=== ds1302_write ===
**ds1302_write: placement by cell class**

(4 px per µm) Fill, decap, tap and diode cells in grey.
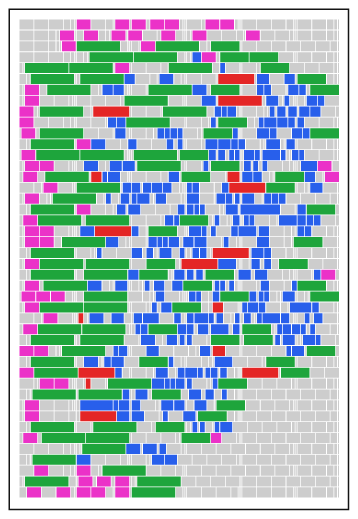
**ds1302_write: PDN straps and rails**

(3 px per µm) Pins as bars on the die edge.
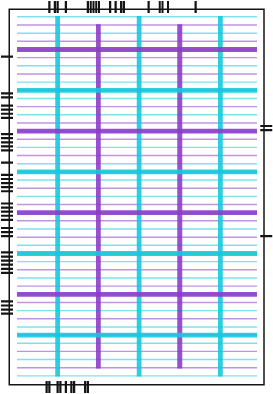
**ds1302_write: congestion heat map**

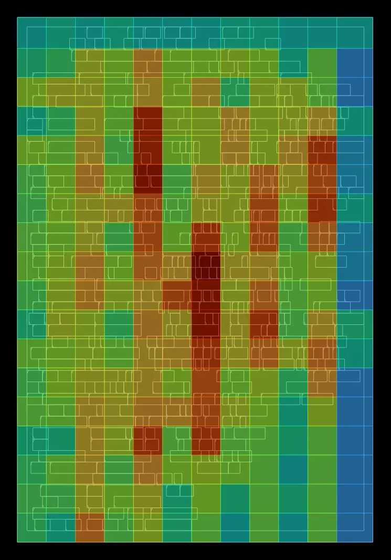
[src/rtl/ds1302_pkg.sv]
// ds1302_pkg -- shared definitions for the DS1302 serial RTC interface.
// Holds the command bytes used by both the writer (ds1302_write) and the
// reader (ds1302read), the per-transaction bit counts of the writer, and
// the writer's state enumeration.
package ds1302_pkg;

   // Command bytes (the address byte is always sent first, LSB first)
   localparam logic [7:0] CMD_WP_WR    = 8'h8E;  // write control register
   localparam logic [7:0] CMD_BURST_WR = 8'hBE;  // clock burst write
   localparam logic [7:0] CMD_BURST_RD = 8'hBF;  // clock burst read

   // Bits per write transaction: A = cmd + WP clear, B = cmd + 8 data bytes
   localparam logic [6:0] BITS_A = 7'd16;
   localparam logic [6:0] BITS_B = 7'd72;

   typedef enum logic [2:0] {
      IDLE     = 3'd0,
      CE_SETUP = 3'd1,
      SHIFT    = 3'd2,
      TAIL     = 3'd3,
      GAP      = 3'd4
   } ds1302_state_e;

endpackage

[src/rtl/ds1302_bit_shifter.sv]
// ds1302_bit_shifter -- serialises one byte LSB first onto SCLK/data.
// Each bit is a low SCLK phase of HALF_CYC cycles followed by a high phase
// of HALF_CYC cycles. The data bit only changes in the cycle SCLK returns
// low, so it is stable around every rising SCLK edge.
//
// Ports:
//   clk        system clock
//   rst        synchronous active-low reset (clears shift register/counters)
//   load       load load_byte, restart at the low phase of bit 0
//   load_byte  byte to serialise
//   en         advance the phase timing (held low outside of shifting)
//   sclk       serial clock output
//   bit_out    current data bit (shift register bit 0)
//   bit_end    last cycle of a bit's high phase
//   byte_done  bit_end of the eighth bit
module ds1302_bit_shifter #(
   parameter int HALF_CYC = 100
) (
   input  logic       clk,
   input  logic       rst,
   input  logic       load,
   input  logic [7:0] load_byte,
   input  logic       en,
   output logic       sclk,
   output logic       bit_out,
   output logic       bit_end,
   output logic       byte_done
);
   import ds1302_pkg::*;

   localparam int HW = (HALF_CYC > 1) ? $clog2(HALF_CYC) : 1;
   localparam logic [HW-1:0] HALF_LAST = HW'(HALF_CYC - 1);

   logic [7:0]    sreg_q, sreg_d;
   logic [HW-1:0] half_q, half_d;
   logic          sclk_q, sclk_d;
   logic [2:0]    idx_q,  idx_d;

   // Derived from state only, never from load, so the parent may use these
   // flags to decide on a load in the same cycle without a loop.
   assign bit_end   = en & sclk_q & (half_q == HALF_LAST);
   assign byte_done = bit_end & (idx_q == 3'd7);

   always_comb begin
      sreg_d = sreg_q;
      half_d = half_q;
      sclk_d = sclk_q;
      idx_d  = idx_q;
      if (load) begin
         sreg_d = load_byte;
         half_d = '0;
         sclk_d = 1'b0;
         idx_d  = 3'd0;
      end else if (en) begin
         if (half_q == HALF_LAST) begin
            half_d = '0;
            sclk_d = ~sclk_q;
            // End of the high phase: move to the next bit as SCLK drops
            if (sclk_q) begin
               sreg_d = {1'b0, sreg_q[7:1]};
               idx_d  = idx_q + 3'd1;
            end
         end else begin
            half_d = half_q + 1'b1;
         end
      end
   end

   always_ff @(posedge clk) begin
      if (!rst) begin
         sreg_q <= '0;
         half_q <= '0;
         sclk_q <= 1'b0;
         idx_q  <= '0;
      end else begin
         sreg_q <= sreg_d;
         half_q <= half_d;
         sclk_q <= sclk_d;
         idx_q  <= idx_d;
      end
   end

   assign sclk    = sclk_q;
   assign bit_out = sreg_q[0];

endmodule

[src/rtl/ds1302_write.sv]
// ds1302_write -- writes the time/date to a DS1302 RTC.
// On start it captures the seven BCD register images and wpAfter, then runs
// two CE-framed transactions: A clears write-protect (8E 00), B performs a
// clock burst write (BE sec min hrs date mon day yr {wpAfter,7'b0}).
//
// Ports:
//   clk                 100 MHz system clock
//   rst                 synchronous active-low reset
//   start               one-cycle write request (accepted in IDLE only)
//   secIn..yrIn         BCD register images
//   wpAfter             write-protect bit for the burst control byte
//   sclkOut, ceOut      DS1302 SCLK and CE
//   dataOut, dataOe     serial data and pin drive enable (equal to CE)
//   busy                high while a sequence runs
//   done                one-cycle pulse at the end of the sequence
module ds1302_write #(
   parameter int HALF_CYC = 100,
   parameter int CE_CYC   = 400
) (
   input  logic       clk,
   input  logic       rst,
   input  logic       start,
   input  logic [7:0] secIn,
   input  logic [7:0] minIn,
   input  logic [7:0] hrsIn,
   input  logic [7:0] dateIn,
   input  logic [7:0] monIn,
   input  logic [7:0] dayIn,
   input  logic [7:0] yrIn,
   input  logic       wpAfter,
   output logic       sclkOut,
   output logic       ceOut,
   output logic       dataOut,
   output logic       dataOe,
   output logic       busy,
   output logic       done
);
   import ds1302_pkg::*;

   localparam int CNT_MAX = ((HALF_CYC > CE_CYC) ? HALF_CYC : CE_CYC) - 1;
   localparam int CNT_W   = (CNT_MAX > 0) ? $clog2(CNT_MAX + 1) : 1;
   localparam logic [CNT_W-1:0] CE_LAST   = CNT_W'(CE_CYC - 1);
   localparam logic [CNT_W-1:0] HALF_LAST = CNT_W'(HALF_CYC - 1);

   ds1302_state_e    state_q, state_d;
   logic [CNT_W-1:0] cnt_q, cnt_d;
   logic [6:0]       bit_cnt_q, bit_cnt_d;
   logic             txn_b_q, txn_b_d;
   logic             ce_q, ce_d;
   logic             busy_q, busy_d;
   logic             done_q, done_d;
   logic [7:0]       cap_q [7];
   logic [7:0]       cap_d [7];
   logic             wp_q, wp_d;

   logic             sh_load;
   logic [7:0]       sh_byte;
   logic             sh_en;
   logic             sh_sclk;
   logic             sh_bit;
   logic             sh_bit_end;
   logic             sh_byte_done;

   logic [3:0]       byte_idx;
   logic [7:0]       next_byte;
   logic [6:0]       last_bit;

   ds1302_bit_shifter #(.HALF_CYC(HALF_CYC)) u_shifter (
      .clk       (clk),
      .rst       (rst),
      .load      (sh_load),
      .load_byte (sh_byte),
      .en        (sh_en),
      .sclk      (sh_sclk),
      .bit_out   (sh_bit),
      .bit_end   (sh_bit_end),
      .byte_done (sh_byte_done)
   );

   // 9-entry byte mux: entry 0 is the command (loaded on CE_SETUP entry),
   // entries 1..8 follow it. Transaction A only has entry 1 = 0x00.
   assign byte_idx = bit_cnt_q[6:3] + 4'd1;
   assign last_bit = txn_b_q ? (BITS_B - 7'd1) : (BITS_A - 7'd1);

   always_comb begin
      next_byte = 8'h00;
      if (txn_b_q) begin
         case (byte_idx)
            4'd1:    next_byte = cap_q[0];
            4'd2:    next_byte = cap_q[1];
            4'd3:    next_byte = cap_q[2];
            4'd4:    next_byte = cap_q[3];
            4'd5:    next_byte = cap_q[4];
            4'd6:    next_byte = cap_q[5];
            4'd7:    next_byte = cap_q[6];
            4'd8:    next_byte = {wp_q, 7'b0};
            default: next_byte = 8'h00;
         endcase
      end
   end

   always_comb begin
      state_d   = state_q;
      cnt_d     = cnt_q;
      bit_cnt_d = bit_cnt_q;
      txn_b_d   = txn_b_q;
      cap_d     = cap_q;
      wp_d      = wp_q;
      done_d    = 1'b0;
      sh_load   = 1'b0;
      sh_byte   = 8'h00;
      sh_en     = 1'b0;

      case (state_q)
         IDLE: begin
            // A start coinciding with the done pulse is dropped
            if (start && !done_q) begin
               cap_d[0]  = secIn;
               cap_d[1]  = minIn;
               cap_d[2]  = hrsIn;
               cap_d[3]  = dateIn;
               cap_d[4]  = monIn;
               cap_d[5]  = dayIn;
               cap_d[6]  = yrIn;
               wp_d      = wpAfter;
               txn_b_d   = 1'b0;
               cnt_d     = '0;
               bit_cnt_d = '0;
               sh_load   = 1'b1;
               sh_byte   = CMD_WP_WR;
               state_d   = CE_SETUP;
            end
         end
         CE_SETUP: begin
            if (cnt_q == CE_LAST) begin
               cnt_d   = '0;
               state_d = SHIFT;
            end else begin
               cnt_d = cnt_q + 1'b1;
            end
         end
         SHIFT: begin
            sh_en = 1'b1;
            if (sh_bit_end) begin
               if (bit_cnt_q == last_bit) begin
                  bit_cnt_d = '0;
                  cnt_d     = '0;
                  state_d   = TAIL;
               end else begin
                  bit_cnt_d = bit_cnt_q + 7'd1;
                  if (sh_byte_done) begin
                     sh_load = 1'b1;
                     sh_byte = next_byte;
                  end
               end
            end
         end
         TAIL: begin
            if (cnt_q == HALF_LAST) begin
               cnt_d = '0;
               if (txn_b_q) begin
                  done_d  = 1'b1;
                  state_d = IDLE;
               end else begin
                  state_d = GAP;
               end
            end else begin
               cnt_d = cnt_q + 1'b1;
            end
         end
         GAP: begin
            if (cnt_q == CE_LAST) begin
               cnt_d   = '0;
               txn_b_d = 1'b1;
               sh_load = 1'b1;
               sh_byte = CMD_BURST_WR;
               state_d = CE_SETUP;
            end else begin
               cnt_d = cnt_q + 1'b1;
            end
         end
         default: state_d = IDLE;
      endcase
   end

   // CE and busy are registered from the next state so they line up with
   // state_q and are glitch-free at the pins.
   assign ce_d   = (state_d == CE_SETUP) || (state_d == SHIFT) || (state_d == TAIL);
   assign busy_d = (state_d != IDLE);

   always_ff @(posedge clk) begin
      if (!rst) begin
         state_q   <= IDLE;
         cnt_q     <= '0;
         bit_cnt_q <= '0;
         txn_b_q   <= 1'b0;
         ce_q      <= 1'b0;
         busy_q    <= 1'b0;
         done_q    <= 1'b0;
      end else begin
         state_q   <= state_d;
         cnt_q     <= cnt_d;
         bit_cnt_q <= bit_cnt_d;
         txn_b_q   <= txn_b_d;
         ce_q      <= ce_d;
         busy_q    <= busy_d;
         done_q    <= done_d;
      end
   end

   // Captured register images need no reset; they are loaded on every start
   always_ff @(posedge clk) begin
      cap_q <= cap_d;
      wp_q  <= wp_d;
   end

   assign sclkOut = sh_sclk;
   assign ceOut   = ce_q;
   assign dataOe  = ce_q;
   assign dataOut = ce_q & sh_bit;
   assign busy    = busy_q;
   assign done    = done_q;

endmodule

[config.mk]
export PLATFORM = sky130hd
export DESIGN_NAME = ds1302_write
export DESIGN_NICKNAME = d
export VERILOG_FILES = /design/src/rtl/ds1302_pkg.sv /design/src/rtl/ds1302_bit_shifter.sv /design/src/rtl/ds1302_write.sv
export SDC_FILE = /design/constraint.sdc
export NUM_CORES = 1
export LEC_CHECK = 0
export CORE_ASPECT_RATIO = 1.5
export CORE_MARGIN = 2
export CORE_UTILIZATION = 45
export CTS_BUF_LIST = sky130_fd_sc_hd__clkbuf_8 sky130_fd_sc_hd__clkbuf_16
export DETAILED_ROUTE_END_ITERATION = 16
export MAX_ROUTING_LAYER = met4
export PLACE_DENSITY = 0.68
export SYNTH_ARGS = -nofsm -noshare
export SYNTH_HDL_FRONTEND = slang
export SYNTH_SLANG_ARGS = --single-unit
[constraint.sdc]
create_clock -name clk -period 5.55 [get_ports clk]
set_input_delay 0.8325 -clock clk [delete_from_list [all_inputs] [get_ports clk]]
set_output_delay 0.8325 -clock clk [all_outputs]
set_load 0.03 [all_outputs]
==> run notes <==
flow finished, numbers: hold crit path type=flip-flop to flip-flop, H-tree levels=3, starting DRC count in detailed routing=156, worst flop-to-flop path startpoint=state_q[1], register-to-register path setup slack=2.71 ns, Min Hold Slack=0.466 ns, drt first pass iters=4, syn_area_per_cell=11.3 µm², antenna-violating nets left=0, XOR/XNOR Fraction of Synth Area=2.41%, FFs w/ async S/R, synth=0%, CP Capture Type=flip-flop, most numerous logic cell after layout=clkdlybuf4s50_1, unrepaired setup endpoints after global routing=no, Avg Vias per Cell=5.65, status=complete, no violations, fa+ha+maj area frac=1.43%, GPL Wtd Cong=0.876, yosys aoi share=15.1%, Die Ht=125 µm, largest net degree at the start of global routing=63
About 'placement by cell class' of ds1302_write:
- magenta: remaining buffers and delay cells (cells 66)
- red: clock drivers and dummy loads (cells 16)
- green: registers (cells 99)
- blue: remaining logic cells (cells 269)
Final Util: 56.2%
core area: 9580 µm²
final instance area: 5380 µm²

About 'PDN straps and rails' of ds1302_write:
- purple: VDD
- cyan: VSS
- met4 straps: 5
- met5 straps: 8
- rows: 44
- met1 rails: 45
- signal pins: 66

About 'congestion heat map' of ds1302_write:
busiest grt layer: met2
Avg WL per Cell: 15.4 µm
GRT Util Overall: 17.9%
GR Layer Usage met3: 4.24%

critical path, cell delays in order:
cell	delay [ns]
clkdlybuf4s50_1	0.50
nand3b_1	0.33
inv_2	1.00
nor2_1	0.25
a21o_1	0.23
a31oi_1	0.18
per-stage QoR:
stage	instances	setup slack [ns]	utilization, %	total power, mW	cell area [µm²]
final	565	2.46	56.2	1.55	5380
after global routing	565	2.22	56.2	1.60	5380
after CTS	565	2.42	56.2	1.56	5380
after detailed placement	549	2.07	53.1	0.950	5090
after global placement	549	2.18	53.1	0.946	5090
after floorplan	387	2.57	-	0.889	4370
cell type report:
cell class	count	area [µm²]
clock buffer	9	225
clock inverter	7	70.1
fill	850	4200
inverter	4	15.0
multi-input combinational	265	1720
sequential	99	2550
tap	115	144
timing repair buffer	66	658
registers in the layout, indices dropped and copies added, names as in the netlist:
| name | flops |
|---|---|
| u_shifter.sclk | 1 |
| cap_q | 56 |
| u_shifter.sreg_q | 8 |
| u_shifter.idx_q | 3 |
| u_shifter.half_q | 7 |
| ceOut | 1 |
| bit_cnt_q | 7 |
| txn_b_q | 1 |
| done | 1 |
| busy | 1 |
| wp_q | 1 |
| cnt_q | 9 |
| state_q | 3 |

=== uart_tx_frame ===
**uart_tx_frame: placement by cell class**

(8 px per µm) Fill, decap, tap and diode cells in grey.
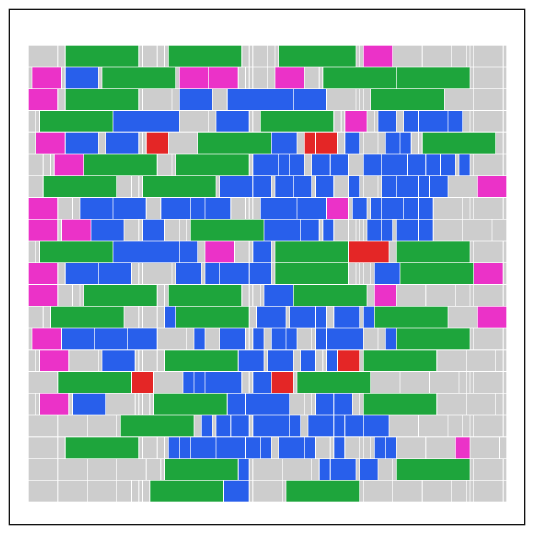
**uart_tx_frame: PDN straps and rails**

(6 px per µm) Pins as bars on the die edge.
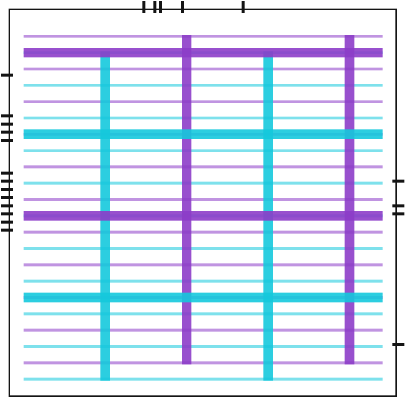
## src/rtl/uart_pkg.sv

```systemverilog
// Shared definitions for the UART blocks: FSM encoding, divider/width helpers and the parity function.
package uart_pkg;

    localparam int DATA_BITS = 8;

    typedef enum logic [2:0] {
        ST_IDLE   = 3'd0,
        ST_START  = 3'd1,
        ST_DATA   = 3'd2,
        ST_PARITY = 3'd3,
        ST_STOP   = 3'd4
    } uart_state_e;

    // Rounded clocks-per-bit so that odd ratios land on the nearest integer.
    function automatic int calc_div(input int clk_freq_hz, input int baud);
        return (clk_freq_hz + (baud / 2)) / baud;
    endfunction

    function automatic int calc_cnt_w(input int div);
        return (div > 1) ? $clog2(div) : 1;
    endfunction

    function automatic logic calc_parity(input logic [DATA_BITS-1:0] data, input logic odd);
        return (^data) ^ odd;
    endfunction

endpackage

```

## src/rtl/uart_baud_gen.sv

```systemverilog
// Bit-period generator: counts 0..DIV-1 while run is high and strobes bit_tick on the last count.
module uart_baud_gen
    import uart_pkg::*;
#(
    parameter int DIV = 10
) (
    input  logic clk,
    input  logic reset_n,
    input  logic clear,
    input  logic run,
    output logic bit_tick
);

    localparam int              CW   = calc_cnt_w(DIV);
    localparam logic [CW-1:0]   LAST = CW'(DIV - 1);

    if (DIV < 2) begin : g_div_chk
        $error("uart_baud_gen: DIV must be at least 2");
    end

    logic [CW-1:0] cnt_q;
    logic [CW-1:0] cnt_d;

    // Next count: held at zero when idle or cleared, wraps after the last count.
    always_comb begin
        cnt_d = cnt_q;
        if (clear || !run) begin
            cnt_d = '0;
        end else if (cnt_q == LAST) begin
            cnt_d = '0;
        end else begin
            cnt_d = cnt_q + CW'(1);
        end
    end

    // Counter register.
    always_ff @(posedge clk or negedge reset_n) begin
        if (!reset_n) begin
            cnt_q <= '0;
        end else begin
            cnt_q <= cnt_d;
        end
    end

    assign bit_tick = run && (cnt_q == LAST);

endmodule

```

## src/rtl/uart_tx_frame.sv

```systemverilog
// Multi-byte UART transmitter: NBYTES frames of start/8 data/[parity]/stop sent back to back.
// Build option: define UART_TX_PARITY_EN to insert a parity bit after data bit 7.
module uart_tx_frame
    import uart_pkg::*;
#(
    parameter int CLK_FREQ_HZ = 100_000_000,
    parameter int BAUD        = 9600,
    parameter int NBYTES      = 2,
    parameter int STOP_BITS   = 1,
    parameter int PARITY_ODD  = 0
) (
    input  logic                  clk,
    input  logic                  reset_n,
    input  logic                  tx_start,
    input  logic [8*NBYTES-1:0]   tx_data,
    output logic                  TxD,
    output logic                  tx_busy,
    output logic                  tx_done
);

    localparam int              DIV        = calc_div(CLK_FREQ_HZ, BAUD);
    localparam int              BW         = (NBYTES > 1) ? $clog2(NBYTES) : 1;
    localparam logic [BW-1:0]   LAST_BYTE  = BW'(NBYTES - 1);
    localparam logic            STOP_LAST  = (STOP_BITS == 2) ? 1'b1 : 1'b0;

    if ((NBYTES < 1) || (NBYTES > 16)) begin : g_nbytes_chk
        $error("uart_tx_frame: NBYTES must be 1..16");
    end
    if ((STOP_BITS != 1) && (STOP_BITS != 2)) begin : g_stop_chk
        $error("uart_tx_frame: STOP_BITS must be 1 or 2");
    end
    if ((PARITY_ODD != 0) && (PARITY_ODD != 1)) begin : g_par_chk
        $error("uart_tx_frame: PARITY_ODD must be 0 or 1");
    end

    uart_state_e                            state_q, state_d;
    logic [NBYTES-1:0][DATA_BITS-1:0]       shadow_q, shadow_d;
    logic [BW-1:0]                          byte_q, byte_d;
    logic [2:0]                             bit_q, bit_d;
    logic                                   stop_q, stop_d;
    logic                                   txd_q, txd_d;
    logic                                   busy_q, busy_d;
    logic                                   done_q, done_d;
    logic                                   bit_tick_s;
    logic                                   accept_s;
    logic [DATA_BITS-1:0]                   cur_byte_s;

    assign accept_s   = (state_q == ST_IDLE) && tx_start;
    assign cur_byte_s = shadow_q[byte_q];

    uart_baud_gen #(
        .DIV (DIV)
    ) u_baud (
        .clk      (clk),
        .reset_n  (reset_n),
        .clear    (accept_s),
        .run      (state_q != ST_IDLE),
        .bit_tick (bit_tick_s)
    );

    // Next-state logic; line level is taken from the current state so TxD trails the FSM by one clock.
    always_comb begin
        state_d  = state_q;
        shadow_d = shadow_q;
        byte_d   = byte_q;
        bit_d    = bit_q;
        stop_d   = stop_q;
        txd_d    = 1'b1;
        busy_d   = 1'b1;
        done_d   = 1'b0;
        case (state_q)
            ST_IDLE: begin
                byte_d = '0;
                bit_d  = 3'd0;
                stop_d = 1'b0;
                if (tx_start) begin
                    state_d  = ST_START;
                    shadow_d = tx_data;
                    busy_d   = 1'b1;
                end else begin
                    state_d  = ST_IDLE;
                    busy_d   = 1'b0;
                end
            end
            ST_START: begin
                txd_d = 1'b0;
                if (bit_tick_s) begin
                    state_d = ST_DATA;
                    bit_d   = 3'd0;
                end else begin
                    state_d = ST_START;
                end
            end
            ST_DATA: begin
                txd_d = cur_byte_s[bit_q];
                if (bit_tick_s && (bit_q == 3'd7)) begin
                    bit_d = 3'd0;
`ifdef UART_TX_PARITY_EN
                    state_d = ST_PARITY;
`else
                    state_d = ST_STOP;
`endif
                end else if (bit_tick_s) begin
                    bit_d = bit_q + 3'd1;
                end else begin
                    bit_d = bit_q;
                end
            end
`ifdef UART_TX_PARITY_EN
            ST_PARITY: begin
                txd_d = calc_parity(cur_byte_s, (PARITY_ODD != 0));
                if (bit_tick_s) begin
                    state_d = ST_STOP;
                end else begin
                    state_d = ST_PARITY;
                end
            end
`endif
            ST_STOP: begin
                txd_d = 1'b1;
                if (bit_tick_s && (stop_q == STOP_LAST)) begin
                    stop_d = 1'b0;
                    if (byte_q == LAST_BYTE) begin
                        state_d = ST_IDLE;
                        busy_d  = 1'b0;
                        done_d  = 1'b1;
                    end else begin
                        byte_d  = byte_q + BW'(1);
                        state_d = ST_START;
                    end
                end else if (bit_tick_s) begin
                    stop_d = stop_q + 1'b1;
                end else begin
                    stop_d = stop_q;
                end
            end
            default: begin
                state_d = ST_IDLE;
                busy_d  = 1'b0;
                txd_d   = 1'b1;
            end
        endcase
    end

    // State, datapath and registered output flops.
    always_ff @(posedge clk or negedge reset_n) begin
        if (!reset_n) begin
            state_q  <= ST_IDLE;
            shadow_q <= '0;
            byte_q   <= '0;
            bit_q    <= 3'd0;
            stop_q   <= 1'b0;
            txd_q    <= 1'b1;
            busy_q   <= 1'b0;
            done_q   <= 1'b0;
        end else begin
            state_q  <= state_d;
            shadow_q <= shadow_d;
            byte_q   <= byte_d;
            bit_q    <= bit_d;
            stop_q   <= stop_d;
            txd_q    <= txd_d;
            busy_q   <= busy_d;
            done_q   <= done_d;
        end
    end

    assign TxD     = txd_q;
    assign tx_busy = busy_q;
    assign tx_done = done_q;

endmodule

```

## config.mk

```make
export PLATFORM = sky130hd
export DESIGN_NAME = uart_tx_frame
export DESIGN_NICKNAME = d
export VERILOG_FILES = /design/src/rtl/uart_pkg.sv /design/src/rtl/uart_baud_gen.sv /design/src/rtl/uart_tx_frame.sv
export SDC_FILE = /design/constraint.sdc
export NUM_CORES = 1
export LEC_CHECK = 0
export CORE_MARGIN = 2
export CORE_UTILIZATION = 55
export DETAILED_ROUTE_END_ITERATION = 8
export GPL_ROUTABILITY_DRIVEN = 1
export PLACE_DENSITY = 0.81
export SETUP_SLACK_MARGIN = 0.2
export SYNTH_ARGS = -nofsm -noshare
export SYNTH_HDL_FRONTEND = slang
export SYNTH_SLANG_ARGS = --single-unit
export TNS_END_PERCENT = 100
```

## constraint.sdc

```tcl
create_clock -name clk -period 2.5 [get_ports clk]
set_clock_uncertainty 0.1 [all_clocks]
set_input_delay 0.5 -clock clk [delete_from_list [all_inputs] [get_ports clk]]
set_output_delay 0.5 -clock clk [all_outputs]
set_load 0.005 [all_outputs]
```

==> run notes <==
flow finished, numbers: number of antenna violations at the first check in global routing=0, CP arrival=2.18 ns, Max-area cell share=50.2%, Finished Layout Cells=243, Setup TNS Final=0 ns, Buf/Inv on CP=2, vias in the first global route=1406, Synth Register Bits=41, IO Count=22, Root Driver=clkbuf_4, count leader, synth=dfrtp_1, yosys cell count=175, Avg Vias per Cell=5.75, CP startpoint kind=flip-flop, post-layout period usage=79.5%, clkbuf count=7, Die Ht=64.2 µm, mapped cell area=2000 µm², status=complete, no violations, top cell category=registers, via count=1397, Layout clock area frac=2.40%, Synth area leader=dfrtp_1, starting DRC count in detailed routing=92, CP top delay family=simple AND/OR/NAND/NOR gates, Min Hold Slack=0.150 ns, grt ovf=0, ratio of cells with drive above 1 in the final layout=18.8%, Setup violations, final=0, largest net degree at the start of global routing=42
Notes on 'placement by cell class' of uart_tx_frame above:
- magenta: remaining buffers and delay cells (cells 24)
- green: registers (cells 41)
- blue: remaining logic cells (cells 125)
- red: clock drivers and dummy loads (cells 7)
Cell Rows: 21
Final Util: 67.2%
core area: 3420 µm²

Notes on 'PDN straps and rails' of uart_tx_frame above:
- cyan: VSS
- purple: VDD
- met4 straps: 4
- met5 straps: 4
- rows: 21
- signal pins: 22

-- routing by layer --
layer	share of wire, %	up-vias	track usage (%)	wire length, µm
met5	0	-	0	0
met4	2.8	0	9.57	106
met3	4.6	10	5.99	172
met2	51	38	33.1	1900
met1	42	679	25.9	1570
li1	-	670	-	-
-- where the power goes --
| group | internal (mW) | switching, mW |
|---|---|---|
| Combinational | 0.177 | 0.113 |
| Clock | 0.133 | 0.201 |
| Sequential | 0.791 | 0.0985 |
| Total | 1.10 | 0.412 |
-- flip-flops by register name, summed over array words and instances, names as in the netlist --
signal and cells:
stop_q 1, tx_done 1, shadow_q 16, state_q 3
bit_q 3, tx_busy 1, TxD 1, byte_q 1
u_baud.cnt_q 14
-- cell families (layout without fill, tap and decap cells) --
| logic type | count (synthesis) | count (layout) |
|---|---|---|
| AOI/OAI and AO/OA | 19 | 19 |
| xor gates and xnor gates | 11 | 11 |
| adders and majority gates | 5 | 5 |
| buffers and inverters | 16 | 38 |
| DFF | 41 | 41 |
| muxes | 21 | 21 |
| and+or+nand+nor | 62 | 62 |

=== ps2_zx_keyboard ===
**src/rtl/ps2_zx_keyboard.sv**
```systemverilog
// PS/2 set-2 keyboard receiver and ZX Spectrum 8x5 key matrix.
// Answers ULA port #FE row selects on a_hi with active-low kd.
`timescale 1ns/1ps
module ps2_zx_keyboard #(
  parameter int SYNC_STAGES    = 2,
  parameter int FILTER_LEN     = 8,
  parameter int TIMEOUT_CYCLES = 2800
) (
  input  logic       clk14,
  input  logic       rst_n,
  input  logic       ps2_clk,
  input  logic       ps2_dat,
  input  logic [7:0] a_hi,
  output logic [4:0] kd,
  output logic       rst_req
);

  localparam int FW = $clog2(FILTER_LEN + 1);
  localparam int TW = $clog2(TIMEOUT_CYCLES + 1);

  typedef enum logic [1:0] {
    IDLE,
    DATA,
    PARITY,
    STOP
  } rx_state_t;

  logic [SYNC_STAGES-1:0] clk_sync;
  logic [SYNC_STAGES-1:0] dat_sync;
  logic                   s_clk;
  logic                   s_dat;

  always_ff @(posedge clk14 or negedge rst_n) begin
    if (!rst_n) begin
      clk_sync <= '1;
      dat_sync <= '1;
    end else begin
      clk_sync <= {clk_sync[SYNC_STAGES-2:0], ps2_clk};
      dat_sync <= {dat_sync[SYNC_STAGES-2:0], ps2_dat};
    end
  end

  assign s_clk = clk_sync[SYNC_STAGES-1];
  assign s_dat = dat_sync[SYNC_STAGES-1];

  logic          filt;
  logic          strobe;
  logic [FW-1:0] fcnt;

  // a new level is taken only after FILTER_LEN equal samples
  always_ff @(posedge clk14 or negedge rst_n) begin
    if (!rst_n) begin
      filt   <= 1'b1;
      fcnt   <= '0;
      strobe <= 1'b0;
    end else begin
      strobe <= 1'b0;
      if (s_clk == filt) begin
        fcnt <= '0;
      end else if (fcnt == FW'(FILTER_LEN - 1)) begin
        filt   <= s_clk;
        fcnt   <= '0;
        strobe <= ~s_clk;
      end else begin
        fcnt <= fcnt + 1'b1;
      end
    end
  end

  rx_state_t     state;
  logic [7:0]    shreg;
  logic [2:0]    bcnt;
  logic          par;
  logic [TW-1:0] tcnt;
  logic          byte_valid;

  always_ff @(posedge clk14 or negedge rst_n) begin
    if (!rst_n) begin
      state      <= IDLE;
      shreg      <= '0;
      bcnt       <= '0;
      par        <= 1'b0;
      tcnt       <= '0;
      byte_valid <= 1'b0;
    end else begin
      byte_valid <= 1'b0;
      if (strobe) begin
        tcnt <= '0;
        unique case (state)
          IDLE: begin
            if (!s_dat) begin
              state <= DATA;
              bcnt  <= '0;
            end
          end
          DATA: begin
            shreg <= {s_dat, shreg[7:1]};
            bcnt  <= bcnt + 1'b1;
            if (bcnt == 3'd7) state <= PARITY;
          end
          PARITY: begin
            par   <= s_dat;
            state <= STOP;
          end
          STOP: begin
            byte_valid <= s_dat & (^{par, shreg});
            state      <= IDLE;
          end
        endcase
      end else if (state != IDLE) begin
        if (tcnt == TW'(TIMEOUT_CYCLES)) begin
          state <= IDLE;
          tcnt  <= '0;
        end else begin
          tcnt <= tcnt + 1'b1;
        end
      end
    end
  end

  // result is {hit, row, col}
  function automatic logic [6:0] key_map(
    input logic       e,
    input logic [7:0] code
  );
    logic [6:0] m;
    m = '0;
    if (e) begin
      case (code)
        8'h5A:   m = 7'o160;
        8'h14:   m = 7'o171;
        default: m = '0;
      endcase
    end else begin
      case (code)
        8'h12, 8'h59: m = 7'o100;
        8'h1A: m = 7'o101;
        8'h22: m = 7'o102;
        8'h21: m = 7'o103;
        8'h2A: m = 7'o104;
        8'h1C: m = 7'o110;
        8'h1B: m = 7'o111;
        8'h23: m = 7'o112;
        8'h2B: m = 7'o113;
        8'h34: m = 7'o114;
        8'h15: m = 7'o120;
        8'h1D: m = 7'o121;
        8'h24: m = 7'o122;
        8'h2D: m = 7'o123;
        8'h2C: m = 7'o124;
        8'h16: m = 7'o130;
        8'h1E: m = 7'o131;
        8'h26: m = 7'o132;
        8'h25: m = 7'o133;
        8'h2E: m = 7'o134;
        8'h45: m = 7'o140;
        8'h46: m = 7'o141;
        8'h3E: m = 7'o142;
        8'h3D: m = 7'o143;
        8'h36: m = 7'o144;
        8'h4D: m = 7'o150;
        8'h44: m = 7'o151;
        8'h43: m = 7'o152;
        8'h3C: m = 7'o153;
        8'h35: m = 7'o154;
        8'h5A: m = 7'o160;
        8'h4B: m = 7'o161;
        8'h42: m = 7'o162;
        8'h3B: m = 7'o163;
        8'h33: m = 7'o164;
        8'h29: m = 7'o170;
        8'h14: m = 7'o171;
        8'h3A: m = 7'o172;
        8'h31: m = 7'o173;
        8'h32: m = 7'o174;
        default: m = '0;
      endcase
    end
    return m;
  endfunction

  logic [7:0][4:0] pressed;
  logic            ext;
  logic            brk;
  logic [2:0]      skip;
  logic [6:0]      km;

  always_comb km = key_map(ext, shreg);

  always_ff @(posedge clk14 or negedge rst_n) begin
    if (!rst_n) begin
      pressed <= '0;
      ext     <= 1'b0;
      brk     <= 1'b0;
      skip    <= '0;
      rst_req <= 1'b0;
    end else if (byte_valid) begin
      if (skip != 3'd0) begin
        skip <= skip - 3'd1;
      end else begin
        unique case (1'b1)
          shreg == 8'hE0: ext <= 1'b1;
          shreg == 8'hF0: brk <= 1'b1;
          shreg == 8'hE1: skip <= 3'd7;
          shreg == 8'hAA || shreg == 8'h00 ||
          shreg == 8'hFF: pressed <= '0;
          shreg == 8'hFA || shreg == 8'hFE ||
          shreg == 8'hEE: ;
          default: begin
            if (km[6]) pressed[km[5:3]][km[2:0]] <= ~brk;
            if (shreg == 8'h07 && !ext) rst_req <= ~brk;
            ext <= 1'b0;
            brk <= 1'b0;
          end
        endcase
      end
    end
  end

  always_comb begin
    logic [4:0] col;
    col = '0;
    for (int r = 0; r < 8; r++) begin
      if (!a_hi[r]) col = col | pressed[r];
    end
    kd = ~col;
  end

endmodule
```
**config.mk**
```make
export PLATFORM = sky130hd
export DESIGN_NAME = ps2_zx_keyboard
export DESIGN_NICKNAME = d
export VERILOG_FILES = /design/src/rtl/ps2_zx_keyboard.sv
export SDC_FILE = /design/constraint.sdc
export NUM_CORES = 1
export LEC_CHECK = 0
export ABC_AREA = 1
export CAP_MARGIN = 20
export CORE_ASPECT_RATIO = 0.6
export CORE_MARGIN = 2
export CORE_UTILIZATION = 55
export DETAILED_ROUTE_END_ITERATION = 8
export PLACE_DENSITY_LB_ADDON = 0.25
export SLEW_MARGIN = 40
export SYNTH_ARGS = -nofsm -noshare
export SYNTH_HDL_FRONTEND = slang
export SYNTH_SLANG_ARGS = --single-unit
```
**constraint.sdc**
```tcl
create_clock -name clk14 -period 2.5 [get_ports clk14]
set_input_delay 0.25 -clock clk14 [delete_from_list [all_inputs] [get_ports clk14]]
set_output_delay 0.25 -clock clk14 [all_outputs]
set_load 0.05 [all_outputs]
```
**ps2_zx_keyboard: PDN straps and rails**

(4 px per µm) Pins as bars on the die edge.
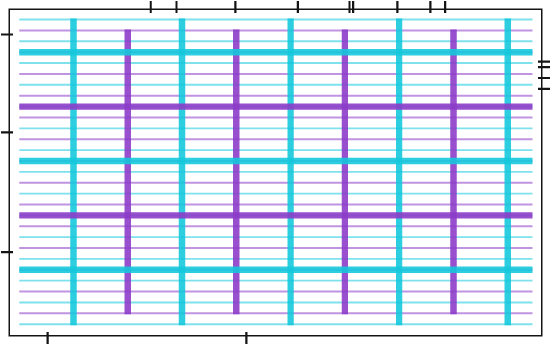
- cyan: VSS
- purple: VDD
- met1 rails: 29
- rows: 28
- met5 straps: 5
- signal pins: 18

==> run notes <==
flow finished, numbers: register with the most flip-flops=pressed, Seq share, synth=38.1%, cells on worst reg2reg path=15, worst flop-to-flop path startpoint=shreg[0], count leader, synth=nand2_1, Hold Crit Depth=1, Avg Vias per Cell=5.56, drt first pass iters=5, Pre-Place Util=56.0%, Gates resized, CTS repair=0, Synth Register Bits=83, status=complete, no violations, Max-area cell share=35.7%, unrepaired setup endpoints after global routing=yes, Synth cell types=39, Dominant flop cell=dfrtp_1, number of flops mapped to enable cells by yosys=0
**ps2_zx_keyboard: sequential cells coloured by netlist name**

(4 px per µm)
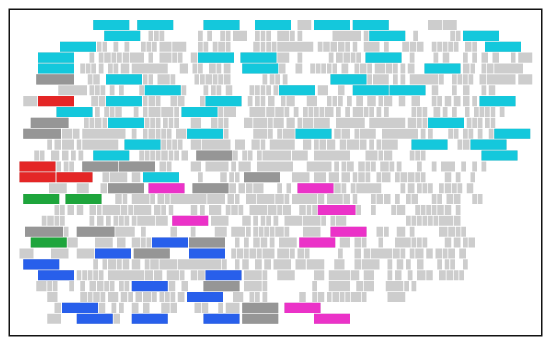
- red: `fcnt` (placed flops 4; where left middle)
- blue: `tcnt` (placed flops 12)
- cyan: `pressed` (placed flops 40)
- magenta: `shreg` (placed flops 8)
- green: `bcnt` (placed flops 3)
- not coloured: 16
Flop area: 2080 µm²
Flop+latch power: 1.40 mW
Final Util: 65.4%

[worst max-delay path, delay by kind of cell]
kind | cells | cell delay [ns]
buffers and inverters | 3 | 0.73
AOI/OAI and AO/OA | 5 | 1.16
[stage by stage]
stage	std cells	instance area, µm²	worst slack, ns	TNS (ns)
2_1_floorplan	772	5470	0.282	0
3_3_place_gp	925	5940	0.0956	0
3_5_place_dp	925	5940	0.0810	0
4_1_cts	942	6290	0.0265	0
5_1_grt	947	6390	-0.00760	-0.0236
6_report	947	6390	0.112	0
[final cells by class]
type	count	area, µm²
clock inverters	6	96.3
clock buffers	10	239
fillers	841	3380
well taps	135	169
multi-input cells	580	3020
inverters	91	342
repair buffers	42	445
flip-flops and latches	83	2080
[kinds of logic after synthesis]
| kind of cell | synth area share (%) |
|---|---|
| flops | 38.1 |
| xor+xnor | 0.960 |
| simple gates | 33.9 |
| fa+ha+maj | 6.63 |
| compound gates | 12.3 |
| buf+inv | 8.14 |
[routing by layer]
layer  wire length [µm]  GRT usage [%]
met5                  0              0
met4                173           9.03
met3               1040           5.43
met2               6180           41.5
met1               6620           39.4

=== piradma_desc_emitter ===
<file path="src/rtl/piradma_desc_emitter.sv">
// Descriptor transmitter: queues whole descriptors in a small ring and serializes each
// as four AXI-Stream beats (base, len, flags, extra) toward the gather engine.
module piradma_desc_emitter #(
   parameter int DESC_WORD_WIDTH = 32,
   parameter int NDESC_BITS      = 2
) (
   input  logic                       aclk,
   input  logic                       aresetn,
   input  logic [DESC_WORD_WIDTH-1:0] s_base,
   input  logic [DESC_WORD_WIDTH-1:0] s_len,
   input  logic [DESC_WORD_WIDTH-1:0] s_flags,
   input  logic [DESC_WORD_WIDTH-1:0] s_extra,
   input  logic                       s_valid,
   output logic                       s_ready,
   output logic [DESC_WORD_WIDTH-1:0] m_tdata,
   output logic                       m_tvalid,
   input  logic                       m_tready,
   output logic                       m_tlast,
   output logic [NDESC_BITS:0]        level,
   output logic [31:0]                sent_count
);

   localparam int NDESC = 1 << NDESC_BITS;
   localparam int PTR_W = NDESC_BITS + 1;

   typedef enum logic [2:0] {
      IDLE,
      BASE,
      LEN,
      FLAGS,
      EXTRA
   } state_t;

   state_t                           state_q, state_d;
   logic [PTR_W-1:0]                 head_q, head_d;
   logic [PTR_W-1:0]                 tail_q, tail_d;
   logic [31:0]                      sent_count_q, sent_count_d;
   logic                             ready_en_q;
   logic [3:0][DESC_WORD_WIDTH-1:0]  ring_q [NDESC];

   logic                  empty;
   logic                  full;
   logic                  push;
   logic [NDESC_BITS-1:0] head_idx;
   logic [NDESC_BITS-1:0] tail_idx;

   assign head_idx = head_q[NDESC_BITS-1:0];
   assign tail_idx = tail_q[NDESC_BITS-1:0];
   assign empty    = (head_q == tail_q);
   assign full     = (head_q[PTR_W-1] != tail_q[PTR_W-1]) && (head_idx == tail_idx);

   // ready_en_q keeps s_ready low while in reset even though the empty ring is not full
   assign s_ready    = ready_en_q & ~full;
   assign push       = s_valid & s_ready;
   assign level      = head_q - tail_q;
   assign sent_count = sent_count_q;
   assign m_tvalid   = (state_q != IDLE);
   assign m_tlast    = (state_q == EXTRA);

   always_comb begin
      m_tdata = '0;
      case (state_q)
         BASE:    m_tdata = ring_q[tail_idx][0];
         LEN:     m_tdata = ring_q[tail_idx][1];
         FLAGS:   m_tdata = ring_q[tail_idx][2];
         EXTRA:   m_tdata = ring_q[tail_idx][3];
         default: m_tdata = '0;
      endcase
   end

   // m_tvalid is high in every non-IDLE state, so m_tready alone marks a beat handshake
   always_comb begin
      state_d      = state_q;
      head_d       = head_q;
      tail_d       = tail_q;
      sent_count_d = sent_count_q;
      if (push) begin
         head_d = head_q + PTR_W'(1);
      end
      case (state_q)
         IDLE:  if (!empty)  state_d = BASE;
         BASE:  if (m_tready) state_d = LEN;
         LEN:   if (m_tready) state_d = FLAGS;
         FLAGS: if (m_tready) state_d = EXTRA;
         EXTRA: begin
            if (m_tready) begin
               tail_d       = tail_q + PTR_W'(1);
               sent_count_d = sent_count_q + 32'd1;
               state_d      = (level > PTR_W'(1)) ? BASE : IDLE;
            end
         end
         default: state_d = IDLE;
      endcase
   end

   always_ff @(posedge aclk or negedge aresetn) begin
      if (!aresetn) begin
         state_q      <= IDLE;
         head_q       <= '0;
         tail_q       <= '0;
         sent_count_q <= '0;
         ready_en_q   <= 1'b0;
      end else begin
         state_q      <= state_d;
         head_q       <= head_d;
         tail_q       <= tail_d;
         sent_count_q <= sent_count_d;
         ready_en_q   <= 1'b1;
      end
   end

   // Storage is deliberately unreset; full prevents overwriting the entry being emitted
   always_ff @(posedge aclk) begin
      if (push) begin
         ring_q[head_idx] <= {s_extra, s_flags, s_len, s_base};
      end
   end

endmodule
</file>
<file path="config.mk">
export PLATFORM = sky130hd
export DESIGN_NAME = piradma_desc_emitter
export DESIGN_NICKNAME = d
export VERILOG_FILES = /design/src/rtl/piradma_desc_emitter.sv
export SDC_FILE = /design/constraint.sdc
export NUM_CORES = 1
export LEC_CHECK = 0
export ABC_AREA = 1
export CORE_ASPECT_RATIO = 0.8
export CORE_MARGIN = 4
export CORE_UTILIZATION = 57
export CTS_CLUSTER_DIAMETER = 60
export CTS_CLUSTER_SIZE = 40
export DETAILED_ROUTE_END_ITERATION = 16
export DONT_BUFFER_PORTS = 1
export PLACE_DENSITY = 0.71
export SLEW_MARGIN = 20
export SYNTH_ARGS = -nofsm -noshare
export SYNTH_HDL_FRONTEND = slang
export SYNTH_SLANG_ARGS = --single-unit
</file>
<file path="constraint.sdc">
create_clock -name aclk -period 7.7 [get_ports aclk]
set_clock_uncertainty 0.2 [all_clocks]
set_input_delay 1.155 -clock aclk [delete_from_list [all_inputs] [get_ports aclk]]
set_output_delay 1.155 -clock aclk [all_outputs]
set_load 0.03 [all_outputs]
</file>
==> run notes <==
flow finished, numbers: NonClk Buf Share=0.817%, hold crit path type=input port to asynchronous set/reset pin, IO Count=202, Non-CTS buffers=15, Root Driver=clkbuf_16, largest family of logic cells by area=simple AND/OR/NAND/NOR gates, drt first pass iters=5, pre-CTS setup slack=3.02 ns, Crit Path Max Fanout=107, top cell category=registers, Top Layout Cells=edfxtp_1, nor2_1, o21ai_0, nand2_1, o21ai_1, tool warning count=44, mapped cell area=22400 µm², status=complete, no violations, largest net degree at the start of global routing=219, # Taps=528, drt total wl=54.8 mm, yosys aoi share=9.07%, Syn-to-layout area delta=6.74%, starting DRC count in detailed routing=1649, Cell Rows=64, first-pass GRT wire length=81.2 mm, # diodes=0, Hold Buf Count CTS=0, Min Hold Slack=0.0376 ns, synth warn=0, Setup TNS Final=0 ns, yosys synthesis chip area=22400 µm²
## where the power goes
part           internal (mW)  switching, mW
combinational          0.668           2.22
sequential              3.66          0.142
clock                  0.852           1.08
total                   5.18           3.44
## worst max-delay path: cells and delay by family (launching register included)
family	cells	cell delay [ns]
AND-OR/OR-AND	2	0.32
buffers and inverters	3	1.52
flip-flops	1	0.66
AND/OR/NAND/NOR	2	0.64
## synth_stat cells (all sizes together)
master,count
clkbuf,48
ha,8
o21a,1
buf,49
a21oi,3
xnor2,9
xor2,10
o21ai,361
or2,1
nor2,411
inv,43
clkinv,1
nand3b,4
and2,1
edfxtp,512
dfrtp,42
fa,1
conb,1
o22ai,32
nand2,257
nand3,14
nor3,7
nand4,39
## through the flow
step | instance area (µm²) | util (%)
3_3_place_gp | 22700 | 59.0
3_5_place_dp | 22700 | 59.0
4_1_cts | 23900 | 61.9
2_1_floorplan | 22400 | -
5_1_grt | 23900 | 62.0
6_report | 23900 | 62.0
## per-layer routing
layer	wire, µm	share of wire [%]
met1	22600	41
met2	23900	44
met3	6760	12
met4	1580	2.9
met5	13	0.024
## sequential cells by signal, summed over array words and instances, names as in the netlist
register,cells
ring_q,512
head_q,3
ready_en_q,1
state_q,3
tail_q,3
sent_count,32
**piradma_desc_emitter: PDN straps and rails**

(1.5 px per µm) Pins as bars on the die edge.
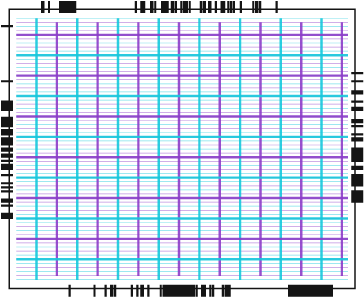
- cyan: VSS
- purple: VDD
- met4 straps: 16
- signal pins: 202
peak supply drop: 304 µV
Chip Width: 229 µm
core area: 38500 µm²
Die Ht: 185 µm


=== day_of_year_arbiter_flat ===
**day_of_year_arbiter_flat: placement by cell class**

(4 px per µm) Fill, decap, tap and diode cells in grey.
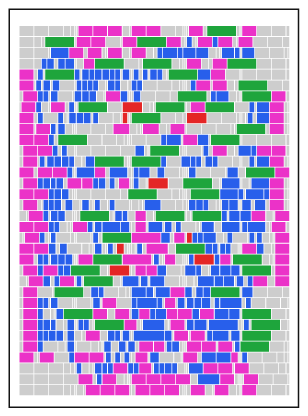
**day_of_year_arbiter_flat: PDN straps and rails**

(4 px per µm) Pins as bars on the die edge.
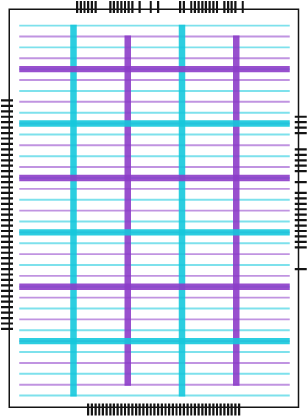
**day_of_year_arbiter_flat: congestion heat map**

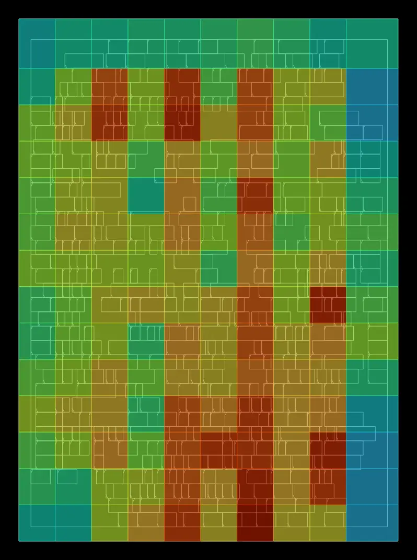
[src/rtl/day_of_year_arbiter_if.sv]
// Request/response bundle between date clients and the day-of-year arbiter.
// Operand buses are flat packed vectors with one slice per requester.
interface day_of_year_arbiter_if #(
    parameter int NUM_REQ = 4,
    parameter int ID_W    = 2
);
    logic [NUM_REQ-1:0]    req_valid;
    logic [NUM_REQ-1:0]    req_ready;
    logic [NUM_REQ*6-1:0]  req_day_of_month;
    logic [NUM_REQ*4-1:0]  req_month;
    logic [NUM_REQ*11-1:0] req_year;

    logic                  rsp_valid;
    logic                  rsp_ready;
    logic [ID_W-1:0]       rsp_id;
    logic [8:0]            rsp_day_of_year;
    logic                  rsp_error;

    // Client side: issues requests, consumes responses.
    modport master (
        output req_valid, req_day_of_month, req_month, req_year, rsp_ready,
        input  req_ready, rsp_valid, rsp_id, rsp_day_of_year, rsp_error
    );

    // Arbiter side.
    modport slave (
        input  req_valid, req_day_of_month, req_month, req_year, rsp_ready,
        output req_ready, rsp_valid, rsp_id, rsp_day_of_year, rsp_error
    );
endinterface

[src/rtl/day_of_year_arbiter.sv]
// Round-robin arbiter sharing one combinational day-of-year calculator.
// One transaction at a time: IDLE (grant) -> CALC (capture) -> RESP (hold).
module day_of_year_arbiter #(
    parameter int NUM_REQ = 4,
    parameter int ID_W    = 2
) (
    input  logic                 clk,
    input  logic                 rst,
    day_of_year_arbiter_if.slave bus,
    output logic [5:0]           calc_day_of_month,
    output logic [3:0]           calc_month,
    output logic [10:0]          calc_year,
    input  logic [8:0]           calc_day_of_year
);
    localparam logic [1:0] IDLE = 2'd0;
    localparam logic [1:0] CALC = 2'd1;
    localparam logic [1:0] RESP = 2'd2;

    logic [1:0]         state;
    logic [ID_W-1:0]    ptr;
    logic [ID_W-1:0]    sel_id;
    logic [ID_W-1:0]    grant_idx;
    logic               grant_found;
    logic [ID_W:0]      cand;
    logic [NUM_REQ-1:0] req_ready_c;
    logic [5:0]         month_max;
    logic               op_error;

    logic               rsp_valid_q;
    logic [ID_W-1:0]    rsp_id_q;
    logic [8:0]         rsp_doy_q;
    logic               rsp_error_q;

    // First valid requester at or after the pointer, wrapping at NUM_REQ.
    // One extra bit on cand keeps the wrap correct for non-power-of-2 counts.
    always_comb begin
        grant_found = 1'b0;
        grant_idx   = '0;
        cand        = '0;
        for (int k = 0; k < NUM_REQ; k++) begin
            cand = {1'b0, ptr} + (ID_W+1)'(k);
            if (cand >= (ID_W+1)'(NUM_REQ))
                cand = cand - (ID_W+1)'(NUM_REQ);
            if (!grant_found && bus.req_valid[cand[ID_W-1:0]]) begin
                grant_found = 1'b1;
                grant_idx   = cand[ID_W-1:0];
            end
        end
    end

    // Grant is combinational so the handshake completes in the IDLE cycle.
    always_comb begin
        req_ready_c = '0;
        if (state == IDLE && grant_found)
            req_ready_c[grant_idx] = 1'b1;
    end

    // Range check on the latched operands; Feb allows 29 regardless of year.
    always_comb begin
        case (calc_month)
            4'd1, 4'd3, 4'd5, 4'd7, 4'd8, 4'd10, 4'd12: month_max = 6'd31;
            4'd4, 4'd6, 4'd9, 4'd11:                     month_max = 6'd30;
            4'd2:                                        month_max = 6'd29;
            default:                                     month_max = 6'd0;
        endcase
        op_error = (month_max == 6'd0) || (calc_day_of_month == 6'd0) ||
                   (calc_day_of_month > month_max);
    end

    // Arbitration FSM, operand latch and response capture.
    always_ff @(posedge clk) begin
        if (rst) begin
            state             <= IDLE;
            ptr               <= '0;
            sel_id            <= '0;
            calc_day_of_month <= 6'd1;
            calc_month        <= 4'd1;
            calc_year         <= 11'd0;
            rsp_valid_q       <= 1'b0;
            rsp_id_q          <= '0;
            rsp_doy_q         <= 9'd0;
            rsp_error_q       <= 1'b0;
        end else begin
            case (state)
                IDLE: begin
                    if (grant_found) begin
                        calc_day_of_month <= bus.req_day_of_month[grant_idx*6 +: 6];
                        calc_month        <= bus.req_month[grant_idx*4 +: 4];
                        calc_year         <= bus.req_year[grant_idx*11 +: 11];
                        sel_id            <= grant_idx;
                        ptr               <= (grant_idx == ID_W'(NUM_REQ-1)) ? '0
                                                                             : grant_idx + 1'b1;
                        state             <= CALC;
                    end
                end
                CALC: begin
                    rsp_doy_q   <= op_error ? 9'd0 : calc_day_of_year;
                    rsp_error_q <= op_error;
                    rsp_id_q    <= sel_id;
                    rsp_valid_q <= 1'b1;
                    state       <= RESP;
                end
                RESP: begin
                    if (bus.rsp_ready) begin
                        rsp_valid_q <= 1'b0;
                        state       <= IDLE;
                    end
                end
                default: state <= IDLE;
            endcase
        end
    end

    assign bus.req_ready       = req_ready_c;
    assign bus.rsp_valid       = rsp_valid_q;
    assign bus.rsp_id          = rsp_id_q;
    assign bus.rsp_day_of_year = rsp_doy_q;
    assign bus.rsp_error       = rsp_error_q;
endmodule

[src/flat_wrapper.sv]
// flat-port wrapper written by rule: the top's interface ports become plain ports
module day_of_year_arbiter_flat 
#(
    parameter int NUM_REQ = 4,
    parameter int ID_W    = 2
)
  (clk, rst, calc_day_of_month, calc_month, calc_year, calc_day_of_year, bus_req_valid, bus_req_day_of_month, bus_req_month, bus_req_year, bus_rsp_ready, bus_req_ready, bus_rsp_valid, bus_rsp_id, bus_rsp_day_of_year, bus_rsp_error);
  day_of_year_arbiter_if #(.NUM_REQ(NUM_REQ), .ID_W(ID_W)) bus_i ();
  input  logic clk;
  input  logic rst;
  output logic [5:0] calc_day_of_month;
  output logic [3:0] calc_month;
  output logic [10:0] calc_year;
  input  logic [8:0] calc_day_of_year;
  input wire logic [$bits(bus_i.req_valid)-1:0] bus_req_valid;
  input wire logic [$bits(bus_i.req_day_of_month)-1:0] bus_req_day_of_month;
  input wire logic [$bits(bus_i.req_month)-1:0] bus_req_month;
  input wire logic [$bits(bus_i.req_year)-1:0] bus_req_year;
  input wire logic [$bits(bus_i.rsp_ready)-1:0] bus_rsp_ready;
  output wire logic [$bits(bus_i.req_ready)-1:0] bus_req_ready;
  output wire logic [$bits(bus_i.rsp_valid)-1:0] bus_rsp_valid;
  output wire logic [$bits(bus_i.rsp_id)-1:0] bus_rsp_id;
  output wire logic [$bits(bus_i.rsp_day_of_year)-1:0] bus_rsp_day_of_year;
  output wire logic [$bits(bus_i.rsp_error)-1:0] bus_rsp_error;
  assign bus_i.req_valid = bus_req_valid;
  assign bus_i.req_day_of_month = bus_req_day_of_month;
  assign bus_i.req_month = bus_req_month;
  assign bus_i.req_year = bus_req_year;
  assign bus_i.rsp_ready = bus_rsp_ready;
  assign bus_req_ready = bus_i.req_ready;
  assign bus_rsp_valid = bus_i.rsp_valid;
  assign bus_rsp_id = bus_i.rsp_id;
  assign bus_rsp_day_of_year = bus_i.rsp_day_of_year;
  assign bus_rsp_error = bus_i.rsp_error;
  day_of_year_arbiter #(.NUM_REQ(NUM_REQ), .ID_W(ID_W)) u_core (.clk(clk), .rst(rst), .bus(bus_i), .calc_day_of_month(calc_day_of_month), .calc_month(calc_month), .calc_year(calc_year), .calc_day_of_year(calc_day_of_year));
endmodule
[config.mk]
export PLATFORM = sky130hd
export DESIGN_NAME = day_of_year_arbiter_flat
export DESIGN_NICKNAME = d
export VERILOG_FILES = /design/src/rtl/day_of_year_arbiter_if.sv /design/src/rtl/day_of_year_arbiter.sv /design/src/flat_wrapper.sv
export SDC_FILE = /design/constraint.sdc
export NUM_CORES = 1
export LEC_CHECK = 0
export CORE_ASPECT_RATIO = 1.4
export CORE_MARGIN = 2
export CORE_UTILIZATION = 39
export DETAILED_ROUTE_END_ITERATION = 16
export PLACE_DENSITY = 0.87
export SLEW_MARGIN = 20
export SYNTH_ARGS = -nofsm -noshare
export SYNTH_HDL_FRONTEND = slang
export SYNTH_SLANG_ARGS = --single-unit
[constraint.sdc]
create_clock -name clk -period 3.2 [get_ports clk]
set_clock_uncertainty 0.1 [all_clocks]
set_input_delay 0.64 -clock clk [delete_from_list [all_inputs] [get_ports clk]]
set_output_delay 0.64 -clock clk [all_outputs]
set_load 0.03 [all_outputs]
==> run notes <==
flow finished, numbers: Post-CTS Setup Bufs=0, number of flops mapped to enable cells by yosys=0, Min Hold Slack=0.357 ns, Max-area cell share=34.2%, XOR/XNOR Fraction of Synth Area=0%, status=complete, no violations, ratio of cells with drive above 1 in the final layout=9.26%, MaxCap Viol Count=0, Non-CTS buffers=153, final count of pins violating max slew=0, Synth Register Bits=43, DRC=0, Avg Vias per Cell=5.26, CTS tree=built, Worst-path clk slew=0.08 ns
## Picture notes: 'placement by cell class' of day_of_year_arbiter_flat
- green: registers (cells 43)
- red: clock drivers and dummy loads (cells 8)
- magenta: remaining buffers and delay cells (cells 153)
- blue: remaining logic cells (cells 282)

## Picture notes: 'PDN straps and rails' of day_of_year_arbiter_flat
- cyan: VSS
- purple: VDD
- met4 straps: 4
- signal pins: 138
- rows: 34
core area: 6250 µm²
peak supply drop: 259 µV
Chip Width: 71.9 µm

## Picture notes: 'congestion heat map' of day_of_year_arbiter_flat
Final Util: 65.8%
busiest grt layer: met2

placed cells by master (no fill, tap or decap), types with 2 or more instances in the layout:
| master | n |
|---|---|
| clkdlybuf4s50_1 | 129 |
| nand2_1 | 95 |
| nand3_1 | 54 |
| dfxtp_1 | 43 |
| nor2_1 | 23 |
| a21oi_1 | 22 |
| buf_4 | 15 |
| a32oi_1 | 9 |
| ha_1 | 9 |
| inv_1 | 8 |
| mux2i_1 | 6 |
| and2_1 | 6 |
| clkbuf_8 | 5 |
| o21ai_0 | 4 |
| o21a_1 | 4 |
| inv_2 | 3 |
| a211oi_1 | 3 |
| dlygate4sd2_1 | 3 |
| nor3_1 | 2 |
| o221a_2 | 2 |
| or4_1 | 2 |
| a31oi_1 | 2 |
| clkbuf_1 | 2 |
| buf_12 | 2 |
where the power goes:
part           internal [mW]  switching, mW
sequential             0.621         0.0620
clock                  0.153          0.180
combinational          0.469          0.548
kinds of logic after synthesis:
family | after synthesis
mux | 7
flops | 43
buf+inv | 34
simple gates | 197
fa+ha+maj | 9
compound gates | 58

=== ram_stream_reader ===
**ram_stream_reader: PDN straps and rails**

(6 px per µm) Pins as bars on the die edge.
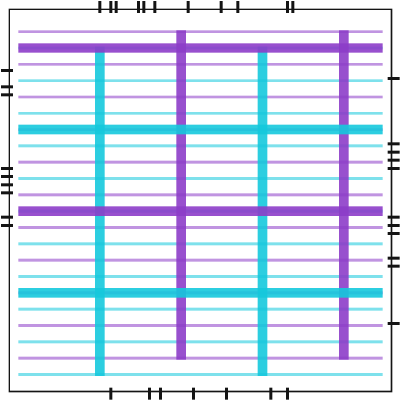
**ram_stream_reader: clock wires, drivers and flops**

(10 px per µm)
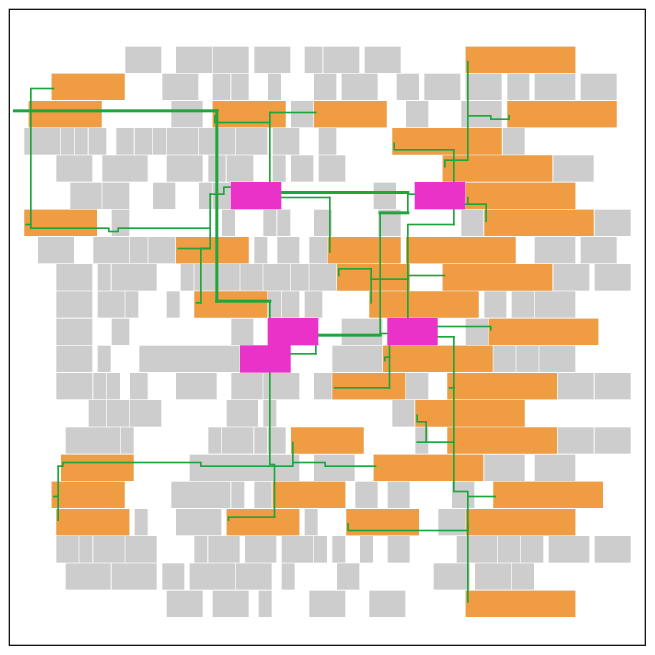
**ram_stream_reader: congestion heat map**

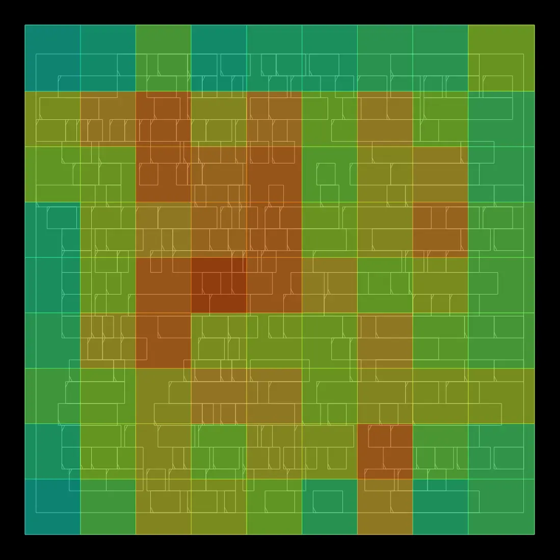
## src/rtl/ram_rd_pkg.sv

```systemverilog
// Shared types and sizing for the RAM stream reader.
package ram_rd_pkg;

  typedef enum logic [1:0] {IDLE, RUN, FIN} rd_state_t;

  localparam int unsigned SKID_DEPTH = 2;

endpackage

```

## src/rtl/stream_skid_buf.sv

```systemverilog
// Two-entry FIFO holding returned RAM words until the stream sink takes them.
module stream_skid_buf
  import ram_rd_pkg::*;
#(
  parameter int unsigned W = 9
) (
  input  logic         clk,
  input  logic         rst,
  input  logic         push_i,
  input  logic [W-1:0] data_i,
  input  logic         pop_i,
  output logic [W-1:0] data_o,
  output logic [1:0]   count_o
);

  logic [W-1:0] mem_q [SKID_DEPTH];
  logic         head_q;
  logic [1:0]   count_q;
  logic         tail;

  // With two entries the tail is the head when empty or full, the other slot otherwise.
  assign tail    = head_q ^ count_q[0];
  assign data_o  = mem_q[head_q];
  assign count_o = count_q;

  always_ff @(posedge clk) begin
    if (rst) begin
      for (int unsigned i = 0; i < SKID_DEPTH; i++) begin
        mem_q[i] <= '0;
      end
      head_q  <= 1'b0;
      count_q <= '0;
    end else begin
      assert (!(push_i && !pop_i && count_q == 2'(SKID_DEPTH)));
      assert (!(pop_i && count_q == 2'd0));
      if (push_i) begin
        mem_q[tail] <= data_i;
      end
      if (pop_i) begin
        head_q <= ~head_q;
      end
      count_q <= count_q + {1'b0, push_i} - {1'b0, pop_i};
    end
  end

endmodule

```

## src/rtl/ram_stream_reader.sv

```systemverilog
// Burst reader for the dual-port RAM: issues reads, absorbs the one-cycle
// read latency and streams the words out with full backpressure.
module ram_stream_reader
  import ram_rd_pkg::*;
#(
  parameter  int unsigned DEPTH = 16,
  parameter  int unsigned WIDTH = 8,
  localparam int unsigned AW    = $clog2(DEPTH),
  localparam int unsigned LW    = $clog2(DEPTH + 1)
) (
  input  logic             clk,
  input  logic             rst,
  input  logic             start,
  input  logic [AW-1:0]    start_addr,
  input  logic [LW-1:0]    length,
  output logic             busy,
  output logic             done,
  output logic             rd_en,
  output logic [AW-1:0]    rd_addr,
  input  logic [WIDTH-1:0] rd_data,
  output logic             m_valid,
  input  logic             m_ready,
  output logic [WIDTH-1:0] m_data,
  output logic             m_last
);

  rd_state_t     state_q;
  logic [AW-1:0] addr_q, addr_d;
  logic [LW-1:0] issue_left_q, remaining_q;
  logic          inflight_q, last_inflight_q;
  logic [1:0]    sb_count;
  logic [WIDTH:0] sb_dout;
  logic          pop;
  logic [2:0]    occ;

  stream_skid_buf #(.W(WIDTH + 1)) u_skid (
    .clk     (clk),
    .rst     (rst),
    .push_i  (inflight_q),
    .data_i  ({last_inflight_q, rd_data}),
    .pop_i   (pop),
    .data_o  (sb_dout),
    .count_o (sb_count)
  );

  assign m_valid         = (sb_count != 2'd0);
  assign {m_last, m_data} = sb_dout;
  assign pop             = m_valid && m_ready;
  assign occ             = {1'b0, sb_count} + {2'b0, inflight_q};
  // Credit test (occ - pop < 2) written as occ < 2 + pop to stay unsigned.
  assign rd_en   = (state_q == RUN) && (issue_left_q != '0) && (occ < (3'd2 + {2'b0, pop}));
  assign rd_addr = addr_q;
  assign busy    = (state_q == RUN);
  assign done    = (state_q == FIN);
  assign addr_d  = (addr_q == AW'(DEPTH - 1)) ? '0 : addr_q + AW'(1);

  always_ff @(posedge clk) begin
    if (rst) begin
      state_q         <= IDLE;
      addr_q          <= '0;
      issue_left_q    <= '0;
      remaining_q     <= '0;
      inflight_q      <= 1'b0;
      last_inflight_q <= 1'b0;
    end else begin
      assert (!(state_q == IDLE && start && length > LW'(DEPTH)));
      assert (!(pop && (m_last != (remaining_q == LW'(1)))));
      inflight_q      <= rd_en;
      last_inflight_q <= rd_en && (issue_left_q == LW'(1));
      case (state_q)
        IDLE: begin
          if (start) begin
            if (length != '0) begin
              addr_q       <= start_addr;
              issue_left_q <= length;
              remaining_q  <= length;
              state_q      <= RUN;
            end else begin
              state_q <= FIN;
            end
          end
        end
        RUN: begin
          if (rd_en) begin
            issue_left_q <= issue_left_q - LW'(1);
            addr_q       <= addr_d;
          end
          if (pop) begin
            remaining_q <= remaining_q - LW'(1);
            if (m_last) begin
              state_q <= FIN;
            end
          end
        end
        FIN:     state_q <= IDLE;
        default: state_q <= IDLE;
      endcase
    end
  end

endmodule

```

## config.mk

```make
export PLATFORM = sky130hd
export DESIGN_NAME = ram_stream_reader
export DESIGN_NICKNAME = d
export VERILOG_FILES = /design/src/rtl/ram_rd_pkg.sv /design/src/rtl/stream_skid_buf.sv /design/src/rtl/ram_stream_reader.sv
export SDC_FILE = /design/constraint.sdc
export NUM_CORES = 1
export LEC_CHECK = 0
export ABC_AREA = 0
export CORE_UTILIZATION = 48
export DETAILED_ROUTE_END_ITERATION = 10
export GPL_TIMING_DRIVEN = 0
export PLACE_DENSITY_LB_ADDON = 0.05
export SYNTH_ARGS = -nofsm -noshare
export SYNTH_HDL_FRONTEND = slang
export SYNTH_SLANG_ARGS = --single-unit
```

## constraint.sdc

```tcl
create_clock -name clk -period 5.03 [get_ports clk]
set_input_delay 1.006 -clock clk [delete_from_list [all_inputs] [get_ports clk]]
set_output_delay 1.006 -clock clk [all_outputs]
set_load 0.01 [all_outputs]
```

==> run notes <==
flow finished, numbers: slowest cell delay on critical path=0.54 ns, grt ovf=0, Finished Layout Cells=260, kind of critical path=input port to primary output, Pwr per Cell Area=408 nW/µm², GRT Util Overall=21.4%, met2 WL post-DR=1.98 mm, number of flops mapped to enable cells by yosys=18, peak supply drop=272 µV, Worst-Skew Late Latency=0.28 ns, mapped cell area=1810 µm², status=complete, no violations, Clock Tree Buf Depth=2, Post-CTS Setup Bufs=0, Cell Count Post-Placement=252, Synth top cells by count=and2_1, edfxtp_1, dfxtp_1, nand2_1, a21oi_1, most numerous logic cell after layout=clkdlybuf4s50_1, Post-Synthesis Cells=169, Setup TNS Final=0 ns, # nets final=241, final setup margin=1.54 ns, Flop+latch power=0.373 mW, Slowest-stage cell, CP=clkdlybuf4s50_1, yosys cell count=169, most frequent CP cell=clkdlybuf4s50_1, Synth Register Bits=35
## Picture notes: 'PDN straps and rails' of ram_stream_reader
- purple: VDD
- cyan: VSS
- met1 rails: 22
- met4 straps: 4

## Picture notes: 'clock wires, drivers and flops' of ram_stream_reader
- orange: flip-flops (count 35)
- green: clock wires (length 397 µm)
- magenta: clock-net drivers (count 5)
- flops lie: widely spread
- routed clock nets: 6
Clk pwr share: 25.2%
clock-net power: 0.241 mW

## Picture notes: 'congestion heat map' of ram_stream_reader
Final Util: 67.7%
Avg WL per Cell: 14.9 µm
busiest grt layer: met2

==> state kept, by name, summed over array words and instances (netlist names), named ones only <==
signal / cells
state_q: 2
u_skid.head_q: 1
u_skid.count_o: 2
last_inflight_q: 1
issue_left_q: 5
u_skid.mem_q: 18
rd_addr: 4
inflight_q: 1
==> area by class of cell <==
class                           instances  area (µm²)  share of cell area, %
Inverter                                9        33.8                   1.44
Clock inverter                          3        38.8                   1.65
Tap cell                               46        57.6                   2.45
Sequential cell                        35         881                   37.5
Multi-Input combinational cell        118         848                   36.1
Clock buffer                            5        68.8                   2.93
Timing Repair Buffer                   37         370                   15.8
Buffer                                  7        50.0                   2.13
==> path summary, 6_finish.rpt <==
path,slack (ns),end,from,cells after the start
max reg2reg,3.10,rd_addr[0],issue_left_q[0],7
min,0.50,issue_left_q[4],issue_left_q[4],2
max,1.54,rd_en,m_ready,6
min reg2reg,0.50,issue_left_q[4],issue_left_q[4],2
==> worst max-delay path: cells and delay by family <==
family,cells,cell delay [ns]
buffers and inverters,2,1.01
AND-OR/OR-AND,2,0.27
AND/OR/NAND/NOR,2,0.19

=== dual_slope_ctrl ===
**dual_slope_ctrl: placement by cell class**

(4 px per µm) Fill, decap, tap and diode cells in grey.
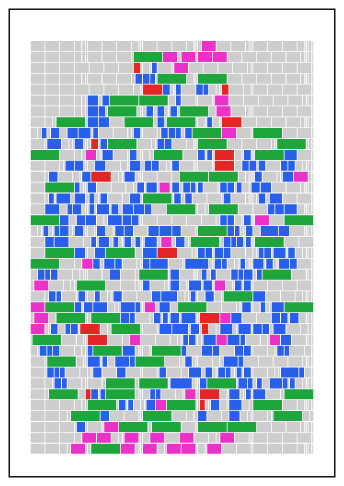
### config.mk
export PLATFORM = sky130hd
export DESIGN_NAME = dual_slope_ctrl
export DESIGN_NICKNAME = d
export VERILOG_FILES = /design/src/rtl/voltmeter_pkg.sv /design/src/rtl/sync_ff.sv /design/src/rtl/dual_slope_ctrl.sv
export SDC_FILE = /design/constraint.sdc
export NUM_CORES = 1
export LEC_CHECK = 0
export CAP_MARGIN = 20
export CORE_ASPECT_RATIO = 1.5
export CORE_MARGIN = 5
export CORE_UTILIZATION = 40
export CTS_BUF_LIST = sky130_fd_sc_hd__clkbuf_8
export CTS_CLUSTER_DIAMETER = 60
export DETAILED_ROUTE_END_ITERATION = 16
export HOLD_SLACK_MARGIN = 0.03
export MAX_ROUTING_LAYER = met4
export PLACE_DENSITY = 0.62
export SYNTH_ARGS = -nofsm -noshare
export SYNTH_HDL_FRONTEND = slang
export SYNTH_SLANG_ARGS = --single-unit
### constraint.sdc
create_clock -name clk_i -period 3.24 [get_ports clk_i]
set_input_delay 0.486 -clock clk_i [delete_from_list [all_inputs] [get_ports clk_i]]
set_output_delay 0.486 -clock clk_i [all_outputs]
set_load 0.005 [all_outputs]
### src/rtl/voltmeter_pkg.sv
// Shared definitions for the voltmeter ADC front end: sequencer states,
// GAP next-phase tags and default phase timings.
package voltmeter_pkg;

   // Conversion sequencer states.
   typedef enum logic [2:0] {
      ST_IDLE  = 3'd0,
      ST_AZ    = 3'd1,
      ST_GAP   = 3'd2,
      ST_INT   = 3'd3,
      ST_DEINT = 3'd4,
      ST_DONE  = 3'd5
   } state_e;

   // Phase that follows a GAP cycle.
   typedef enum logic [1:0] {
      TAG_IDLE  = 2'd0,
      TAG_INT   = 2'd1,
      TAG_DEINT = 2'd2
   } gap_tag_e;

   // Default phase lengths in clk cycles.
   localparam int DEF_T_AZ        = 1000;
   localparam int DEF_T_INT       = 10000;
   localparam int DEF_T_DEINT_MAX = 20000;

endpackage

### src/rtl/sync_ff.sv
// Multi-stage flip-flop synchronizer for a single asynchronous input.
module sync_ff #(
   parameter int STAGES = 2
) (
   input  logic clk_i,
   input  logic rst_i,
   input  logic d_i,
   output logic q_o
);

   logic [STAGES-1:0] sync_q;

   // Shift the asynchronous input through the synchronizer chain.
   always_ff @(posedge clk_i) begin
      if (rst_i) begin
         sync_q <= '0;
      end else begin
         sync_q <= {sync_q[STAGES-2:0], d_i};
      end
   end

   assign q_o = sync_q[STAGES-1];

endmodule

### src/rtl/dual_slope_ctrl.sv
// Conversion sequencer for the dual-slope integrating ADC: auto-zero,
// fixed-time integrate, reference de-integrate, result hand-off.
//
// Handshake: start_i is a request sampled only while idle (busy_o=0);
// requests while busy_o=1 are dropped, not queued. valid_o is a one-cycle
// pulse with no back-pressure: result_o/pol_o/ovr_o change on the same edge
// that raises valid_o and then hold until the next valid_o (or reset).
module dual_slope_ctrl
   import voltmeter_pkg::*;
#(
   parameter int CNT_W       = 16,
   parameter int T_AZ        = DEF_T_AZ,
   parameter int T_INT       = DEF_T_INT,
   parameter int T_DEINT_MAX = DEF_T_DEINT_MAX,
   parameter int SYNC_STAGES = 2
) (
   input  logic             clk_i,
   input  logic             rst_i,
   input  logic             start_i,
   input  logic             abort_i,
   input  logic             cmp_i,
   output logic             az_o,
   output logic             int_o,
   output logic             ref_pos_o,
   output logic             ref_neg_o,
   output logic             busy_o,
   output logic             valid_o,
   output logic [CNT_W-1:0] result_o,
   output logic             pol_o,
   output logic             ovr_o
);

   localparam logic [CNT_W-1:0] AZ_LOAD    = CNT_W'(T_AZ - 1);
   localparam logic [CNT_W-1:0] INT_LOAD   = CNT_W'(T_INT - 1);
   localparam logic [CNT_W-1:0] DEINT_LAST = CNT_W'(T_DEINT_MAX - 1);
   localparam logic [CNT_W-1:0] DEINT_OVR  = CNT_W'(T_DEINT_MAX);

   logic cmp_s;

   state_e           state_q, state_d;
   gap_tag_e         tag_q, tag_d;
   logic [CNT_W-1:0] timer_q, timer_d;
   logic [CNT_W-1:0] cnt_q, cnt_d;
   logic             pol_int_q, pol_int_d;
   logic [CNT_W-1:0] result_q, result_d;
   logic             pol_q, pol_d;
   logic             ovr_q, ovr_d;
   logic             valid_q, valid_d;
   logic             az_q, az_d;
   logic             int_q, int_d;
   logic             ref_pos_q, ref_pos_d;
   logic             ref_neg_q, ref_neg_d;
   logic             busy_q, busy_d;

   sync_ff #(
      .STAGES(SYNC_STAGES)
   ) u_cmp_sync (
      .clk_i(clk_i),
      .rst_i(rst_i),
      .d_i  (cmp_i),
      .q_o  (cmp_s)
   );

   // Next-state, phase timer, de-integrate counter and registered output decode.
   always_comb begin
      state_d   = state_q;
      tag_d     = tag_q;
      timer_d   = timer_q;
      cnt_d     = cnt_q;
      pol_int_d = pol_int_q;
      result_d  = result_q;
      pol_d     = pol_q;
      ovr_d     = ovr_q;
      valid_d   = 1'b0;

      if (state_q == ST_IDLE) begin
         // abort_i takes priority over start_i while idle.
         if (start_i && !abort_i) begin
            state_d = ST_AZ;
            timer_d = AZ_LOAD;
         end
      end else if (abort_i) begin
         // Open every switch for one cycle before returning to idle.
         state_d = ST_GAP;
         tag_d   = TAG_IDLE;
      end else begin
         case (state_q)
            ST_AZ: begin
               if (timer_q == '0) begin
                  state_d = ST_GAP;
                  tag_d   = TAG_INT;
               end else begin
                  timer_d = timer_q - 1'b1;
               end
            end
            ST_GAP: begin
               case (tag_q)
                  TAG_INT: begin
                     state_d = ST_INT;
                     timer_d = INT_LOAD;
                  end
                  TAG_DEINT: begin
                     state_d = ST_DEINT;
                     cnt_d   = '0;
                  end
                  default: state_d = ST_IDLE;
               endcase
            end
            ST_INT: begin
               if (timer_q == '0) begin
                  // The comparator at the end of integration gives input polarity.
                  pol_int_d = cmp_s;
                  state_d   = ST_GAP;
                  tag_d     = TAG_DEINT;
               end else begin
                  timer_d = timer_q - 1'b1;
               end
            end
            ST_DEINT: begin
               // A zero crossing is checked first so it beats a simultaneous timeout.
               if (cmp_s != pol_int_q) begin
                  result_d = cnt_q;
                  ovr_d    = 1'b0;
                  pol_d    = pol_int_q;
                  valid_d  = 1'b1;
                  state_d  = ST_DONE;
               end else if (cnt_q == DEINT_LAST) begin
                  result_d = DEINT_OVR;
                  ovr_d    = 1'b1;
                  pol_d    = pol_int_q;
                  valid_d  = 1'b1;
                  state_d  = ST_DONE;
               end else begin
                  cnt_d = cnt_q + 1'b1;
               end
            end
            ST_DONE: state_d = ST_IDLE;
            default: state_d = ST_IDLE;
         endcase
      end

      // Switch drives are decoded from the next state so they register in step with it.
      az_d      = (state_d == ST_IDLE) || (state_d == ST_AZ);
      int_d     = (state_d == ST_INT);
      ref_pos_d = (state_d == ST_DEINT) && pol_int_d;
      ref_neg_d = (state_d == ST_DEINT) && !pol_int_d;
      busy_d    = (state_d != ST_IDLE);
   end

   // State, counters, result and switch registers.
   always_ff @(posedge clk_i) begin
      if (rst_i) begin
         state_q   <= ST_IDLE;
         tag_q     <= TAG_IDLE;
         timer_q   <= '0;
         cnt_q     <= '0;
         pol_int_q <= 1'b0;
         result_q  <= '0;
         pol_q     <= 1'b0;
         ovr_q     <= 1'b0;
         valid_q   <= 1'b0;
         az_q      <= 1'b1;
         int_q     <= 1'b0;
         ref_pos_q <= 1'b0;
         ref_neg_q <= 1'b0;
         busy_q    <= 1'b0;
      end else begin
         state_q   <= state_d;
         tag_q     <= tag_d;
         timer_q   <= timer_d;
         cnt_q     <= cnt_d;
         pol_int_q <= pol_int_d;
         result_q  <= result_d;
         pol_q     <= pol_d;
         ovr_q     <= ovr_d;
         valid_q   <= valid_d;
         az_q      <= az_d;
         int_q     <= int_d;
         ref_pos_q <= ref_pos_d;
         ref_neg_q <= ref_neg_d;
         busy_q    <= busy_d;
      end
   end

   assign az_o      = az_q;
   assign int_o     = int_q;
   assign ref_pos_o = ref_pos_q;
   assign ref_neg_o = ref_neg_q;
   assign busy_o    = busy_q;
   assign valid_o   = valid_q;
   assign result_o  = result_q;
   assign pol_o     = pol_q;
   assign ovr_o     = ovr_q;

endmodule

==> run notes <==
flow finished, numbers: status=complete, no violations, Max Freq=0.415 GHz, inverters=6, yosys cell count=365, worst flop-to-flop path startpoint=state_q[0], Root Driver=clkbuf_8, ratio of cells with drive above 1 in the final layout=9.07%, max_slew headroom=50.6%, clk_skew=0.00719 ns, met2 WL post-DR=3.85 mm, peak supply drop=367 µV, pre-CTS setup slack=0.545 ns, number of antenna violations at the first check in global routing=0, Logic Gate Count=271, Non-CTS buffers=40, # Taps=100, Layout clock area frac=4.61%, Post-Synthesis Cells=365, Synth top cells by count=dfxtp_1, a21oi_1, nand2_1, nor2_1, nor3_1, CP Capture Type=flip-flop
## Picture notes: 'placement by cell class' of dual_slope_ctrl
- blue: remaining logic cells (cells 277)
- red: clock drivers and dummy loads (cells 16)
- green: registers (cells 64)
- magenta: remaining buffers and delay cells (cells 40)
final instance area: 3580 µm²
Seq/total area: 35.8%
Cell Rows: 38

-- worst max-delay path by stage --
stage / end / cells after the start / slack [ns]
floorplan: cnt_q[15] / 6 / 1.23
global placement: cnt_q[8] / 8 / 0.57
detailed placement: cnt_q[8] / 8 / 0.55
CTS: cnt_q[8] / 7 / 0.85
global route: cnt_q[6] / 7 / 0.70
finish: cnt_q[12] / 7 / 0.83
-- cell usage in the layout, fill, tap and decap left out, types with 2 or more instances in the layout --
master and n:
o21a_1 3, o21ai_1 2, a31oi_1 3, nor2_1 25, nor4_1 10, o41ai_1 2
inv_1 8, a311oi_1 5, or4_1 12, clkdlybuf4s50_1 28, nor3_1 19, nor4b_1 2
nand2_1 35, o21ai_0 15, a211oi_1 3, buf_4 12, and2_1 4, mux2i_1 6
o31a_1 2, dfxtp_1 64, nand4_1 8, a21oi_1 41, nand3_1 15, ha_1 2
clkinv_2 4, and4_1 3, nor2b_1 6, nand2b_1 11, o31ai_1 9, xnor2_1 2
clkbuf_8 10
-- worst max-delay path: stages, from the launching register on --
cell	delay, ns
dfxtp_1	0.63
nor4b_2	0.14
buf_4	0.20
and2_1	0.16
a21o_1	0.32
buf_4	0.23
or4_1	0.49
a21oi_1	0.15

=== mips_run_ctrl ===
===== src/rtl/mips_run_ctrl.sv =====
// Run controller for the mips core: sequences core reset, counts run cycles, detects a PC
// self-loop halt and enforces a watchdog. Define MIPS_RUN_CTRL_RETIRE_EN for retire_cnt/ipc_valid.
module mips_run_ctrl #(
   parameter int RST_CYCLES  = 4,
   parameter int TIMEOUT     = 100000,
   parameter int CNT_W       = 32,
   parameter int PC_W        = 32,
   parameter int HALT_REPEAT = 3
) (
   input  logic             clk,
   input  logic             reset,
   input  logic             start,
   input  logic             pc_valid,
   input  logic [PC_W-1:0]  pc_i,
   output logic             core_reset,
   output logic             running,
   output logic [CNT_W-1:0] cycle_cnt,
   output logic             done,
   output logic             timeout,
   output logic [PC_W-1:0]  halt_pc
`ifdef MIPS_RUN_CTRL_RETIRE_EN
   ,
   output logic [CNT_W-1:0] retire_cnt,
   output logic             ipc_valid
`endif
);

   localparam int         REP_W    = $clog2(HALT_REPEAT + 1);
   localparam logic [7:0] RST_LOAD = 8'(RST_CYCLES - 1);

   typedef enum logic [2:0] {S_IDLE, S_RST, S_RUN, S_DONE, S_TOUT} state_t;

   state_t           state, state_nxt;
   logic [7:0]       rst_cnt, rst_cnt_nxt;
   logic [REP_W-1:0] rep_cnt, rep_cnt_nxt;
   logic [PC_W-1:0]  last_pc, last_pc_nxt;
   logic [PC_W-1:0]  halt_pc_nxt;
   logic [CNT_W-1:0] cycle_cnt_nxt;
   logic             launch;

   // start is honoured only when no run is in progress
   assign launch = start && (state == S_IDLE || state == S_DONE || state == S_TOUT);

   always_ff @(posedge clk or negedge reset) begin
      if (!reset) state <= S_IDLE;
      else        state <= state_nxt;
   end

   always_comb begin
      // NOTE: every variable gets its hold value first so no path through the case infers a latch.
      state_nxt     = state;
      rst_cnt_nxt   = rst_cnt;
      rep_cnt_nxt   = rep_cnt;
      last_pc_nxt   = last_pc;
      halt_pc_nxt   = halt_pc;
      cycle_cnt_nxt = cycle_cnt;

      unique case (state)
         S_IDLE, S_DONE, S_TOUT: begin
            if (launch) begin
               state_nxt     = S_RST;
               rst_cnt_nxt   = RST_LOAD;
               rep_cnt_nxt   = '0;
               last_pc_nxt   = '0;
               halt_pc_nxt   = '0;
               cycle_cnt_nxt = '0;
            end
         end
         S_RST: begin
            if (rst_cnt == 8'd0) begin
               state_nxt     = S_RUN;
               cycle_cnt_nxt = CNT_W'(1);
            end else begin
               rst_cnt_nxt = rst_cnt - 8'd1;
            end
         end
         S_RUN: begin
            if (pc_valid) begin
               if (pc_i == last_pc) begin
                  rep_cnt_nxt = rep_cnt + REP_W'(1);
               end else begin
                  rep_cnt_nxt = REP_W'(1);
                  last_pc_nxt = pc_i;
               end
            end
            // halt takes priority over a watchdog expiry in the same cycle
            if (pc_valid && rep_cnt_nxt == REP_W'(HALT_REPEAT)) begin
               state_nxt   = S_DONE;
               halt_pc_nxt = pc_i;
            end else if (cycle_cnt >= CNT_W'(TIMEOUT)) begin
               state_nxt = S_TOUT;
            end else if (cycle_cnt != '1) begin
               cycle_cnt_nxt = cycle_cnt + CNT_W'(1);
            end
         end
         default: state_nxt = S_IDLE;
      endcase
   end

   always_ff @(posedge clk or negedge reset) begin
      if (!reset) begin
         rst_cnt   <= '0;
         rep_cnt   <= '0;
         last_pc   <= '0;
         halt_pc   <= '0;
         cycle_cnt <= '0;
      end else begin
         rst_cnt   <= rst_cnt_nxt;
         rep_cnt   <= rep_cnt_nxt;
         last_pc   <= last_pc_nxt;
         halt_pc   <= halt_pc_nxt;
         cycle_cnt <= cycle_cnt_nxt;
      end
   end

   // NOTE: status outputs are flops loaded from state_nxt, so core_reset cannot glitch on state
   // decode and falls on exactly the edge that enters RUN.
   always_ff @(posedge clk or negedge reset) begin
      if (!reset) begin
         core_reset <= 1'b1;
         running    <= 1'b0;
         done       <= 1'b0;
         timeout    <= 1'b0;
      end else begin
         core_reset <= (state_nxt == S_IDLE) || (state_nxt == S_RST);
         running    <= (state_nxt == S_RUN);
         done       <= (state_nxt == S_DONE);
         timeout    <= (state_nxt == S_TOUT);
      end
   end

`ifdef MIPS_RUN_CTRL_RETIRE_EN
   logic [CNT_W-1:0] retire_nxt;

   always_comb begin
      retire_nxt = retire_cnt;
      if (launch)
         retire_nxt = '0;
      else if (state == S_RUN && pc_valid && retire_cnt != '1)
         retire_nxt = retire_cnt + CNT_W'(1);
   end

   always_ff @(posedge clk or negedge reset) begin
      if (!reset) retire_cnt <= '0;
      else        retire_cnt <= retire_nxt;
   end

   assign ipc_valid = done && (retire_cnt != '0);
`endif

endmodule


===== config.mk =====
export PLATFORM = sky130hd
export DESIGN_NAME = mips_run_ctrl
export DESIGN_NICKNAME = d
export VERILOG_FILES = /design/src/rtl/mips_run_ctrl.sv
export SDC_FILE = /design/constraint.sdc
export NUM_CORES = 1
export LEC_CHECK = 0
export CORE_MARGIN = 2
export CORE_UTILIZATION = 52
export DETAILED_ROUTE_END_ITERATION = 10
export PLACE_DENSITY = 0.76
export SYNTH_ARGS = -nofsm -noshare
export SYNTH_HDL_FRONTEND = slang
export SYNTH_SLANG_ARGS = --single-unit

===== constraint.sdc =====
create_clock -name clk -period 2.6 [get_ports clk]
set_input_delay 0.52 -clock clk [delete_from_list [all_inputs] [get_ports clk]]
set_output_delay 0.52 -clock clk [all_outputs]
set_load 0.01 [all_outputs]

**mips_run_ctrl: congestion heat map**

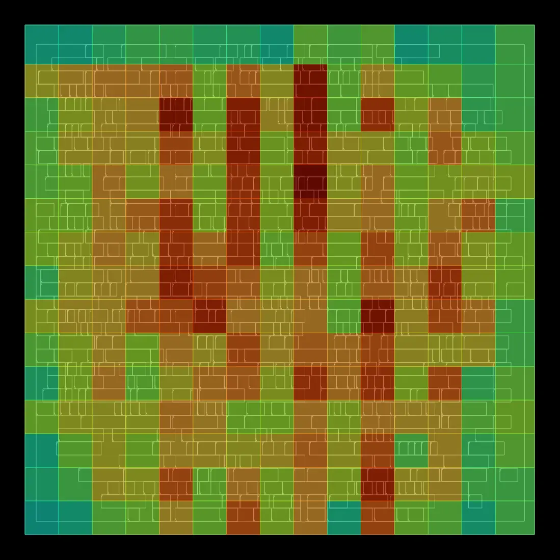
Final Util: 75.5%
Avg WL per Cell: 16.9 µm

==> run notes <==
flow finished, numbers: status=complete, no violations, Syn-to-layout area delta=40.8%, CP Capture Type=flip-flop, Worst-path clk slew=0.06 ns, grt ovf=0, CTS tree=built, Sw Ratio=31.9%, Post-CTS Setup Bufs=0, XOR/XNOR Fraction of Synth Area=6.32%, Synth area leader=dfrtp_1, GRT Util Overall=26.8%, Pleak=3.23 nW, hold crit path type=flip-flop to flip-flop, Die Area=10900 µm², Max-area cell share=53.2%, top flop regs=cycle_cnt: 32 flops, halt_pc: 32 flops, last_pc: 32 flops, clk_skew=0.00817 ns, sequential share of power=35.4%, number of clock sinks=113, core area=9820 µm²
[worst max-delay path, stage by stage]
cell             delay, ns
clkdlybuf4s50_1       0.48
xnor2_1               0.27
nand4_1               0.18
nor4_1                0.49
nand2_1               0.17
and3_1                0.26
buf_12                0.17
a22o_1                0.19
[cells in the mapped netlist (all sizes together) (2+ instances only)]
cell	n
a31o	2
nor3	7
o31a	6
and3	24
ha	4
clkbuf	11
xor2	6
o21ai	41
nand3b	4
xnor2	32
o31ai	2
o21a	7
nand3	15
dfrtp	112
a21oi	11
nand4	17
nor4	18
or4	4
nor2	22
nand4b	2
and2	2
a211o	2
buf	16
mux2i	5
nand2b	3
nor2b	3
nand2	85
inv	7
or3	4
a22o	33
[final cells by class]
type	instances	area share (%)
repair buffers	153	20.0
clock buffers	20	6.14
inverters	7	0.354
flip-flops and latches	113	38.2
clock inverters	12	2.13
multi-input cells	369	31.0
well taps	133	2.24
[metal layers]
| layer | up-vias | GRT usage (%) |
|---|---|---|
| met2 | 133 | 43.9 |
| met3 | 29 | 7.30 |
| li1 | 2145 | - |
| met4 | 0 | 10.7 |
| met5 | - | 0 |
| met1 | 2248 | 34.0 |

=== dc_pattern_source_ipu ===
==> config.mk <==
export PLATFORM = sky130hd
export DESIGN_NAME = dc_pattern_source_ipu
export DESIGN_NICKNAME = d
export VERILOG_FILES = /design/src/rtl/dc_pattern_source_ipu.sv
export SDC_FILE = /design/constraint.sdc
export NUM_CORES = 1
export LEC_CHECK = 0
export ABC_AREA = 1
export CAP_MARGIN = 30
export CORE_MARGIN = 2
export CORE_UTILIZATION = 35
export DETAILED_ROUTE_END_ITERATION = 16
export DONT_BUFFER_PORTS = 1
export PLACE_DENSITY = 0.49
export SYNTH_ARGS = -nofsm -noshare
export SYNTH_HDL_FRONTEND = slang
export SYNTH_SLANG_ARGS = --single-unit
==> constraint.sdc <==
create_clock -name clk -period 8.6 [get_ports clk]
set_clock_uncertainty 0.05 [all_clocks]
set_input_delay 2.15 -clock clk [delete_from_list [all_inputs] [get_ports clk]]
set_output_delay 2.15 -clock clk [all_outputs]
set_load 0.05 [all_outputs]
==> src/rtl/dc_pattern_source_ipu.sv <==
// Test-pattern frame source for the IPU pixel stream: solid, gradient,
// checkerboard and 8-bar colour bars over an IMG_WIDTH x IMG_HEIGHT raster.
module dc_pattern_source_ipu #(
    parameter int IMG_WIDTH  = 8,
    parameter int IMG_HEIGHT = 8,
    parameter int FRAME_GAP  = 4,
    parameter int CHK_SHIFT  = 1
) (
    input  logic        clk,
    input  logic        rst,
    input  logic        enable,
    input  logic [1:0]  mode,
    input  logic [23:0] solid_color,
    output logic        pixel_valid,
    input  logic        pixel_ready,
    output logic [23:0] pixel_data,
    output logic        pixel_sof,
    output logic        pixel_eol,
    output logic        frame_done,
    output logic        busy,
    output logic [15:0] frame_cnt
);
    localparam logic [11:0] X_LAST   = 12'(IMG_WIDTH - 1);
    localparam logic [11:0] Y_LAST   = 12'(IMG_HEIGHT - 1);
    localparam logic [11:0] BAR_LAST = 12'(IMG_WIDTH / 8 - 1);
    localparam logic [15:0] GAP_LAST = 16'((FRAME_GAP > 0) ? FRAME_GAP - 1 : 0);

    typedef enum logic [1:0] {IDLE, RUN, GAP} state_t;

    state_t      state;
    logic [11:0] x, y, bar_pos;
    logic [2:0]  bar;
    logic [15:0] gap_cnt;
    logic [1:0]  mode_q;
    logic [23:0] color_q;

    logic        xfer, last, start, advance;
    logic [11:0] n_x, n_y, n_bar_pos;
    logic [2:0]  n_bar;
    logic [1:0]  n_mode;
    logic [23:0] n_color, n_data;
    logic [7:0]  n_sum;

    // Next presented pixel: either (0,0) of a new frame or the raster successor.
    always_comb begin
        xfer    = (state == RUN) && pixel_valid && pixel_ready;
        last    = xfer && (x == X_LAST) && (y == Y_LAST);
        start   = enable && ((state == IDLE) ||
                             ((state == GAP) && (gap_cnt == GAP_LAST)) ||
                             (last && (FRAME_GAP == 0)));
        advance = xfer && !last;

        n_mode  = start ? mode : mode_q;
        n_color = start ? solid_color : color_q;

        n_x       = '0;
        n_y       = '0;
        n_bar     = '0;
        n_bar_pos = '0;
        if (advance) begin
            if (x == X_LAST) begin
                n_y = y + 12'd1;
            end else begin
                n_x = x + 12'd1;
                n_y = y;
                if (bar_pos == BAR_LAST) begin
                    n_bar = bar + 3'd1;
                end else begin
                    n_bar     = bar;
                    n_bar_pos = bar_pos + 12'd1;
                end
            end
        end

        n_sum  = n_x[7:0] + n_y[7:0];
        n_data = '0;
        case (n_mode)
            2'd0: n_data = n_color;
            2'd1: n_data = {n_sum, n_y[7:0], n_x[7:0]};
            2'd2: n_data = (n_x[CHK_SHIFT] ^ n_y[CHK_SHIFT]) ? 24'h000000 : 24'hFFFFFF;
            default: begin
                case (n_bar)
                    3'd0:    n_data = 24'hFFFFFF;
                    3'd1:    n_data = 24'h00FFFF;
                    3'd2:    n_data = 24'hFFFF00;
                    3'd3:    n_data = 24'h00FF00;
                    3'd4:    n_data = 24'hFF00FF;
                    3'd5:    n_data = 24'h0000FF;
                    3'd6:    n_data = 24'hFF0000;
                    default: n_data = 24'h000000;
                endcase
            end
        endcase
    end

    always_ff @(posedge clk or posedge rst) begin
        if (rst) begin
            state       <= IDLE;
            x           <= '0;
            y           <= '0;
            bar         <= '0;
            bar_pos     <= '0;
            gap_cnt     <= '0;
            mode_q      <= '0;
            color_q     <= '0;
            pixel_valid <= 1'b0;
            pixel_data  <= '0;
            pixel_sof   <= 1'b0;
            pixel_eol   <= 1'b0;
            frame_done  <= 1'b0;
            busy        <= 1'b0;
            frame_cnt   <= '0;
        end else begin
            frame_done <= 1'b0;
            if (start || advance) begin
                x          <= n_x;
                y          <= n_y;
                bar        <= n_bar;
                bar_pos    <= n_bar_pos;
                mode_q     <= n_mode;
                color_q    <= n_color;
                pixel_data <= n_data;
                pixel_sof  <= start;
                pixel_eol  <= (n_x == X_LAST);
            end
            if (last) begin
                frame_done <= 1'b1;
                frame_cnt  <= frame_cnt + 16'd1;
            end
            case (state)
                IDLE: begin
                    if (enable) begin
                        state       <= RUN;
                        pixel_valid <= 1'b1;
                        busy        <= 1'b1;
                    end
                end
                RUN: begin
                    if (last) begin
                        if (FRAME_GAP > 0) begin
                            state       <= GAP;
                            gap_cnt     <= '0;
                            pixel_valid <= 1'b0;
                        end else if (!enable) begin
                            state       <= IDLE;
                            pixel_valid <= 1'b0;
                            busy        <= 1'b0;
                        end
                    end
                end
                GAP: begin
                    if (gap_cnt == GAP_LAST) begin
                        state       <= enable ? RUN : IDLE;
                        pixel_valid <= enable;
                        busy        <= enable;
                    end else begin
                        gap_cnt <= gap_cnt + 16'd1;
                    end
                end
                default: state <= IDLE;
            endcase
        end
    end
endmodule

**dc_pattern_source_ipu: PDN straps and rails**

(2 px per µm) Pins as bars on the die edge.
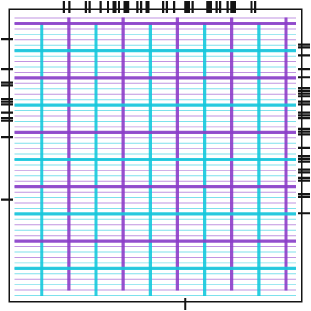
- cyan: VSS
- purple: VDD
- met1 rails: 52
- met5 straps: 10
core area: 19500 µm²
Chip Width: 145 µm

**dc_pattern_source_ipu: placement by cell class**

(3 px per µm) Fill, decap, tap and diode cells in grey.
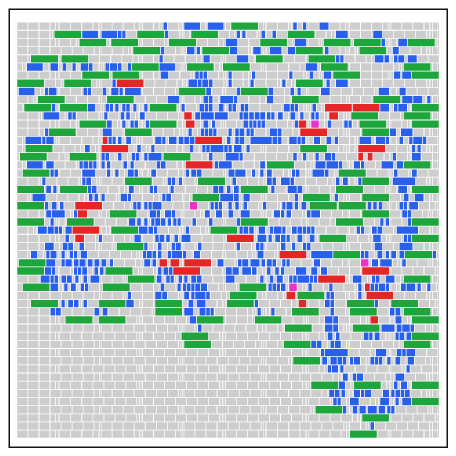
- green: registers (cells 128)
- blue: remaining logic cells (cells 685)
- magenta: remaining buffers and delay cells (cells 4)
- red: clock drivers and dummy loads (cells 32)

**dc_pattern_source_ipu: congestion heat map**

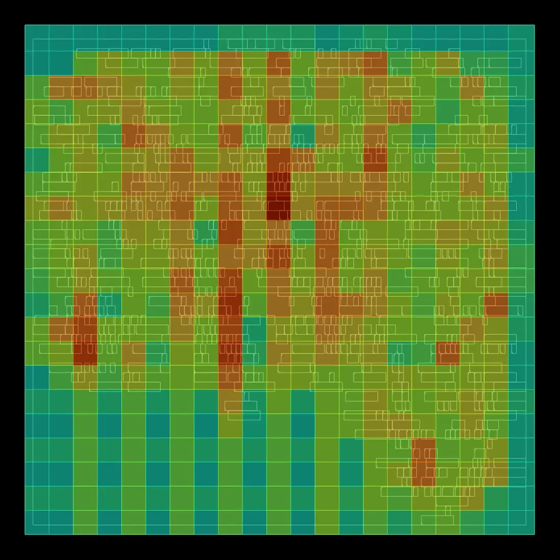
met1 usage: 22.7%
Final Util: 39.9%
GRT Util Overall: 16.4%

## layout make-up
| class | count | area share, % |
|---|---|---|
| multi-input combinational | 561 | 41.3 |
| sequential | 128 | 41.1 |
| inverter | 124 | 6.10 |
| clock buffer | 17 | 5.45 |
| tap | 265 | 4.25 |
| clock inverter | 15 | 1.41 |
| timing repair buffer | 4 | 0.385 |
## tightest hold or removal path: cells and delay by family, from the launching register on
family | cells | cell delay [ns]
AND/OR/NAND/NOR | 2 | 0.13
flip-flops | 1 | 0.32
## logic make-up (layout without fill, tap and decap cells)
kind of cell | count (synthesis) | after routing
and+or+nand+nor | 383 | 383
buffers and inverters | 142 | 160
DFF | 128 | 128
AOI/OAI and AO/OA | 106 | 106
xor gates and xnor gates | 37 | 37
muxes | 21 | 21
adders and majority gates | 14 | 14
## layer usage
layer | up-vias | part of all wire, % | wire length [µm]
met4 | 0 | 0.82 | 139
met1 | 2551 | 49 | 8250
li1 | 2734 | - | -
met3 | 10 | 4.1 | 701
met2 | 90 | 46 | 7850
met5 | - | 0 | 0
==> run notes <==
flow finished, numbers: status=complete, no violations, Die Area=21200 µm², drt total wl=16.9 mm, Comb pwr share=1.0%, hold crit path type=flip-flop to flip-flop, number of antenna violations at the first check in global routing=0, starting DRC count in detailed routing=373, Syn Nets=875, CTS tree=built, fa+ha+maj area frac=2.61%, final setup margin=4.03 ns, critical path, cell by cell=nand2_1 > inv_1 > nand2_1 > nor2_2 > nand2_2 > nor2_8 > nor2_2 > nand2_1 > o22ai_1 > ha_1 > inv_1 > nand3_2 > nand2_1 > nand3b_1 > nand2_1 > inv_1, peak supply drop=119 µV, Area after DPL=7260 µm², synth warn=0, syn_area_per_cell=8.43 µm², grt ovf=0, yosys synthesis chip area=7010 µm², clock-net power=0.664 mW, Flop+latch power=0.605 mW, Logic power comb=0.0129 mW

=== mmio_uart_tx ===
<file path="config.mk">
export PLATFORM = sky130hd
export DESIGN_NAME = mmio_uart_tx
export DESIGN_NICKNAME = d
export VERILOG_FILES = /design/src/rtl/uart_tx_pkg.sv /design/src/rtl/sync_fifo.sv /design/src/rtl/mmio_uart_tx.sv
export SDC_FILE = /design/constraint.sdc
export NUM_CORES = 1
export LEC_CHECK = 0
export CAP_MARGIN = 20
export CELL_PAD_IN_SITES_DETAIL_PLACEMENT = 0
export CELL_PAD_IN_SITES_GLOBAL_PLACEMENT = 1
export CORE_ASPECT_RATIO = 0.8
export CORE_UTILIZATION = 45
export CTS_BUF_LIST = sky130_fd_sc_hd__clkbuf_8
export CTS_CLUSTER_DIAMETER = 80
export CTS_CLUSTER_SIZE = 10
export DETAILED_ROUTE_END_ITERATION = 16
export GPL_TIMING_DRIVEN = 0
export PLACE_DENSITY_LB_ADDON = 0.25
export SETUP_SLACK_MARGIN = 0.02
export SYNTH_ARGS = -nofsm -noshare
export SYNTH_HDL_FRONTEND = slang
export SYNTH_SLANG_ARGS = --single-unit
</file>
<file path="constraint.sdc">
create_clock -name clk_i -period 8.92 [get_ports clk_i]
set_input_delay 0.892 -clock clk_i [delete_from_list [all_inputs] [get_ports clk_i]]
set_output_delay 0.892 -clock clk_i [all_outputs]
set_load 0.02 [all_outputs]
</file>
<file path="src/rtl/uart_tx_pkg.sv">
// Shared constants and types for the memory-mapped UART transmitter.
// Register byte offsets within the 16-byte window, STATUS bit positions and the TX FSM states.
package uart_tx_pkg;

    localparam logic [3:0] TXDATA_OFF = 4'h0;
    localparam logic [3:0] STATUS_OFF = 4'h4;
    localparam logic [3:0] DIV_OFF    = 4'h8;

    localparam int ST_FULL    = 0;
    localparam int ST_EMPTY   = 1;
    localparam int ST_ACTIVE  = 2;
    localparam int ST_CNT_LSB = 4;
    localparam int ST_CNT_MSB = 7;
    localparam int ST_OVF     = 8;

    typedef enum logic [1:0] {
        IDLE  = 2'd0,
        START = 2'd1,
        DATA  = 2'd2,
        STOP  = 2'd3
    } tx_state_t;

endpackage

</file>
<file path="src/rtl/sync_fifo.sv">
// Generic synchronous FIFO: head visible combinationally on pop_dat, one-cycle write-to-read.
// A push while full is dropped and a pop while empty is ignored; fullness is judged before the edge.
module sync_fifo #(
    parameter int WIDTH = 8,
    parameter int DEPTH = 4,
    localparam int AW   = $clog2(DEPTH)
) (
    input  logic             clk,
    input  logic             rst,
    input  logic             push,
    input  logic [WIDTH-1:0] push_dat,
    input  logic             pop,
    output logic [WIDTH-1:0] pop_dat,
    output logic             full,
    output logic             empty,
    output logic [AW:0]      count
);

    logic [WIDTH-1:0] mem [DEPTH];
    logic [AW-1:0]    wr_ptr;
    logic [AW-1:0]    rd_ptr;
    logic             push_ok;
    logic             pop_ok;

    assign full    = (count == (AW+1)'(DEPTH));
    assign empty   = (count == '0);
    assign push_ok = push & ~full;
    assign pop_ok  = pop & ~empty;
    assign pop_dat = mem[rd_ptr];

    // Storage needs no reset; validity is tracked entirely by count and the pointers.
    always_ff @(posedge clk) begin
        if (push_ok) begin
            mem[wr_ptr] <= push_dat;
        end
    end

    always_ff @(posedge clk) begin
        if (rst) begin
            wr_ptr <= '0;
            rd_ptr <= '0;
            count  <= '0;
        end else begin
            if (push_ok) begin
                wr_ptr <= wr_ptr + 1'b1;
            end
            if (pop_ok) begin
                rd_ptr <= rd_ptr + 1'b1;
            end
            count <= count + (AW+1)'(push_ok) - (AW+1)'(pop_ok);
        end
    end

endmodule

</file>
<file path="src/rtl/mmio_uart_tx.sv">
// Memory-mapped 8N1 UART transmitter: combinational reads, register writes visible next cycle.
// TXDATA pushes into a small FIFO; pushes while full are dropped and flag sticky overflow.
module mmio_uart_tx
    import uart_tx_pkg::*;
#(
    parameter logic [31:0] BASE_ADDR   = 32'h0000_1000,
    parameter int          FIFO_DEPTH  = 4,
    parameter logic [15:0] DEFAULT_DIV = 16'd16
) (
    input  logic        clk_i,
    input  logic        rst_i,
    input  logic [31:0] a_i,
    input  logic [31:0] wd_i,
    input  logic        we_i,
    input  logic [3:0]  wmask_i,
    output logic [31:0] rd_o,
    output logic        sel_o,
    output logic        tx_o,
    output logic        busy_o
);

    localparam int CW = $clog2(FIFO_DEPTH) + 1;

    logic [3:0]    off;
    logic          wr_en;
    logic          push;
    logic          ovf_clr;
    logic [15:0]   div_r;
    logic [15:0]   div_eff;
    logic          ovf_r;
    logic [31:0]   status;

    logic          fifo_full;
    logic          fifo_empty;
    logic [CW-1:0] fifo_cnt;
    logic [CW-1:0] cnt_nxt;
    logic [7:0]    fifo_dat;
    logic          pop;

    tx_state_t     state, state_d;
    logic [15:0]   cnt, cnt_d;
    logic [2:0]    bit_idx, bit_d;
    logic [7:0]    shift, shift_d;
    logic [15:0]   div_q, divq_d;
    logic          tx_d;

    logic          unused_bits;
    assign unused_bits = ^{wd_i[31:16], wmask_i[3:2]};

    assign sel_o   = (a_i[31:4] == BASE_ADDR[31:4]);
    assign off     = {a_i[3:2], 2'b00};
    assign wr_en   = we_i & sel_o & (a_i[1:0] == 2'b00);
    assign push    = wr_en & (off == TXDATA_OFF) & wmask_i[0];
    assign ovf_clr = wr_en & (off == STATUS_OFF) & wmask_i[1] & wd_i[8];
    assign div_eff = (div_r == 16'd0) ? 16'd1 : div_r;

    sync_fifo #(
        .WIDTH (8),
        .DEPTH (FIFO_DEPTH)
    ) u_fifo (
        .clk      (clk_i),
        .rst      (rst_i),
        .push     (push),
        .push_dat (wd_i[7:0]),
        .pop      (pop),
        .pop_dat  (fifo_dat),
        .full     (fifo_full),
        .empty    (fifo_empty),
        .count    (fifo_cnt)
    );

    always_comb begin
        status                         = '0;
        status[ST_FULL]                = fifo_full;
        status[ST_EMPTY]               = fifo_empty;
        status[ST_ACTIVE]              = (state != IDLE);
        status[ST_CNT_MSB:ST_CNT_LSB]  = 4'(fifo_cnt);
        status[ST_OVF]                 = ovf_r;
    end

    always_comb begin
        rd_o = '0;
        if (sel_o) begin
            case (off)
                STATUS_OFF: rd_o = status;
                DIV_OFF:    rd_o = {16'h0000, div_r};
                default:    rd_o = '0;
            endcase
        end
    end

    always_ff @(posedge clk_i) begin
        if (rst_i) begin
            div_r <= DEFAULT_DIV;
            ovf_r <= 1'b0;
        end else begin
            if (wr_en && off == DIV_OFF) begin
                if (wmask_i[0]) div_r[7:0]  <= wd_i[7:0];
                if (wmask_i[1]) div_r[15:8] <= wd_i[15:8];
            end
            if (push && fifo_full) begin
                ovf_r <= 1'b1;
            end else if (ovf_clr) begin
                ovf_r <= 1'b0;
            end
        end
    end

    // Bit timer reloads with div_q-1 and the bit advances on the edge where it hits 0.
    always_comb begin
        state_d = state;
        cnt_d   = cnt;
        bit_d   = bit_idx;
        shift_d = shift;
        divq_d  = div_q;
        pop     = 1'b0;
        case (state)
            IDLE: begin
                if (!fifo_empty) begin
                    pop     = 1'b1;
                    shift_d = fifo_dat;
                    divq_d  = div_eff;
                    cnt_d   = div_eff - 16'd1;
                    bit_d   = 3'd0;
                    state_d = START;
                end
            end
            START: begin
                if (cnt == 16'd0) begin
                    cnt_d   = div_q - 16'd1;
                    state_d = DATA;
                end else begin
                    cnt_d = cnt - 16'd1;
                end
            end
            DATA: begin
                if (cnt == 16'd0) begin
                    cnt_d = div_q - 16'd1;
                    if (bit_idx == 3'd7) begin
                        state_d = STOP;
                    end else begin
                        bit_d   = bit_idx + 3'd1;
                        shift_d = {1'b0, shift[7:1]};
                    end
                end else begin
                    cnt_d = cnt - 16'd1;
                end
            end
            STOP: begin
                if (cnt == 16'd0) begin
                    state_d = IDLE;
                end else begin
                    cnt_d = cnt - 16'd1;
                end
            end
            default: state_d = IDLE;
        endcase
    end

    // The line is registered from the current state, so it trails the FSM by one cycle.
    always_comb begin
        case (state)
            START:   tx_d = 1'b0;
            DATA:    tx_d = shift[0];
            default: tx_d = 1'b1;
        endcase
    end

    assign cnt_nxt = fifo_cnt + CW'(push & ~fifo_full) - CW'(pop);

    always_ff @(posedge clk_i) begin
        if (rst_i) begin
            state   <= IDLE;
            cnt     <= '0;
            bit_idx <= '0;
            shift   <= '0;
            div_q   <= '0;
            tx_o    <= 1'b1;
            busy_o  <= 1'b0;
        end else begin
            state   <= state_d;
            cnt     <= cnt_d;
            bit_idx <= bit_d;
            shift   <= shift_d;
            div_q   <= divq_d;
            tx_o    <= tx_d;
            busy_o  <= (state_d != IDLE) || (cnt_nxt != '0);
        end
    end

endmodule

</file>
**mmio_uart_tx: congestion heat map**

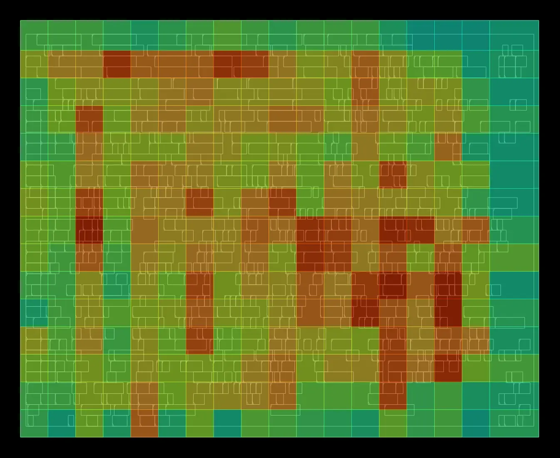
busiest grt layer: met2
met1 usage: 35.4%
GR Layer Usage met3: 6.89%
Avg WL per Cell: 17.6 µm
GRT Util Overall: 24.3%

==> run notes <==
flow finished, numbers: final count of pins violating max slew=0, post-layout period usage=47.1%, CTS tree=built, number of clock sinks=105, grt ovf=0, Gates resized, CTS repair=0, Setup violations, final=0, # nets final=807, yosys synthesis chip area=5860 µm², Pleak=2.57 nW, Cell Rows=36, core area=12400 µm², met2 WL post-DR=6.66 mm, status=complete, no violations, Sw Ratio=43.9%, number of antenna violations at the first check in global routing=0, final instance area=7030 µm², # diodes=0, peak supply drop=106 µV, Max Freq=0.238 GHz, Flop+latch power=0.614 mW, vias in the first global route=4750, Area after DPL=6830 µm², GR Util met2=35.6%, Synth cell types=76, Synth area leader=dfxtp_1, Tmin final=4.20 ns, pre-CTS setup slack=4.61 ns, CP arrival=3.31 ns, drt first pass iters=5
## kinds of logic after synthesis
family	count (synthesis)	synth area share [%]
AND-OR/OR-AND	121	14.1
XOR/XNOR	35	5.23
adder cells (fa/ha/maj)	20	4.40
buffers and inverters	81	7.88
flip-flops	105	41.3
multiplexers	29	6.68
other	1	0.0640
AND/OR/NAND/NOR	228	20.3
## path summary, 6_finish.rpt
path / cells after the start / slack [ns] / startpoint / endpoint
setup reg to reg: 13 / 4.99 / u_fifo.count[1] / busy_o
hold reg to reg: 2 / 0.48 / div_q[15] / div_q[15]
hold / removal: 2 / 0.48 / div_q[15] / div_q[15]
setup / recovery: 9 / 4.72 / a_i[2] / rd_o[15]
## worst max-delay path: stages
cell,delay [ns]
clkdlybuf4s50_1,0.44
inv_1,0.09
ha_1,0.14
clkbuf_1,0.30
inv_1,0.08
nor3_1,0.25
clkbuf_1,0.31
and2_1,0.19
clkdlybuf4s50_1,0.61
## cell type report
class	instances	area share, %
clock buffers	9	1.76
repair buffers	70	9.97
well taps	171	3.05
plain buffers	57	5.29
flip-flops and latches	105	34.5
multi-input cells	449	43.2
inverters	24	1.28
clock inverters	7	0.997

=== second_largest_change_logger ===
**second_largest_change_logger: congestion heat map**

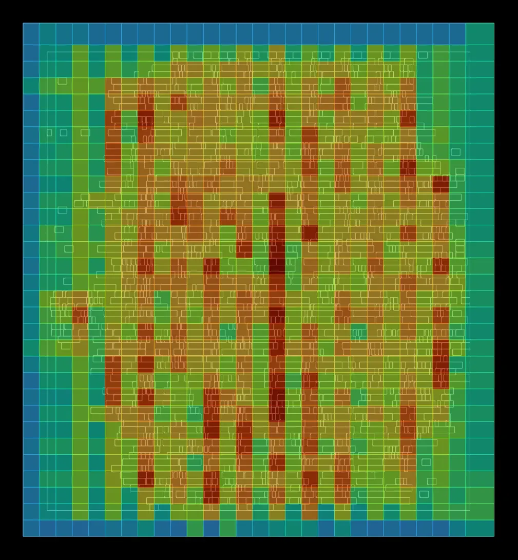
**second_largest_change_logger: placement by cell class**

(2 px per µm) Fill, decap, tap and diode cells in grey.
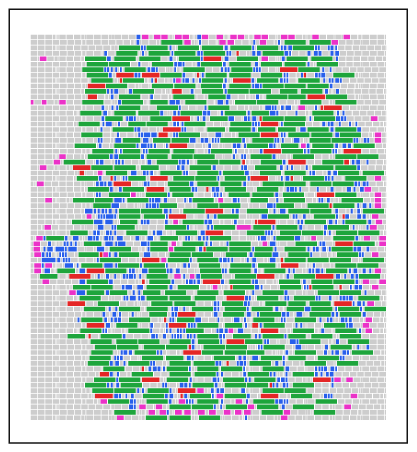
## src/rtl/second_largest_change_logger.sv

```systemverilog
// Change logger: stamps each change of the tracker output with a free-running cycle
// count and queues {value, stamp} in a small FWFT FIFO drained by a valid/ready stream.
module second_largest_change_logger #(
  parameter int DATA_WIDTH  = 32,
  parameter int STAMP_WIDTH = 16,
  parameter int DEPTH       = 8,
  localparam int AW = $clog2(DEPTH),
  localparam int CW = AW + 1
) (
  input  logic                   clk,
  input  logic                   resetn,
  input  logic [DATA_WIDTH-1:0]  din,
  output logic                   out_valid,
  input  logic                   out_ready,
  output logic [DATA_WIDTH-1:0]  out_data,
  output logic [STAMP_WIDTH-1:0] out_stamp,
  output logic [CW-1:0]          count,
  output logic                   overflow
);

  typedef struct packed {
    logic [DATA_WIDTH-1:0]  data;
    logic [STAMP_WIDTH-1:0] stamp;
  } entry_t;

  entry_t mem_q [DEPTH];

  logic [DATA_WIDTH-1:0]  prev_q,  prev_d;
  logic [STAMP_WIDTH-1:0] stamp_q, stamp_d;
  logic [AW-1:0]          wptr_q,  wptr_d;
  logic [AW-1:0]          rptr_q,  rptr_d;
  logic [CW-1:0]          count_q, count_d;
  logic                   ovf_q,   ovf_d;
  logic                   evt, pop, push;

  assign evt  = (din != prev_q);
  assign pop  = (count_q != '0) && out_ready;
  // A full FIFO still accepts when the head leaves on the same edge.
  assign push = evt && ((count_q < CW'(DEPTH)) || pop);

  always_comb begin
    prev_d  = prev_q;
    stamp_d = stamp_q + STAMP_WIDTH'(1);
    wptr_d  = wptr_q;
    rptr_d  = rptr_q;
    count_d = count_q;
    ovf_d   = ovf_q;
    if (evt)  prev_d = din;
    if (push) wptr_d = wptr_q + AW'(1);
    if (pop)  rptr_d = rptr_q + AW'(1);
    if (evt && !push) ovf_d = 1'b1;
    case ({push, pop})
      2'b10:   count_d = count_q + CW'(1);
      2'b01:   count_d = count_q - CW'(1);
      default: count_d = count_q;
    endcase
  end

  always_ff @(posedge clk or negedge resetn) begin
    if (!resetn) begin
      prev_q  <= '0;
      stamp_q <= '0;
      wptr_q  <= '0;
      rptr_q  <= '0;
      count_q <= '0;
      ovf_q   <= 1'b0;
    end else begin
      prev_q  <= prev_d;
      stamp_q <= stamp_d;
      wptr_q  <= wptr_d;
      rptr_q  <= rptr_d;
      count_q <= count_d;
      ovf_q   <= ovf_d;
    end
  end

  // Storage needs no reset; contents are only observed behind out_valid.
  always_ff @(posedge clk) begin
    if (push) mem_q[wptr_q] <= '{data: din, stamp: stamp_q};
  end

  assign out_valid = (count_q != '0);
  assign out_data  = mem_q[rptr_q].data;
  assign out_stamp = mem_q[rptr_q].stamp;
  assign count     = count_q;
  assign overflow  = ovf_q;

endmodule

```

## config.mk

```make
export PLATFORM = sky130hd
export DESIGN_NAME = second_largest_change_logger
export DESIGN_NICKNAME = d
export VERILOG_FILES = /design/src/rtl/second_largest_change_logger.sv
export SDC_FILE = /design/constraint.sdc
export NUM_CORES = 1
export LEC_CHECK = 0
export ABC_AREA = 1
export ABC_CLOCK_PERIOD_IN_PS = 6700
export CORE_ASPECT_RATIO = 1.1
export CORE_MARGIN = 10
export CORE_UTILIZATION = 50
export DETAILED_ROUTE_END_ITERATION = 7
export HOLD_SLACK_MARGIN = 0.06
export PLACE_DENSITY = 0.68
export REMOVE_ABC_BUFFERS = 1
export SLEW_MARGIN = 20
export SYNTH_ARGS = -nofsm -noshare
export SYNTH_HDL_FRONTEND = slang
export SYNTH_SLANG_ARGS = --single-unit
```

## constraint.sdc

```tcl
create_clock -name clk -period 6.7 [get_ports clk]
set_input_delay 1.34 -clock clk [delete_from_list [all_inputs] [get_ports clk]]
set_output_delay 1.34 -clock clk [all_outputs]
set_load 0.01 [all_outputs]
```

==> run notes <==
flow finished, numbers: Area after DPL=18600 µm², hold crit path type=flip-flop to flip-flop, Chip Width=198 µm, Hold Crit Depth=1, H-tree levels=2, Non-CTS buffers=106, antenna-violating nets left=0, final instance area=20000 µm², # diodes=0, status=complete, no violations, yosys cell count=1374, register-to-register path setup slack=3.76 ns, mapped cell area=17500 µm², Pwr per Cell Area=468 nW/µm², post-layout period usage=76.4%, Logic Gate Count=793, kind of critical path=flip-flop to primary output, DRC=0, clkbuf count=70, GR Layer Usage met3=3.36%, I/O Buffers=88, Avg Vias per Cell=5.51
## Picture notes: 'congestion heat map' of second_largest_change_logger
busiest grt layer: met2
GRT Util Overall: 17.4%
met1 usage: 23.3%

## Picture notes: 'placement by cell class' of second_largest_change_logger
- red: clock drivers and dummy loads (cells 83)
- green: registers (cells 443)
- magenta: remaining buffers and delay cells (cells 106)
- blue: remaining logic cells (cells 825)

-- cells by family after synthesis --
group           after synthesis  share of synthesized area [%]
compound gates              294                           9.14
xor+xnor                     45                           2.25
fa+ha+maj                     7                          0.544
buf+inv                     138                           3.85
flops                       443                           74.4
simple gates                447                           9.83
-- per-stage QoR --
| stage | instances | hold WS (ns) |
|---|---|---|
| floorplan | 1268 | 0.493 |
| global placement | 1812 | 0.488 |
| detailed placement | 1812 | 0.477 |
| CTS | 1895 | 0.498 |
| global route | 1895 | 0.507 |
| finish | 1895 | 0.506 |
-- flip-flops by register name, summed over array words and instances, names as in the netlist --
name and flops:
mem_q 384, count 4, overflow 1, stamp_q 16, prev_q 32, wptr_q 3, rptr_q 3
-- synthesized netlist by cell type, drive strengths merged (12+ instances only) --
| library cell | n | area (µm²) |
|---|---|---|
| buf | 41 | 307 |
| xnor2 | 32 | 280 |
| nor2 | 363 | 1360 |
| xor2 | 13 | 114 |
| o21ai | 195 | 976 |
| a31oi | 48 | 300 |
| nand3 | 12 | 65.1 |
| dfrtp | 59 | 1480 |
| clkbuf | 65 | 246 |
| o22ai | 48 | 300 |
| edfxtp | 384 | 11500 |
| nand2 | 67 | 254 |
| inv | 32 | 120 |

=== cs_y_buffer ===
### config.mk
export PLATFORM = sky130hd
export DESIGN_NAME = cs_y_buffer
export DESIGN_NICKNAME = d
export VERILOG_FILES = /design/src/rtl/cs_pkg.sv /design/src/rtl/cs_y_fifo.sv /design/src/rtl/cs_y_buffer.sv
export SDC_FILE = /design/constraint.sdc
export NUM_CORES = 1
export LEC_CHECK = 0
export CELL_PAD_IN_SITES_DETAIL_PLACEMENT = 1
export CELL_PAD_IN_SITES_GLOBAL_PLACEMENT = 2
export CORE_MARGIN = 2
export CORE_UTILIZATION = 38
export DETAILED_ROUTE_END_ITERATION = 8
export PLACE_DENSITY_LB_ADDON = 0.1
export SLEW_MARGIN = 5
export SYNTH_ARGS = -nofsm -noshare
export SYNTH_HDL_FRONTEND = slang
export SYNTH_SLANG_ARGS = --single-unit
### constraint.sdc
create_clock -name clk -period 3.4 [get_ports clk]
set_input_delay 0.51 -clock clk [delete_from_list [all_inputs] [get_ports clk]]
set_output_delay 0.51 -clock clk [all_outputs]
set_load 0.005 [all_outputs]
### src/rtl/cs_pkg.sv
// Shared types and constants for the CS sliding-window block and its output buffer.
package cs_pkg;

  localparam int X_W    = 8;
  localparam int Y_W    = 10;
  localparam int CS_WIN = 9;

  typedef logic [Y_W-1:0] y_t;

  typedef enum logic {
    WARM = 1'b0,
    RUN  = 1'b1
  } cs_buf_state_t;

endpackage

### src/rtl/cs_y_fifo.sv
// Circular result FIFO with a registered head output (out_data is a flop, not a mem mux).
// Pointers carry one extra MSB so full and empty are distinguishable.
module cs_y_fifo
  import cs_pkg::*;
#(
  parameter int DEPTH = 8
) (
  input  logic                   clk,
  input  logic                   reset,
  input  logic                   push,
  input  logic                   pop,
  input  logic [Y_W-1:0]         din,
  output logic [Y_W-1:0]         dout,
  output logic                   full,
  output logic                   empty,
  output logic [$clog2(DEPTH):0] level
);

  localparam int AW = $clog2(DEPTH);

  logic [AW:0] wr_q, wr_d;
  logic [AW:0] rd_q, rd_d;
  y_t          dout_q, dout_d;
  y_t          mem_q [DEPTH];
  logic        wr_en, rd_en;

  assign empty = (wr_q == rd_q);
  assign full  = (wr_q[AW] != rd_q[AW]) && (wr_q[AW-1:0] == rd_q[AW-1:0]);
  assign level = wr_q - rd_q;
  assign dout  = dout_q;

  // A push into a full FIFO only lands when a pop frees the slot on the same edge.
  assign rd_en = pop & ~empty;
  assign wr_en = push & (~full | rd_en);

  always_comb begin
    wr_d   = wr_q + {{AW{1'b0}}, wr_en};
    rd_d   = rd_q + {{AW{1'b0}}, rd_en};
    dout_d = dout_q;
    // The new head is the incoming word when it lands exactly at the next read slot.
    if (wr_en && (wr_q == rd_d)) begin
      dout_d = din;
    end else if (rd_en) begin
      dout_d = mem_q[rd_d[AW-1:0]];
    end
  end

  always_ff @(posedge clk or posedge reset) begin
    if (reset) begin
      wr_q   <= '0;
      rd_q   <= '0;
      dout_q <= '0;
    end else begin
      wr_q   <= wr_d;
      rd_q   <= rd_d;
      dout_q <= dout_d;
    end
  end

  always_ff @(posedge clk) begin
    if (wr_en) begin
      mem_q[wr_q[AW-1:0]] <= din;
    end
  end

endmodule

### src/rtl/cs_y_buffer.sv
// Output buffer for CS results: drops the WIN-1 warm-up results, queues the rest
// for a valid/ready consumer and counts results lost to back-pressure.
module cs_y_buffer
  import cs_pkg::*;
#(
  parameter int DEPTH = 8,
  parameter int WIN   = CS_WIN,
  parameter int CNT_W = 16
) (
  input  logic                   clk,
  input  logic                   reset,
  input  logic [Y_W-1:0]         Y,
  input  logic                   y_stb,
  // Handshake: a word transfers on every rising edge where out_valid and out_ready are both high.
  output logic [Y_W-1:0]         out_data,
  output logic                   out_valid,
  input  logic                   out_ready,
  output logic [$clog2(DEPTH):0] level,
  output logic                   warm,
  output logic                   ovf,
  output logic [CNT_W-1:0]       drop_cnt
);

  localparam int WC_W = $clog2(WIN);
  localparam logic [WC_W-1:0] WC_LAST = WC_W'(WIN - 2);

  cs_buf_state_t   state_q, state_d;
  logic [WC_W-1:0] wcnt_q, wcnt_d;
  logic            ovf_q, ovf_d;
  logic [CNT_W-1:0] drop_q, drop_d;

  logic push, pop, drop, full, empty;

  assign push      = y_stb & (state_q == RUN);
  assign pop       = out_valid & out_ready;
  assign drop      = push & full & ~pop;
  assign out_valid = ~empty;
  // warm is the externally visible FSM state.
  assign warm      = (state_q == RUN);
  assign ovf       = ovf_q;
  assign drop_cnt  = drop_q;

  always_comb begin
    state_d = state_q;
    wcnt_d  = wcnt_q;
    ovf_d   = ovf_q;
    drop_d  = drop_q;
    case (state_q)
      WARM: begin
        if (y_stb) begin
          if (wcnt_q == WC_LAST) begin
            state_d = RUN;
          end else begin
            wcnt_d = wcnt_q + WC_W'(1);
          end
        end
      end
      RUN: begin
        if (drop) begin
          ovf_d = 1'b1;
          if (drop_q != '1) begin
            drop_d = drop_q + CNT_W'(1);
          end
        end
      end
      default: state_d = WARM;
    endcase
  end

  always_ff @(posedge clk or posedge reset) begin
    if (reset) begin
      state_q <= WARM;
      wcnt_q  <= '0;
      ovf_q   <= 1'b0;
      drop_q  <= '0;
    end else begin
      state_q <= state_d;
      wcnt_q  <= wcnt_d;
      ovf_q   <= ovf_d;
      drop_q  <= drop_d;
    end
  end

  cs_y_fifo #(
    .DEPTH(DEPTH)
  ) u_fifo (
    .clk  (clk),
    .reset(reset),
    .push (push),
    .pop  (pop),
    .din  (Y),
    .dout (out_data),
    .full (full),
    .empty(empty),
    .level(level)
  );

endmodule

**cs_y_buffer: PDN straps and rails**

(3 px per µm) Pins as bars on the die edge.
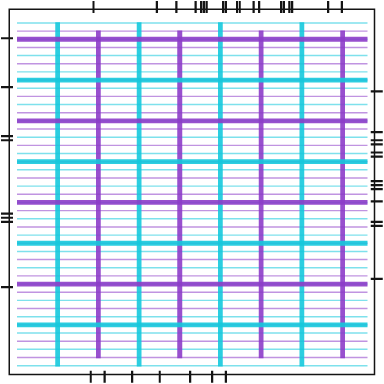
- cyan: VSS
- purple: VDD
- signal pins: 47
- met5 straps: 8

**cs_y_buffer: clock wires, drivers and flops**

(4 px per µm)
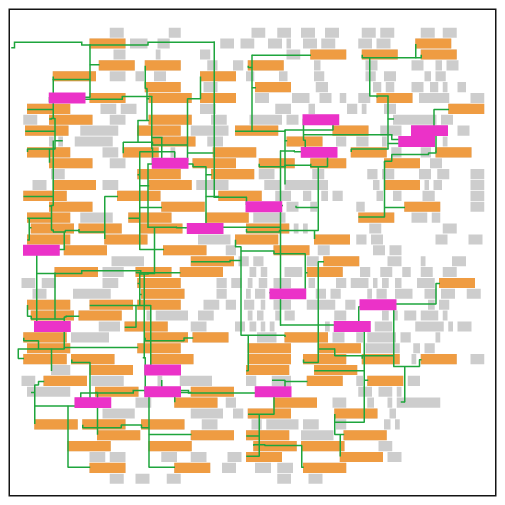
- magenta: clock-net drivers (count 17)
- orange: flip-flops (count 120)
- green: clock wires (length 1650 µm)
- routed clock nets: 18
clock-net power: 1.91 mW
Worst-Skew Late Latency: 0.42 ns
clk_skew: 0.0100 ns

cells by family (layout without fill, tap and decap cells):
kind of cell,after synthesis,after routing,synth area share (%)
xor gates and xnor gates,28,28,4.98
buffers and inverters,25,120,2.59
muxes,52,52,15.5
and+or+nand+nor,55,55,6.08
adders and majority gates,10,10,2.54
DFF,120,120,65.1
AOI/OAI and AO/OA,22,22,3.21
cell type report:
class / count / area [µm²]
fillers: 1301 / 6650
flip-flops and latches: 120 / 3400
multi-input cells: 167 / 1690
repair buffers: 74 / 696
clock buffers: 25 / 485
well taps: 176 / 220
clock inverters: 7 / 144
inverters: 14 / 52.6
how the worst min path moves through the flow:
stage | from | endpoint | slack, ns | cells past startpoint
2_1_floorplan | wcnt_q[3] | wcnt_q[3] | 0.44 | 1
3_3_place_gp | wcnt_q[3] | wcnt_q[3] | 0.45 | 1
3_5_place_dp | ovf | ovf | 0.47 | 1
4_1_cts | ovf | ovf | 0.48 | 1
5_1_grt | ovf | ovf | 0.49 | 1
6_report | ovf | ovf | 0.47 | 1
metal layers:
metal	vias to the layer above	wire length, µm	global-route usage (%)
met2	50	5530	27.3
met3	12	412	4.98
li1	1374	-	-
met5	-	0	0
met4	0	137	5.82
met1	1503	5390	23.0
==> run notes <==
flow finished, numbers: Synth area leader=edfxtp_1, Cell Rows=42, Hold Buf Count CTS=0, ratio of cells with drive above 1 in the final layout=25.3%, cells on worst reg2reg path=11, slowest cell delay on critical path=0.57 ns, Sw Pwr=1.88 mW, yosys synthesis chip area=5230 µm², Synth cell types=42, GPL Wtd Cong=0.728, hold crit path type=flip-flop to flip-flop, DRC=0, Pwr per Cell Area=969 nW/µm², Avg WL per Cell=19.7 µm, core area=13300 µm², Logic power comb=2.55 mW, status=complete, no violations, Final Total Pwr=6.49 mW, Finished Layout Cells=583, number of clock sinks=120, Clock Tree Buf Depth=2, vias in the first global route=3194, largest net degree at the start of global routing=29, Slowest-stage cell, CP=mux4_1, crit path DRT=3.70 ns, heaviest power group=combinational cells, Max-area cell share=46.0%, Dominant flop cell=edfxtp_1

=== controller_responder ===
--- config.mk ---
export PLATFORM = sky130hd
export DESIGN_NAME = controller_responder
export DESIGN_NICKNAME = d
export VERILOG_FILES = /design/src/rtl/controller_responder.sv
export SDC_FILE = /design/constraint.sdc
export NUM_CORES = 1
export LEC_CHECK = 0
export CAP_MARGIN = 10
export CORE_ASPECT_RATIO = 1.2
export CORE_UTILIZATION = 25
export CTS_BUF_LIST = sky130_fd_sc_hd__clkbuf_8
export CTS_CLUSTER_DIAMETER = 80
export DETAILED_ROUTE_END_ITERATION = 8
export REMOVE_ABC_BUFFERS = 1
export SLEW_MARGIN = 20
export SYNTH_ARGS = -nofsm -noshare
export SYNTH_HDL_FRONTEND = slang
export SYNTH_SLANG_ARGS = --single-unit
--- constraint.sdc ---
create_clock -name SYSCLK -period 2.65 [get_ports SYSCLK]
set_input_delay 0.53 -clock SYSCLK [delete_from_list [all_inputs] [get_ports SYSCLK]]
set_output_delay 0.53 -clock SYSCLK [all_outputs]
set_load 0.1 [all_outputs]
--- src/rtl/controller_responder.sv ---
// Serial game-controller responder: latches button state on a poll pulse and
// shifts it out bit-by-bit (active-low) on each sample strobe from the reader.
module controller_responder #(
  parameter int WIDTH   = 16,
  parameter int TIMEOUT = 2000
) (
  input  logic             SYSCLK,
  input  logic             NSYSRESET,
  input  logic             poll,
  input  logic             sample,
  input  logic [WIDTH-1:0] buttons,
  output logic             data,
  output logic             busy,
  output logic             frame_done
);

  localparam int CNT_W = $clog2(WIDTH + 1);
  localparam int TMO_W = $clog2(TIMEOUT + 1);

  typedef enum logic [1:0] {IDLE, LATCH, SHIFT, DONE} state_e;

  state_e             state_q, state_d;
  logic [1:0]         poll_sync_q;
  logic [2:0]         sample_sync_q;
  logic [WIDTH-1:0]   shreg_q, shreg_d;
  logic [CNT_W-1:0]   bit_cnt_q, bit_cnt_d;
  logic [TMO_W-1:0]   tmo_q, tmo_d;
  logic               data_q, data_d;
  logic               busy_q, busy_d;
  logic               frame_done_q, frame_done_d;

  logic poll_lvl;
  logic sample_rise;

  assign poll_lvl    = poll_sync_q[1];
  // The third sample flop only exists to remember the previous synchronized level.
  assign sample_rise = sample_sync_q[1] & ~sample_sync_q[2];

  // NOTE: sequential state uses non-blocking assignments so every flop samples
  // pre-edge values regardless of statement order.
  always_ff @(posedge SYSCLK or negedge NSYSRESET) begin
    if (!NSYSRESET) begin
      state_q       <= IDLE;
      poll_sync_q   <= '0;
      sample_sync_q <= '0;
      shreg_q       <= '0;
      bit_cnt_q     <= '0;
      tmo_q         <= '0;
      data_q        <= 1'b1;
      busy_q        <= 1'b0;
      frame_done_q  <= 1'b0;
    end else begin
      state_q       <= state_d;
      poll_sync_q   <= {poll_sync_q[0], poll};
      sample_sync_q <= {sample_sync_q[1:0], sample};
      shreg_q       <= shreg_d;
      bit_cnt_q     <= bit_cnt_d;
      tmo_q         <= tmo_d;
      data_q        <= data_d;
      busy_q        <= busy_d;
      frame_done_q  <= frame_done_d;
    end
  end

  // NOTE: every combinational output gets a default first so no path can infer a latch.
  always_comb begin
    state_d = state_q;
    unique case (state_q)
      IDLE:  if (poll_lvl) state_d = LATCH;
      LATCH: if (!poll_lvl) state_d = SHIFT;
      SHIFT: begin
        // A new poll outranks a simultaneous sample edge and aborts the frame.
        if (poll_lvl)
          state_d = LATCH;
        else if (sample_rise && bit_cnt_q == CNT_W'(WIDTH - 1))
          state_d = DONE;
        else if (!sample_rise && tmo_q == TMO_W'(TIMEOUT - 1))
          state_d = IDLE;
      end
      DONE:    state_d = poll_lvl ? LATCH : IDLE;
      default: state_d = IDLE;
    endcase
  end

  always_comb begin
    shreg_d   = shreg_q;
    bit_cnt_d = bit_cnt_q;
    tmo_d     = tmo_q;
    if (state_d == LATCH) begin
      shreg_d   = buttons;
      bit_cnt_d = '0;
      tmo_d     = '0;
    end else if (state_q == SHIFT && state_d == SHIFT) begin
      if (sample_rise) begin
        shreg_d   = shreg_q >> 1;
        bit_cnt_d = bit_cnt_q + CNT_W'(1);
        tmo_d     = '0;
      end else begin
        tmo_d = tmo_q + TMO_W'(1);
      end
    end
  end

  // Outputs are decoded from next-state values and registered, so they line
  // up with the state they describe and have no combinational input path.
  always_comb begin
    data_d       = 1'b1;
    busy_d       = 1'b0;
    frame_done_d = 1'b0;
    unique case (state_d)
      IDLE: ;
      LATCH, SHIFT: begin
        data_d = ~shreg_d[0];
        busy_d = 1'b1;
      end
      DONE: begin
        data_d       = 1'b0;
        busy_d       = 1'b1;
        frame_done_d = 1'b1;
      end
      default: ;
    endcase
  end

  assign data       = data_q;
  assign busy       = busy_q;
  assign frame_done = frame_done_q;

endmodule
**controller_responder: sequential cells coloured by netlist name**

(4 px per µm)
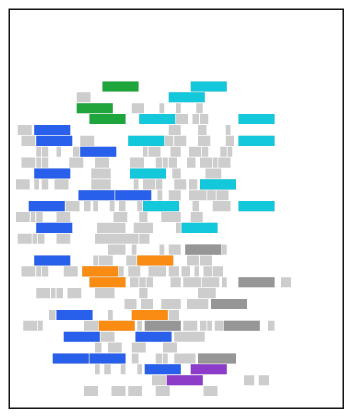
- blue: `shreg_q` (placed flops 15)
- green: `sample_sync_q` (placed flops 3)
- orange: `bit_cnt_q` (placed flops 5)
- cyan: `tmo_q` (placed flops 11)
- purple: `poll_sync_q` (placed flops 2)
Flop+latch power: 0.711 mW
Seq/total area: 43.8%
Final Util: 31.3%

==> run notes <==
flow finished, numbers: status=complete, no violations, Avg Vias per Cell=4.44, yosys synthesis chip area=1970 µm², number of clock sinks=42, final setup margin=0.194 ns, synth warn=0, CP arrival=2.64 ns, # diodes=0, Worst Tran Pin Value=0.921 ns, hold crit path type=flip-flop to flip-flop, cts bufs inserted=5, Comb area share=35.3%, sequential share of power=50.7%, tool warning count=28, Sw Ratio=24.2%, Logic power comb=0.177 mW, Max-area cell share=52.0%
**controller_responder: clock wires, drivers and flops**

(6 px per µm)
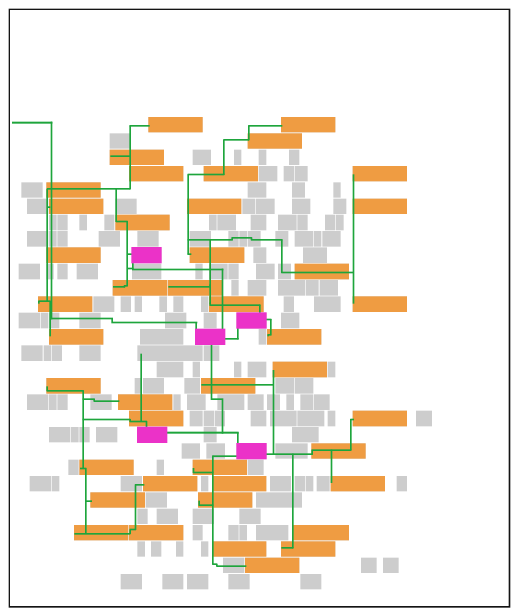
- orange: flip-flops (count 42)
- green: clock wires (length 544 µm)
- magenta: clock-net drivers (count 5)
- routed clock nets: 6
clock-net power: 0.514 mW
clk_skew: 0.0113 ns
Clk pwr share: 36.7%
Worst-Skew Late Latency: 0.29 ns

==> worst max-delay path, cell delays in order, from the launching register on <==
cell and delay, ns:
dfrtp_1 0.40, ha_1 0.22, and3_1 0.18, ha_1 0.17, a31oi_1 0.23, ha_1 0.19, and3b_1 0.19, and2_4 0.26
mux2_4 0.34, o21ba_1 0.17
==> worst max path at each step <==
stage	startpoint	endpoint	cells after the start
2_1_floorplan	tmo_q[0]	tmo_q[9]	8
6_report	bit_cnt_q[0]	flip-flop	9
3_3_place_gp	tmo_q[0]	tmo_q[9]	8
4_1_cts	tmo_q[0]	flip-flop	9
5_1_grt	bit_cnt_q[0]	shreg_q[10]	10
3_5_place_dp	bit_cnt_q[0]	flip-flop	9
==> per-stage QoR <==
step	power (mW)	hold WS [ns]	cell area [µm²]
4_1_cts	1.43	0.357	2400
3_5_place_dp	0.905	0.338	2280
3_3_place_gp	0.901	0.335	2280
6_report	1.40	0.353	2400
2_1_floorplan	0.830	0.234	1920
5_1_grt	1.48	0.365	2400
==> metal layers <==
layer	vias to the layer above	global-route usage, %	routed length, µm
met4	0	3.98	61
li1	659	-	-
met5	-	0	0
met1	620	10.5	1580
met2	20	15.8	1660
met3	6	2.32	105

=== btb_assoc ===
==> config.mk <==
export PLATFORM = sky130hd
export DESIGN_NAME = btb_assoc
export DESIGN_NICKNAME = d
export VERILOG_FILES = /design/src/rtl/btb_assoc.sv
export SDC_FILE = /design/constraint.sdc
export NUM_CORES = 1
export LEC_CHECK = 0
export CAP_MARGIN = 10
export CORE_UTILIZATION = 65
export CTS_CLUSTER_DIAMETER = 60
export DETAILED_ROUTE_END_ITERATION = 8
export PLACE_DENSITY = 0.82
export SLEW_MARGIN = 20
export SYNTH_ARGS = -nofsm -noshare
export SYNTH_HDL_FRONTEND = slang
export SYNTH_SLANG_ARGS = --single-unit
==> constraint.sdc <==
create_clock -name clk -period 11.5 [get_ports clk]
set_input_delay 1.15 -clock clk [delete_from_list [all_inputs] [get_ports clk]]
set_output_delay 1.15 -clock clk [all_outputs]
set_load 0.01 [all_outputs]
==> src/rtl/btb_assoc.sv <==
// N-way set-associative branch target buffer with 2-bit style saturating direction counters.
// Combinational lookup on the fetch PC; registered updates from resolved branches.
module btb_assoc #(
    parameter int PC_W  = 16,
    parameter int SETS  = 16,
    parameter int WAYS  = 2,
    parameter int CNT_W = 2
) (
    input  logic            clk,
    input  logic            rst,
    input  logic            en,
    input  logic            flush,
    input  logic [PC_W-1:0] if_pc,
    output logic            pred_hit,
    output logic            pred_taken,
    output logic [PC_W-1:0] pred_target,
    input  logic            upd_valid,
    input  logic [PC_W-1:0] upd_pc,
    input  logic            upd_taken,
    input  logic [PC_W-1:0] upd_target
);
    localparam int IDX_W = $clog2(SETS);
    localparam int TAG_W = PC_W - IDX_W;
    localparam int WAY_W = (WAYS > 1) ? $clog2(WAYS) : 1;
    localparam logic [CNT_W-1:0] CNT_RST = CNT_W'((1 << (CNT_W - 1)) - 1);
    localparam logic [CNT_W-1:0] CNT_NEW = CNT_W'(1 << (CNT_W - 1));

    logic [WAYS-1:0]  valid_q [SETS];
    logic [TAG_W-1:0] tag_q   [SETS][WAYS];
    logic [PC_W-1:0]  tgt_q   [SETS][WAYS];
    logic [CNT_W-1:0] cnt_q   [SETS][WAYS];
    logic [WAY_W-1:0] rr_q    [SETS];

    logic [IDX_W-1:0] if_idx;
    logic [TAG_W-1:0] if_tag;
    logic             if_hit;
    logic [WAY_W-1:0] if_way;
    logic [PC_W-1:0]  pc_inc;

    assign if_idx = if_pc[IDX_W-1:0];
    assign if_tag = if_pc[PC_W-1:IDX_W];
    assign pc_inc = if_pc + PC_W'(1);

    always_comb begin
        if_hit = 1'b0;
        if_way = '0;
        for (int unsigned w = 0; w < WAYS; w++) begin
            if (valid_q[if_idx][WAY_W'(w)] && tag_q[if_idx][WAY_W'(w)] == if_tag) begin
                if_hit = 1'b1;
                if_way = WAY_W'(w);
            end
        end
    end

    assign pred_hit    = en & if_hit;
    assign pred_taken  = pred_hit & cnt_q[if_idx][if_way][CNT_W-1];
    assign pred_target = pred_taken ? tgt_q[if_idx][if_way] : pc_inc;

    logic [IDX_W-1:0] u_idx;
    logic [TAG_W-1:0] u_tag;
    logic             u_hit;
    logic [WAY_W-1:0] u_way;
    logic [CNT_W-1:0] u_cnt;
    logic             u_free;
    logic [WAY_W-1:0] u_free_way;
    logic [WAY_W-1:0] u_victim;

    assign u_idx = upd_pc[IDX_W-1:0];
    assign u_tag = upd_pc[PC_W-1:IDX_W];

    // Downward scan so the lowest-numbered invalid way wins.
    always_comb begin
        u_hit      = 1'b0;
        u_way      = '0;
        u_free     = 1'b0;
        u_free_way = '0;
        for (int unsigned w = WAYS; w > 0; w--) begin
            if (valid_q[u_idx][WAY_W'(w - 1)] && tag_q[u_idx][WAY_W'(w - 1)] == u_tag) begin
                u_hit = 1'b1;
                u_way = WAY_W'(w - 1);
            end
            if (!valid_q[u_idx][WAY_W'(w - 1)]) begin
                u_free     = 1'b1;
                u_free_way = WAY_W'(w - 1);
            end
        end
    end

    assign u_cnt    = cnt_q[u_idx][u_way];
    assign u_victim = u_free ? u_free_way : rr_q[u_idx];

    always_ff @(posedge clk) begin
        if (rst) begin
            for (int unsigned s = 0; s < SETS; s++) begin
                valid_q[IDX_W'(s)] <= '0;
                rr_q[IDX_W'(s)]    <= '0;
                for (int unsigned w = 0; w < WAYS; w++)
                    cnt_q[IDX_W'(s)][WAY_W'(w)] <= CNT_RST;
            end
        end else if (flush) begin
            for (int unsigned s = 0; s < SETS; s++)
                valid_q[IDX_W'(s)] <= '0;
        end else if (upd_valid && en) begin
            if (u_hit) begin
                if (upd_taken) begin
                    if (u_cnt != '1)
                        cnt_q[u_idx][u_way] <= u_cnt + CNT_W'(1);
                    tgt_q[u_idx][u_way] <= upd_target;
                end else if (u_cnt != '0) begin
                    cnt_q[u_idx][u_way] <= u_cnt - CNT_W'(1);
                end
            end else if (upd_taken) begin
                valid_q[u_idx][u_victim] <= 1'b1;
                tag_q[u_idx][u_victim]   <= u_tag;
                tgt_q[u_idx][u_victim]   <= upd_target;
                cnt_q[u_idx][u_victim]   <= CNT_NEW;
                if (!u_free && WAYS > 1)
                    rr_q[u_idx] <= rr_q[u_idx] + WAY_W'(1);
            end
        end
    end
endmodule

**btb_assoc: sequential cells coloured by netlist name**

(2 px per µm)
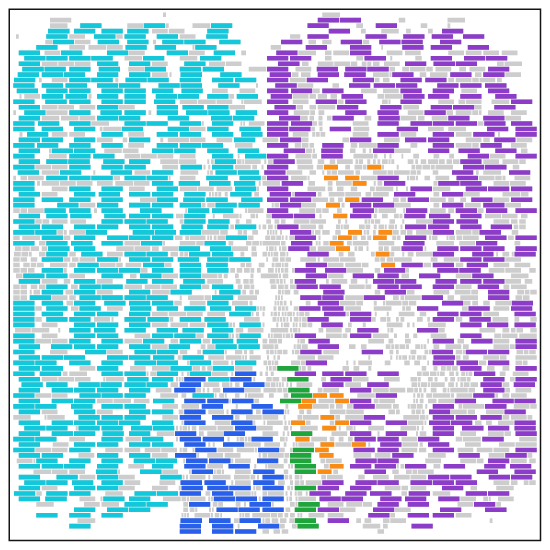
- blue: `cnt_q` (placed flops 64; where bottom middle)
- purple: `tag_q` (placed flops 384)
- cyan: `tgt_q` (placed flops 512)
- green: `rr_q` (placed flops 16; where bottom middle)
- orange: `valid_q` (placed flops 32)
Final Util: 72.7%
Seq/total area: 60.1%
Flop area: 29900 µm²

**btb_assoc: PDN straps and rails**

(1.5 px per µm) Pins as bars on the die edge.
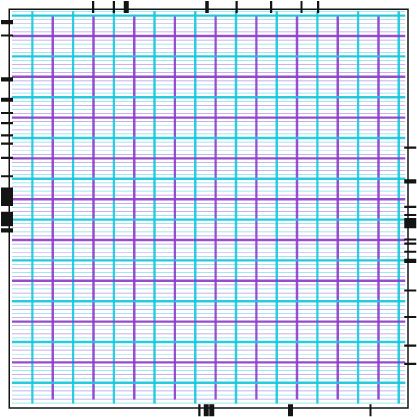
- cyan: VSS
- purple: VDD
- signal pins: 72
- met4 straps: 19
core area: 68500 µm²
Die Ht: 265 µm
peak supply drop: 179 µV
Chip Width: 265 µm

-- cell families after synthesis --
| logic type | share of synthesized area, % |
|---|---|
| xor+xnor | 1.35 |
| simple gates | 3.98 |
| flops | 66.7 |
| mux | 22.2 |
| buf+inv | 2.05 |
| fa+ha+maj | 0.0836 |
| compound gates | 3.68 |
-- worst max-delay path, stage by stage --
cell	delay (ns)
buf_6	0.61
buf_4	0.59
clkinv_1	0.45
buf_4	0.42
nor2_1	0.23
nor4_1	0.06
or4_1	0.53
nor4_1	0.28
nand3_1	0.29
o32ai_4	0.63
buf_6	0.28
mux2i_1	0.25
clkdlybuf4s50_1	0.60
-- final timing paths --
path | start | end | slack (ns) | cells after the start
max | if_pc[2] | pred_target[9] | 3.84 | 13
min | valid_q[13][1] | valid_q[13][1] | 0.48 | 1
max reg2reg | tag_q[15][7] | cnt_q[6][0] | 6.25 | 15
min reg2reg | valid_q[13][1] | valid_q[13][1] | 0.48 | 1
-- routing by layer --
layer | up-vias | routed length, µm
li1 | 10100 | -
met3 | 354 | 14400
met5 | - | 26
met2 | 1915 | 60200
met1 | 13300 | 42200
met4 | 4 | 5920
==> run notes <==
flow finished, numbers: status=complete, no violations, Sw Ratio=22.4%, Root Driver=clkbuf_16, Worst-path clk slew=0.06 ns, Pleak=16.1 nW, kind of critical path=input port to primary output, Dominant flop cell=edfxtp_1, DRC=0, Gates resized, CTS repair=0, Tmin final=7.66 ns, Clk pwr share=41.3%, most numerous logic cell after layout=edfxtp_1, drt total wl=123 mm, CTS tree=built, Setup violations, final=0, ratio of cells with drive above 1 in the final layout=26.1%, met1 usage=46.9%, Cell Count Post-Placement=3253, Setup TNS Final=0 ns, register with the most flip-flops=tgt_q, Synth area leader=edfxtp_1, grt ovf=0, Logic Gate Count=1206, Max-area cell share=65.3%, heaviest power group=registers, Non-CTS buffers=137, via count=25.6k, Post-CTS Setup Bufs=0, Post-Synthesis Cells=2401, Top area cell types=edfxtp_1, mux4_2, mux2i_1

=== lsu_mem_if ===
**lsu_mem_if: congestion heat map**

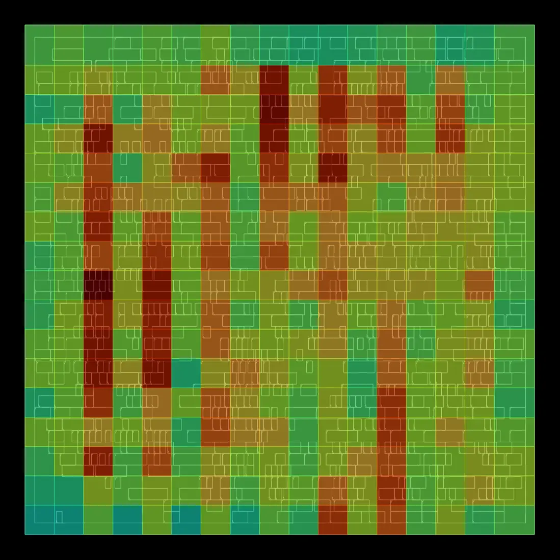
## src/rtl/lsu_mem_if.sv

```systemverilog
// lsu_mem_if: load/store memory interface; checks alignment, drives a word bus with byte enables and right-aligns load data.
module lsu_mem_if #(
    parameter int unsigned TIMEOUT_CYCLES = 255
) (
    input  logic        clk_i,
    input  logic        rst_i,
    input  logic        req_valid_i,
    output logic        req_ready_o,
    input  logic        we_i,
    input  logic [31:0] addr_i,
    input  logic [31:0] wdata_i,
    input  logic [2:0]  funct3_i,
    output logic        rsp_valid_o,
    output logic [31:0] rdata_o,
    output logic [2:0]  funct3_o,
    output logic        misalign_o,
    output logic        bus_err_o,
    output logic        mem_req_o,
    output logic        mem_we_o,
    output logic [31:0] mem_addr_o,
    output logic [31:0] mem_wdata_o,
    output logic [3:0]  mem_be_o,
    input  logic        mem_gnt_i,
    input  logic        mem_rvalid_i,
    input  logic [31:0] mem_rdata_i
);
    typedef enum logic [1:0] {IDLE, REQ, WAIT, RESP} state_t;
    state_t state, state_nxt;
    logic        we_q, misalign_q, bus_err_q;
    logic [31:0] addr_q, wdata_q, rdata_q;
    logic [2:0]  funct3_q;
    logic [3:0]  be_q;
    logic [7:0]  cnt;
    logic        accept, mis_c, timeout;
    logic [3:0]  be_c;
    logic [31:0] wdata_c, load_data;
    logic [7:0]  cnt_nxt;
    assign req_ready_o = (state == IDLE);
    assign rsp_valid_o = (state == RESP);
    assign mem_req_o   = (state == REQ);
    assign mem_we_o    = mem_req_o & we_q;
    assign mem_be_o    = mem_req_o ? be_q : 4'b0000;
    assign mem_addr_o  = {addr_q[31:2], 2'b00};
    assign mem_wdata_o = wdata_q;
    assign rdata_o     = rdata_q;
    assign funct3_o    = funct3_q;
    assign misalign_o  = misalign_q;
    assign bus_err_o   = bus_err_q;
    assign accept      = req_valid_i & req_ready_o;
    always_comb begin
        be_c = (funct3_i[1:0] == 2'd0) ? 4'b0001 << addr_i[1:0] :
               (funct3_i[1:0] == 2'd1) ? 4'b0011 << {addr_i[1], 1'b0} : 4'b1111;
        wdata_c = (funct3_i[1:0] == 2'd0) ? {4{wdata_i[7:0]}} :
                  (funct3_i[1:0] == 2'd1) ? {2{wdata_i[15:0]}} : wdata_i;
        // stores only have B/H/W encodings; unsigned variants are illegal for them
        mis_c = (funct3_i[1:0] == 2'd3) || (funct3_i == 3'd6) || (we_i && funct3_i[2]) ||
                (funct3_i[1:0] == 2'd1 && addr_i[0]) ||
                (funct3_i == 3'd2 && addr_i[1:0] != 2'b00);
        cnt_nxt   = cnt + 8'd1;
        timeout   = (TIMEOUT_CYCLES != 0) && (cnt_nxt == 8'(TIMEOUT_CYCLES));
        load_data = we_q ? 32'd0 : mem_rdata_i >> {addr_q[1:0], 3'b000};
        state_nxt = state;
        case (state)
            IDLE: state_nxt = accept ? (mis_c ? RESP : REQ) : IDLE;
            REQ:  state_nxt = mem_gnt_i ? (mem_rvalid_i ? RESP : WAIT) : REQ;
            WAIT: state_nxt = (mem_rvalid_i || timeout) ? RESP : WAIT;
            RESP: state_nxt = IDLE;
        endcase
    end
    always_ff @(posedge clk_i) begin
        if (rst_i) begin
            state      <= IDLE;
            we_q       <= 1'b0;
            addr_q     <= '0;
            wdata_q    <= '0;
            rdata_q    <= '0;
            funct3_q   <= '0;
            be_q       <= '0;
            misalign_q <= 1'b0;
            bus_err_q  <= 1'b0;
            cnt        <= '0;
        end else begin
            state <= state_nxt;
            if (accept) begin
                we_q       <= we_i;
                addr_q     <= addr_i;
                wdata_q    <= wdata_c;
                funct3_q   <= funct3_i;
                be_q       <= be_c;
                misalign_q <= mis_c;
                bus_err_q  <= 1'b0;
                rdata_q    <= '0;
                cnt        <= '0;
            end
            if (state == REQ && mem_gnt_i && mem_rvalid_i)
                rdata_q <= load_data;
            if (state == WAIT) begin
                cnt <= cnt_nxt;
                if (mem_rvalid_i)
                    rdata_q <= load_data;
                else if (timeout)
                    bus_err_q <= 1'b1;
            end
        end
    end
endmodule

```

## config.mk

```make
export PLATFORM = sky130hd
export DESIGN_NAME = lsu_mem_if
export DESIGN_NICKNAME = d
export VERILOG_FILES = /design/src/rtl/lsu_mem_if.sv
export SDC_FILE = /design/constraint.sdc
export NUM_CORES = 1
export LEC_CHECK = 0
export ABC_AREA = 1
export CAP_MARGIN = 20
export CORE_MARGIN = 2
export CORE_UTILIZATION = 40
export DETAILED_ROUTE_END_ITERATION = 8
export PLACE_DENSITY_LB_ADDON = 0.05
export SETUP_SLACK_MARGIN = 0.5
export SLEW_MARGIN = 20
export SYNTH_ARGS = -nofsm -noshare
export SYNTH_HDL_FRONTEND = slang
export SYNTH_SLANG_ARGS = --single-unit
```

## constraint.sdc

```tcl
create_clock -name clk_i -period 3.6 [get_ports clk_i]
set_input_delay 0.72 -clock clk_i [delete_from_list [all_inputs] [get_ports clk_i]]
set_output_delay 0.72 -clock clk_i [all_outputs]
set_load 0.05 [all_outputs]
```

==> run notes <==
flow finished, numbers: status=complete, no violations, NonClk Buf Share=27.3%, I/O Buffers=211, ratio of cells with drive above 1 in the final layout=6.09%, busiest grt layer=met2, Buf/Inv on CP=1, IO Count=214, Crit Path Max Fanout=8, Clk pwr share=39.7%, # Taps=176, most numerous logic cell after layout=clkdlybuf4s50_1, cells on worst reg2reg path=4, core area=13200 µm², Synth cell types=34, starting DRC count in detailed routing=424, crit path DRT=2.88 ns, Area after DPL=7310 µm², Synth area leader=dfxtp_1, via count=5546, final setup margin=0.862 ns, count leader, synth=nor2_1, Worst-Skew Late Latency=0.40 ns, slowest cell delay on critical path=0.84 ns, antenna-violating nets left=0, first-pass GRT wire length=26.0 mm, clkbuf count=22, number of clock sinks=116, Post-CTS Setup Bufs=0, DRC=0
About 'congestion heat map' of lsu_mem_if:
GRT Util Overall: 23.0%
met1 usage: 28.3%
GR Util met2: 36.8%

==> worst register-to-register path, delay by kind of cell (launching register included) <==
family	cells	cell delay (ns)
AND/OR/NAND/NOR	1	0.04
buffers and inverters	1	0.81
flip-flops	1	0.71
AND-OR/OR-AND	2	0.76
==> metal layers <==
layer | vias up | wire length (µm)
li1 | 2787 | -
met4 | 0 | 675
met5 | - | 0
met3 | 38 | 981
met2 | 206 | 7830
met1 | 2515 | 7220
==> sequential cells by signal (all words and copies together) (netlist names) <==
signal / flops
misalign_o: 1
cnt: 8
mem_wdata_o: 32
we_q: 1
state: 2
bus_err_o: 1
rdata_o: 32
be_q: 4
funct3_o: 3
addr_q: 32
==> power groups by stage <==
stage	clock, mW	sequential, mW	combinational (mW)
floorplan	0	1.75	0.635
global placement	0	1.51	1.27
detailed placement	0	1.52	1.28
CTS	1.85	1.49	1.28
global route	1.91	1.51	1.36
finish	1.82	1.49	1.28
==> logic make-up after synthesis <==
logic type	after synthesis	share of synthesized area [%]
muxes	1	0.186
DFF	116	43.3
and+or+nand+nor	319	24.1
adders and majority gates	2	0.466
other	1	0.0698
AOI/OAI and AO/OA	189	19.6
buffers and inverters	135	12.3

=== transfer_controller_flat ===
[config.mk]
export PLATFORM = sky130hd
export DESIGN_NAME = transfer_controller_flat
export DESIGN_NICKNAME = d
export VERILOG_FILES = /design/src/rtl/transfer_controller_if.sv /design/src/rtl/transfer_controller.sv /design/src/flat_wrapper.sv
export SDC_FILE = /design/constraint.sdc
export NUM_CORES = 1
export LEC_CHECK = 0
export ABC_AREA = 1
export CELL_PAD_IN_SITES_DETAIL_PLACEMENT = 1
export CELL_PAD_IN_SITES_GLOBAL_PLACEMENT = 1
export CORE_MARGIN = 2
export CORE_UTILIZATION = 38
export DETAILED_ROUTE_END_ITERATION = 7
export PLACE_DENSITY_LB_ADDON = 0.1
export SYNTH_ARGS = -nofsm -noshare
export SYNTH_HDL_FRONTEND = slang
export SYNTH_SLANG_ARGS = --single-unit
[constraint.sdc]
create_clock -name clk -period 1.8 [get_ports clk]
set_input_delay 0.27 -clock clk [delete_from_list [all_inputs] [get_ports clk]]
set_output_delay 0.27 -clock clk [all_outputs]
set_load 0.05 [all_outputs]
[src/rtl/transfer_controller_if.sv]
// Bundle of scanner/host handshake signals around the transfer controller.
//   master : controller side (drives start/flush/status, samples ready/progress/host)
//   slave  : scanner + host side (drives ready/progress/host, samples controller outputs)
interface transfer_controller_if #(
  parameter int unsigned CNT_W = 8
);
  logic             ready0;
  logic             ready1;
  logic [3:0]       progress0;
  logic [3:0]       progress1;
  logic             host_busy;
  logic             host_flush;
  logic             start_transfer0;
  logic             start_transfer1;
  logic             flush0;
  logic             flush1;
  logic [1:0]       active;
  logic [1:0]       state;
  logic [CNT_W-1:0] xfer_count;
  logic             timeout_err;

  modport master (
    input  ready0, ready1, progress0, progress1, host_busy, host_flush,
    output start_transfer0, start_transfer1, flush0, flush1, active, state,
           xfer_count, timeout_err
  );

  modport slave (
    output ready0, ready1, progress0, progress1, host_busy, host_flush,
    input  start_transfer0, start_transfer1, flush0, flush1, active, state,
           xfer_count, timeout_err
  );
endinterface

[src/rtl/transfer_controller.sv]
// Arbitrates transfers from two scanners to the host, one at a time, round-robin.
// Issues a one-cycle start pulse, watches the owner's buffer drain, aborts stalled
// transfers with a watchdog, and flushes scanner buffers on host request or abort.
//   clk   : system clock
//   reset : asynchronous active-low reset
//   bus   : handshake/status bundle (master side), see transfer_controller_if
module transfer_controller #(
  parameter int unsigned FLUSH_CYCLES = 5,
  parameter int unsigned TIMEOUT      = 255,
  parameter int unsigned TMR_W        = 8,
  parameter int unsigned CNT_W        = 8
) (
  input  logic                   clk,
  input  logic                   reset,
  transfer_controller_if.master  bus
);
  localparam int unsigned FL_W = (FLUSH_CYCLES > 1) ? $clog2(FLUSH_CYCLES) : 1;

  localparam logic [1:0] IDLE  = 2'd0;
  localparam logic [1:0] GRANT = 2'd1;
  localparam logic [1:0] XFER  = 2'd2;
  localparam logic [1:0] FLUSH = 2'd3;

  logic [1:0]       state_q,  state_d;
  logic             owner_q,  owner_d;
  logic             last_q,   last_d;
  logic [TMR_W-1:0] timer_q,  timer_d;
  logic [FL_W-1:0]  fcnt_q,   fcnt_d;
  logic [1:0]       ftgt_q,   ftgt_d;
  logic [CNT_W-1:0] count_q,  count_d;
  logic             err_q,    err_d;
  logic [1:0]       start_q,  start_d;
  logic [1:0]       flush_q,  flush_d;
  logic [1:0]       active_q, active_d;

  logic [3:0] owner_progress;
  logic [1:0] owner_onehot;

  assign owner_progress = owner_q ? bus.progress1 : bus.progress0;
  assign owner_onehot   = owner_q ? 2'b10 : 2'b01;

  // Next-state and next-output decode; outputs are registered from the next state.
  always_comb begin
    state_d = state_q;
    owner_d = owner_q;
    last_d  = last_q;
    timer_d = timer_q;
    fcnt_d  = fcnt_q;
    ftgt_d  = ftgt_q;
    count_d = count_q;
    err_d   = err_q;

    case (state_q)
      IDLE: begin
        if (bus.host_flush) begin
          state_d = FLUSH;
          ftgt_d  = 2'b11;
          fcnt_d  = FL_W'(FLUSH_CYCLES - 1);
        end else if (!bus.host_busy && (bus.ready0 || bus.ready1)) begin
          state_d = GRANT;
          // Tie goes to the scanner not served last.
          owner_d = (bus.ready0 && bus.ready1) ? !last_q : bus.ready1;
        end
      end
      GRANT: begin
        if (bus.host_flush) begin
          state_d = FLUSH;
          ftgt_d  = 2'b11;
          fcnt_d  = FL_W'(FLUSH_CYCLES - 1);
        end else begin
          state_d = XFER;
          timer_d = '0;
        end
      end
      XFER: begin
        timer_d = timer_q + TMR_W'(1);
        if (bus.host_flush) begin
          state_d = FLUSH;
          ftgt_d  = 2'b11;
          fcnt_d  = FL_W'(FLUSH_CYCLES - 1);
        end else if (owner_progress == 4'd0) begin
          state_d = IDLE;
          last_d  = owner_q;
          if (count_q != '1) count_d = count_q + CNT_W'(1);
        end else if (timer_q == TMR_W'(TIMEOUT - 1)) begin
          state_d = FLUSH;
          err_d   = 1'b1;
          ftgt_d  = owner_onehot;
          fcnt_d  = FL_W'(FLUSH_CYCLES - 1);
        end
      end
      default: begin
        if (fcnt_q == '0) state_d = IDLE;
        else              fcnt_d  = fcnt_q - FL_W'(1);
      end
    endcase

    start_d  = 2'b00;
    flush_d  = 2'b00;
    active_d = 2'b00;
    if (state_d == GRANT) start_d = owner_d ? 2'b10 : 2'b01;
    if (state_d == GRANT || state_d == XFER) active_d = owner_d ? 2'b10 : 2'b01;
    if (state_d == FLUSH) flush_d = ftgt_d;
  end

  // State and output registers.
  always_ff @(posedge clk or negedge reset) begin
    if (!reset) begin
      state_q  <= IDLE;
      owner_q  <= 1'b0;
      last_q   <= 1'b1;
      timer_q  <= '0;
      fcnt_q   <= '0;
      ftgt_q   <= 2'b00;
      count_q  <= '0;
      err_q    <= 1'b0;
      start_q  <= 2'b00;
      flush_q  <= 2'b00;
      active_q <= 2'b00;
    end else begin
      state_q  <= state_d;
      owner_q  <= owner_d;
      last_q   <= last_d;
      timer_q  <= timer_d;
      fcnt_q   <= fcnt_d;
      ftgt_q   <= ftgt_d;
      count_q  <= count_d;
      err_q    <= err_d;
      start_q  <= start_d;
      flush_q  <= flush_d;
      active_q <= active_d;
    end
  end

  assign bus.state           = state_q;
  assign bus.active          = active_q;
  assign bus.start_transfer0 = start_q[0];
  assign bus.start_transfer1 = start_q[1];
  assign bus.flush0          = flush_q[0];
  assign bus.flush1          = flush_q[1];
  assign bus.xfer_count      = count_q;
  assign bus.timeout_err     = err_q;
endmodule
[src/flat_wrapper.sv]
// flat-port wrapper written by rule: the top's interface ports become plain ports
module transfer_controller_flat 
#(
  parameter int unsigned FLUSH_CYCLES = 5,
  parameter int unsigned TIMEOUT      = 255,
  parameter int unsigned TMR_W        = 8,
  parameter int unsigned CNT_W        = 8
)
  (clk, reset, bus_ready0, bus_ready1, bus_progress0, bus_progress1, bus_host_busy, bus_host_flush, bus_start_transfer0, bus_start_transfer1, bus_flush0, bus_flush1, bus_active, bus_state, bus_xfer_count, bus_timeout_err);
  transfer_controller_if #(.CNT_W(CNT_W)) bus_i ();
  input  logic clk;
  input  logic reset;
  input wire logic [$bits(bus_i.ready0)-1:0] bus_ready0;
  input wire logic [$bits(bus_i.ready1)-1:0] bus_ready1;
  input wire logic [$bits(bus_i.progress0)-1:0] bus_progress0;
  input wire logic [$bits(bus_i.progress1)-1:0] bus_progress1;
  input wire logic [$bits(bus_i.host_busy)-1:0] bus_host_busy;
  input wire logic [$bits(bus_i.host_flush)-1:0] bus_host_flush;
  output wire logic [$bits(bus_i.start_transfer0)-1:0] bus_start_transfer0;
  output wire logic [$bits(bus_i.start_transfer1)-1:0] bus_start_transfer1;
  output wire logic [$bits(bus_i.flush0)-1:0] bus_flush0;
  output wire logic [$bits(bus_i.flush1)-1:0] bus_flush1;
  output wire logic [$bits(bus_i.active)-1:0] bus_active;
  output wire logic [$bits(bus_i.state)-1:0] bus_state;
  output wire logic [$bits(bus_i.xfer_count)-1:0] bus_xfer_count;
  output wire logic [$bits(bus_i.timeout_err)-1:0] bus_timeout_err;
  assign bus_i.ready0 = bus_ready0;
  assign bus_i.ready1 = bus_ready1;
  assign bus_i.progress0 = bus_progress0;
  assign bus_i.progress1 = bus_progress1;
  assign bus_i.host_busy = bus_host_busy;
  assign bus_i.host_flush = bus_host_flush;
  assign bus_start_transfer0 = bus_i.start_transfer0;
  assign bus_start_transfer1 = bus_i.start_transfer1;
  assign bus_flush0 = bus_i.flush0;
  assign bus_flush1 = bus_i.flush1;
  assign bus_active = bus_i.active;
  assign bus_state = bus_i.state;
  assign bus_xfer_count = bus_i.xfer_count;
  assign bus_timeout_err = bus_i.timeout_err;
  transfer_controller #(.FLUSH_CYCLES(FLUSH_CYCLES), .TIMEOUT(TIMEOUT), .TMR_W(TMR_W), .CNT_W(CNT_W)) u_core (.clk(clk), .reset(reset), .bus(bus_i));
endmodule
**transfer_controller_flat: PDN straps and rails**

(4 px per µm) Pins as bars on the die edge.
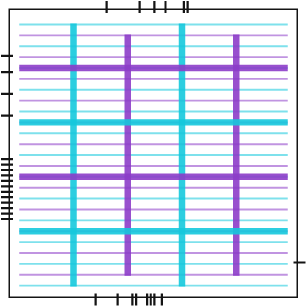
- cyan: VSS
- purple: VDD
- met1 rails: 25
- signal pins: 31
- rows: 24
- met5 straps: 4
- met4 straps: 4
core area: 4380 µm²
Chip Width: 71.6 µm

**transfer_controller_flat: congestion heat map**

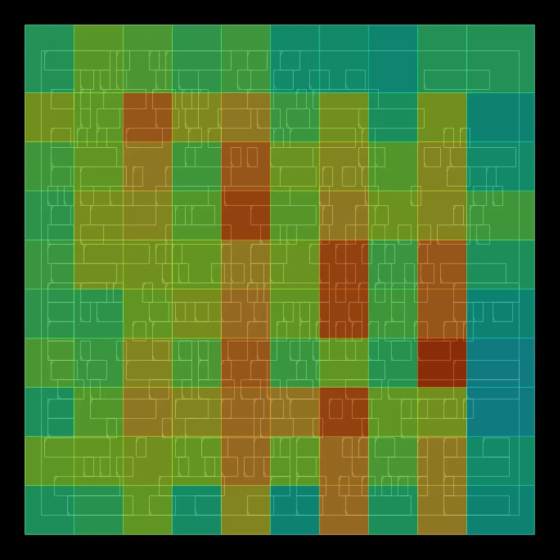
busiest grt layer: met2
Avg WL per Cell: 13.5 µm
GR Layer Usage met3: 4.36%

**transfer_controller_flat: sequential cells coloured by netlist name**

(6 px per µm)
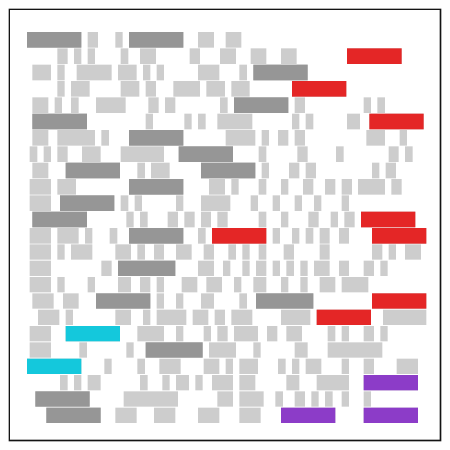
- purple: `u_core.fcnt_q` (placed flops 3)
- red: `u_core.timer_q` (placed flops 8)
- cyan: `u_core.bus.active` (placed flops 2)
- not coloured: 19

==> run notes <==
flow finished, numbers: status=complete, no violations, ratio of cells with drive above 1 in the final layout=23.1%, Root Driver=clkbuf_8, clk_skew=0.00580 ns, CP arrival=1.42 ns, number of clock sinks=32, Pwr per Cell Area=1210 nW/µm², Crit. path cell count=1, kind of critical path=flip-flop to primary output, first-pass GRT wire length=6.93 mm, CP top delay family=buffers and inverters, starting DRC count in detailed routing=30, Worst Setup EP=bus_flush0, Buf/Inv on CP=1, Fin. Hold Viols=0, Hold Buf Count CTS=0, filler cell count=540, Logic Gate Count=147, Final Util=52.9%, max_slew headroom=66.6%
[kinds of logic after synthesis]
group	Yosys count	synth area share, %
buffers and inverters	30	6.77
flip-flops	32	46.1
adder cells (fa/ha/maj)	7	5.04
AND/OR/NAND/NOR	104	28.6
AND-OR/OR-AND	28	9.00
XOR/XNOR	8	4.46
[layer usage]
| metal | part of all wire, % | global-route usage (%) |
|---|---|---|
| met5 | 0 | 0 |
| met4 | 1.3 | 5.66 |
| met3 | 3.1 | 4.36 |
| met2 | 49 | 29.0 |
| met1 | 47 | 22.8 |
[power by group]
group	internal, mW	switching, mW
Combinational	0.476	0.730
Clock	0.275	0.259
Sequential	0.903	0.152
[Yosys cell counts (all sizes together)]
master,instances,area (µm²)
xor2,5,43.8
dfrtp,31,776
o21ai,19,103
inv,29,109
dfstp,1,26.3
nand2,49,208
o21bai,1,7.51
ha,7,87.6
a21o,1,7.51
o22ai,1,6.26
nand3,22,133
clkinv,1,8.76
a22oi,1,7.51
nor2,26,105
or2,1,6.26
nor3,4,31.3
a21oi,5,25.0
nand4,1,6.26
xnor2,3,33.8
nand3b,1,7.51

=== weighted_pool_selector ===
**weighted_pool_selector: sequential cells coloured by netlist name**

(1.5 px per µm)
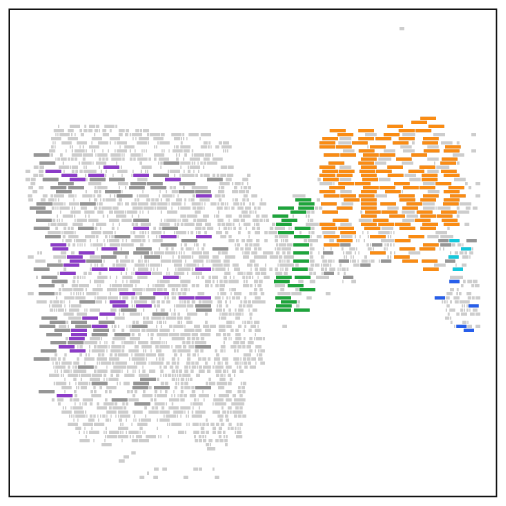
**weighted_pool_selector: clock wires, drivers and flops**

(2 px per µm)
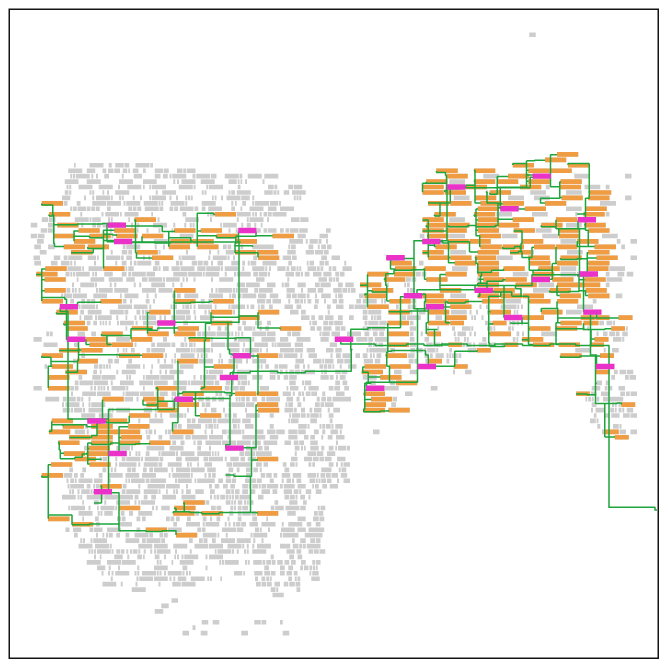
**weighted_pool_selector: placement by cell class**

(1.5 px per µm) Fill, decap, tap and diode cells in grey.
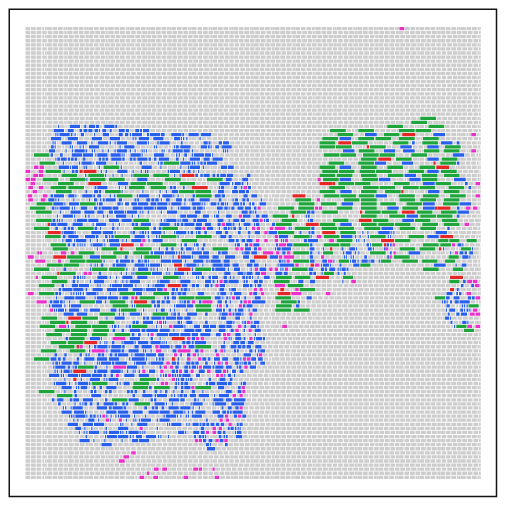
<file path="src/rtl/weighted_pool_selector.sv">
// weighted_pool_selector
//   Keeps a pool of N_SLOT candidate records {id, size, iq, eq}. The first
//   N_SLOT accepted records fill the pool in slot order. After that, every
//   accepted record scores the current pool with its own weights:
//     score = size*w_size + iq*w_iq + eq*w_eq
//   The block picks the best slot: the maximum score when mode=0, or the
//   minimum score when mode=1. When scores tie, the lowest index wins.
//   It pushes {winner index, winner id} into a show-ahead output FIFO, and
//   the incoming record then replaces the winner slot.
//
// Ports
//   clk, rst            clock, synchronous active-high reset
//   flush               synchronous clear of the pool state and the FIFO
//   in_valid/in_ready   record handshake; in_ready is combinational
//   in_id, in_size, in_iq, in_eq            record fields
//   in_w_size, in_w_iq, in_w_eq, mode       weights and mode, used on accept only
//   out_valid/out_ready FIFO head handshake
//   out_data            {slot index, id}; reads 0 when the FIFO is empty
//   fifo_level          FIFO occupancy
module weighted_pool_selector #(
  parameter int N_SLOT     = 5,
  parameter int ID_W       = 5,
  parameter int ATTR_W     = 8,
  parameter int WT_W       = 3,
  parameter int FIFO_DEPTH = 16,
  localparam int IDX_W     = $clog2(N_SLOT),
  localparam int LVL_W     = $clog2(FIFO_DEPTH + 1)
) (
  input  logic                    clk,
  input  logic                    rst,
  input  logic                    flush,
  input  logic                    in_valid,
  output logic                    in_ready,
  input  logic [ID_W-1:0]         in_id,
  input  logic [ATTR_W-1:0]       in_size,
  input  logic [ATTR_W-1:0]       in_iq,
  input  logic [ATTR_W-1:0]       in_eq,
  input  logic [WT_W-1:0]         in_w_size,
  input  logic [WT_W-1:0]         in_w_iq,
  input  logic [WT_W-1:0]         in_w_eq,
  input  logic                    mode,
  output logic                    out_valid,
  input  logic                    out_ready,
  output logic [IDX_W+ID_W-1:0]   out_data,
  output logic [LVL_W-1:0]        fifo_level
);

  localparam int SC_W  = ATTR_W + WT_W + 2;
  localparam int PTR_W = $clog2(FIFO_DEPTH);
  localparam int OUT_W = IDX_W + ID_W;

  localparam logic [0:0] ST_FILL = 1'b0;
  localparam logic [0:0] ST_RUN  = 1'b1;

  logic [0:0]        state_q;
  logic [IDX_W-1:0]  fill_cnt_q;
  logic [PTR_W-1:0]  wr_ptr_q;
  logic [PTR_W-1:0]  rd_ptr_q;
  logic [LVL_W-1:0]  level_q;

  logic [ID_W-1:0]   slot_id   [N_SLOT];
  logic [ATTR_W-1:0] slot_size [N_SLOT];
  logic [ATTR_W-1:0] slot_iq   [N_SLOT];
  logic [ATTR_W-1:0] slot_eq   [N_SLOT];
  logic [OUT_W-1:0]  fifo_mem  [FIFO_DEPTH];

  logic              accept;
  logic              push;
  logic              pop;
  logic              fifo_full;
  logic              fifo_empty;
  logic [SC_W-1:0]   score [N_SLOT];
  logic [SC_W-1:0]   win_score;
  logic [IDX_W-1:0]  win_idx;
  logic [IDX_W-1:0]  wr_slot;

  function automatic logic [SC_W-1:0] weigh(input logic [ATTR_W-1:0] a,
                                            input logic [WT_W-1:0]   w);
    return SC_W'(a) * SC_W'(w);
  endfunction

  // Scoring: each slot is weighted by the incoming record's weights
  always_comb begin
    for (int i = 0; i < N_SLOT; i++) begin
      score[i] = weigh(slot_size[i], in_w_size) + weigh(slot_iq[i], in_w_iq)
               + weigh(slot_eq[i], in_w_eq);
    end
  end

  // Selection: only a strictly better score moves the winner, so ties stay on the lower index
  always_comb begin
    win_idx   = '0;
    win_score = score[0];
    for (int i = 1; i < N_SLOT; i++) begin
      if (mode ? (score[i] < win_score) : (score[i] > win_score)) begin
        win_idx   = IDX_W'(i);
        win_score = score[i];
      end
    end
  end

  assign fifo_full  = (level_q == LVL_W'(FIFO_DEPTH));
  assign fifo_empty = (level_q == '0);

  // A pop in the same cycle does not free a slot for a push into a full FIFO
  assign in_ready = !rst && !flush && ((state_q == ST_FILL) || !fifo_full);
  assign accept   = in_valid && in_ready;
  assign push     = accept && (state_q == ST_RUN);
  assign pop      = out_valid && out_ready && !rst && !flush;
  assign wr_slot  = (state_q == ST_FILL) ? fill_cnt_q : win_idx;

  // Control registers: pool phase and FIFO pointers
  always_ff @(posedge clk) begin
    if (rst || flush) begin
      state_q    <= ST_FILL;
      fill_cnt_q <= '0;
      wr_ptr_q   <= '0;
      rd_ptr_q   <= '0;
      level_q    <= '0;
    end else begin
      if (accept && (state_q == ST_FILL)) begin
        if (fill_cnt_q == IDX_W'(N_SLOT - 1)) begin
          state_q    <= ST_RUN;
          fill_cnt_q <= '0;
        end else begin
          fill_cnt_q <= fill_cnt_q + IDX_W'(1);
        end
      end
      if (push) wr_ptr_q <= wr_ptr_q + PTR_W'(1);
      if (pop)  rd_ptr_q <= rd_ptr_q + PTR_W'(1);
      case ({push, pop})
        2'b10:   level_q <= level_q + LVL_W'(1);
        2'b01:   level_q <= level_q - LVL_W'(1);
        default: level_q <= level_q;
      endcase
    end
  end

  // Data registers: pool slots and FIFO storage (no reset needed)
  always_ff @(posedge clk) begin
    if (accept) begin
      slot_id[wr_slot]   <= in_id;
      slot_size[wr_slot] <= in_size;
      slot_iq[wr_slot]   <= in_iq;
      slot_eq[wr_slot]   <= in_eq;
    end
    if (push) fifo_mem[wr_ptr_q] <= {win_idx, slot_id[win_idx]};
  end

  assign out_valid  = !fifo_empty;
  assign out_data   = fifo_empty ? '0 : fifo_mem[rd_ptr_q];
  assign fifo_level = level_q;

endmodule

</file>
<file path="config.mk">
export PLATFORM = sky130hd
export DESIGN_NAME = weighted_pool_selector
export DESIGN_NICKNAME = d
export VERILOG_FILES = /design/src/rtl/weighted_pool_selector.sv
export SDC_FILE = /design/constraint.sdc
export NUM_CORES = 1
export LEC_CHECK = 0
export CORE_MARGIN = 10
export CORE_UTILIZATION = 25
export DETAILED_ROUTE_END_ITERATION = 10
export RECOVER_POWER = 50
export SETUP_SLACK_MARGIN = 0.5
export SYNTH_ARGS = -nofsm -noshare
export SYNTH_HDL_FRONTEND = slang
export SYNTH_SLANG_ARGS = --single-unit
</file>
<file path="constraint.sdc">
create_clock -name clk -period 17.6 [get_ports clk]
set_input_delay 3.52 -clock clk [delete_from_list [all_inputs] [get_ports clk]]
set_output_delay 3.52 -clock clk [all_outputs]
set_load 0.01 [all_outputs]
</file>
==> run notes <==
flow finished, numbers: status=complete, no violations, Area after DPL=25900 µm², fa+ha+maj area frac=31.2%, WHS Endpoint=fifo_level[4], synth warn=0, syn_area_per_cell=11.7 µm², yosys aoi share=5.60%, Max-area cell share=35.5%, Pre-Place Util=25.2%, largest family of logic cells by area=adder cells, Synth area leader=edfxtp_1, count leader, synth=inv_1, vias in the first global route=15.0k, Comb pwr share=68.8%, final count of pins violating max slew=0, Synth top cells by count=inv_1, edfxtp_1, fa_1, nand2_1, and2_1, Clk pwr share=11.4%, I/O Buffers=58, Hold Startpoint=fifo_level[4], clock-net power=0.607 mW
Notes on 'sequential cells coloured by netlist name' of weighted_pool_selector above:
- purple: `slot_size` (placed flops 40; where left middle)
- green: `slot_id` (placed flops 25; where middle)
- orange: `fifo_mem` (placed flops 128)
- blue: `fifo_level` (placed flops 5; where right middle)
- cyan: `rd_ptr_q` (placed flops 4; where right middle)
- not coloured: 92
Flop+latch power: 1.06 mW
Final Util: 29.9%
Flop area: 8620 µm²

Notes on 'clock wires, drivers and flops' of weighted_pool_selector above:
- green: clock wires (length 4050 µm)
- orange: flip-flops (count 294)
- magenta: clock-net drivers (count 30)
- routed clock nets: 31

Notes on 'placement by cell class' of weighted_pool_selector above:
- magenta: remaining buffers and delay cells (cells 209)
- red: clock drivers and dummy loads (cells 55)
- green: registers (cells 294)
- blue: remaining logic cells (cells 1618)

-- cell type report --
cell class | count | share of cell area [%]
antenna | 1 | 0.00913
clock inverter | 21 | 0.543
sequential | 294 | 31.5
clock buffer | 34 | 2.79
multi-input combinational | 1291 | 48.4
inverter | 327 | 4.50
tap | 1186 | 5.41
timing repair buffer | 209 | 6.86
-- sequential cells by signal, summed over array words and instances (netlist names), named ones only --
name	flops
fifo_mem	128
slot_id	25
fifo_level	5
slot_eq	40
wr_ptr_q	4
slot_iq	40
fill_cnt_q	3
rd_ptr_q	4
slot_size	40
state_q	1
-- worst max-delay path, delay by kind of cell --
kind,cells,cell delay (ns)
compound gates,29,4.84
fa+ha+maj,9,3.62
buf+inv,12,1.83
mux,5,1.41
simple gates,8,1.30
xor+xnor,1,0.22
-- per-stage QoR --
| stage | cells | setup TNS [ns] |
|---|---|---|
| final | 3363 | 0 |
| after global routing | 3362 | 0 |
| after CTS | 3333 | 0 |
| after detailed placement | 3276 | -6.86 |
| after global placement | 3276 | 0 |
| after floorplan | 1970 | 0 |

=== pipeline_hazard_ctrl ===
**pipeline_hazard_ctrl: clock wires, drivers and flops**

(6 px per µm)
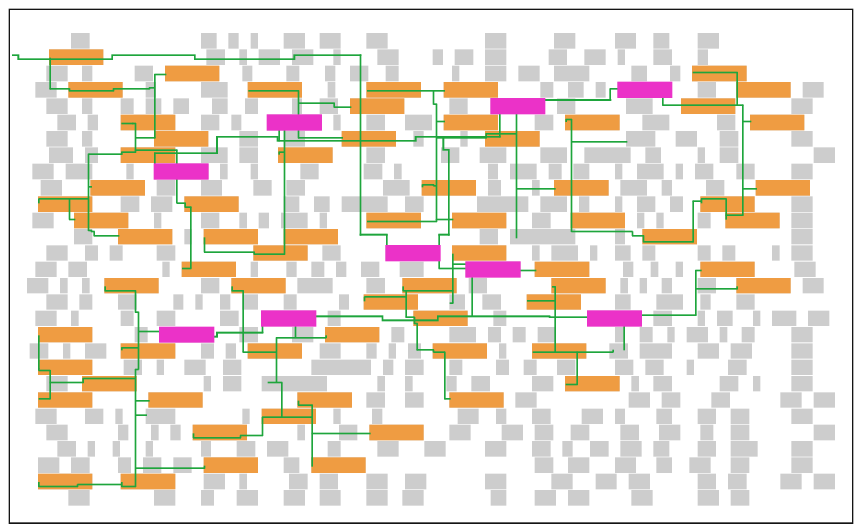
### config.mk
export PLATFORM = sky130hd
export DESIGN_NAME = pipeline_hazard_ctrl
export DESIGN_NICKNAME = d
export VERILOG_FILES = /design/src/rtl/pipeline_hazard_ctrl_pkg.sv /design/src/rtl/pipeline_hazard_ctrl_raw_hazard_detect.sv /design/src/rtl/pipeline_hazard_ctrl.sv
export SDC_FILE = /design/constraint.sdc
export NUM_CORES = 1
export LEC_CHECK = 0
export CAP_MARGIN = 10
export CELL_PAD_IN_SITES_DETAIL_PLACEMENT = 2
export CELL_PAD_IN_SITES_GLOBAL_PLACEMENT = 2
export CORE_ASPECT_RATIO = 0.6
export CORE_MARGIN = 1.5
export CORE_UTILIZATION = 33
export CTS_BUF_LIST = sky130_fd_sc_hd__clkbuf_4 sky130_fd_sc_hd__clkbuf_8 sky130_fd_sc_hd__clkbuf_16
export CTS_CLUSTER_SIZE = 20
export DETAILED_ROUTE_END_ITERATION = 10
export PLACE_DENSITY_LB_ADDON = 0.1
export SLEW_MARGIN = 10
export SYNTH_ARGS = -nofsm -noshare
export SYNTH_HDL_FRONTEND = slang
export SYNTH_SLANG_ARGS = --single-unit
### constraint.sdc
create_clock -name clk -period 5.11 [get_ports clk]
set_input_delay 1.022 -clock clk [delete_from_list [all_inputs] [get_ports clk]]
set_output_delay 1.022 -clock clk [all_outputs]
set_load 0.05 [all_outputs]
### src/rtl/pipeline_hazard_ctrl_pkg.sv
// Shared pipeline definitions for the hazard sequencer.
// Holds the register index width and the sequencer state type.
package pipeline_hazard_ctrl_pkg;

    localparam int REG_FILE_ADDR_LEN = 5;

    typedef enum logic [1:0] {
        RUN,
        MC_WAIT,
        MEM_WAIT
    } hz_state_t;

endpackage

### src/rtl/pipeline_hazard_ctrl_raw_hazard_detect.sv
// RAW hazard detection between the ID instruction and EXE/MEM producers.
// Register 0 never produces a hazard.
module raw_hazard_detect
    import pipeline_hazard_ctrl_pkg::*;
(
    input  logic [REG_FILE_ADDR_LEN-1:0] id_src1,
    input  logic [REG_FILE_ADDR_LEN-1:0] id_src2,
    input  logic                         id_uses_src2,
    input  logic [REG_FILE_ADDR_LEN-1:0] exe_dest,
    input  logic                         exe_wb_en,
    input  logic                         exe_mem_r_en,
    input  logic [REG_FILE_ADDR_LEN-1:0] mem_dest,
    input  logic                         mem_wb_en,
    input  logic                         fwd_en,
    output logic                         use_stall
);

    function automatic logic raw_hit(
        input logic [REG_FILE_ADDR_LEN-1:0] d,
        input logic                         we
    );
        return we && (d != '0) &&
               ((id_src1 == d) || (id_uses_src2 && (id_src2 == d)));
    endfunction

    logic load_hit;
    logic nofwd_hit;

    always_comb begin
        load_hit  = raw_hit(exe_dest, exe_wb_en && exe_mem_r_en);
        // Without forwarding every in-flight writer must retire first.
        nofwd_hit = !fwd_en &&
                    (raw_hit(exe_dest, exe_wb_en) ||
                     raw_hit(mem_dest, mem_wb_en));
        use_stall = load_hit || nofwd_hit;
    end

endmodule

### src/rtl/pipeline_hazard_ctrl.sv
// Stall/flush sequencer for the 5-stage pipeline registers.
// Also keeps saturating stall-cycle and branch-flush counters.
module pipeline_hazard_ctrl
    import pipeline_hazard_ctrl_pkg::*;
#(
    parameter int MC_LATENCY = 4,
    parameter int CNT_W      = 32
) (
    input  logic                         clk,
    input  logic                         rstn,
    input  logic [REG_FILE_ADDR_LEN-1:0] id_src1,
    input  logic [REG_FILE_ADDR_LEN-1:0] id_src2,
    input  logic                         id_uses_src2,
    input  logic [REG_FILE_ADDR_LEN-1:0] exe_dest,
    input  logic                         exe_wb_en,
    input  logic                         exe_mem_r_en,
    input  logic [REG_FILE_ADDR_LEN-1:0] mem_dest,
    input  logic                         mem_wb_en,
    input  logic                         fwd_en,
    input  logic                         exe_br_taken,
    input  logic                         exe_mc_op,
    input  logic                         mem_access,
    input  logic                         dmem_ready,
    output logic                         pc_en,
    output logic                         ifid_en,
    output logic                         idex_en,
    output logic                         exmem_en,
    output logic                         ifid_flush,
    output logic                         idex_flush,
    output logic                         exmem_flush,
    output logic [CNT_W-1:0]             stall_cycles,
    output logic [CNT_W-1:0]             flush_events
);

    localparam int MCW = $clog2(MC_LATENCY);

    generate
        if (MC_LATENCY < 2) begin : g_bad_latency
            $error("MC_LATENCY must be at least 2");
        end
    endgenerate

    hz_state_t      state, state_nxt;
    logic [MCW-1:0] mc_cnt, mc_cnt_nxt;
    logic           use_stall;
    logic           br_flush;
    logic           run_rules;

    raw_hazard_detect u_raw (
        .id_src1      (id_src1),
        .id_src2      (id_src2),
        .id_uses_src2 (id_uses_src2),
        .exe_dest     (exe_dest),
        .exe_wb_en    (exe_wb_en),
        .exe_mem_r_en (exe_mem_r_en),
        .mem_dest     (mem_dest),
        .mem_wb_en    (mem_wb_en),
        .fwd_en       (fwd_en),
        .use_stall    (use_stall)
    );

    always_comb begin
        pc_en       = 1'b1;
        ifid_en     = 1'b1;
        idex_en     = 1'b1;
        exmem_en    = 1'b1;
        ifid_flush  = 1'b0;
        idex_flush  = 1'b0;
        exmem_flush = 1'b0;
        state_nxt   = state;
        mc_cnt_nxt  = mc_cnt;
        br_flush    = 1'b0;
        run_rules   = 1'b0;

        unique case (state)
            RUN:      run_rules = 1'b1;
            MEM_WAIT: run_rules = dmem_ready;
            MC_WAIT: begin
                if (mc_cnt != '0) begin
                    pc_en       = 1'b0;
                    ifid_en     = 1'b0;
                    idex_en     = 1'b0;
                    exmem_flush = 1'b1;
                    mc_cnt_nxt  = mc_cnt - MCW'(1);
                end else begin
                    state_nxt = RUN;
                end
            end
            default: state_nxt = RUN;
        endcase

        if (state == MEM_WAIT && !dmem_ready) begin
            pc_en    = 1'b0;
            ifid_en  = 1'b0;
            idex_en  = 1'b0;
            exmem_en = 1'b0;
        end

        if (run_rules) begin
            state_nxt = RUN;
            if (mem_access && !dmem_ready) begin
                pc_en     = 1'b0;
                ifid_en   = 1'b0;
                idex_en   = 1'b0;
                exmem_en  = 1'b0;
                state_nxt = MEM_WAIT;
            end else if (exe_br_taken) begin
                ifid_flush = 1'b1;
                idex_flush = 1'b1;
                br_flush   = 1'b1;
            end else if (exe_mc_op) begin
                pc_en       = 1'b0;
                ifid_en     = 1'b0;
                idex_en     = 1'b0;
                exmem_flush = 1'b1;
                mc_cnt_nxt  = MCW'(MC_LATENCY - 2);
                state_nxt   = MC_WAIT;
            end else if (use_stall) begin
                pc_en      = 1'b0;
                ifid_en    = 1'b0;
                idex_flush = 1'b1;
            end
        end

        // Reset drops any stall at once rather than waiting for an edge.
        if (!rstn) begin
            pc_en       = 1'b1;
            ifid_en     = 1'b1;
            idex_en     = 1'b1;
            exmem_en    = 1'b1;
            ifid_flush  = 1'b0;
            idex_flush  = 1'b0;
            exmem_flush = 1'b0;
            br_flush    = 1'b0;
        end
    end

    always_ff @(posedge clk or negedge rstn) begin
        if (!rstn) begin
            state        <= RUN;
            mc_cnt       <= '0;
            stall_cycles <= '0;
            flush_events <= '0;
        end else begin
            state  <= state_nxt;
            mc_cnt <= mc_cnt_nxt;
            if (!pc_en && stall_cycles != '1)
                stall_cycles <= stall_cycles + CNT_W'(1);
            if (br_flush && flush_events != '1)
                flush_events <= flush_events + CNT_W'(1);
        end
    end

    a_br_mc_excl: assert property (@(posedge clk) disable iff (!rstn)
        !(exe_br_taken && exe_mc_op));

    a_no_mem_in_mc: assert property (@(posedge clk) disable iff (!rstn)
        !(state == MC_WAIT && mem_access));

    a_en_flush: assert property (@(posedge clk) disable iff (!rstn)
        !((!ifid_en && ifid_flush) ||
          (!idex_en && idex_flush) ||
          (!exmem_en && exmem_flush)));

endmodule

==> run notes <==
flow finished, numbers: status=complete, no violations, count leader, synth=dfrtp_1, number of flops mapped to enable cells by yosys=0, antenna-violating nets left=0, number of clock sinks=68, Sw Pwr=0.675 mW, Layout clock area frac=6.46%, max_slew headroom=45.7%, filler cell count=1099, Seq/total area=32.7%, MaxCap Viol Count=0, Logic Gate Count=264, # diodes=0, Root Driver=clkbuf_16, WHS Endpoint=stall_cycles[23], cells on worst reg2reg path=7, H-tree levels=3, clk_skew=0.00927 ns
## Picture notes: 'clock wires, drivers and flops' of pipeline_hazard_ctrl
- magenta: clock-net drivers (count 9)
- green: clock wires (length 1060 µm)
- orange: flip-flops (count 68)
- routed clock nets: 10
- flops lie: widely spread

[power groups by stage]
| stage | registers [mW] | clock network (mW) | logic (mW) |
|---|---|---|---|
| 2_1_floorplan | 0.828 | 0 | 0.182 |
| 3_3_place_gp | 0.679 | 0 | 0.526 |
| 3_5_place_dp | 0.683 | 0 | 0.537 |
| 4_1_cts | 0.677 | 0.714 | 0.543 |
| 5_1_grt | 0.688 | 0.740 | 0.568 |
| 6_report | 0.675 | 0.699 | 0.537 |
[per-stage QoR]
| step | utilization [%] | total power [mW] | cells | hold WS, ns |
|---|---|---|---|---|
| 2_1_floorplan | - | 1.01 | 347 | 0.479 |
| 3_3_place_gp | 45.2 | 1.20 | 581 | 0.471 |
| 3_5_place_dp | 45.2 | 1.22 | 581 | 0.487 |
| 4_1_cts | 48.3 | 1.93 | 597 | 0.502 |
| 5_1_grt | 48.3 | 2.00 | 597 | 0.520 |
| 6_report | 48.3 | 1.91 | 597 | 0.494 |
[worst max-delay path, stage by stage]
cell and delay (ns):
clkdlybuf4s50_1 0.48, xor2_1 0.19, nor4_1 0.36, a32oi_1 0.17, o22a_1 0.23, nor2_1 0.10
o211a_1 0.14, clkdlybuf4s50_1 0.81

=== jump_resolve_flat ===
## config.mk

```make
export PLATFORM = sky130hd
export DESIGN_NAME = jump_resolve_flat
export DESIGN_NICKNAME = d
export VERILOG_FILES = /design/src/rtl/jump_resolve_if.sv /design/src/rtl/jump_resolve.sv /design/src/flat_wrapper.sv
export SDC_FILE = /design/constraint.sdc
export NUM_CORES = 1
export LEC_CHECK = 0
export ABC_AREA = 1
export CORE_MARGIN = 2
export CORE_UTILIZATION = 40
export DETAILED_ROUTE_END_ITERATION = 7
export GPL_TIMING_DRIVEN = 0
export SETUP_SLACK_MARGIN = 0.2
export SYNTH_ARGS = -nofsm -noshare
export SYNTH_HDL_FRONTEND = slang
export SYNTH_SLANG_ARGS = --single-unit
```

## constraint.sdc

```tcl
create_clock -name clk -period 2.1 [get_ports clk]
set_input_delay 0.315 -clock clk [delete_from_list [all_inputs] [get_ports clk]]
set_output_delay 0.315 -clock clk [all_outputs]
set_load 0.01 [all_outputs]
```

## src/rtl/jump_resolve_if.sv

```systemverilog
// jump_resolve_if
//   Bundle between the ID/EX/MEM pipeline and the jump resolver.
//   The pipeline side uses the master modport and drives the ID-stage
//   prediction, the MEM-stage outcome and the stall. The resolver uses the
//   slave modport and returns the redirect, the training packet and the
//   sticky protocol error.
//
//   ID side  : jump_inst, pred_taken, pred_adr, pcinc_id
//   MEM side : jump, ALUres_mem
//   control  : stall
//   results  : redirect, redirect_pc, upd_valid, upd_idx, upd_kind,
//              upd_target, protocol_err
interface jump_resolve_if #(
    parameter int IDX_W = 6
);
    logic              stall;
    logic [2:0]        jump_inst;
    logic              pred_taken;
    logic [15:0]       pred_adr;
    logic [15:0]       pcinc_id;
    logic              jump;
    logic [15:0]       ALUres_mem;
    logic              redirect;
    logic [15:0]       redirect_pc;
    logic              upd_valid;
    logic [IDX_W-1:0]  upd_idx;
    logic [1:0]        upd_kind;
    logic [15:0]       upd_target;
    logic              protocol_err;

    modport master (
        output stall, jump_inst, pred_taken, pred_adr, pcinc_id, jump, ALUres_mem,
        input  redirect, redirect_pc, upd_valid, upd_idx, upd_kind, upd_target,
               protocol_err
    );

    modport slave (
        input  stall, jump_inst, pred_taken, pred_adr, pcinc_id, jump, ALUres_mem,
        output redirect, redirect_pc, upd_valid, upd_idx, upd_kind, upd_target,
               protocol_err
    );
endinterface

```

## src/rtl/jump_resolve.sv

```systemverilog
// jump_resolve
//   Carries each ID-stage jump prediction down a DEPTH-entry queue to MEM,
//   compares it with the actual outcome there, and issues a registered
//   redirect to fetch plus a registered training packet to the predictor.
//
//   Ports:
//     clk      rising-edge clock
//     reset_n  asynchronous active-low reset
//     bus      jump_resolve_if.slave (ID/MEM inputs, redirect/training outputs)
//   Optional (JUMP_RESOLVE_PERF_EN defined):
//     perf_jumps  saturating count of evaluations of a valid MEM entry
//     perf_miss   saturating count of registered redirects
//
//   upd_kind encoding: 0 HIT, 1 MISS_NT, 2 ADR_MISS, 3 MISS_T.
module jump_resolve #(
    parameter int DEPTH = 2,
    parameter int IDX_W = 6
) (
    input  logic              clk,
    input  logic              reset_n,
    jump_resolve_if.slave     bus
`ifdef JUMP_RESOLVE_PERF_EN
    ,
    output logic [15:0]       perf_jumps,
    output logic [15:0]       perf_miss
`endif
);

    localparam logic [1:0] KIND_HIT      = 2'd0;
    localparam logic [1:0] KIND_MISS_NT  = 2'd1;
    localparam logic [1:0] KIND_ADR_MISS = 2'd2;
    localparam logic [1:0] KIND_MISS_T   = 2'd3;

    typedef struct packed {
        logic        valid;
        logic        pred;
        logic [15:0] adr;
        logic [15:0] pcinc;
    } entry_t;

    // Entry 0 is the ID capture slot, entry DEPTH-1 is the MEM entry.
    entry_t [DEPTH-1:0] q_q, q_d;
    entry_t             mem_e;

    logic              redirect_q, redirect_d;
    logic [15:0]       redirect_pc_q, redirect_pc_d;
    logic              upd_valid_q, upd_valid_d;
    logic [IDX_W-1:0]  upd_idx_q, upd_idx_d;
    logic [1:0]        upd_kind_q, upd_kind_d;
    logic [15:0]       upd_target_q, upd_target_d;
    logic              perr_q, perr_d;
    logic              eval;

    always_comb begin
        q_d           = q_q;
        mem_e         = q_q[DEPTH-1];
        eval          = !bus.stall && mem_e.valid;
        redirect_d    = 1'b0;
        redirect_pc_d = redirect_pc_q;
        upd_valid_d   = 1'b0;
        upd_idx_d     = upd_idx_q;
        upd_kind_d    = upd_kind_q;
        upd_target_d  = upd_target_q;
        // A MEM-stage jump with nothing tracked means the pipeline and the
        // queue have lost step; record it permanently.
        perr_d        = perr_q | (!bus.stall && bus.jump && !mem_e.valid);

        if (eval) begin
            case ({mem_e.pred, bus.jump})
                2'b01: begin
                    redirect_d    = 1'b1;
                    redirect_pc_d = bus.ALUres_mem;
                    upd_valid_d   = 1'b1;
                    upd_kind_d    = KIND_MISS_NT;
                end
                2'b11: begin
                    upd_valid_d = 1'b1;
                    if (bus.ALUres_mem == mem_e.adr) begin
                        upd_kind_d = KIND_HIT;
                    end else begin
                        redirect_d    = 1'b1;
                        redirect_pc_d = bus.ALUres_mem;
                        upd_kind_d    = KIND_ADR_MISS;
                    end
                end
                2'b10: begin
                    redirect_d    = 1'b1;
                    redirect_pc_d = mem_e.pcinc;
                    upd_valid_d   = 1'b1;
                    upd_kind_d    = KIND_MISS_T;
                end
                default: ;
            endcase
        end

        if (upd_valid_d) begin
            upd_idx_d    = mem_e.pcinc[IDX_W-1:0];
            upd_target_d = bus.ALUres_mem;
        end

        if (!bus.stall) begin
            for (int i = DEPTH - 1; i > 0; i--) begin
                q_d[i] = q_q[i-1];
            end
            // The cycle the redirect is visible, ID holds a wrong-path
            // instruction, so it is not captured.
            q_d[0].valid = (bus.jump_inst != 3'd0) && !redirect_q;
            q_d[0].pred  = bus.pred_taken;
            q_d[0].adr   = bus.pred_adr;
            q_d[0].pcinc = bus.pcinc_id;
        end

        // Squash everything younger than the mispredicted jump, including
        // whatever is entering from ID on this edge.
        if (redirect_d) begin
            for (int i = 0; i < DEPTH; i++) begin
                q_d[i].valid = 1'b0;
            end
        end
    end

    always_ff @(posedge clk or negedge reset_n) begin
        if (!reset_n) begin
            q_q           <= '0;
            redirect_q    <= 1'b0;
            redirect_pc_q <= '0;
            upd_valid_q   <= 1'b0;
            upd_idx_q     <= '0;
            upd_kind_q    <= '0;
            upd_target_q  <= '0;
            perr_q        <= 1'b0;
        end else begin
            q_q           <= q_d;
            redirect_q    <= redirect_d;
            redirect_pc_q <= redirect_pc_d;
            upd_valid_q   <= upd_valid_d;
            upd_idx_q     <= upd_idx_d;
            upd_kind_q    <= upd_kind_d;
            upd_target_q  <= upd_target_d;
            perr_q        <= perr_d;
        end
    end

    assign bus.redirect     = redirect_q;
    assign bus.redirect_pc  = redirect_pc_q;
    assign bus.upd_valid    = upd_valid_q;
    assign bus.upd_idx      = upd_idx_q;
    assign bus.upd_kind     = upd_kind_q;
    assign bus.upd_target   = upd_target_q;
    assign bus.protocol_err = perr_q;

`ifdef JUMP_RESOLVE_PERF_EN
    logic [15:0] perf_jumps_q, perf_jumps_d;
    logic [15:0] perf_miss_q, perf_miss_d;

    // Both counters stick at all-ones rather than wrapping.
    always_comb begin
        perf_jumps_d = perf_jumps_q;
        perf_miss_d  = perf_miss_q;
        if (eval && perf_jumps_q != 16'hFFFF) begin
            perf_jumps_d = perf_jumps_q + 16'd1;
        end
        if (redirect_d && perf_miss_q != 16'hFFFF) begin
            perf_miss_d = perf_miss_q + 16'd1;
        end
    end

    always_ff @(posedge clk or negedge reset_n) begin
        if (!reset_n) begin
            perf_jumps_q <= '0;
            perf_miss_q  <= '0;
        end else begin
            perf_jumps_q <= perf_jumps_d;
            perf_miss_q  <= perf_miss_d;
        end
    end

    assign perf_jumps = perf_jumps_q;
    assign perf_miss  = perf_miss_q;
`endif

endmodule

```

## src/flat_wrapper.sv

```systemverilog
// flat-port wrapper written by rule: the top's interface ports become plain ports
module jump_resolve_flat 
#(
    parameter int DEPTH = 2,
    parameter int IDX_W = 6
)
  (clk, reset_n, bus_stall, bus_jump_inst, bus_pred_taken, bus_pred_adr, bus_pcinc_id, bus_jump, bus_ALUres_mem, bus_redirect, bus_redirect_pc, bus_upd_valid, bus_upd_idx, bus_upd_kind, bus_upd_target, bus_protocol_err);
  jump_resolve_if #(.IDX_W(IDX_W)) bus_i ();
  input  logic clk;
  input  logic reset_n;
  input wire logic [$bits(bus_i.stall)-1:0] bus_stall;
  input wire logic [$bits(bus_i.jump_inst)-1:0] bus_jump_inst;
  input wire logic [$bits(bus_i.pred_taken)-1:0] bus_pred_taken;
  input wire logic [$bits(bus_i.pred_adr)-1:0] bus_pred_adr;
  input wire logic [$bits(bus_i.pcinc_id)-1:0] bus_pcinc_id;
  input wire logic [$bits(bus_i.jump)-1:0] bus_jump;
  input wire logic [$bits(bus_i.ALUres_mem)-1:0] bus_ALUres_mem;
  output wire logic [$bits(bus_i.redirect)-1:0] bus_redirect;
  output wire logic [$bits(bus_i.redirect_pc)-1:0] bus_redirect_pc;
  output wire logic [$bits(bus_i.upd_valid)-1:0] bus_upd_valid;
  output wire logic [$bits(bus_i.upd_idx)-1:0] bus_upd_idx;
  output wire logic [$bits(bus_i.upd_kind)-1:0] bus_upd_kind;
  output wire logic [$bits(bus_i.upd_target)-1:0] bus_upd_target;
  output wire logic [$bits(bus_i.protocol_err)-1:0] bus_protocol_err;
  assign bus_i.stall = bus_stall;
  assign bus_i.jump_inst = bus_jump_inst;
  assign bus_i.pred_taken = bus_pred_taken;
  assign bus_i.pred_adr = bus_pred_adr;
  assign bus_i.pcinc_id = bus_pcinc_id;
  assign bus_i.jump = bus_jump;
  assign bus_i.ALUres_mem = bus_ALUres_mem;
  assign bus_redirect = bus_i.redirect;
  assign bus_redirect_pc = bus_i.redirect_pc;
  assign bus_upd_valid = bus_i.upd_valid;
  assign bus_upd_idx = bus_i.upd_idx;
  assign bus_upd_kind = bus_i.upd_kind;
  assign bus_upd_target = bus_i.upd_target;
  assign bus_protocol_err = bus_i.protocol_err;
  jump_resolve #(.DEPTH(DEPTH), .IDX_W(IDX_W)) u_core (.clk(clk), .reset_n(reset_n), .bus(bus_i));
endmodule
```

==> run notes <==
flow finished, numbers: met2 WL post-DR=5.59 mm, Fin. Hold Viols=42, yosys synthesis chip area=4790 µm², failing checks=hold timing, status=finished with violations, syn_area_per_cell=8.52 µm², Post-Synthesis Cells=563, Pre-Place Util=41.5%, Top area cell types=dfrtp_1, nand2_1, o21ai_0, CP Capture Type=flip-flop, antenna-violating nets left=0, Top Layout Cells=nand2_1, dfrtp_1, clkdlybuf4s50_1, inv_1, o21ai_0, filler cell count=1099, # Taps=143, Min Hold Slack=-0.0233 ns, NonClk Buf Share=18.1%, largest net degree at the start of global routing=65, busiest grt layer=met2, Die Ht=113 µm, Synth area leader=dfrtp_1
## worst max-delay path: stages
cell             delay [ns]
clkdlybuf4s50_1        0.57
clkbuf_1               0.38
buf_2                  0.31
buf_2                  0.28
a21oi_1                0.10
## where the power goes
group | total, mW | internal, mW | switching (mW)
registers | 2.81 | 2.54 | 0.266
clock network | 1.70 | 0.895 | 0.807
logic | 1.55 | 0.823 | 0.729
total | 6.06 | 4.26 | 1.80
## sequential cells by signal, indices dropped and copies added, names as in the netlist
| name | count |
|---|---|
| u_core.bus.protocol_err | 1 |
| u_core.bus.redirect | 1 |
| u_core.bus.redirect_pc | 16 |
| u_core.bus.upd_idx | 6 |
| u_core.bus.upd_kind | 2 |
| u_core.bus.upd_target | 16 |
| u_core.bus.upd_valid | 1 |
| u_core.mem_e | 34 |
| u_core.q_q | 34 |
## kinds of logic after synthesis
group                      Yosys count  share of synthesized area [%]
and+or+nand+nor                    247                           22.0
AOI/OAI and AO/OA                  101                           10.7
DFF                                111                           57.9
buffers and inverters              100                           8.35
adders and majority gates            4                           1.04
## timing repair
action,4_1_cts,5_1_grt
gates resized,0,4
setup buffers,0,0
endpoints found under the setup margin,0,13
**jump_resolve_flat: placement by cell class**

(4 px per µm) Fill, decap, tap and diode cells in grey.
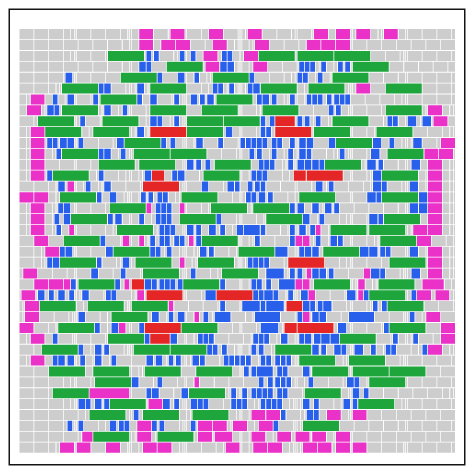
- blue: remaining logic cells (cells 425)
- green: registers (cells 111)
- magenta: remaining buffers and delay cells (cells 126)
- red: clock drivers and dummy loads (cells 16)
final instance area: 6280 µm²
Seq/total area: 44.2%
Cell Rows: 39

**jump_resolve_flat: sequential cells coloured by netlist name**

(4 px per µm)
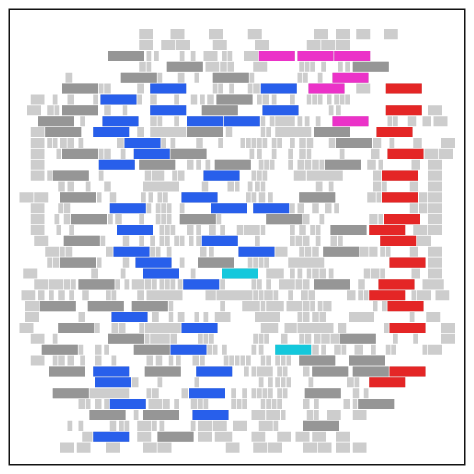
- magenta: `u_core.bus.upd_idx` (placed flops 6; where top right)
- cyan: `u_core.bus.upd_kind` (placed flops 2)
- blue: `u_core.mem_e` (placed flops 34)
- red: `u_core.bus.redirect_pc` (placed flops 16)
- not coloured: 53
Flop area: 2780 µm²
Final Util: 54.3%
Flop+latch power: 2.81 mW

**jump_resolve_flat: PDN straps and rails**

(3 px per µm) Pins as bars on the die edge.
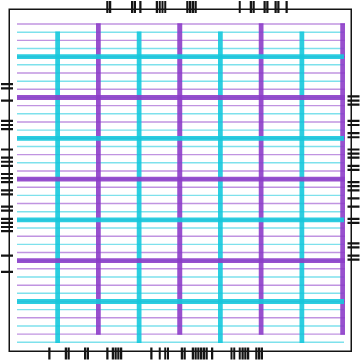
- purple: VDD
- cyan: VSS
- rows: 39
- met1 rails: 40


=== led_pwm_multi ===
**led_pwm_multi: congestion heat map**

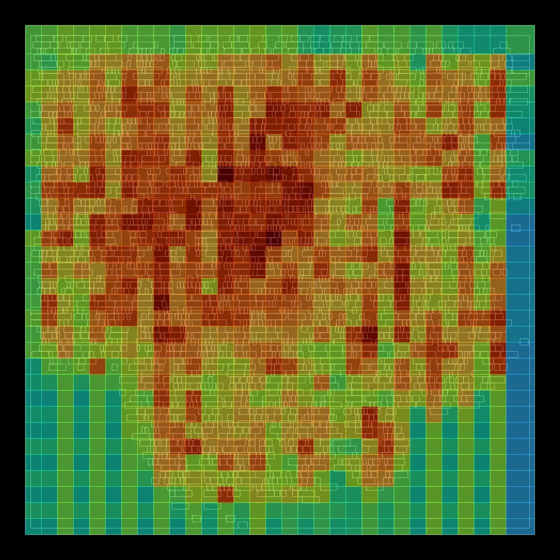
### src/rtl/led_pwm_multi.sv
`default_nettype none
// ============================================================================
// Module      : led_pwm_multi
// Description : Multi-channel millisecond-resolution LED PWM with per-channel
//               period/on-time, enable, invert, and an Avalon-MM pipelined
//               slave register file (CTRL at 0, CHi at 1+i).
// Revision    : 1.0 - initial release
// ============================================================================
module led_pwm_multi #(
    parameter int CLOCK_FREQ_MHZ = 25,
    parameter int CLKS_PER_MS    = CLOCK_FREQ_MHZ * 1000,
    parameter int LED_CNT        = 4,
    parameter int PERIOD_MIN_MS  = 32,
    parameter int ADDR_W         = $clog2(LED_CNT + 1)
) (
    input  logic              clk_i,
    input  logic              srst_i,
    input  logic [ADDR_W-1:0] amm_address_i,
    input  logic [31:0]       amm_writedata_i,
    input  logic              amm_read_i,
    input  logic              amm_write_i,
    output logic [31:0]       amm_readdata_o,
    output logic              amm_readdatavalid_o,
    output logic              amm_waitrequest_o,
    output logic [LED_CNT-1:0] led_o
);

    localparam int                    c_PRESC_W    = (CLKS_PER_MS > 1) ? $clog2(CLKS_PER_MS) : 1;
    localparam logic [c_PRESC_W-1:0]  c_PRESC_LAST = c_PRESC_W'(CLKS_PER_MS - 1);
    localparam logic [15:0]           c_PER_MIN    = 16'(PERIOD_MIN_MS);
    localparam logic [15:0]           c_RST_PERIOD = 16'd500;
    localparam logic [15:0]           c_RST_ON     = 16'd250;
    // Shadow reset values are the clamped form of the register reset values
    localparam logic [15:0]           c_RST_SH_PER = (c_RST_PERIOD < c_PER_MIN) ? c_PER_MIN : c_RST_PERIOD;
    localparam logic [15:0]           c_RST_SH_ON  = (c_RST_ON > c_RST_SH_PER) ? c_RST_SH_PER : c_RST_ON;
    // Invert bit 15 shares CTRL bit 31 with RESTART, so it is never writable
    localparam logic [LED_CNT-1:0]    c_INV_MASK   = LED_CNT'(32'h0000_7FFF);

    logic [c_PRESC_W-1:0]       r_presc;
    logic                       w_tick;
    logic [LED_CNT-1:0]         r_enable;
    logic [LED_CNT-1:0]         r_invert;
    logic [LED_CNT-1:0]         r_led;
    logic [LED_CNT-1:0][15:0]   r_period;
    logic [LED_CNT-1:0][15:0]   r_on;
    logic [LED_CNT-1:0][15:0]   r_cnt;
    logic [LED_CNT-1:0][15:0]   r_sh_per;
    logic [LED_CNT-1:0][15:0]   r_sh_on;
    logic [LED_CNT-1:0][15:0]   w_eff_per;
    logic [LED_CNT-1:0][15:0]   w_eff_on;
    logic                       w_wr_ctrl;
    logic                       w_restart;
    logic [LED_CNT-1:0]         w_wr_ch;
    logic [31:0]                w_rd_data;
    logic [31:0]                r_rd_data;
    logic                       r_rd_valid;

    assign w_tick = (r_presc == c_PRESC_LAST);

    // Write address decode and RESTART strobe detection
    always_comb begin
        w_wr_ctrl = amm_write_i && (amm_address_i == '0);
        w_restart = w_wr_ctrl && amm_writedata_i[31];
        w_wr_ch   = '0;
        for (int i = 0; i < LED_CNT; i++) begin
            w_wr_ch[i] = amm_write_i && (amm_address_i == ADDR_W'(i + 1));
        end
    end

    // Effective period/on-time: period clamped from below, on-time capped at period
    always_comb begin
        w_eff_per = '0;
        w_eff_on  = '0;
        for (int i = 0; i < LED_CNT; i++) begin
            w_eff_per[i] = (r_period[i] < c_PER_MIN) ? c_PER_MIN : r_period[i];
            w_eff_on[i]  = (r_on[i] > w_eff_per[i]) ? w_eff_per[i] : r_on[i];
        end
    end

    // Read data mux; unmapped addresses and unimplemented bits read as zero
    always_comb begin
        w_rd_data = '0;
        if (amm_address_i == '0) begin
            w_rd_data[LED_CNT-1:0]  = r_enable;
            w_rd_data[16 +: LED_CNT] = r_invert;
        end
        for (int i = 0; i < LED_CNT; i++) begin
            if (amm_address_i == ADDR_W'(i + 1)) begin
                w_rd_data = {r_on[i], r_period[i]};
            end
        end
    end

    // Software-visible register file
    always_ff @(posedge clk_i) begin
        if (srst_i) begin
            r_enable <= '1;
            r_invert <= '0;
            for (int i = 0; i < LED_CNT; i++) begin
                r_period[i] <= c_RST_PERIOD;
                r_on[i]     <= c_RST_ON;
            end
        end else begin
            if (w_wr_ctrl) begin
                r_enable <= amm_writedata_i[LED_CNT-1:0];
                r_invert <= amm_writedata_i[16 +: LED_CNT] & c_INV_MASK;
            end
            for (int i = 0; i < LED_CNT; i++) begin
                if (w_wr_ch[i]) begin
                    r_on[i]     <= amm_writedata_i[31:16];
                    r_period[i] <= amm_writedata_i[15:0];
                end
            end
        end
    end

    // Millisecond prescaler; RESTART realigns it with the channel counters
    always_ff @(posedge clk_i) begin
        if (srst_i || w_restart) begin
            r_presc <= '0;
        end else if (w_tick) begin
            r_presc <= '0;
        end else begin
            r_presc <= r_presc + c_PRESC_W'(1);
        end
    end

    // Channel counters with shadowed period/on-time, reloaded only at period boundaries
    always_ff @(posedge clk_i) begin
        if (srst_i) begin
            for (int i = 0; i < LED_CNT; i++) begin
                r_cnt[i]    <= '0;
                r_sh_per[i] <= c_RST_SH_PER;
                r_sh_on[i]  <= c_RST_SH_ON;
            end
        end else begin
            for (int i = 0; i < LED_CNT; i++) begin
                if (w_restart || !r_enable[i]) begin
                    r_cnt[i]    <= '0;
                    r_sh_per[i] <= w_eff_per[i];
                    r_sh_on[i]  <= w_eff_on[i];
                end else if (w_tick) begin
                    if (r_cnt[i] == r_sh_per[i] - 16'd1) begin
                        r_cnt[i]    <= '0;
                        r_sh_per[i] <= w_eff_per[i];
                        r_sh_on[i]  <= w_eff_on[i];
                    end else begin
                        r_cnt[i] <= r_cnt[i] + 16'd1;
                    end
                end
            end
        end
    end

    // Registered LED drive, one clock behind the counters
    always_ff @(posedge clk_i) begin
        if (srst_i) begin
            r_led <= '0;
        end else begin
            for (int i = 0; i < LED_CNT; i++) begin
                r_led[i] <= (r_enable[i] && (r_cnt[i] < r_sh_on[i])) ^ r_invert[i];
            end
        end
    end

    // Pipelined read response: one valid cycle per read, one clock later
    always_ff @(posedge clk_i) begin
        if (srst_i) begin
            r_rd_valid <= 1'b0;
            r_rd_data  <= '0;
        end else begin
            r_rd_valid <= amm_read_i;
            r_rd_data  <= amm_read_i ? w_rd_data : '0;
        end
    end

    assign amm_readdata_o      = r_rd_data;
    assign amm_readdatavalid_o = r_rd_valid;
    assign amm_waitrequest_o   = 1'b0;
    assign led_o               = r_led;

endmodule
`default_nettype wire

### config.mk
export PLATFORM = sky130hd
export DESIGN_NAME = led_pwm_multi
export DESIGN_NICKNAME = d
export VERILOG_FILES = /design/src/rtl/led_pwm_multi.sv
export SDC_FILE = /design/constraint.sdc
export NUM_CORES = 1
export LEC_CHECK = 0
export CAP_MARGIN = 20
export CORE_MARGIN = 2
export CORE_UTILIZATION = 45
export DETAILED_ROUTE_END_ITERATION = 16
export PLACE_DENSITY = 0.67
export SLEW_MARGIN = 20
export SYNTH_ARGS = -nofsm -noshare
export SYNTH_HDL_FRONTEND = slang
export SYNTH_SLANG_ARGS = --single-unit
export TNS_END_PERCENT = 100
### constraint.sdc
create_clock -name clk_i -period 3.1 [get_ports clk_i]
set_input_delay 0.93 -clock clk_i [delete_from_list [all_inputs] [get_ports clk_i]]
set_output_delay 0.93 -clock clk_i [all_outputs]
set_load 0.02 [all_outputs]
==> run notes <==
flow finished, numbers: status=complete, no violations, Max-area cell share=36.5%, Pleak=10.7 nW, Die Area=48100 µm², H-tree levels=2, pre-CTS setup slack=-0.168 ns, # nets final=2898, tool warning count=29, peak supply drop=485 µV, # diodes=0, first-pass GRT wire length=107 mm, Synth cell types=75, Simple Share, Synth=22.2%, GR Util met2=44.1%, wire length on met3=5.06 mm, register-to-register path setup slack=0.06 ns, kind of critical path=flip-flop to flip-flop, Synth Register Bits=380, Worst-path clk slew=0.06 ns, Worst Tran Pin Value=0.835 ns
## Picture notes: 'congestion heat map' of led_pwm_multi
met1 usage: 38.0%
Avg WL per Cell: 20.6 µm
Final Util: 55.6%
GR Layer Usage met3: 4.14%

## cell type report
type,instances,area [µm²],share of cell area (%)
multi-input cells,1886,12400,49.1
clock inverters,20,270,1.07
inverters,138,520,2.06
clock buffers,60,1230,4.86
flip-flops and latches,380,7610,30.0
well taps,600,751,2.96
repair buffers,277,2520,9.94
## where the power goes
part / switching [mW] / leakage (nW) / internal (mW)
sequential: 0.104 / 3.08 / 5.00
clock: 2.19 / 0.739 / 3.28
combinational: 0.727 / 6.91 / 0.485
## what timing repair did
item	CTS	global route
gates resized	8	73
endpoints found under the setup margin	32	132
pin swaps	0	15
gates cloned	0	3
setup buffers	0	6
## state kept, by name, summed over array words and instances (netlist names)
signal	count
r_cnt	64
r_on	64
r_period	64
r_sh_on	64
r_sh_per	64
amm_readdata_o	32
r_presc	15
led_o	4
r_enable	4
r_invert	4
amm_readdatavalid_o	1
## worst paths after layout
kind,endpoint,cells after the start,start
worst min register to register,r_presc[0],1,r_presc[0]
worst min-delay path,r_presc[0],1,r_presc[0]
worst max-delay path,r_sh_per[22],9,r_presc[11]
worst max register to register,r_sh_per[22],9,r_presc[11]

=== bullet_slot_scheduler ===
**bullet_slot_scheduler: sequential cells coloured by netlist name**

(6 px per µm)
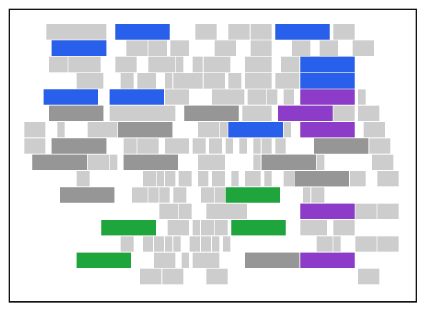
[config.mk]
export PLATFORM = sky130hd
export DESIGN_NAME = bullet_slot_scheduler
export DESIGN_NICKNAME = d
export VERILOG_FILES = /design/src/rtl/bullet_slot_scheduler.sv
export SDC_FILE = /design/constraint.sdc
export NUM_CORES = 1
export LEC_CHECK = 0
export ABC_AREA = 0
export CAP_MARGIN = 15
export CORE_ASPECT_RATIO = 0.7
export CORE_MARGIN = 2
export CORE_UTILIZATION = 45
export CTS_BUF_LIST = sky130_fd_sc_hd__clkbuf_8
export DETAILED_ROUTE_END_ITERATION = 6
export GPL_TIMING_DRIVEN = 0
export PLACE_DENSITY = 0.74
export SYNTH_ARGS = -nofsm -noshare
export SYNTH_HDL_FRONTEND = slang
export SYNTH_SLANG_ARGS = --single-unit
[constraint.sdc]
create_clock -name dclk -period 3.3 [get_ports dclk]
set_clock_uncertainty 0.2 [all_clocks]
set_input_delay 0.99 -clock dclk [delete_from_list [all_inputs] [get_ports dclk]]
set_output_delay 0.99 -clock dclk [all_outputs]
set_load 0.01 [all_outputs]
[src/rtl/bullet_slot_scheduler.sv]
// Bullet slot scheduler: synchronizes the fire button, enforces a per-frame launch
// cooldown, allocates the lowest free bullet slot and retires slots on done.
module bullet_slot_scheduler #(
  parameter int NSLOT           = 5,
  parameter int COOLDOWN_FRAMES = 4,
  parameter int CD_W            = 4,
  parameter int CNT_W           = 8
) (
  input  logic             dclk,
  input  logic             rst,
  input  logic             i_pause,
  input  logic             i_enable,
  input  logic             i_fire_btn,
  input  logic             i_frame_tick,
  input  logic [NSLOT-1:0] i_b_done,
  output logic [NSLOT-1:0] o_b_active,
  output logic [NSLOT-1:0] o_b_launch,
  output logic             o_fire_drop,
  output logic             o_cooldown_busy,
  output logic [CNT_W-1:0] o_shot_count
);

  localparam logic [CD_W-1:0] CD_RELOAD = CD_W'(COOLDOWN_FRAMES);

  logic             r_sync1;
  logic             r_sync2;
  logic             r_prev;
  logic             r_fire_edge;
  logic             r_pending;
  logic [CD_W-1:0]  r_cd;
  logic [NSLOT-1:0] r_active;
  logic [NSLOT-1:0] r_launch;
  logic             r_drop;
  logic [CNT_W-1:0] r_cnt;

  logic             w_fire_edge;
  logic [NSLOT-1:0] w_sel;
  logic [NSLOT-1:0] w_active_nxt;
  logic [NSLOT-1:0] w_launch_nxt;
  logic             w_drop_nxt;
  logic             w_pending_nxt;
  logic [CD_W-1:0]  w_cd_nxt;
  logic [CNT_W-1:0] w_cnt_nxt;

  // One-hot of the lowest-index clear bit of the mask; zero when the mask is full.
  function automatic logic [NSLOT-1:0] lowest_free(input logic [NSLOT-1:0] act);
    logic [NSLOT-1:0] sel;
    sel = '0;
    for (int i = NSLOT - 1; i >= 0; i--) begin
      if (!act[i]) begin
        sel    = '0;
        sel[i] = 1'b1;
      end
    end
    return sel;
  endfunction

  assign w_fire_edge = r_sync2 & ~r_prev;
  assign w_sel       = lowest_free(r_active);

  // Next-state decode: enable-off clears, pause only retires, otherwise allocate.
  always_comb begin
    w_active_nxt  = r_active & ~i_b_done;
    w_launch_nxt  = '0;
    w_drop_nxt    = 1'b0;
    w_pending_nxt = r_pending;
    w_cd_nxt      = r_cd;
    w_cnt_nxt     = r_cnt;
    if (!i_enable) begin
      w_active_nxt  = '0;
      w_pending_nxt = 1'b0;
      w_cd_nxt      = '0;
    end else if (i_pause) begin
      w_active_nxt  = r_active & ~i_b_done;
      w_pending_nxt = r_pending;
    end else if (i_frame_tick && r_pending && (r_cd == '0)) begin
      w_pending_nxt = 1'b0;
      if (w_sel != '0) begin
        // Allocator works from the pre-retire mask, so a retiring slot is never reused here.
        w_launch_nxt = w_sel;
        w_active_nxt = (r_active & ~i_b_done) | w_sel;
        w_cd_nxt     = CD_RELOAD;
        if (r_cnt != '1) begin
          w_cnt_nxt = r_cnt + CNT_W'(1);
        end else begin
          w_cnt_nxt = r_cnt;
        end
      end else begin
        w_drop_nxt = 1'b1;
      end
    end else begin
      if (r_pending) begin
        w_pending_nxt = 1'b1;
      end else begin
        w_pending_nxt = r_fire_edge;
      end
      if (i_frame_tick && (r_cd != '0)) begin
        w_cd_nxt = r_cd - CD_W'(1);
      end else begin
        w_cd_nxt = r_cd;
      end
    end
  end

  // Fire button synchronizer and registered edge detect.
  always_ff @(posedge dclk or posedge rst) begin
    if (rst) begin
      r_sync1     <= 1'b0;
      r_sync2     <= 1'b0;
      r_prev      <= 1'b0;
      r_fire_edge <= 1'b0;
    end else begin
      r_sync1     <= i_fire_btn;
      r_sync2     <= r_sync1;
      r_prev      <= r_sync2;
      r_fire_edge <= w_fire_edge;
    end
  end

  // Scheduler state and registered outputs.
  always_ff @(posedge dclk or posedge rst) begin
    if (rst) begin
      r_active  <= '0;
      r_launch  <= '0;
      r_drop    <= 1'b0;
      r_pending <= 1'b0;
      r_cd      <= '0;
      r_cnt     <= '0;
    end else begin
      r_active  <= w_active_nxt;
      r_launch  <= w_launch_nxt;
      r_drop    <= w_drop_nxt;
      r_pending <= w_pending_nxt;
      r_cd      <= w_cd_nxt;
      r_cnt     <= w_cnt_nxt;
    end
  end

  assign o_b_active      = r_active;
  assign o_b_launch      = r_launch;
  assign o_fire_drop     = r_drop;
  assign o_cooldown_busy = (r_cd != '0);
  assign o_shot_count    = r_cnt;

endmodule

==> run notes <==
flow finished, numbers: status=complete, no violations, Hold Buf Count CTS=0, I/O Buffers=30, most numerous logic cell after layout=clkdlybuf4s50_1, Pleak=0.744 nW, Avg WL per Cell=14.0 µm, DP Wirelength=1.88 mm, slowest cell delay on critical path=0.48 ns, Synth Register Bits=28, Die Ht=48.5 µm, Die Area=3280 µm², count leader, synth=dfrtp_1, Max-area cell share=55.0%, Comb area share=30.7%, grt ovf=0, cells on worst reg2reg path=8, max_slew headroom=50.0%, Top Layout Cells=clkdlybuf4s50_1, dfrtp_1, nand2_1, inv_1, Setup TNS Final=0 ns, H-tree levels=1, CP arrival=1.84 ns, CTS tree=built, largest family of logic cells by area=simple AND/OR/NAND/NOR gates, peak supply drop=360 µV, Setup violations, final=0, Synth cell types=36, largest net degree at the start of global routing=29, Post-CTS Setup Bufs=0
Notes on 'sequential cells coloured by netlist name' of bullet_slot_scheduler above:
- green: `r_cd` (placed flops 4; where bottom middle)
- blue: `o_shot_count` (placed flops 8)
- purple: `o_b_launch` (placed flops 5)
- not coloured: 11

[worst min-delay path by stage]
stage / endpoint / cells after the start
after floorplan: r_sync2 / 0
after global placement: r_sync2 / 0
after detailed placement: r_sync2 / 0
after CTS: r_sync2 / 0
after global routing: r_sync2 / 0
final: r_sync2 / 0
[metrics by stage]
| stage | area (µm²) | worst slack [ns] | hold slack (ns) | instances | total power, mW |
|---|---|---|---|---|---|
| final | 1720 | 0.274 | 0.168 | 182 | 0.747 |
| after global routing | 1720 | 0.141 | 0.172 | 182 | 0.784 |
| after CTS | 1690 | 0.265 | 0.172 | 181 | 0.754 |
| after detailed placement | 1620 | 0.290 | 0.152 | 177 | 0.491 |
| after global placement | 1620 | 0.313 | 0.139 | 177 | 0.487 |
| after floorplan | 1270 | 0.886 | 0.131 | 111 | 0.437 |
[where the power goes]
group / internal (mW) / switching (mW)
combinational: 0.0633 / 0.0486
clock: 0.162 / 0.0977
sequential: 0.359 / 0.0161
[per-layer routing]
layer	routed length [µm]	vias up	GRT usage [%]
met5	0	-	0
met4	0	0	1.02
met3	135	0	5.12
met2	1160	25	25.8
met1	1250	437	26.6
li1	-	458	-

=== amoa_param_pipe ===
### config.mk
export PLATFORM = sky130hd
export DESIGN_NAME = amoa_param_pipe
export DESIGN_NICKNAME = d
export VERILOG_FILES = /design/src/rtl/amoa_param_pipe.sv
export SDC_FILE = /design/constraint.sdc
export NUM_CORES = 1
export LEC_CHECK = 0
export ABC_AREA = 1
export CORE_AREA = 2 2 160 162
export CTS_BUF_LIST = sky130_fd_sc_hd__clkbuf_8
export DETAILED_ROUTE_END_ITERATION = 8
export DIE_AREA = 0 0 162 164
export PLACE_DENSITY = 0.56
export SLEW_MARGIN = 20
export SYNTH_ARGS = -nofsm -noshare
export SYNTH_HDL_FRONTEND = slang
export SYNTH_SLANG_ARGS = --single-unit
### constraint.sdc
create_clock -name clk -period 4.7 [get_ports clk]
set_input_delay 0.47 -clock clk [delete_from_list [all_inputs] [get_ports clk]]
set_output_delay 0.47 -clock clk [all_outputs]
set_load 0.005 [all_outputs]
### src/rtl/amoa_param_pipe.sv
`default_nettype none
// +----------------------------------------------------------------------------+
// | amoa_param_pipe                                                            |
// | Pipelined N-operand adder tree with per-sample exact / lower-OR mode.      |
// | Revision: 1.0                                                              |
// +----------------------------------------------------------------------------+
module amoa_param_pipe #(
   parameter int N_OPS    = 8,
   parameter int W        = 8,
   parameter int APX_BITS = 2,
   parameter int SW       = W + $clog2(N_OPS)
) (
   input  logic                 clk,
   input  logic                 rst,
   input  logic                 in_valid,
   input  logic                 apx_en,
   input  logic [N_OPS*W-1:0]   x_flat,
   output logic [SW-1:0]        summ,
   output logic                 out_valid,
   output logic                 out_apx
);
   localparam int L   = $clog2(N_OPS);
   localparam int NP  = 1 << L;
   localparam int UW  = W - APX_BITS;
   localparam int UWS = UW + L;

   logic [N_OPS*W-1:0] x_q;
   logic [L:0]         vld_q;
   logic [L:0]         apx_q;

   // Mode bits and tree levels only advance with their own sample, so gaps hold the last result.
   always_ff @(posedge clk or posedge rst) begin
      if (rst) begin
         x_q   <= '0;
         vld_q <= '0;
         apx_q <= '0;
      end else begin
         vld_q <= {vld_q[L-1:0], in_valid};
         if (in_valid) begin
            x_q      <= x_flat;
            apx_q[0] <= apx_en;
         end
         for (int k = 1; k <= L; k++) begin
            if (vld_q[k-1]) apx_q[k] <= apx_q[k-1];
         end
      end
   end

   logic [NP*UWS-1:0] w_leaf_up;
   for (genvar n = 0; n < NP; n++) begin : g_up_leaf
      if (n < N_OPS) begin : g_op
         assign w_leaf_up[n*UWS +: UWS] = UWS'(x_q[n*W + APX_BITS +: UW]);
      end else begin : g_pad
         assign w_leaf_up[n*UWS +: UWS] = '0;
      end
   end

   for (genvar k = 1; k <= L; k++) begin : g_up_lvl
      localparam int NN = NP >> k;
      logic [2*NN*UWS-1:0] w_src;
      logic [NN*UWS-1:0]   up_d;
      logic [NN*UWS-1:0]   up_q;
      if (k == 1) begin : g_first
         assign w_src = w_leaf_up;
      end else begin : g_next
         assign w_src = g_up_lvl[k-1].up_q;
      end
      for (genvar n = 0; n < NN; n++) begin : g_node
         assign up_d[n*UWS +: UWS] = w_src[2*n*UWS +: UWS] + w_src[(2*n+1)*UWS +: UWS];
      end
      always_ff @(posedge clk or posedge rst) begin
         if (rst)              up_q <= '0;
         else if (vld_q[k-1])  up_q <= up_d;
      end
   end

   logic [UWS-1:0] w_up;
   assign w_up = g_up_lvl[L].up_q;

   if (APX_BITS > 0) begin : g_low
      localparam int LWS = APX_BITS + L;
      logic [NP*LWS-1:0]      w_leaf_lo;
      logic [NP*APX_BITS-1:0] w_leaf_or;

      for (genvar n = 0; n < NP; n++) begin : g_lo_leaf
         if (n < N_OPS) begin : g_op
            assign w_leaf_lo[n*LWS +: LWS]           = LWS'(x_q[n*W +: APX_BITS]);
            assign w_leaf_or[n*APX_BITS +: APX_BITS] = x_q[n*W +: APX_BITS];
         end else begin : g_pad
            assign w_leaf_lo[n*LWS +: LWS]           = '0;
            assign w_leaf_or[n*APX_BITS +: APX_BITS] = '0;
         end
      end

      // Low lane keeps the exact low sum alongside the OR so either mode can be chosen at the end.
      for (genvar k = 1; k <= L; k++) begin : g_lo_lvl
         localparam int NN = NP >> k;
         logic [2*NN*LWS-1:0]      w_src_lo;
         logic [2*NN*APX_BITS-1:0] w_src_or;
         logic [NN*LWS-1:0]        lo_d, lo_q;
         logic [NN*APX_BITS-1:0]   or_d, or_q;
         if (k == 1) begin : g_first
            assign w_src_lo = w_leaf_lo;
            assign w_src_or = w_leaf_or;
         end else begin : g_next
            assign w_src_lo = g_lo_lvl[k-1].lo_q;
            assign w_src_or = g_lo_lvl[k-1].or_q;
         end
         for (genvar n = 0; n < NN; n++) begin : g_node
            assign lo_d[n*LWS +: LWS] = w_src_lo[2*n*LWS +: LWS]
                                      + w_src_lo[(2*n+1)*LWS +: LWS];
            assign or_d[n*APX_BITS +: APX_BITS] = w_src_or[2*n*APX_BITS +: APX_BITS]
                                                | w_src_or[(2*n+1)*APX_BITS +: APX_BITS];
         end
         always_ff @(posedge clk or posedge rst) begin
            if (rst) begin
               lo_q <= '0;
               or_q <= '0;
            end else if (vld_q[k-1]) begin
               lo_q <= lo_d;
               or_q <= or_d;
            end
         end
      end

      logic [SW-1:0] w_exact;
      logic [SW-1:0] w_apx;
      assign w_exact = (SW'(w_up) << APX_BITS) + SW'(g_lo_lvl[L].lo_q);
      assign w_apx   = {w_up, g_lo_lvl[L].or_q};
      assign summ    = apx_q[L] ? w_apx : w_exact;
   end else begin : g_no_low
      assign summ = SW'(w_up);
   end

   assign out_valid = vld_q[L];
   assign out_apx   = apx_q[L];
endmodule
`default_nettype wire

==> run notes <==
flow finished, numbers: Setup violations, final=0, drt first pass iters=4, Worst Tran Pin Value=0.986 ns, Max-area cell share=47.6%, starting DRC count in detailed routing=326, status=complete, no violations, flop count=164, number of clock sinks=164, peak supply drop=172 µV, top cell category=registers, Comb area share=39.7%, post-layout period usage=63.9%, Finished Layout Cells=1348, first-pass GRT wire length=29.0 mm, Area after DPL=9740 µm², cts bufs inserted=17, Cell Rows=58, met1 usage=19.4%, critical path, cell by cell=ha_1 > inv_1 > fa_1 > or2_4 > nand2_4 > nand2_4 > nor2_4 > xor2_2 > clkdlybuf4s50_1, sequential share of power=41.9%, Synth cell types=34, NonClk Buf Share=8.32%, inverters=91, Pre-Place Util=34.7%, wire length on met3=431 µm
-- power by group through the flow --
stage	clock network, mW	logic [mW]	registers [mW]
finish	1.08	1.56	1.91
global route	1.18	1.86	1.95
CTS	1.12	1.60	1.91
detailed placement	0	1.59	1.94
global placement	0	1.57	1.93
floorplan	0	1.15	1.87
-- sequential cells by signal, summed over array words and instances (netlist names) --
name                 count
g_up_lvl.up_q           53
apx_q                    4
g_low.g_lo_lvl.lo_q     25
vld_q                    4
g_low.g_lo_lvl.or_q     14
x_q                     64
-- worst register-to-register path, stage by stage (launching register included) --
cell      delay, ns
dfrtp_1        0.90
inv_2          0.46
a211oi_1       0.31
a21oi_1        0.10
-- worst max-delay path by stage --
stage / startpoint / endpoint / slack [ns] / cells past startpoint
3_3_place_gp: g_up_lvl[3].up_q[0] / summ[8] / 2.18 / 9
4_1_cts: g_low.g_lo_lvl[3].lo_q[2] / summ[8] / 1.66 / 9
3_5_place_dp: g_low.g_lo_lvl[3].lo_q[2] / summ[8] / 2.17 / 9
5_1_grt: g_up_lvl[3].up_q[0] / summ[10] / 1.55 / 8
6_report: g_low.g_lo_lvl[3].lo_q[2] / summ[8] / 1.70 / 9
2_1_floorplan: rst / apx_q[0] / 2.15 / 1
**amoa_param_pipe: PDN straps and rails**

(2 px per µm) Pins as bars on the die edge.
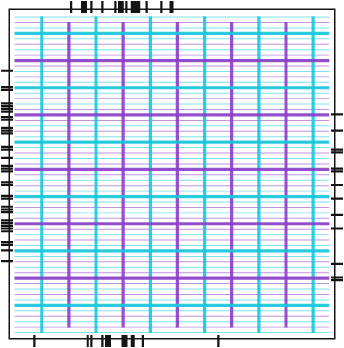
- cyan: VSS
- purple: VDD
- signal pins: 81
- met4 straps: 11
- met1 rails: 59
core area: 24800 µm²
Chip Width: 162 µm

**amoa_param_pipe: congestion heat map**

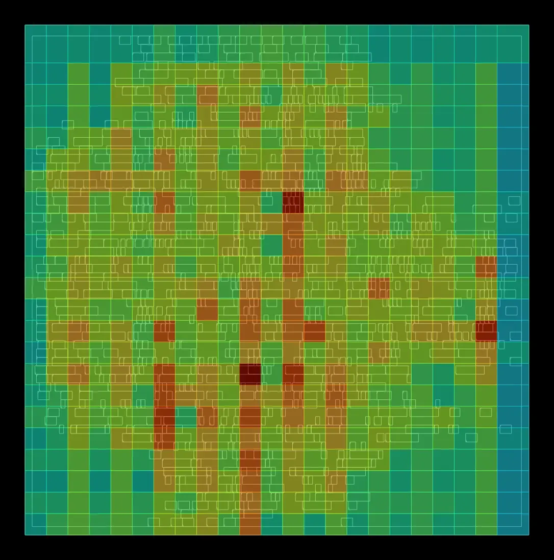
GRT Util Overall: 13.4%
busiest grt layer: met2
Avg WL per Cell: 12.0 µm
GR Util met2: 20.7%
GR Layer Usage met3: 2.63%

**amoa_param_pipe: clock wires, drivers and flops**

(3 px per µm)
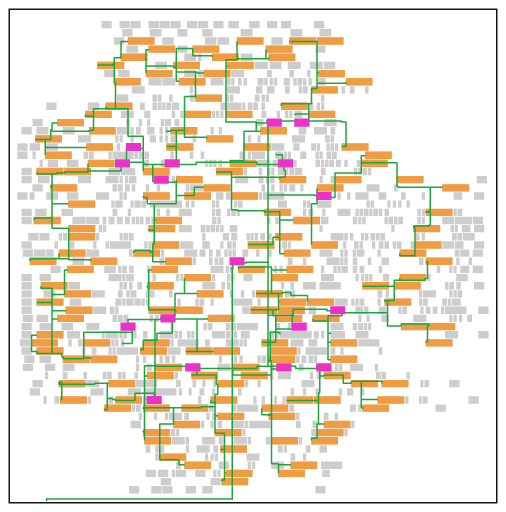
- magenta: clock-net drivers (count 17)
- orange: flip-flops (count 164)
- green: clock wires (length 2060 µm)
- flops lie: widely spread
- routed clock nets: 18
clk_skew: 0.0128 ns
Worst-Skew Late Latency: 0.45 ns
Clk pwr share: 23.7%
clock-net power: 1.08 mW


=== timer ===
**timer: placement by cell class**

(6 px per µm) Fill, decap, tap and diode cells in grey.
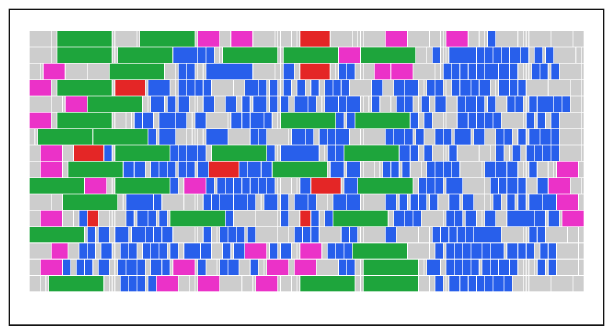
**timer: PDN straps and rails**

(4 px per µm) Pins as bars on the die edge.
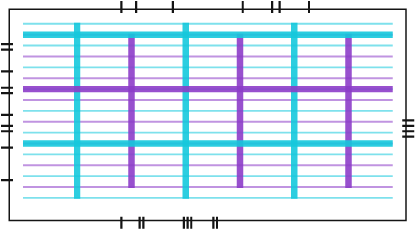
`src/rtl/timer_pkg.sv`:
```
// Shared types and constants for the MM:SS countdown timer and its digit cells.
package timer_pkg;

  typedef logic [3:0] digit_t;

  typedef enum logic [1:0] {
    SET  = 2'd0,
    RUN  = 2'd1,
    DONE = 2'd2
  } state_t;

  localparam digit_t BCD_MAX      = 4'd9;
  localparam digit_t SEC_TENS_MAX = 4'd5;

  function automatic logic isValidBcd(input digit_t value);
    return (value <= BCD_MAX);
  endfunction

endpackage

```
`src/rtl/timer_bcd_digit_down.sv`:
```
// One BCD down-counting digit: decrements when a borrow arrives and reloads
// to its maximum (passing the borrow on) when it underflows from zero.
module bcd_digit_down
  import timer_pkg::*;
(
  input  digit_t i_value,
  input  digit_t i_max,
  input  logic   i_borrowIn,
  output digit_t o_next,
  output logic   o_borrowOut
);

  // A nonzero digit absorbs the borrow, so typed values above i_max still count down by one.
  always_comb begin
    o_next      = i_value;
    o_borrowOut = 1'b0;
    if (i_borrowIn) begin
      if (i_value == 4'd0) begin
        o_next      = i_max;
        o_borrowOut = 1'b1;
      end else begin
        o_next = i_value - 4'd1;
      end
    end
  end

endmodule

```
`src/rtl/timer.sv`:
```
// Keypad-loaded MM:SS countdown timer with SET/RUN/DONE control and a
// synchronized load/countdown strobe.
module timer
  import timer_pkg::*;
(
  input  logic       clk,
  input  logic       rst,
  input  logic [3:0] BCD_IN,
  input  logic       loadn,
  input  logic       pgt_1hz,
  input  logic       clearn,
  input  logic       enablen,
  output logic [3:0] sec_ones,
  output logic [3:0] sec_tens,
  output logic [3:0] min_ones,
  output logic [3:0] min_tens,
  output logic       zero,
  output logic       running,
  output logic       done
);

  logic   r_pgtSync1, r_pgtSync2, r_pgtPrev;
  logic   r_loadnSync1, r_loadnSync2;
  digit_t r_bcdSync1, r_bcdSync2;
  logic   w_tick;

  digit_t r_secOnes, r_secTens, r_minOnes, r_minTens;
  digit_t w_secOnesNext, w_secTensNext, w_minOnesNext, w_minTensNext;
  digit_t w_decSecOnes, w_decSecTens, w_decMinOnes, w_decMinTens;
  logic   w_borrowSecOnes, w_borrowSecTens, w_borrowMinOnes, w_borrowMinTens;

  state_t r_state, w_stateNext;
  logic   r_done, w_doneNext;
  logic   w_zero;

  // Strobe, key-valid and digit share one synchronizer depth so they stay aligned.
  always_ff @(posedge clk or posedge rst) begin
    if (rst) begin
      r_pgtSync1   <= 1'b0;
      r_pgtSync2   <= 1'b0;
      r_pgtPrev    <= 1'b0;
      r_loadnSync1 <= 1'b0;
      r_loadnSync2 <= 1'b0;
      r_bcdSync1   <= 4'd0;
      r_bcdSync2   <= 4'd0;
    end else begin
      r_pgtSync1   <= pgt_1hz;
      r_pgtSync2   <= r_pgtSync1;
      r_pgtPrev    <= r_pgtSync2;
      r_loadnSync1 <= loadn;
      r_loadnSync2 <= r_loadnSync1;
      r_bcdSync1   <= BCD_IN;
      r_bcdSync2   <= r_bcdSync1;
    end
  end

  assign w_tick = r_pgtSync2 & ~r_pgtPrev;
  assign w_zero = (r_secOnes == 4'd0) && (r_secTens == 4'd0) &&
                  (r_minOnes == 4'd0) && (r_minTens == 4'd0);

  bcd_digit_down u_secOnes (
    .i_value     (r_secOnes),
    .i_max       (BCD_MAX),
    .i_borrowIn  (1'b1),
    .o_next      (w_decSecOnes),
    .o_borrowOut (w_borrowSecOnes)
  );

  bcd_digit_down u_secTens (
    .i_value     (r_secTens),
    .i_max       (SEC_TENS_MAX),
    .i_borrowIn  (w_borrowSecOnes),
    .o_next      (w_decSecTens),
    .o_borrowOut (w_borrowSecTens)
  );

  bcd_digit_down u_minOnes (
    .i_value     (r_minOnes),
    .i_max       (BCD_MAX),
    .i_borrowIn  (w_borrowSecTens),
    .o_next      (w_decMinOnes),
    .o_borrowOut (w_borrowMinOnes)
  );

  bcd_digit_down u_minTens (
    .i_value     (r_minTens),
    .i_max       (BCD_MAX),
    .i_borrowIn  (w_borrowMinOnes),
    .o_next      (w_decMinTens),
    .o_borrowOut (w_borrowMinTens)
  );

  always_ff @(posedge clk or posedge rst) begin
    if (rst) begin
      r_state <= SET;
    end else begin
      r_state <= w_stateNext;
    end
  end

  // Clear outranks everything; a pause in RUN outranks a same-cycle tick.
  // A borrow out of the top digit means 00:00, so the count never wraps.
  always_comb begin
    w_stateNext   = r_state;
    w_doneNext    = 1'b0;
    w_secOnesNext = r_secOnes;
    w_secTensNext = r_secTens;
    w_minOnesNext = r_minOnes;
    w_minTensNext = r_minTens;
    if (!clearn) begin
      w_stateNext   = SET;
      w_secOnesNext = 4'd0;
      w_secTensNext = 4'd0;
      w_minOnesNext = 4'd0;
      w_minTensNext = 4'd0;
    end else begin
      case (r_state)
        SET: begin
          if (w_tick && !r_loadnSync2 && isValidBcd(r_bcdSync2)) begin
            w_minTensNext = r_minOnes;
            w_minOnesNext = r_secTens;
            w_secTensNext = r_secOnes;
            w_secOnesNext = r_bcdSync2;
          end
          if (!enablen && !w_zero) begin
            w_stateNext = RUN;
          end
        end
        RUN: begin
          if (enablen) begin
            w_stateNext = SET;
          end else if (w_tick && !w_borrowMinTens) begin
            w_secOnesNext = w_decSecOnes;
            w_secTensNext = w_decSecTens;
            w_minOnesNext = w_decMinOnes;
            w_minTensNext = w_decMinTens;
            if ((w_decSecOnes == 4'd0) && (w_decSecTens == 4'd0) &&
                (w_decMinOnes == 4'd0) && (w_decMinTens == 4'd0)) begin
              w_stateNext = DONE;
              w_doneNext  = 1'b1;
            end
          end
        end
        DONE: begin
          if (enablen) begin
            w_stateNext = SET;
          end
        end
        default: begin
          w_stateNext = SET;
        end
      endcase
    end
  end

  always_ff @(posedge clk or posedge rst) begin
    if (rst) begin
      r_secOnes <= 4'd0;
      r_secTens <= 4'd0;
      r_minOnes <= 4'd0;
      r_minTens <= 4'd0;
      r_done    <= 1'b0;
    end else begin
      r_secOnes <= w_secOnesNext;
      r_secTens <= w_secTensNext;
      r_minOnes <= w_minOnesNext;
      r_minTens <= w_minTensNext;
      r_done    <= w_doneNext;
    end
  end

  assign sec_ones = r_secOnes;
  assign sec_tens = r_secTens;
  assign min_ones = r_minOnes;
  assign min_tens = r_minTens;
  assign zero     = w_zero;
  assign running  = (r_state == RUN);
  assign done     = r_done;

endmodule

```
`config.mk`:
```
export PLATFORM = sky130hd
export DESIGN_NAME = timer
export DESIGN_NICKNAME = d
export VERILOG_FILES = /design/src/rtl/timer_pkg.sv /design/src/rtl/timer_bcd_digit_down.sv /design/src/rtl/timer.sv
export SDC_FILE = /design/constraint.sdc
export NUM_CORES = 1
export LEC_CHECK = 0
export ABC_AREA = 1
export CORE_ASPECT_RATIO = 0.5
export CORE_MARGIN = 3
export CORE_UTILIZATION = 53
export DETAILED_ROUTE_END_ITERATION = 12
export GPL_ROUTABILITY_DRIVEN = 0
export PLACE_DENSITY = 0.77
export SLEW_MARGIN = 20
export SYNTH_ARGS = -nofsm -noshare
export SYNTH_HDL_FRONTEND = slang
export SYNTH_HIERARCHICAL = 1
export SYNTH_SLANG_ARGS = --single-unit
export TNS_END_PERCENT = 20
```
`constraint.sdc`:
```
create_clock -name clk -period 4.07 [get_ports clk]
set_input_delay 0.814 -clock clk [delete_from_list [all_inputs] [get_ports clk]]
set_output_delay 0.814 -clock clk [all_outputs]
set_load 0.005 [all_outputs]
```
==> run notes <==
flow finished, numbers: GRT Util Overall=23.9%, H-tree levels=2, sequential share of power=31.6%, Logic Gate Count=283, mapped cell area=2280 µm², met1 wire length=2.78 mm, status=complete, no violations, Setup TNS Final=0 ns, Post-Synthesis Cells=352, Tmin final=3.61 ns, top cell category=combinational gates, register-to-register path setup slack=0.46 ns, vias in the first global route=2126, most numerous logic cell after layout=nand2_1, number of clock sinks=32, Hold Buf Count CTS=0, Avg WL per Cell=12.3 µm, Sw Ratio=44.7%, Seq/total area=29.1%, final instance area=2750 µm², GR Util met2=36.7%, yosys aoi share=9.48%
## Picture notes: 'placement by cell class' of timer
- red: clock drivers and dummy loads (cells 8)
- blue: remaining logic cells (cells 332)
- magenta: remaining buffers and delay cells (cells 30)
- green: registers (cells 32)

## Picture notes: 'PDN straps and rails' of timer
- purple: VDD
- cyan: VSS
- met4 straps: 6
- rows: 16
- met1 rails: 17

-- cells in the mapped netlist --
| library cell | instances | area, µm² |
|---|---|---|
| a31oi_4 | 1 | 21.3 |
| nand3_1 | 27 | 135 |
| inv_4 | 1 | 6.26 |
| buf_6 | 2 | 22.5 |
| o211ai_1 | 4 | 30.0 |
| o21ai_0 | 22 | 110 |
| inv_1 | 48 | 180 |
| nor4_1 | 1 | 6.26 |
| nor2_2 | 4 | 25.0 |
| nand2_1 | 97 | 364 |
| o21bai_1 | 1 | 7.51 |
| nor3_1 | 2 | 10.0 |
| nand2_2 | 5 | 31.3 |
| o21ai_1 | 7 | 35.0 |
| nor2_4 | 1 | 11.3 |
| nand3_4 | 1 | 17.5 |
| buf_4 | 3 | 22.5 |
| o31ai_1 | 1 | 7.51 |
| buf_2 | 4 | 20.0 |
| conb_1 | 2 | 7.51 |
| a21oi_1 | 1 | 5.00 |
| nand4_1 | 16 | 100 |
| ha_1 | 4 | 50.1 |
| dfrtp_1 | 32 | 801 |
| nor2_1 | 63 | 236 |
| nand3_2 | 1 | 10.0 |
| nor3_2 | 1 | 10.0 |

=== mem_seq ===
**mem_seq: clock wires, drivers and flops**

(4 px per µm)
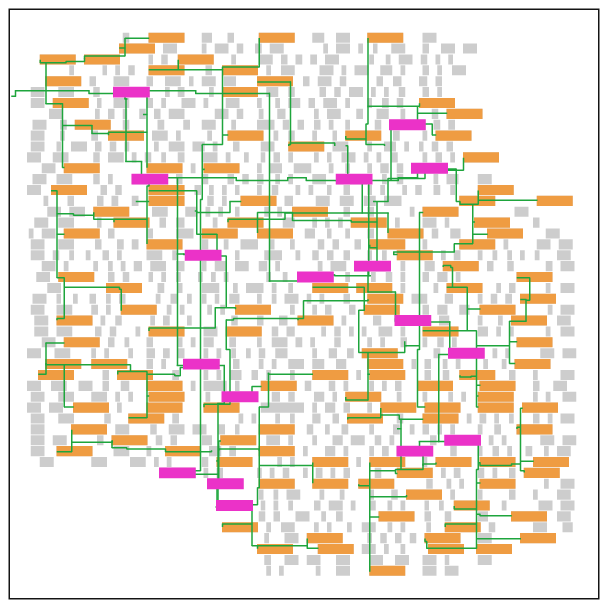
## config.mk

```make
export PLATFORM = sky130hd
export DESIGN_NAME = mem_seq
export DESIGN_NICKNAME = d
export VERILOG_FILES = /design/src/rtl/mem_seq_pkg.sv /design/src/rtl/mem_seq_extend.sv /design/src/rtl/mem_seq.sv
export SDC_FILE = /design/constraint.sdc
export NUM_CORES = 1
export LEC_CHECK = 0
export ABC_AREA = 1
export ABC_CLOCK_PERIOD_IN_PS = 3900
export CAP_MARGIN = 20
export CELL_PAD_IN_SITES_DETAIL_PLACEMENT = 2
export CELL_PAD_IN_SITES_GLOBAL_PLACEMENT = 2
export CORE_MARGIN = 4
export CORE_UTILIZATION = 33
export DETAILED_ROUTE_END_ITERATION = 10
export PLACE_DENSITY = 0.95
export SKIP_CTS_REPAIR_TIMING = 1
export SLEW_MARGIN = 25
export SYNTH_ARGS = -nofsm -noshare
export SYNTH_HDL_FRONTEND = slang
export SYNTH_SLANG_ARGS = --single-unit
```

## constraint.sdc

```tcl
create_clock -name clk -period 3.9 [get_ports clk]
set_clock_uncertainty 0.1 [all_clocks]
set_input_delay 0.39 -clock clk [delete_from_list [all_inputs] [get_ports clk]]
set_output_delay 0.39 -clock clk [all_outputs]
set_load 0.01 [all_outputs]
```

## src/rtl/mem_seq_pkg.sv

```systemverilog
// Shared encodings and helpers for the mem_seq byte-serial load/store sequencer.
package mem_seq_pkg;

  typedef enum logic [1:0] {
    SIZE_BYTE = 2'd0,
    SIZE_WORD = 2'd1,
    SIZE_LONG = 2'd2,
    SIZE_QUAD = 2'd3
  } size_e;

  typedef enum logic [2:0] {
    ST_IDLE,
    ST_RD,
    ST_WR_SETUP,
    ST_WR_STROBE,
    ST_DONE
  } state_e;

  function automatic logic [3:0] size_to_bytes(input logic [1:0] size);
    logic [3:0] n;
    unique case (size_e'(size))
      SIZE_BYTE: n = 4'd1;
      SIZE_WORD: n = 4'd2;
      SIZE_LONG: n = 4'd4;
      default:   n = 4'd8;
    endcase
    return n;
  endfunction

endpackage

```

## src/rtl/mem_seq_extend.sv

```systemverilog
// Zero/sign extension of an assembled load value to the full data width.
// Sign fill only exists when MEM_SEQ_SIGNEXT_EN is defined.
module mem_seq_extend
  import mem_seq_pkg::*;
#(
  parameter int unsigned DATA_BYTES = 4
) (
  input  logic [8*DATA_BYTES-1:0] i_data,
  input  logic [1:0]              i_size,
  input  logic                    i_signed,
  output logic [8*DATA_BYTES-1:0] o_data
);

  logic [3:0] w_nbytes;
  logic       w_sign;
  logic       w_fill_en;

  always_comb begin
    w_nbytes = size_to_bytes(i_size);
    w_sign   = 1'b0;
    for (int unsigned k = 0; k < DATA_BYTES; k++) begin
      if (4'(k + 1) == w_nbytes) w_sign = i_data[8*k+7];
    end
  end

`ifdef MEM_SEQ_SIGNEXT_EN
  assign w_fill_en = i_signed & w_sign;
`else
  logic w_signext_unused;
  assign w_signext_unused = i_signed ^ w_sign;
  assign w_fill_en        = 1'b0;
`endif

  always_comb begin
    o_data = '0;
    for (int unsigned k = 0; k < DATA_BYTES; k++) begin
      o_data[8*k +: 8] = (4'(k) < w_nbytes) ? i_data[8*k +: 8] : {8{w_fill_en}};
    end
  end

endmodule

```

## src/rtl/mem_seq.sv

```systemverilog
// Byte-serial big-endian load/store sequencer for an 8-bit memory.
// Optional sign extension of loads under MEM_SEQ_SIGNEXT_EN.
module mem_seq
  import mem_seq_pkg::*;
#(
  parameter int unsigned ADDR_WIDTH   = 9,
  parameter int unsigned DATA_BYTES   = 4,
  parameter int unsigned READ_LATENCY = 2
) (
  input  logic                    clk,
  input  logic                    reset_n,
  input  logic                    req_valid,
  output logic                    req_ready,
  input  logic                    req_write,
  input  logic [1:0]              req_size,
  input  logic                    req_signed,
  input  logic [ADDR_WIDTH-1:0]   req_addr,
  input  logic [8*DATA_BYTES-1:0] req_wdata,
  output logic                    resp_valid,
  output logic                    resp_err,
  output logic [8*DATA_BYTES-1:0] resp_rdata,
  output logic                    busy,
  output logic [ADDR_WIDTH-1:0]   mem_raddr,
  output logic [ADDR_WIDTH-1:0]   mem_waddr,
  output logic [7:0]              mem_data_in,
  output logic                    mem_write,
  input  logic [7:0]              mem_data_out,
  input  logic                    mem_ready
);

  localparam int unsigned   DW        = 8 * DATA_BYTES;
  localparam int unsigned   LW        = (READ_LATENCY > 1) ? $clog2(READ_LATENCY) : 1;
  localparam logic [3:0]    MAX_BYTES = 4'(DATA_BYTES);
  localparam logic [LW-1:0] LAT_LAST  = LW'(READ_LATENCY - 1);

  state_e                r_state,  w_state_nx;
  logic [ADDR_WIDTH-1:0] r_raddr,  w_raddr_nx;
  logic [ADDR_WIDTH-1:0] r_waddr,  w_waddr_nx;
  logic [7:0]            r_din,    w_din_nx;
  logic                  r_write,  w_write_nx;
  logic                  r_rv,     w_rv_nx;
  logic                  r_err,    w_err_nx;
  logic                  r_errp,   w_errp_nx;
  logic [DW-1:0]         r_rdata,  w_rdata_nx;
  logic [DW-1:0]         r_shift,  w_shift_nx;
  logic [DW-1:0]         r_wdata,  w_wdata_nx;
  logic [1:0]            r_size,   w_size_nx;
  logic [3:0]            r_nbytes, w_nbytes_nx;
  logic                  r_signed, w_signed_nx;
  logic [2:0]            r_cnt,    w_cnt_nx;
  logic [LW-1:0]         r_lat,    w_lat_nx;

  logic [3:0]    w_req_n;
  logic [DW-1:0] w_byte_ext;
  logic [DW-1:0] w_shift_cap;
  logic [DW-1:0] w_ext;

  function automatic logic [7:0] pick_byte(input logic [DW-1:0] d, input logic [2:0] idx);
    logic [7:0] b;
    b = '0;
    for (int unsigned k = 0; k < DATA_BYTES; k++) begin
      if (idx == 3'(k)) b = d[8*k +: 8];
    end
    return b;
  endfunction

  always_comb begin
    w_req_n           = size_to_bytes(req_size);
    w_byte_ext        = '0;
    w_byte_ext[7:0]   = mem_data_out;
    w_shift_cap       = (r_shift << 8) | w_byte_ext;
  end

  mem_seq_extend #(
    .DATA_BYTES (DATA_BYTES)
  ) u_extend (
    .i_data   (w_shift_cap),
    .i_size   (r_size),
    .i_signed (r_signed),
    .o_data   (w_ext)
  );

  // Every non-IDLE branch is gated by mem_ready so a stall freezes all state.
  always_comb begin
    w_state_nx  = r_state;
    w_raddr_nx  = r_raddr;
    w_waddr_nx  = r_waddr;
    w_din_nx    = r_din;
    w_write_nx  = 1'b0;
    w_rv_nx     = 1'b0;
    w_err_nx    = 1'b0;
    w_errp_nx   = r_errp;
    w_rdata_nx  = r_rdata;
    w_shift_nx  = r_shift;
    w_wdata_nx  = r_wdata;
    w_size_nx   = r_size;
    w_nbytes_nx = r_nbytes;
    w_signed_nx = r_signed;
    w_cnt_nx    = r_cnt;
    w_lat_nx    = r_lat;

    unique case (r_state)
      ST_IDLE: begin
        if (req_valid) begin
          w_size_nx   = req_size;
          w_nbytes_nx = w_req_n;
          w_signed_nx = req_signed;
          w_cnt_nx    = '0;
          w_errp_nx   = 1'b0;
          if (w_req_n > MAX_BYTES) begin
            w_errp_nx  = 1'b1;
            w_state_nx = ST_DONE;
          end else if (req_write) begin
            w_waddr_nx = req_addr;
            w_wdata_nx = req_wdata;
            w_din_nx   = pick_byte(req_wdata, 3'(w_req_n - 4'd1));
            w_state_nx = ST_WR_STROBE;
          end else begin
            w_raddr_nx = req_addr;
            w_lat_nx   = '0;
            w_shift_nx = '0;
            w_state_nx = ST_RD;
          end
        end
      end

      ST_RD: begin
        if (mem_ready) begin
          if (r_lat == LAT_LAST) begin
            w_lat_nx   = '0;
            w_shift_nx = w_shift_cap;
            if ({1'b0, r_cnt} == r_nbytes - 4'd1) begin
              w_rdata_nx = w_ext;
              w_rv_nx    = 1'b1;
              w_state_nx = ST_IDLE;
            end else begin
              w_cnt_nx   = r_cnt + 3'd1;
              w_raddr_nx = r_raddr + ADDR_WIDTH'(1);
            end
          end else begin
            w_lat_nx = r_lat + LW'(1);
          end
        end
      end

      ST_WR_STROBE: begin
        if (mem_ready) begin
          w_write_nx = 1'b1;
          w_state_nx = ({1'b0, r_cnt} == r_nbytes - 4'd1) ? ST_DONE : ST_WR_SETUP;
        end
      end

      ST_WR_SETUP: begin
        if (mem_ready) begin
          w_cnt_nx   = r_cnt + 3'd1;
          w_waddr_nx = r_waddr + ADDR_WIDTH'(1);
          w_din_nx   = pick_byte(r_wdata, 3'(r_nbytes - 4'd2 - {1'b0, r_cnt}));
          w_state_nx = ST_WR_STROBE;
        end
      end

      ST_DONE: begin
        if (mem_ready) begin
          w_rv_nx    = 1'b1;
          w_err_nx   = r_errp;
          w_state_nx = ST_IDLE;
        end
      end

      default: w_state_nx = ST_IDLE;
    endcase
  end

  always_ff @(posedge clk or negedge reset_n) begin
    if (!reset_n) begin
      r_state  <= ST_IDLE;
      r_raddr  <= '0;
      r_waddr  <= '0;
      r_din    <= '0;
      r_write  <= 1'b0;
      r_rv     <= 1'b0;
      r_err    <= 1'b0;
      r_errp   <= 1'b0;
      r_rdata  <= '0;
      r_shift  <= '0;
      r_wdata  <= '0;
      r_size   <= '0;
      r_nbytes <= '0;
      r_signed <= 1'b0;
      r_cnt    <= '0;
      r_lat    <= '0;
    end else begin
      r_state  <= w_state_nx;
      r_raddr  <= w_raddr_nx;
      r_waddr  <= w_waddr_nx;
      r_din    <= w_din_nx;
      r_write  <= w_write_nx;
      r_rv     <= w_rv_nx;
      r_err    <= w_err_nx;
      r_errp   <= w_errp_nx;
      r_rdata  <= w_rdata_nx;
      r_shift  <= w_shift_nx;
      r_wdata  <= w_wdata_nx;
      r_size   <= w_size_nx;
      r_nbytes <= w_nbytes_nx;
      r_signed <= w_signed_nx;
      r_cnt    <= w_cnt_nx;
      r_lat    <= w_lat_nx;
    end
  end

  assign req_ready   = (r_state == ST_IDLE);
  assign busy        = (r_state != ST_IDLE);
  assign resp_valid  = r_rv;
  assign resp_err    = r_err;
  assign resp_rdata  = r_rdata;
  assign mem_raddr   = r_raddr;
  assign mem_waddr   = r_waddr;
  assign mem_data_in = r_din;
  assign mem_write   = r_write;

endmodule

```

==> run notes <==
flow finished, numbers: failing checks=hold timing, ratio of cells with drive above 1 in the final layout=10.4%, Worst-Skew Late Latency=0.43 ns, Worst Setup EP=mem_data_in[6], antenna-violating nets left=0, top cell category=registers, grt ovf=0, Pwr per Cell Area=842 nW/µm², H-tree levels=4, yosys cell count=752, max_slew headroom=35.7%, Fin. Hold Viols=27, Synth cell types=35, GR Layer Usage met3=3.82%, Min Hold Slack=-0.0295 ns, yosys aoi share=12.7%, Final Total Pwr=7.00 mW, Worst Tran Pin Value=0.959 ns, status=finished with violations
Notes on 'clock wires, drivers and flops' of mem_seq above:
- green: clock wires (length 2070 µm)
- magenta: clock-net drivers (count 17)
- orange: flip-flops (count 130)
- routed clock nets: 18
- flops lie: widely spread
Clk pwr share: 22.2%
clock-net power: 1.56 mW

[state kept, by name, summed over array words and instances, names as in the netlist, 3 cells and up]
register / flops
resp_rdata: 32
mem_data_in: 8
r_nbytes: 4
r_shift: 24
mem_raddr: 9
mem_waddr: 9
r_cnt: 3
r_state: 3
r_wdata: 32
[where the power goes]
| part | switching [mW] | internal, mW | total, mW |
|---|---|---|---|
| clock network | 0.675 | 0.881 | 1.56 |
| registers | 0.416 | 1.82 | 2.24 |
| logic | 2.09 | 1.12 | 3.21 |
[cell usage after synthesis]
master	instances
a21oi_1	30
a21oi_2	1
a22oi_2	1
a31oi_1	1
buf_1	1
buf_2	11
buf_4	5
buf_6	4
clkbuf_1	9
dfrtp_1	130
ha_1	7
inv_1	83
inv_2	5
mux2_2	29
nand2_1	193
nand2_2	3
nand2_4	2
nand3_1	56
nand3_2	1
nand3b_1	2
nand4_1	6
nor2_1	30
nor2_2	3
nor2_4	2
nor3_1	4
nor3_4	1
o21a_1	1
o21ai_0	66
o21ai_1	42
o21ai_2	1
o22ai_1	2
o31ai_1	8
or2_2	3
xnor2_1	1
xor2_1	8


## Gallery

Placement by cell class.
(a)
(4 px per µm) Fill, decap, tap and diode cells in grey.
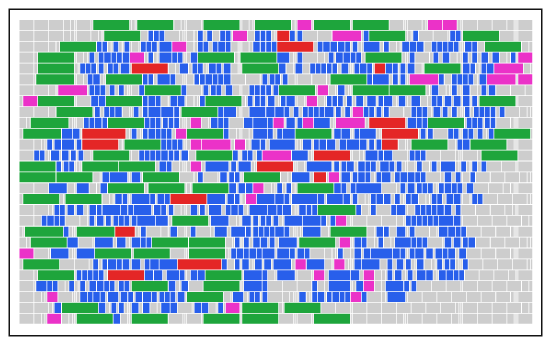
(b)
(4 px per µm) Fill, decap, tap and diode cells in grey.
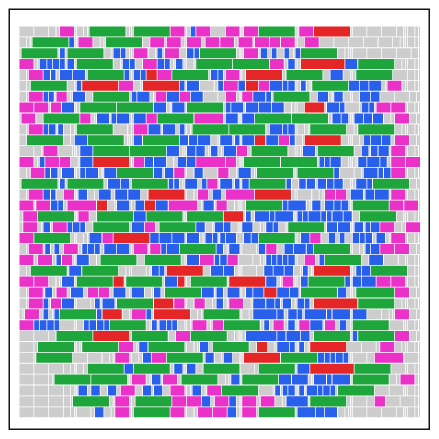
(c)
(8 px per µm) Fill, decap, tap and diode cells in grey.
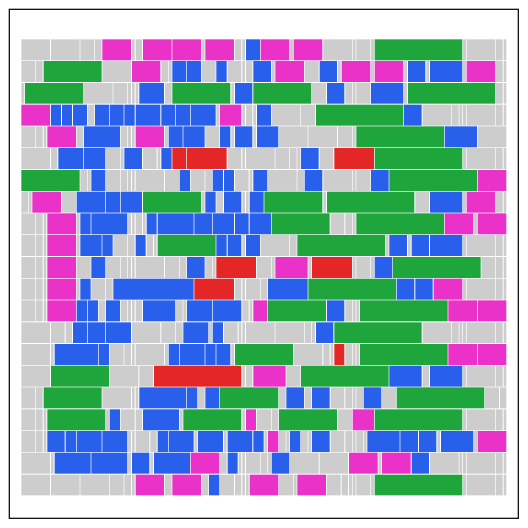
(d)
(2 px per µm) Fill, decap, tap and diode cells in grey.
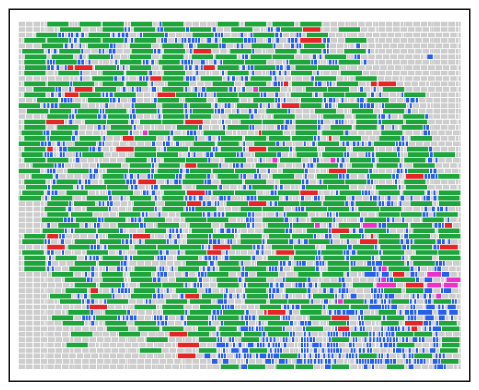
(e)
(2 px per µm) Fill, decap, tap and diode cells in grey.
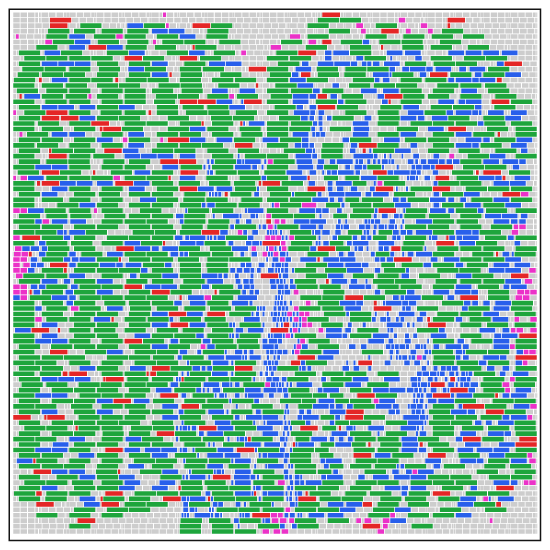
(f)
(4 px per µm) Fill, decap, tap and diode cells in grey.
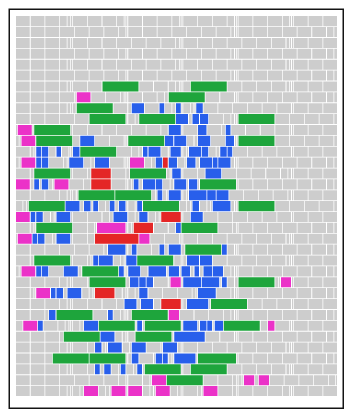
controller_responder: (f)
ram_stream_reader: (c)
btb_assoc: (e)
piradma_desc_emitter: (d)
ps2_zx_keyboard: (a)
mips_run_ctrl: (b)

Key to (c):
- red: clock drivers and dummy loads (cells 8)
- magenta: remaining buffers and delay cells (cells 44)
- blue: remaining logic cells (cells 127)
- green: registers (cells 35)


==> notes/layouts.md <==
Pictures saved along the way, in no particular order.

Sequential cells coloured by netlist name.
Plate I
(4 px per µm)
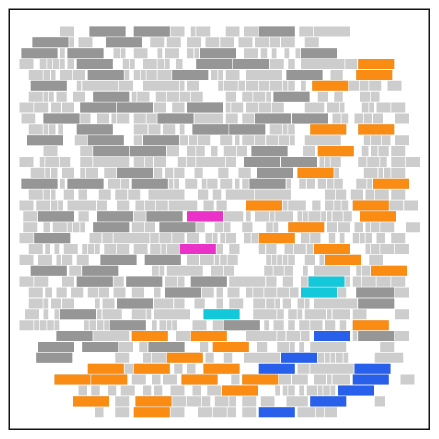
Plate II
(2 px per µm)
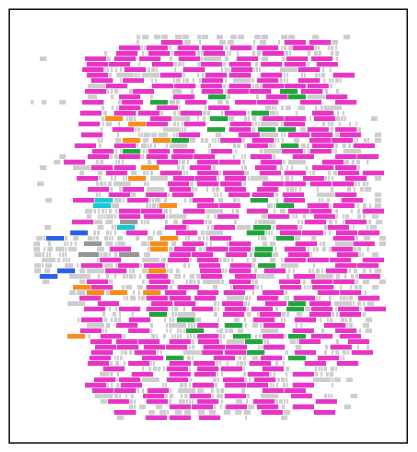
Plate III
(8 px per µm)
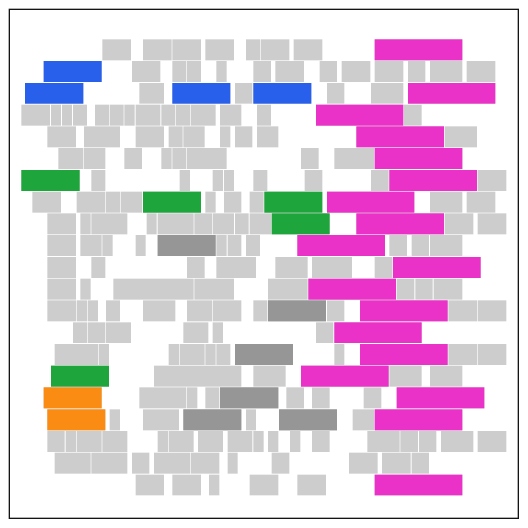
Plate IV
(4 px per µm)
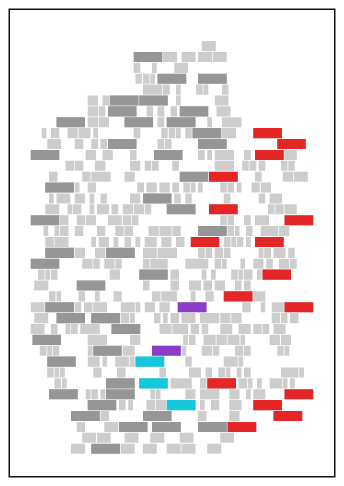
Plate V
(3 px per µm)
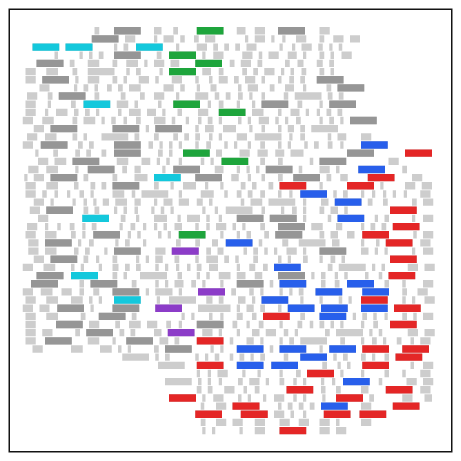
Plate VI
(4 px per µm)
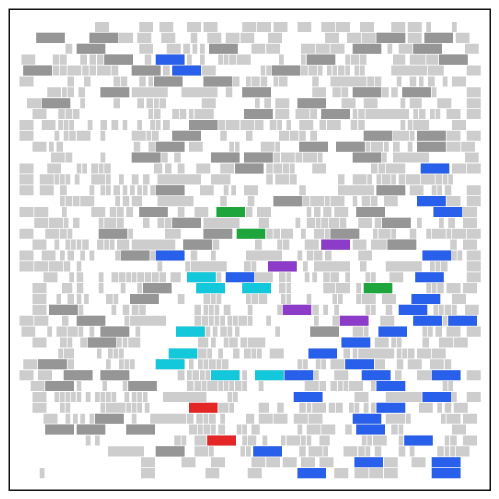
Plate II comes from second_largest_change_logger.
Plate I comes from mips_run_ctrl.
Plate V comes from mem_seq.
Plate VI comes from lsu_mem_if.
Plate III comes from ram_stream_reader.
Plate IV comes from dual_slope_ctrl.
- largest die: Plate II
- fewest sequential cells: Plate III

Power is estimated from default activity; no workload was simulated.
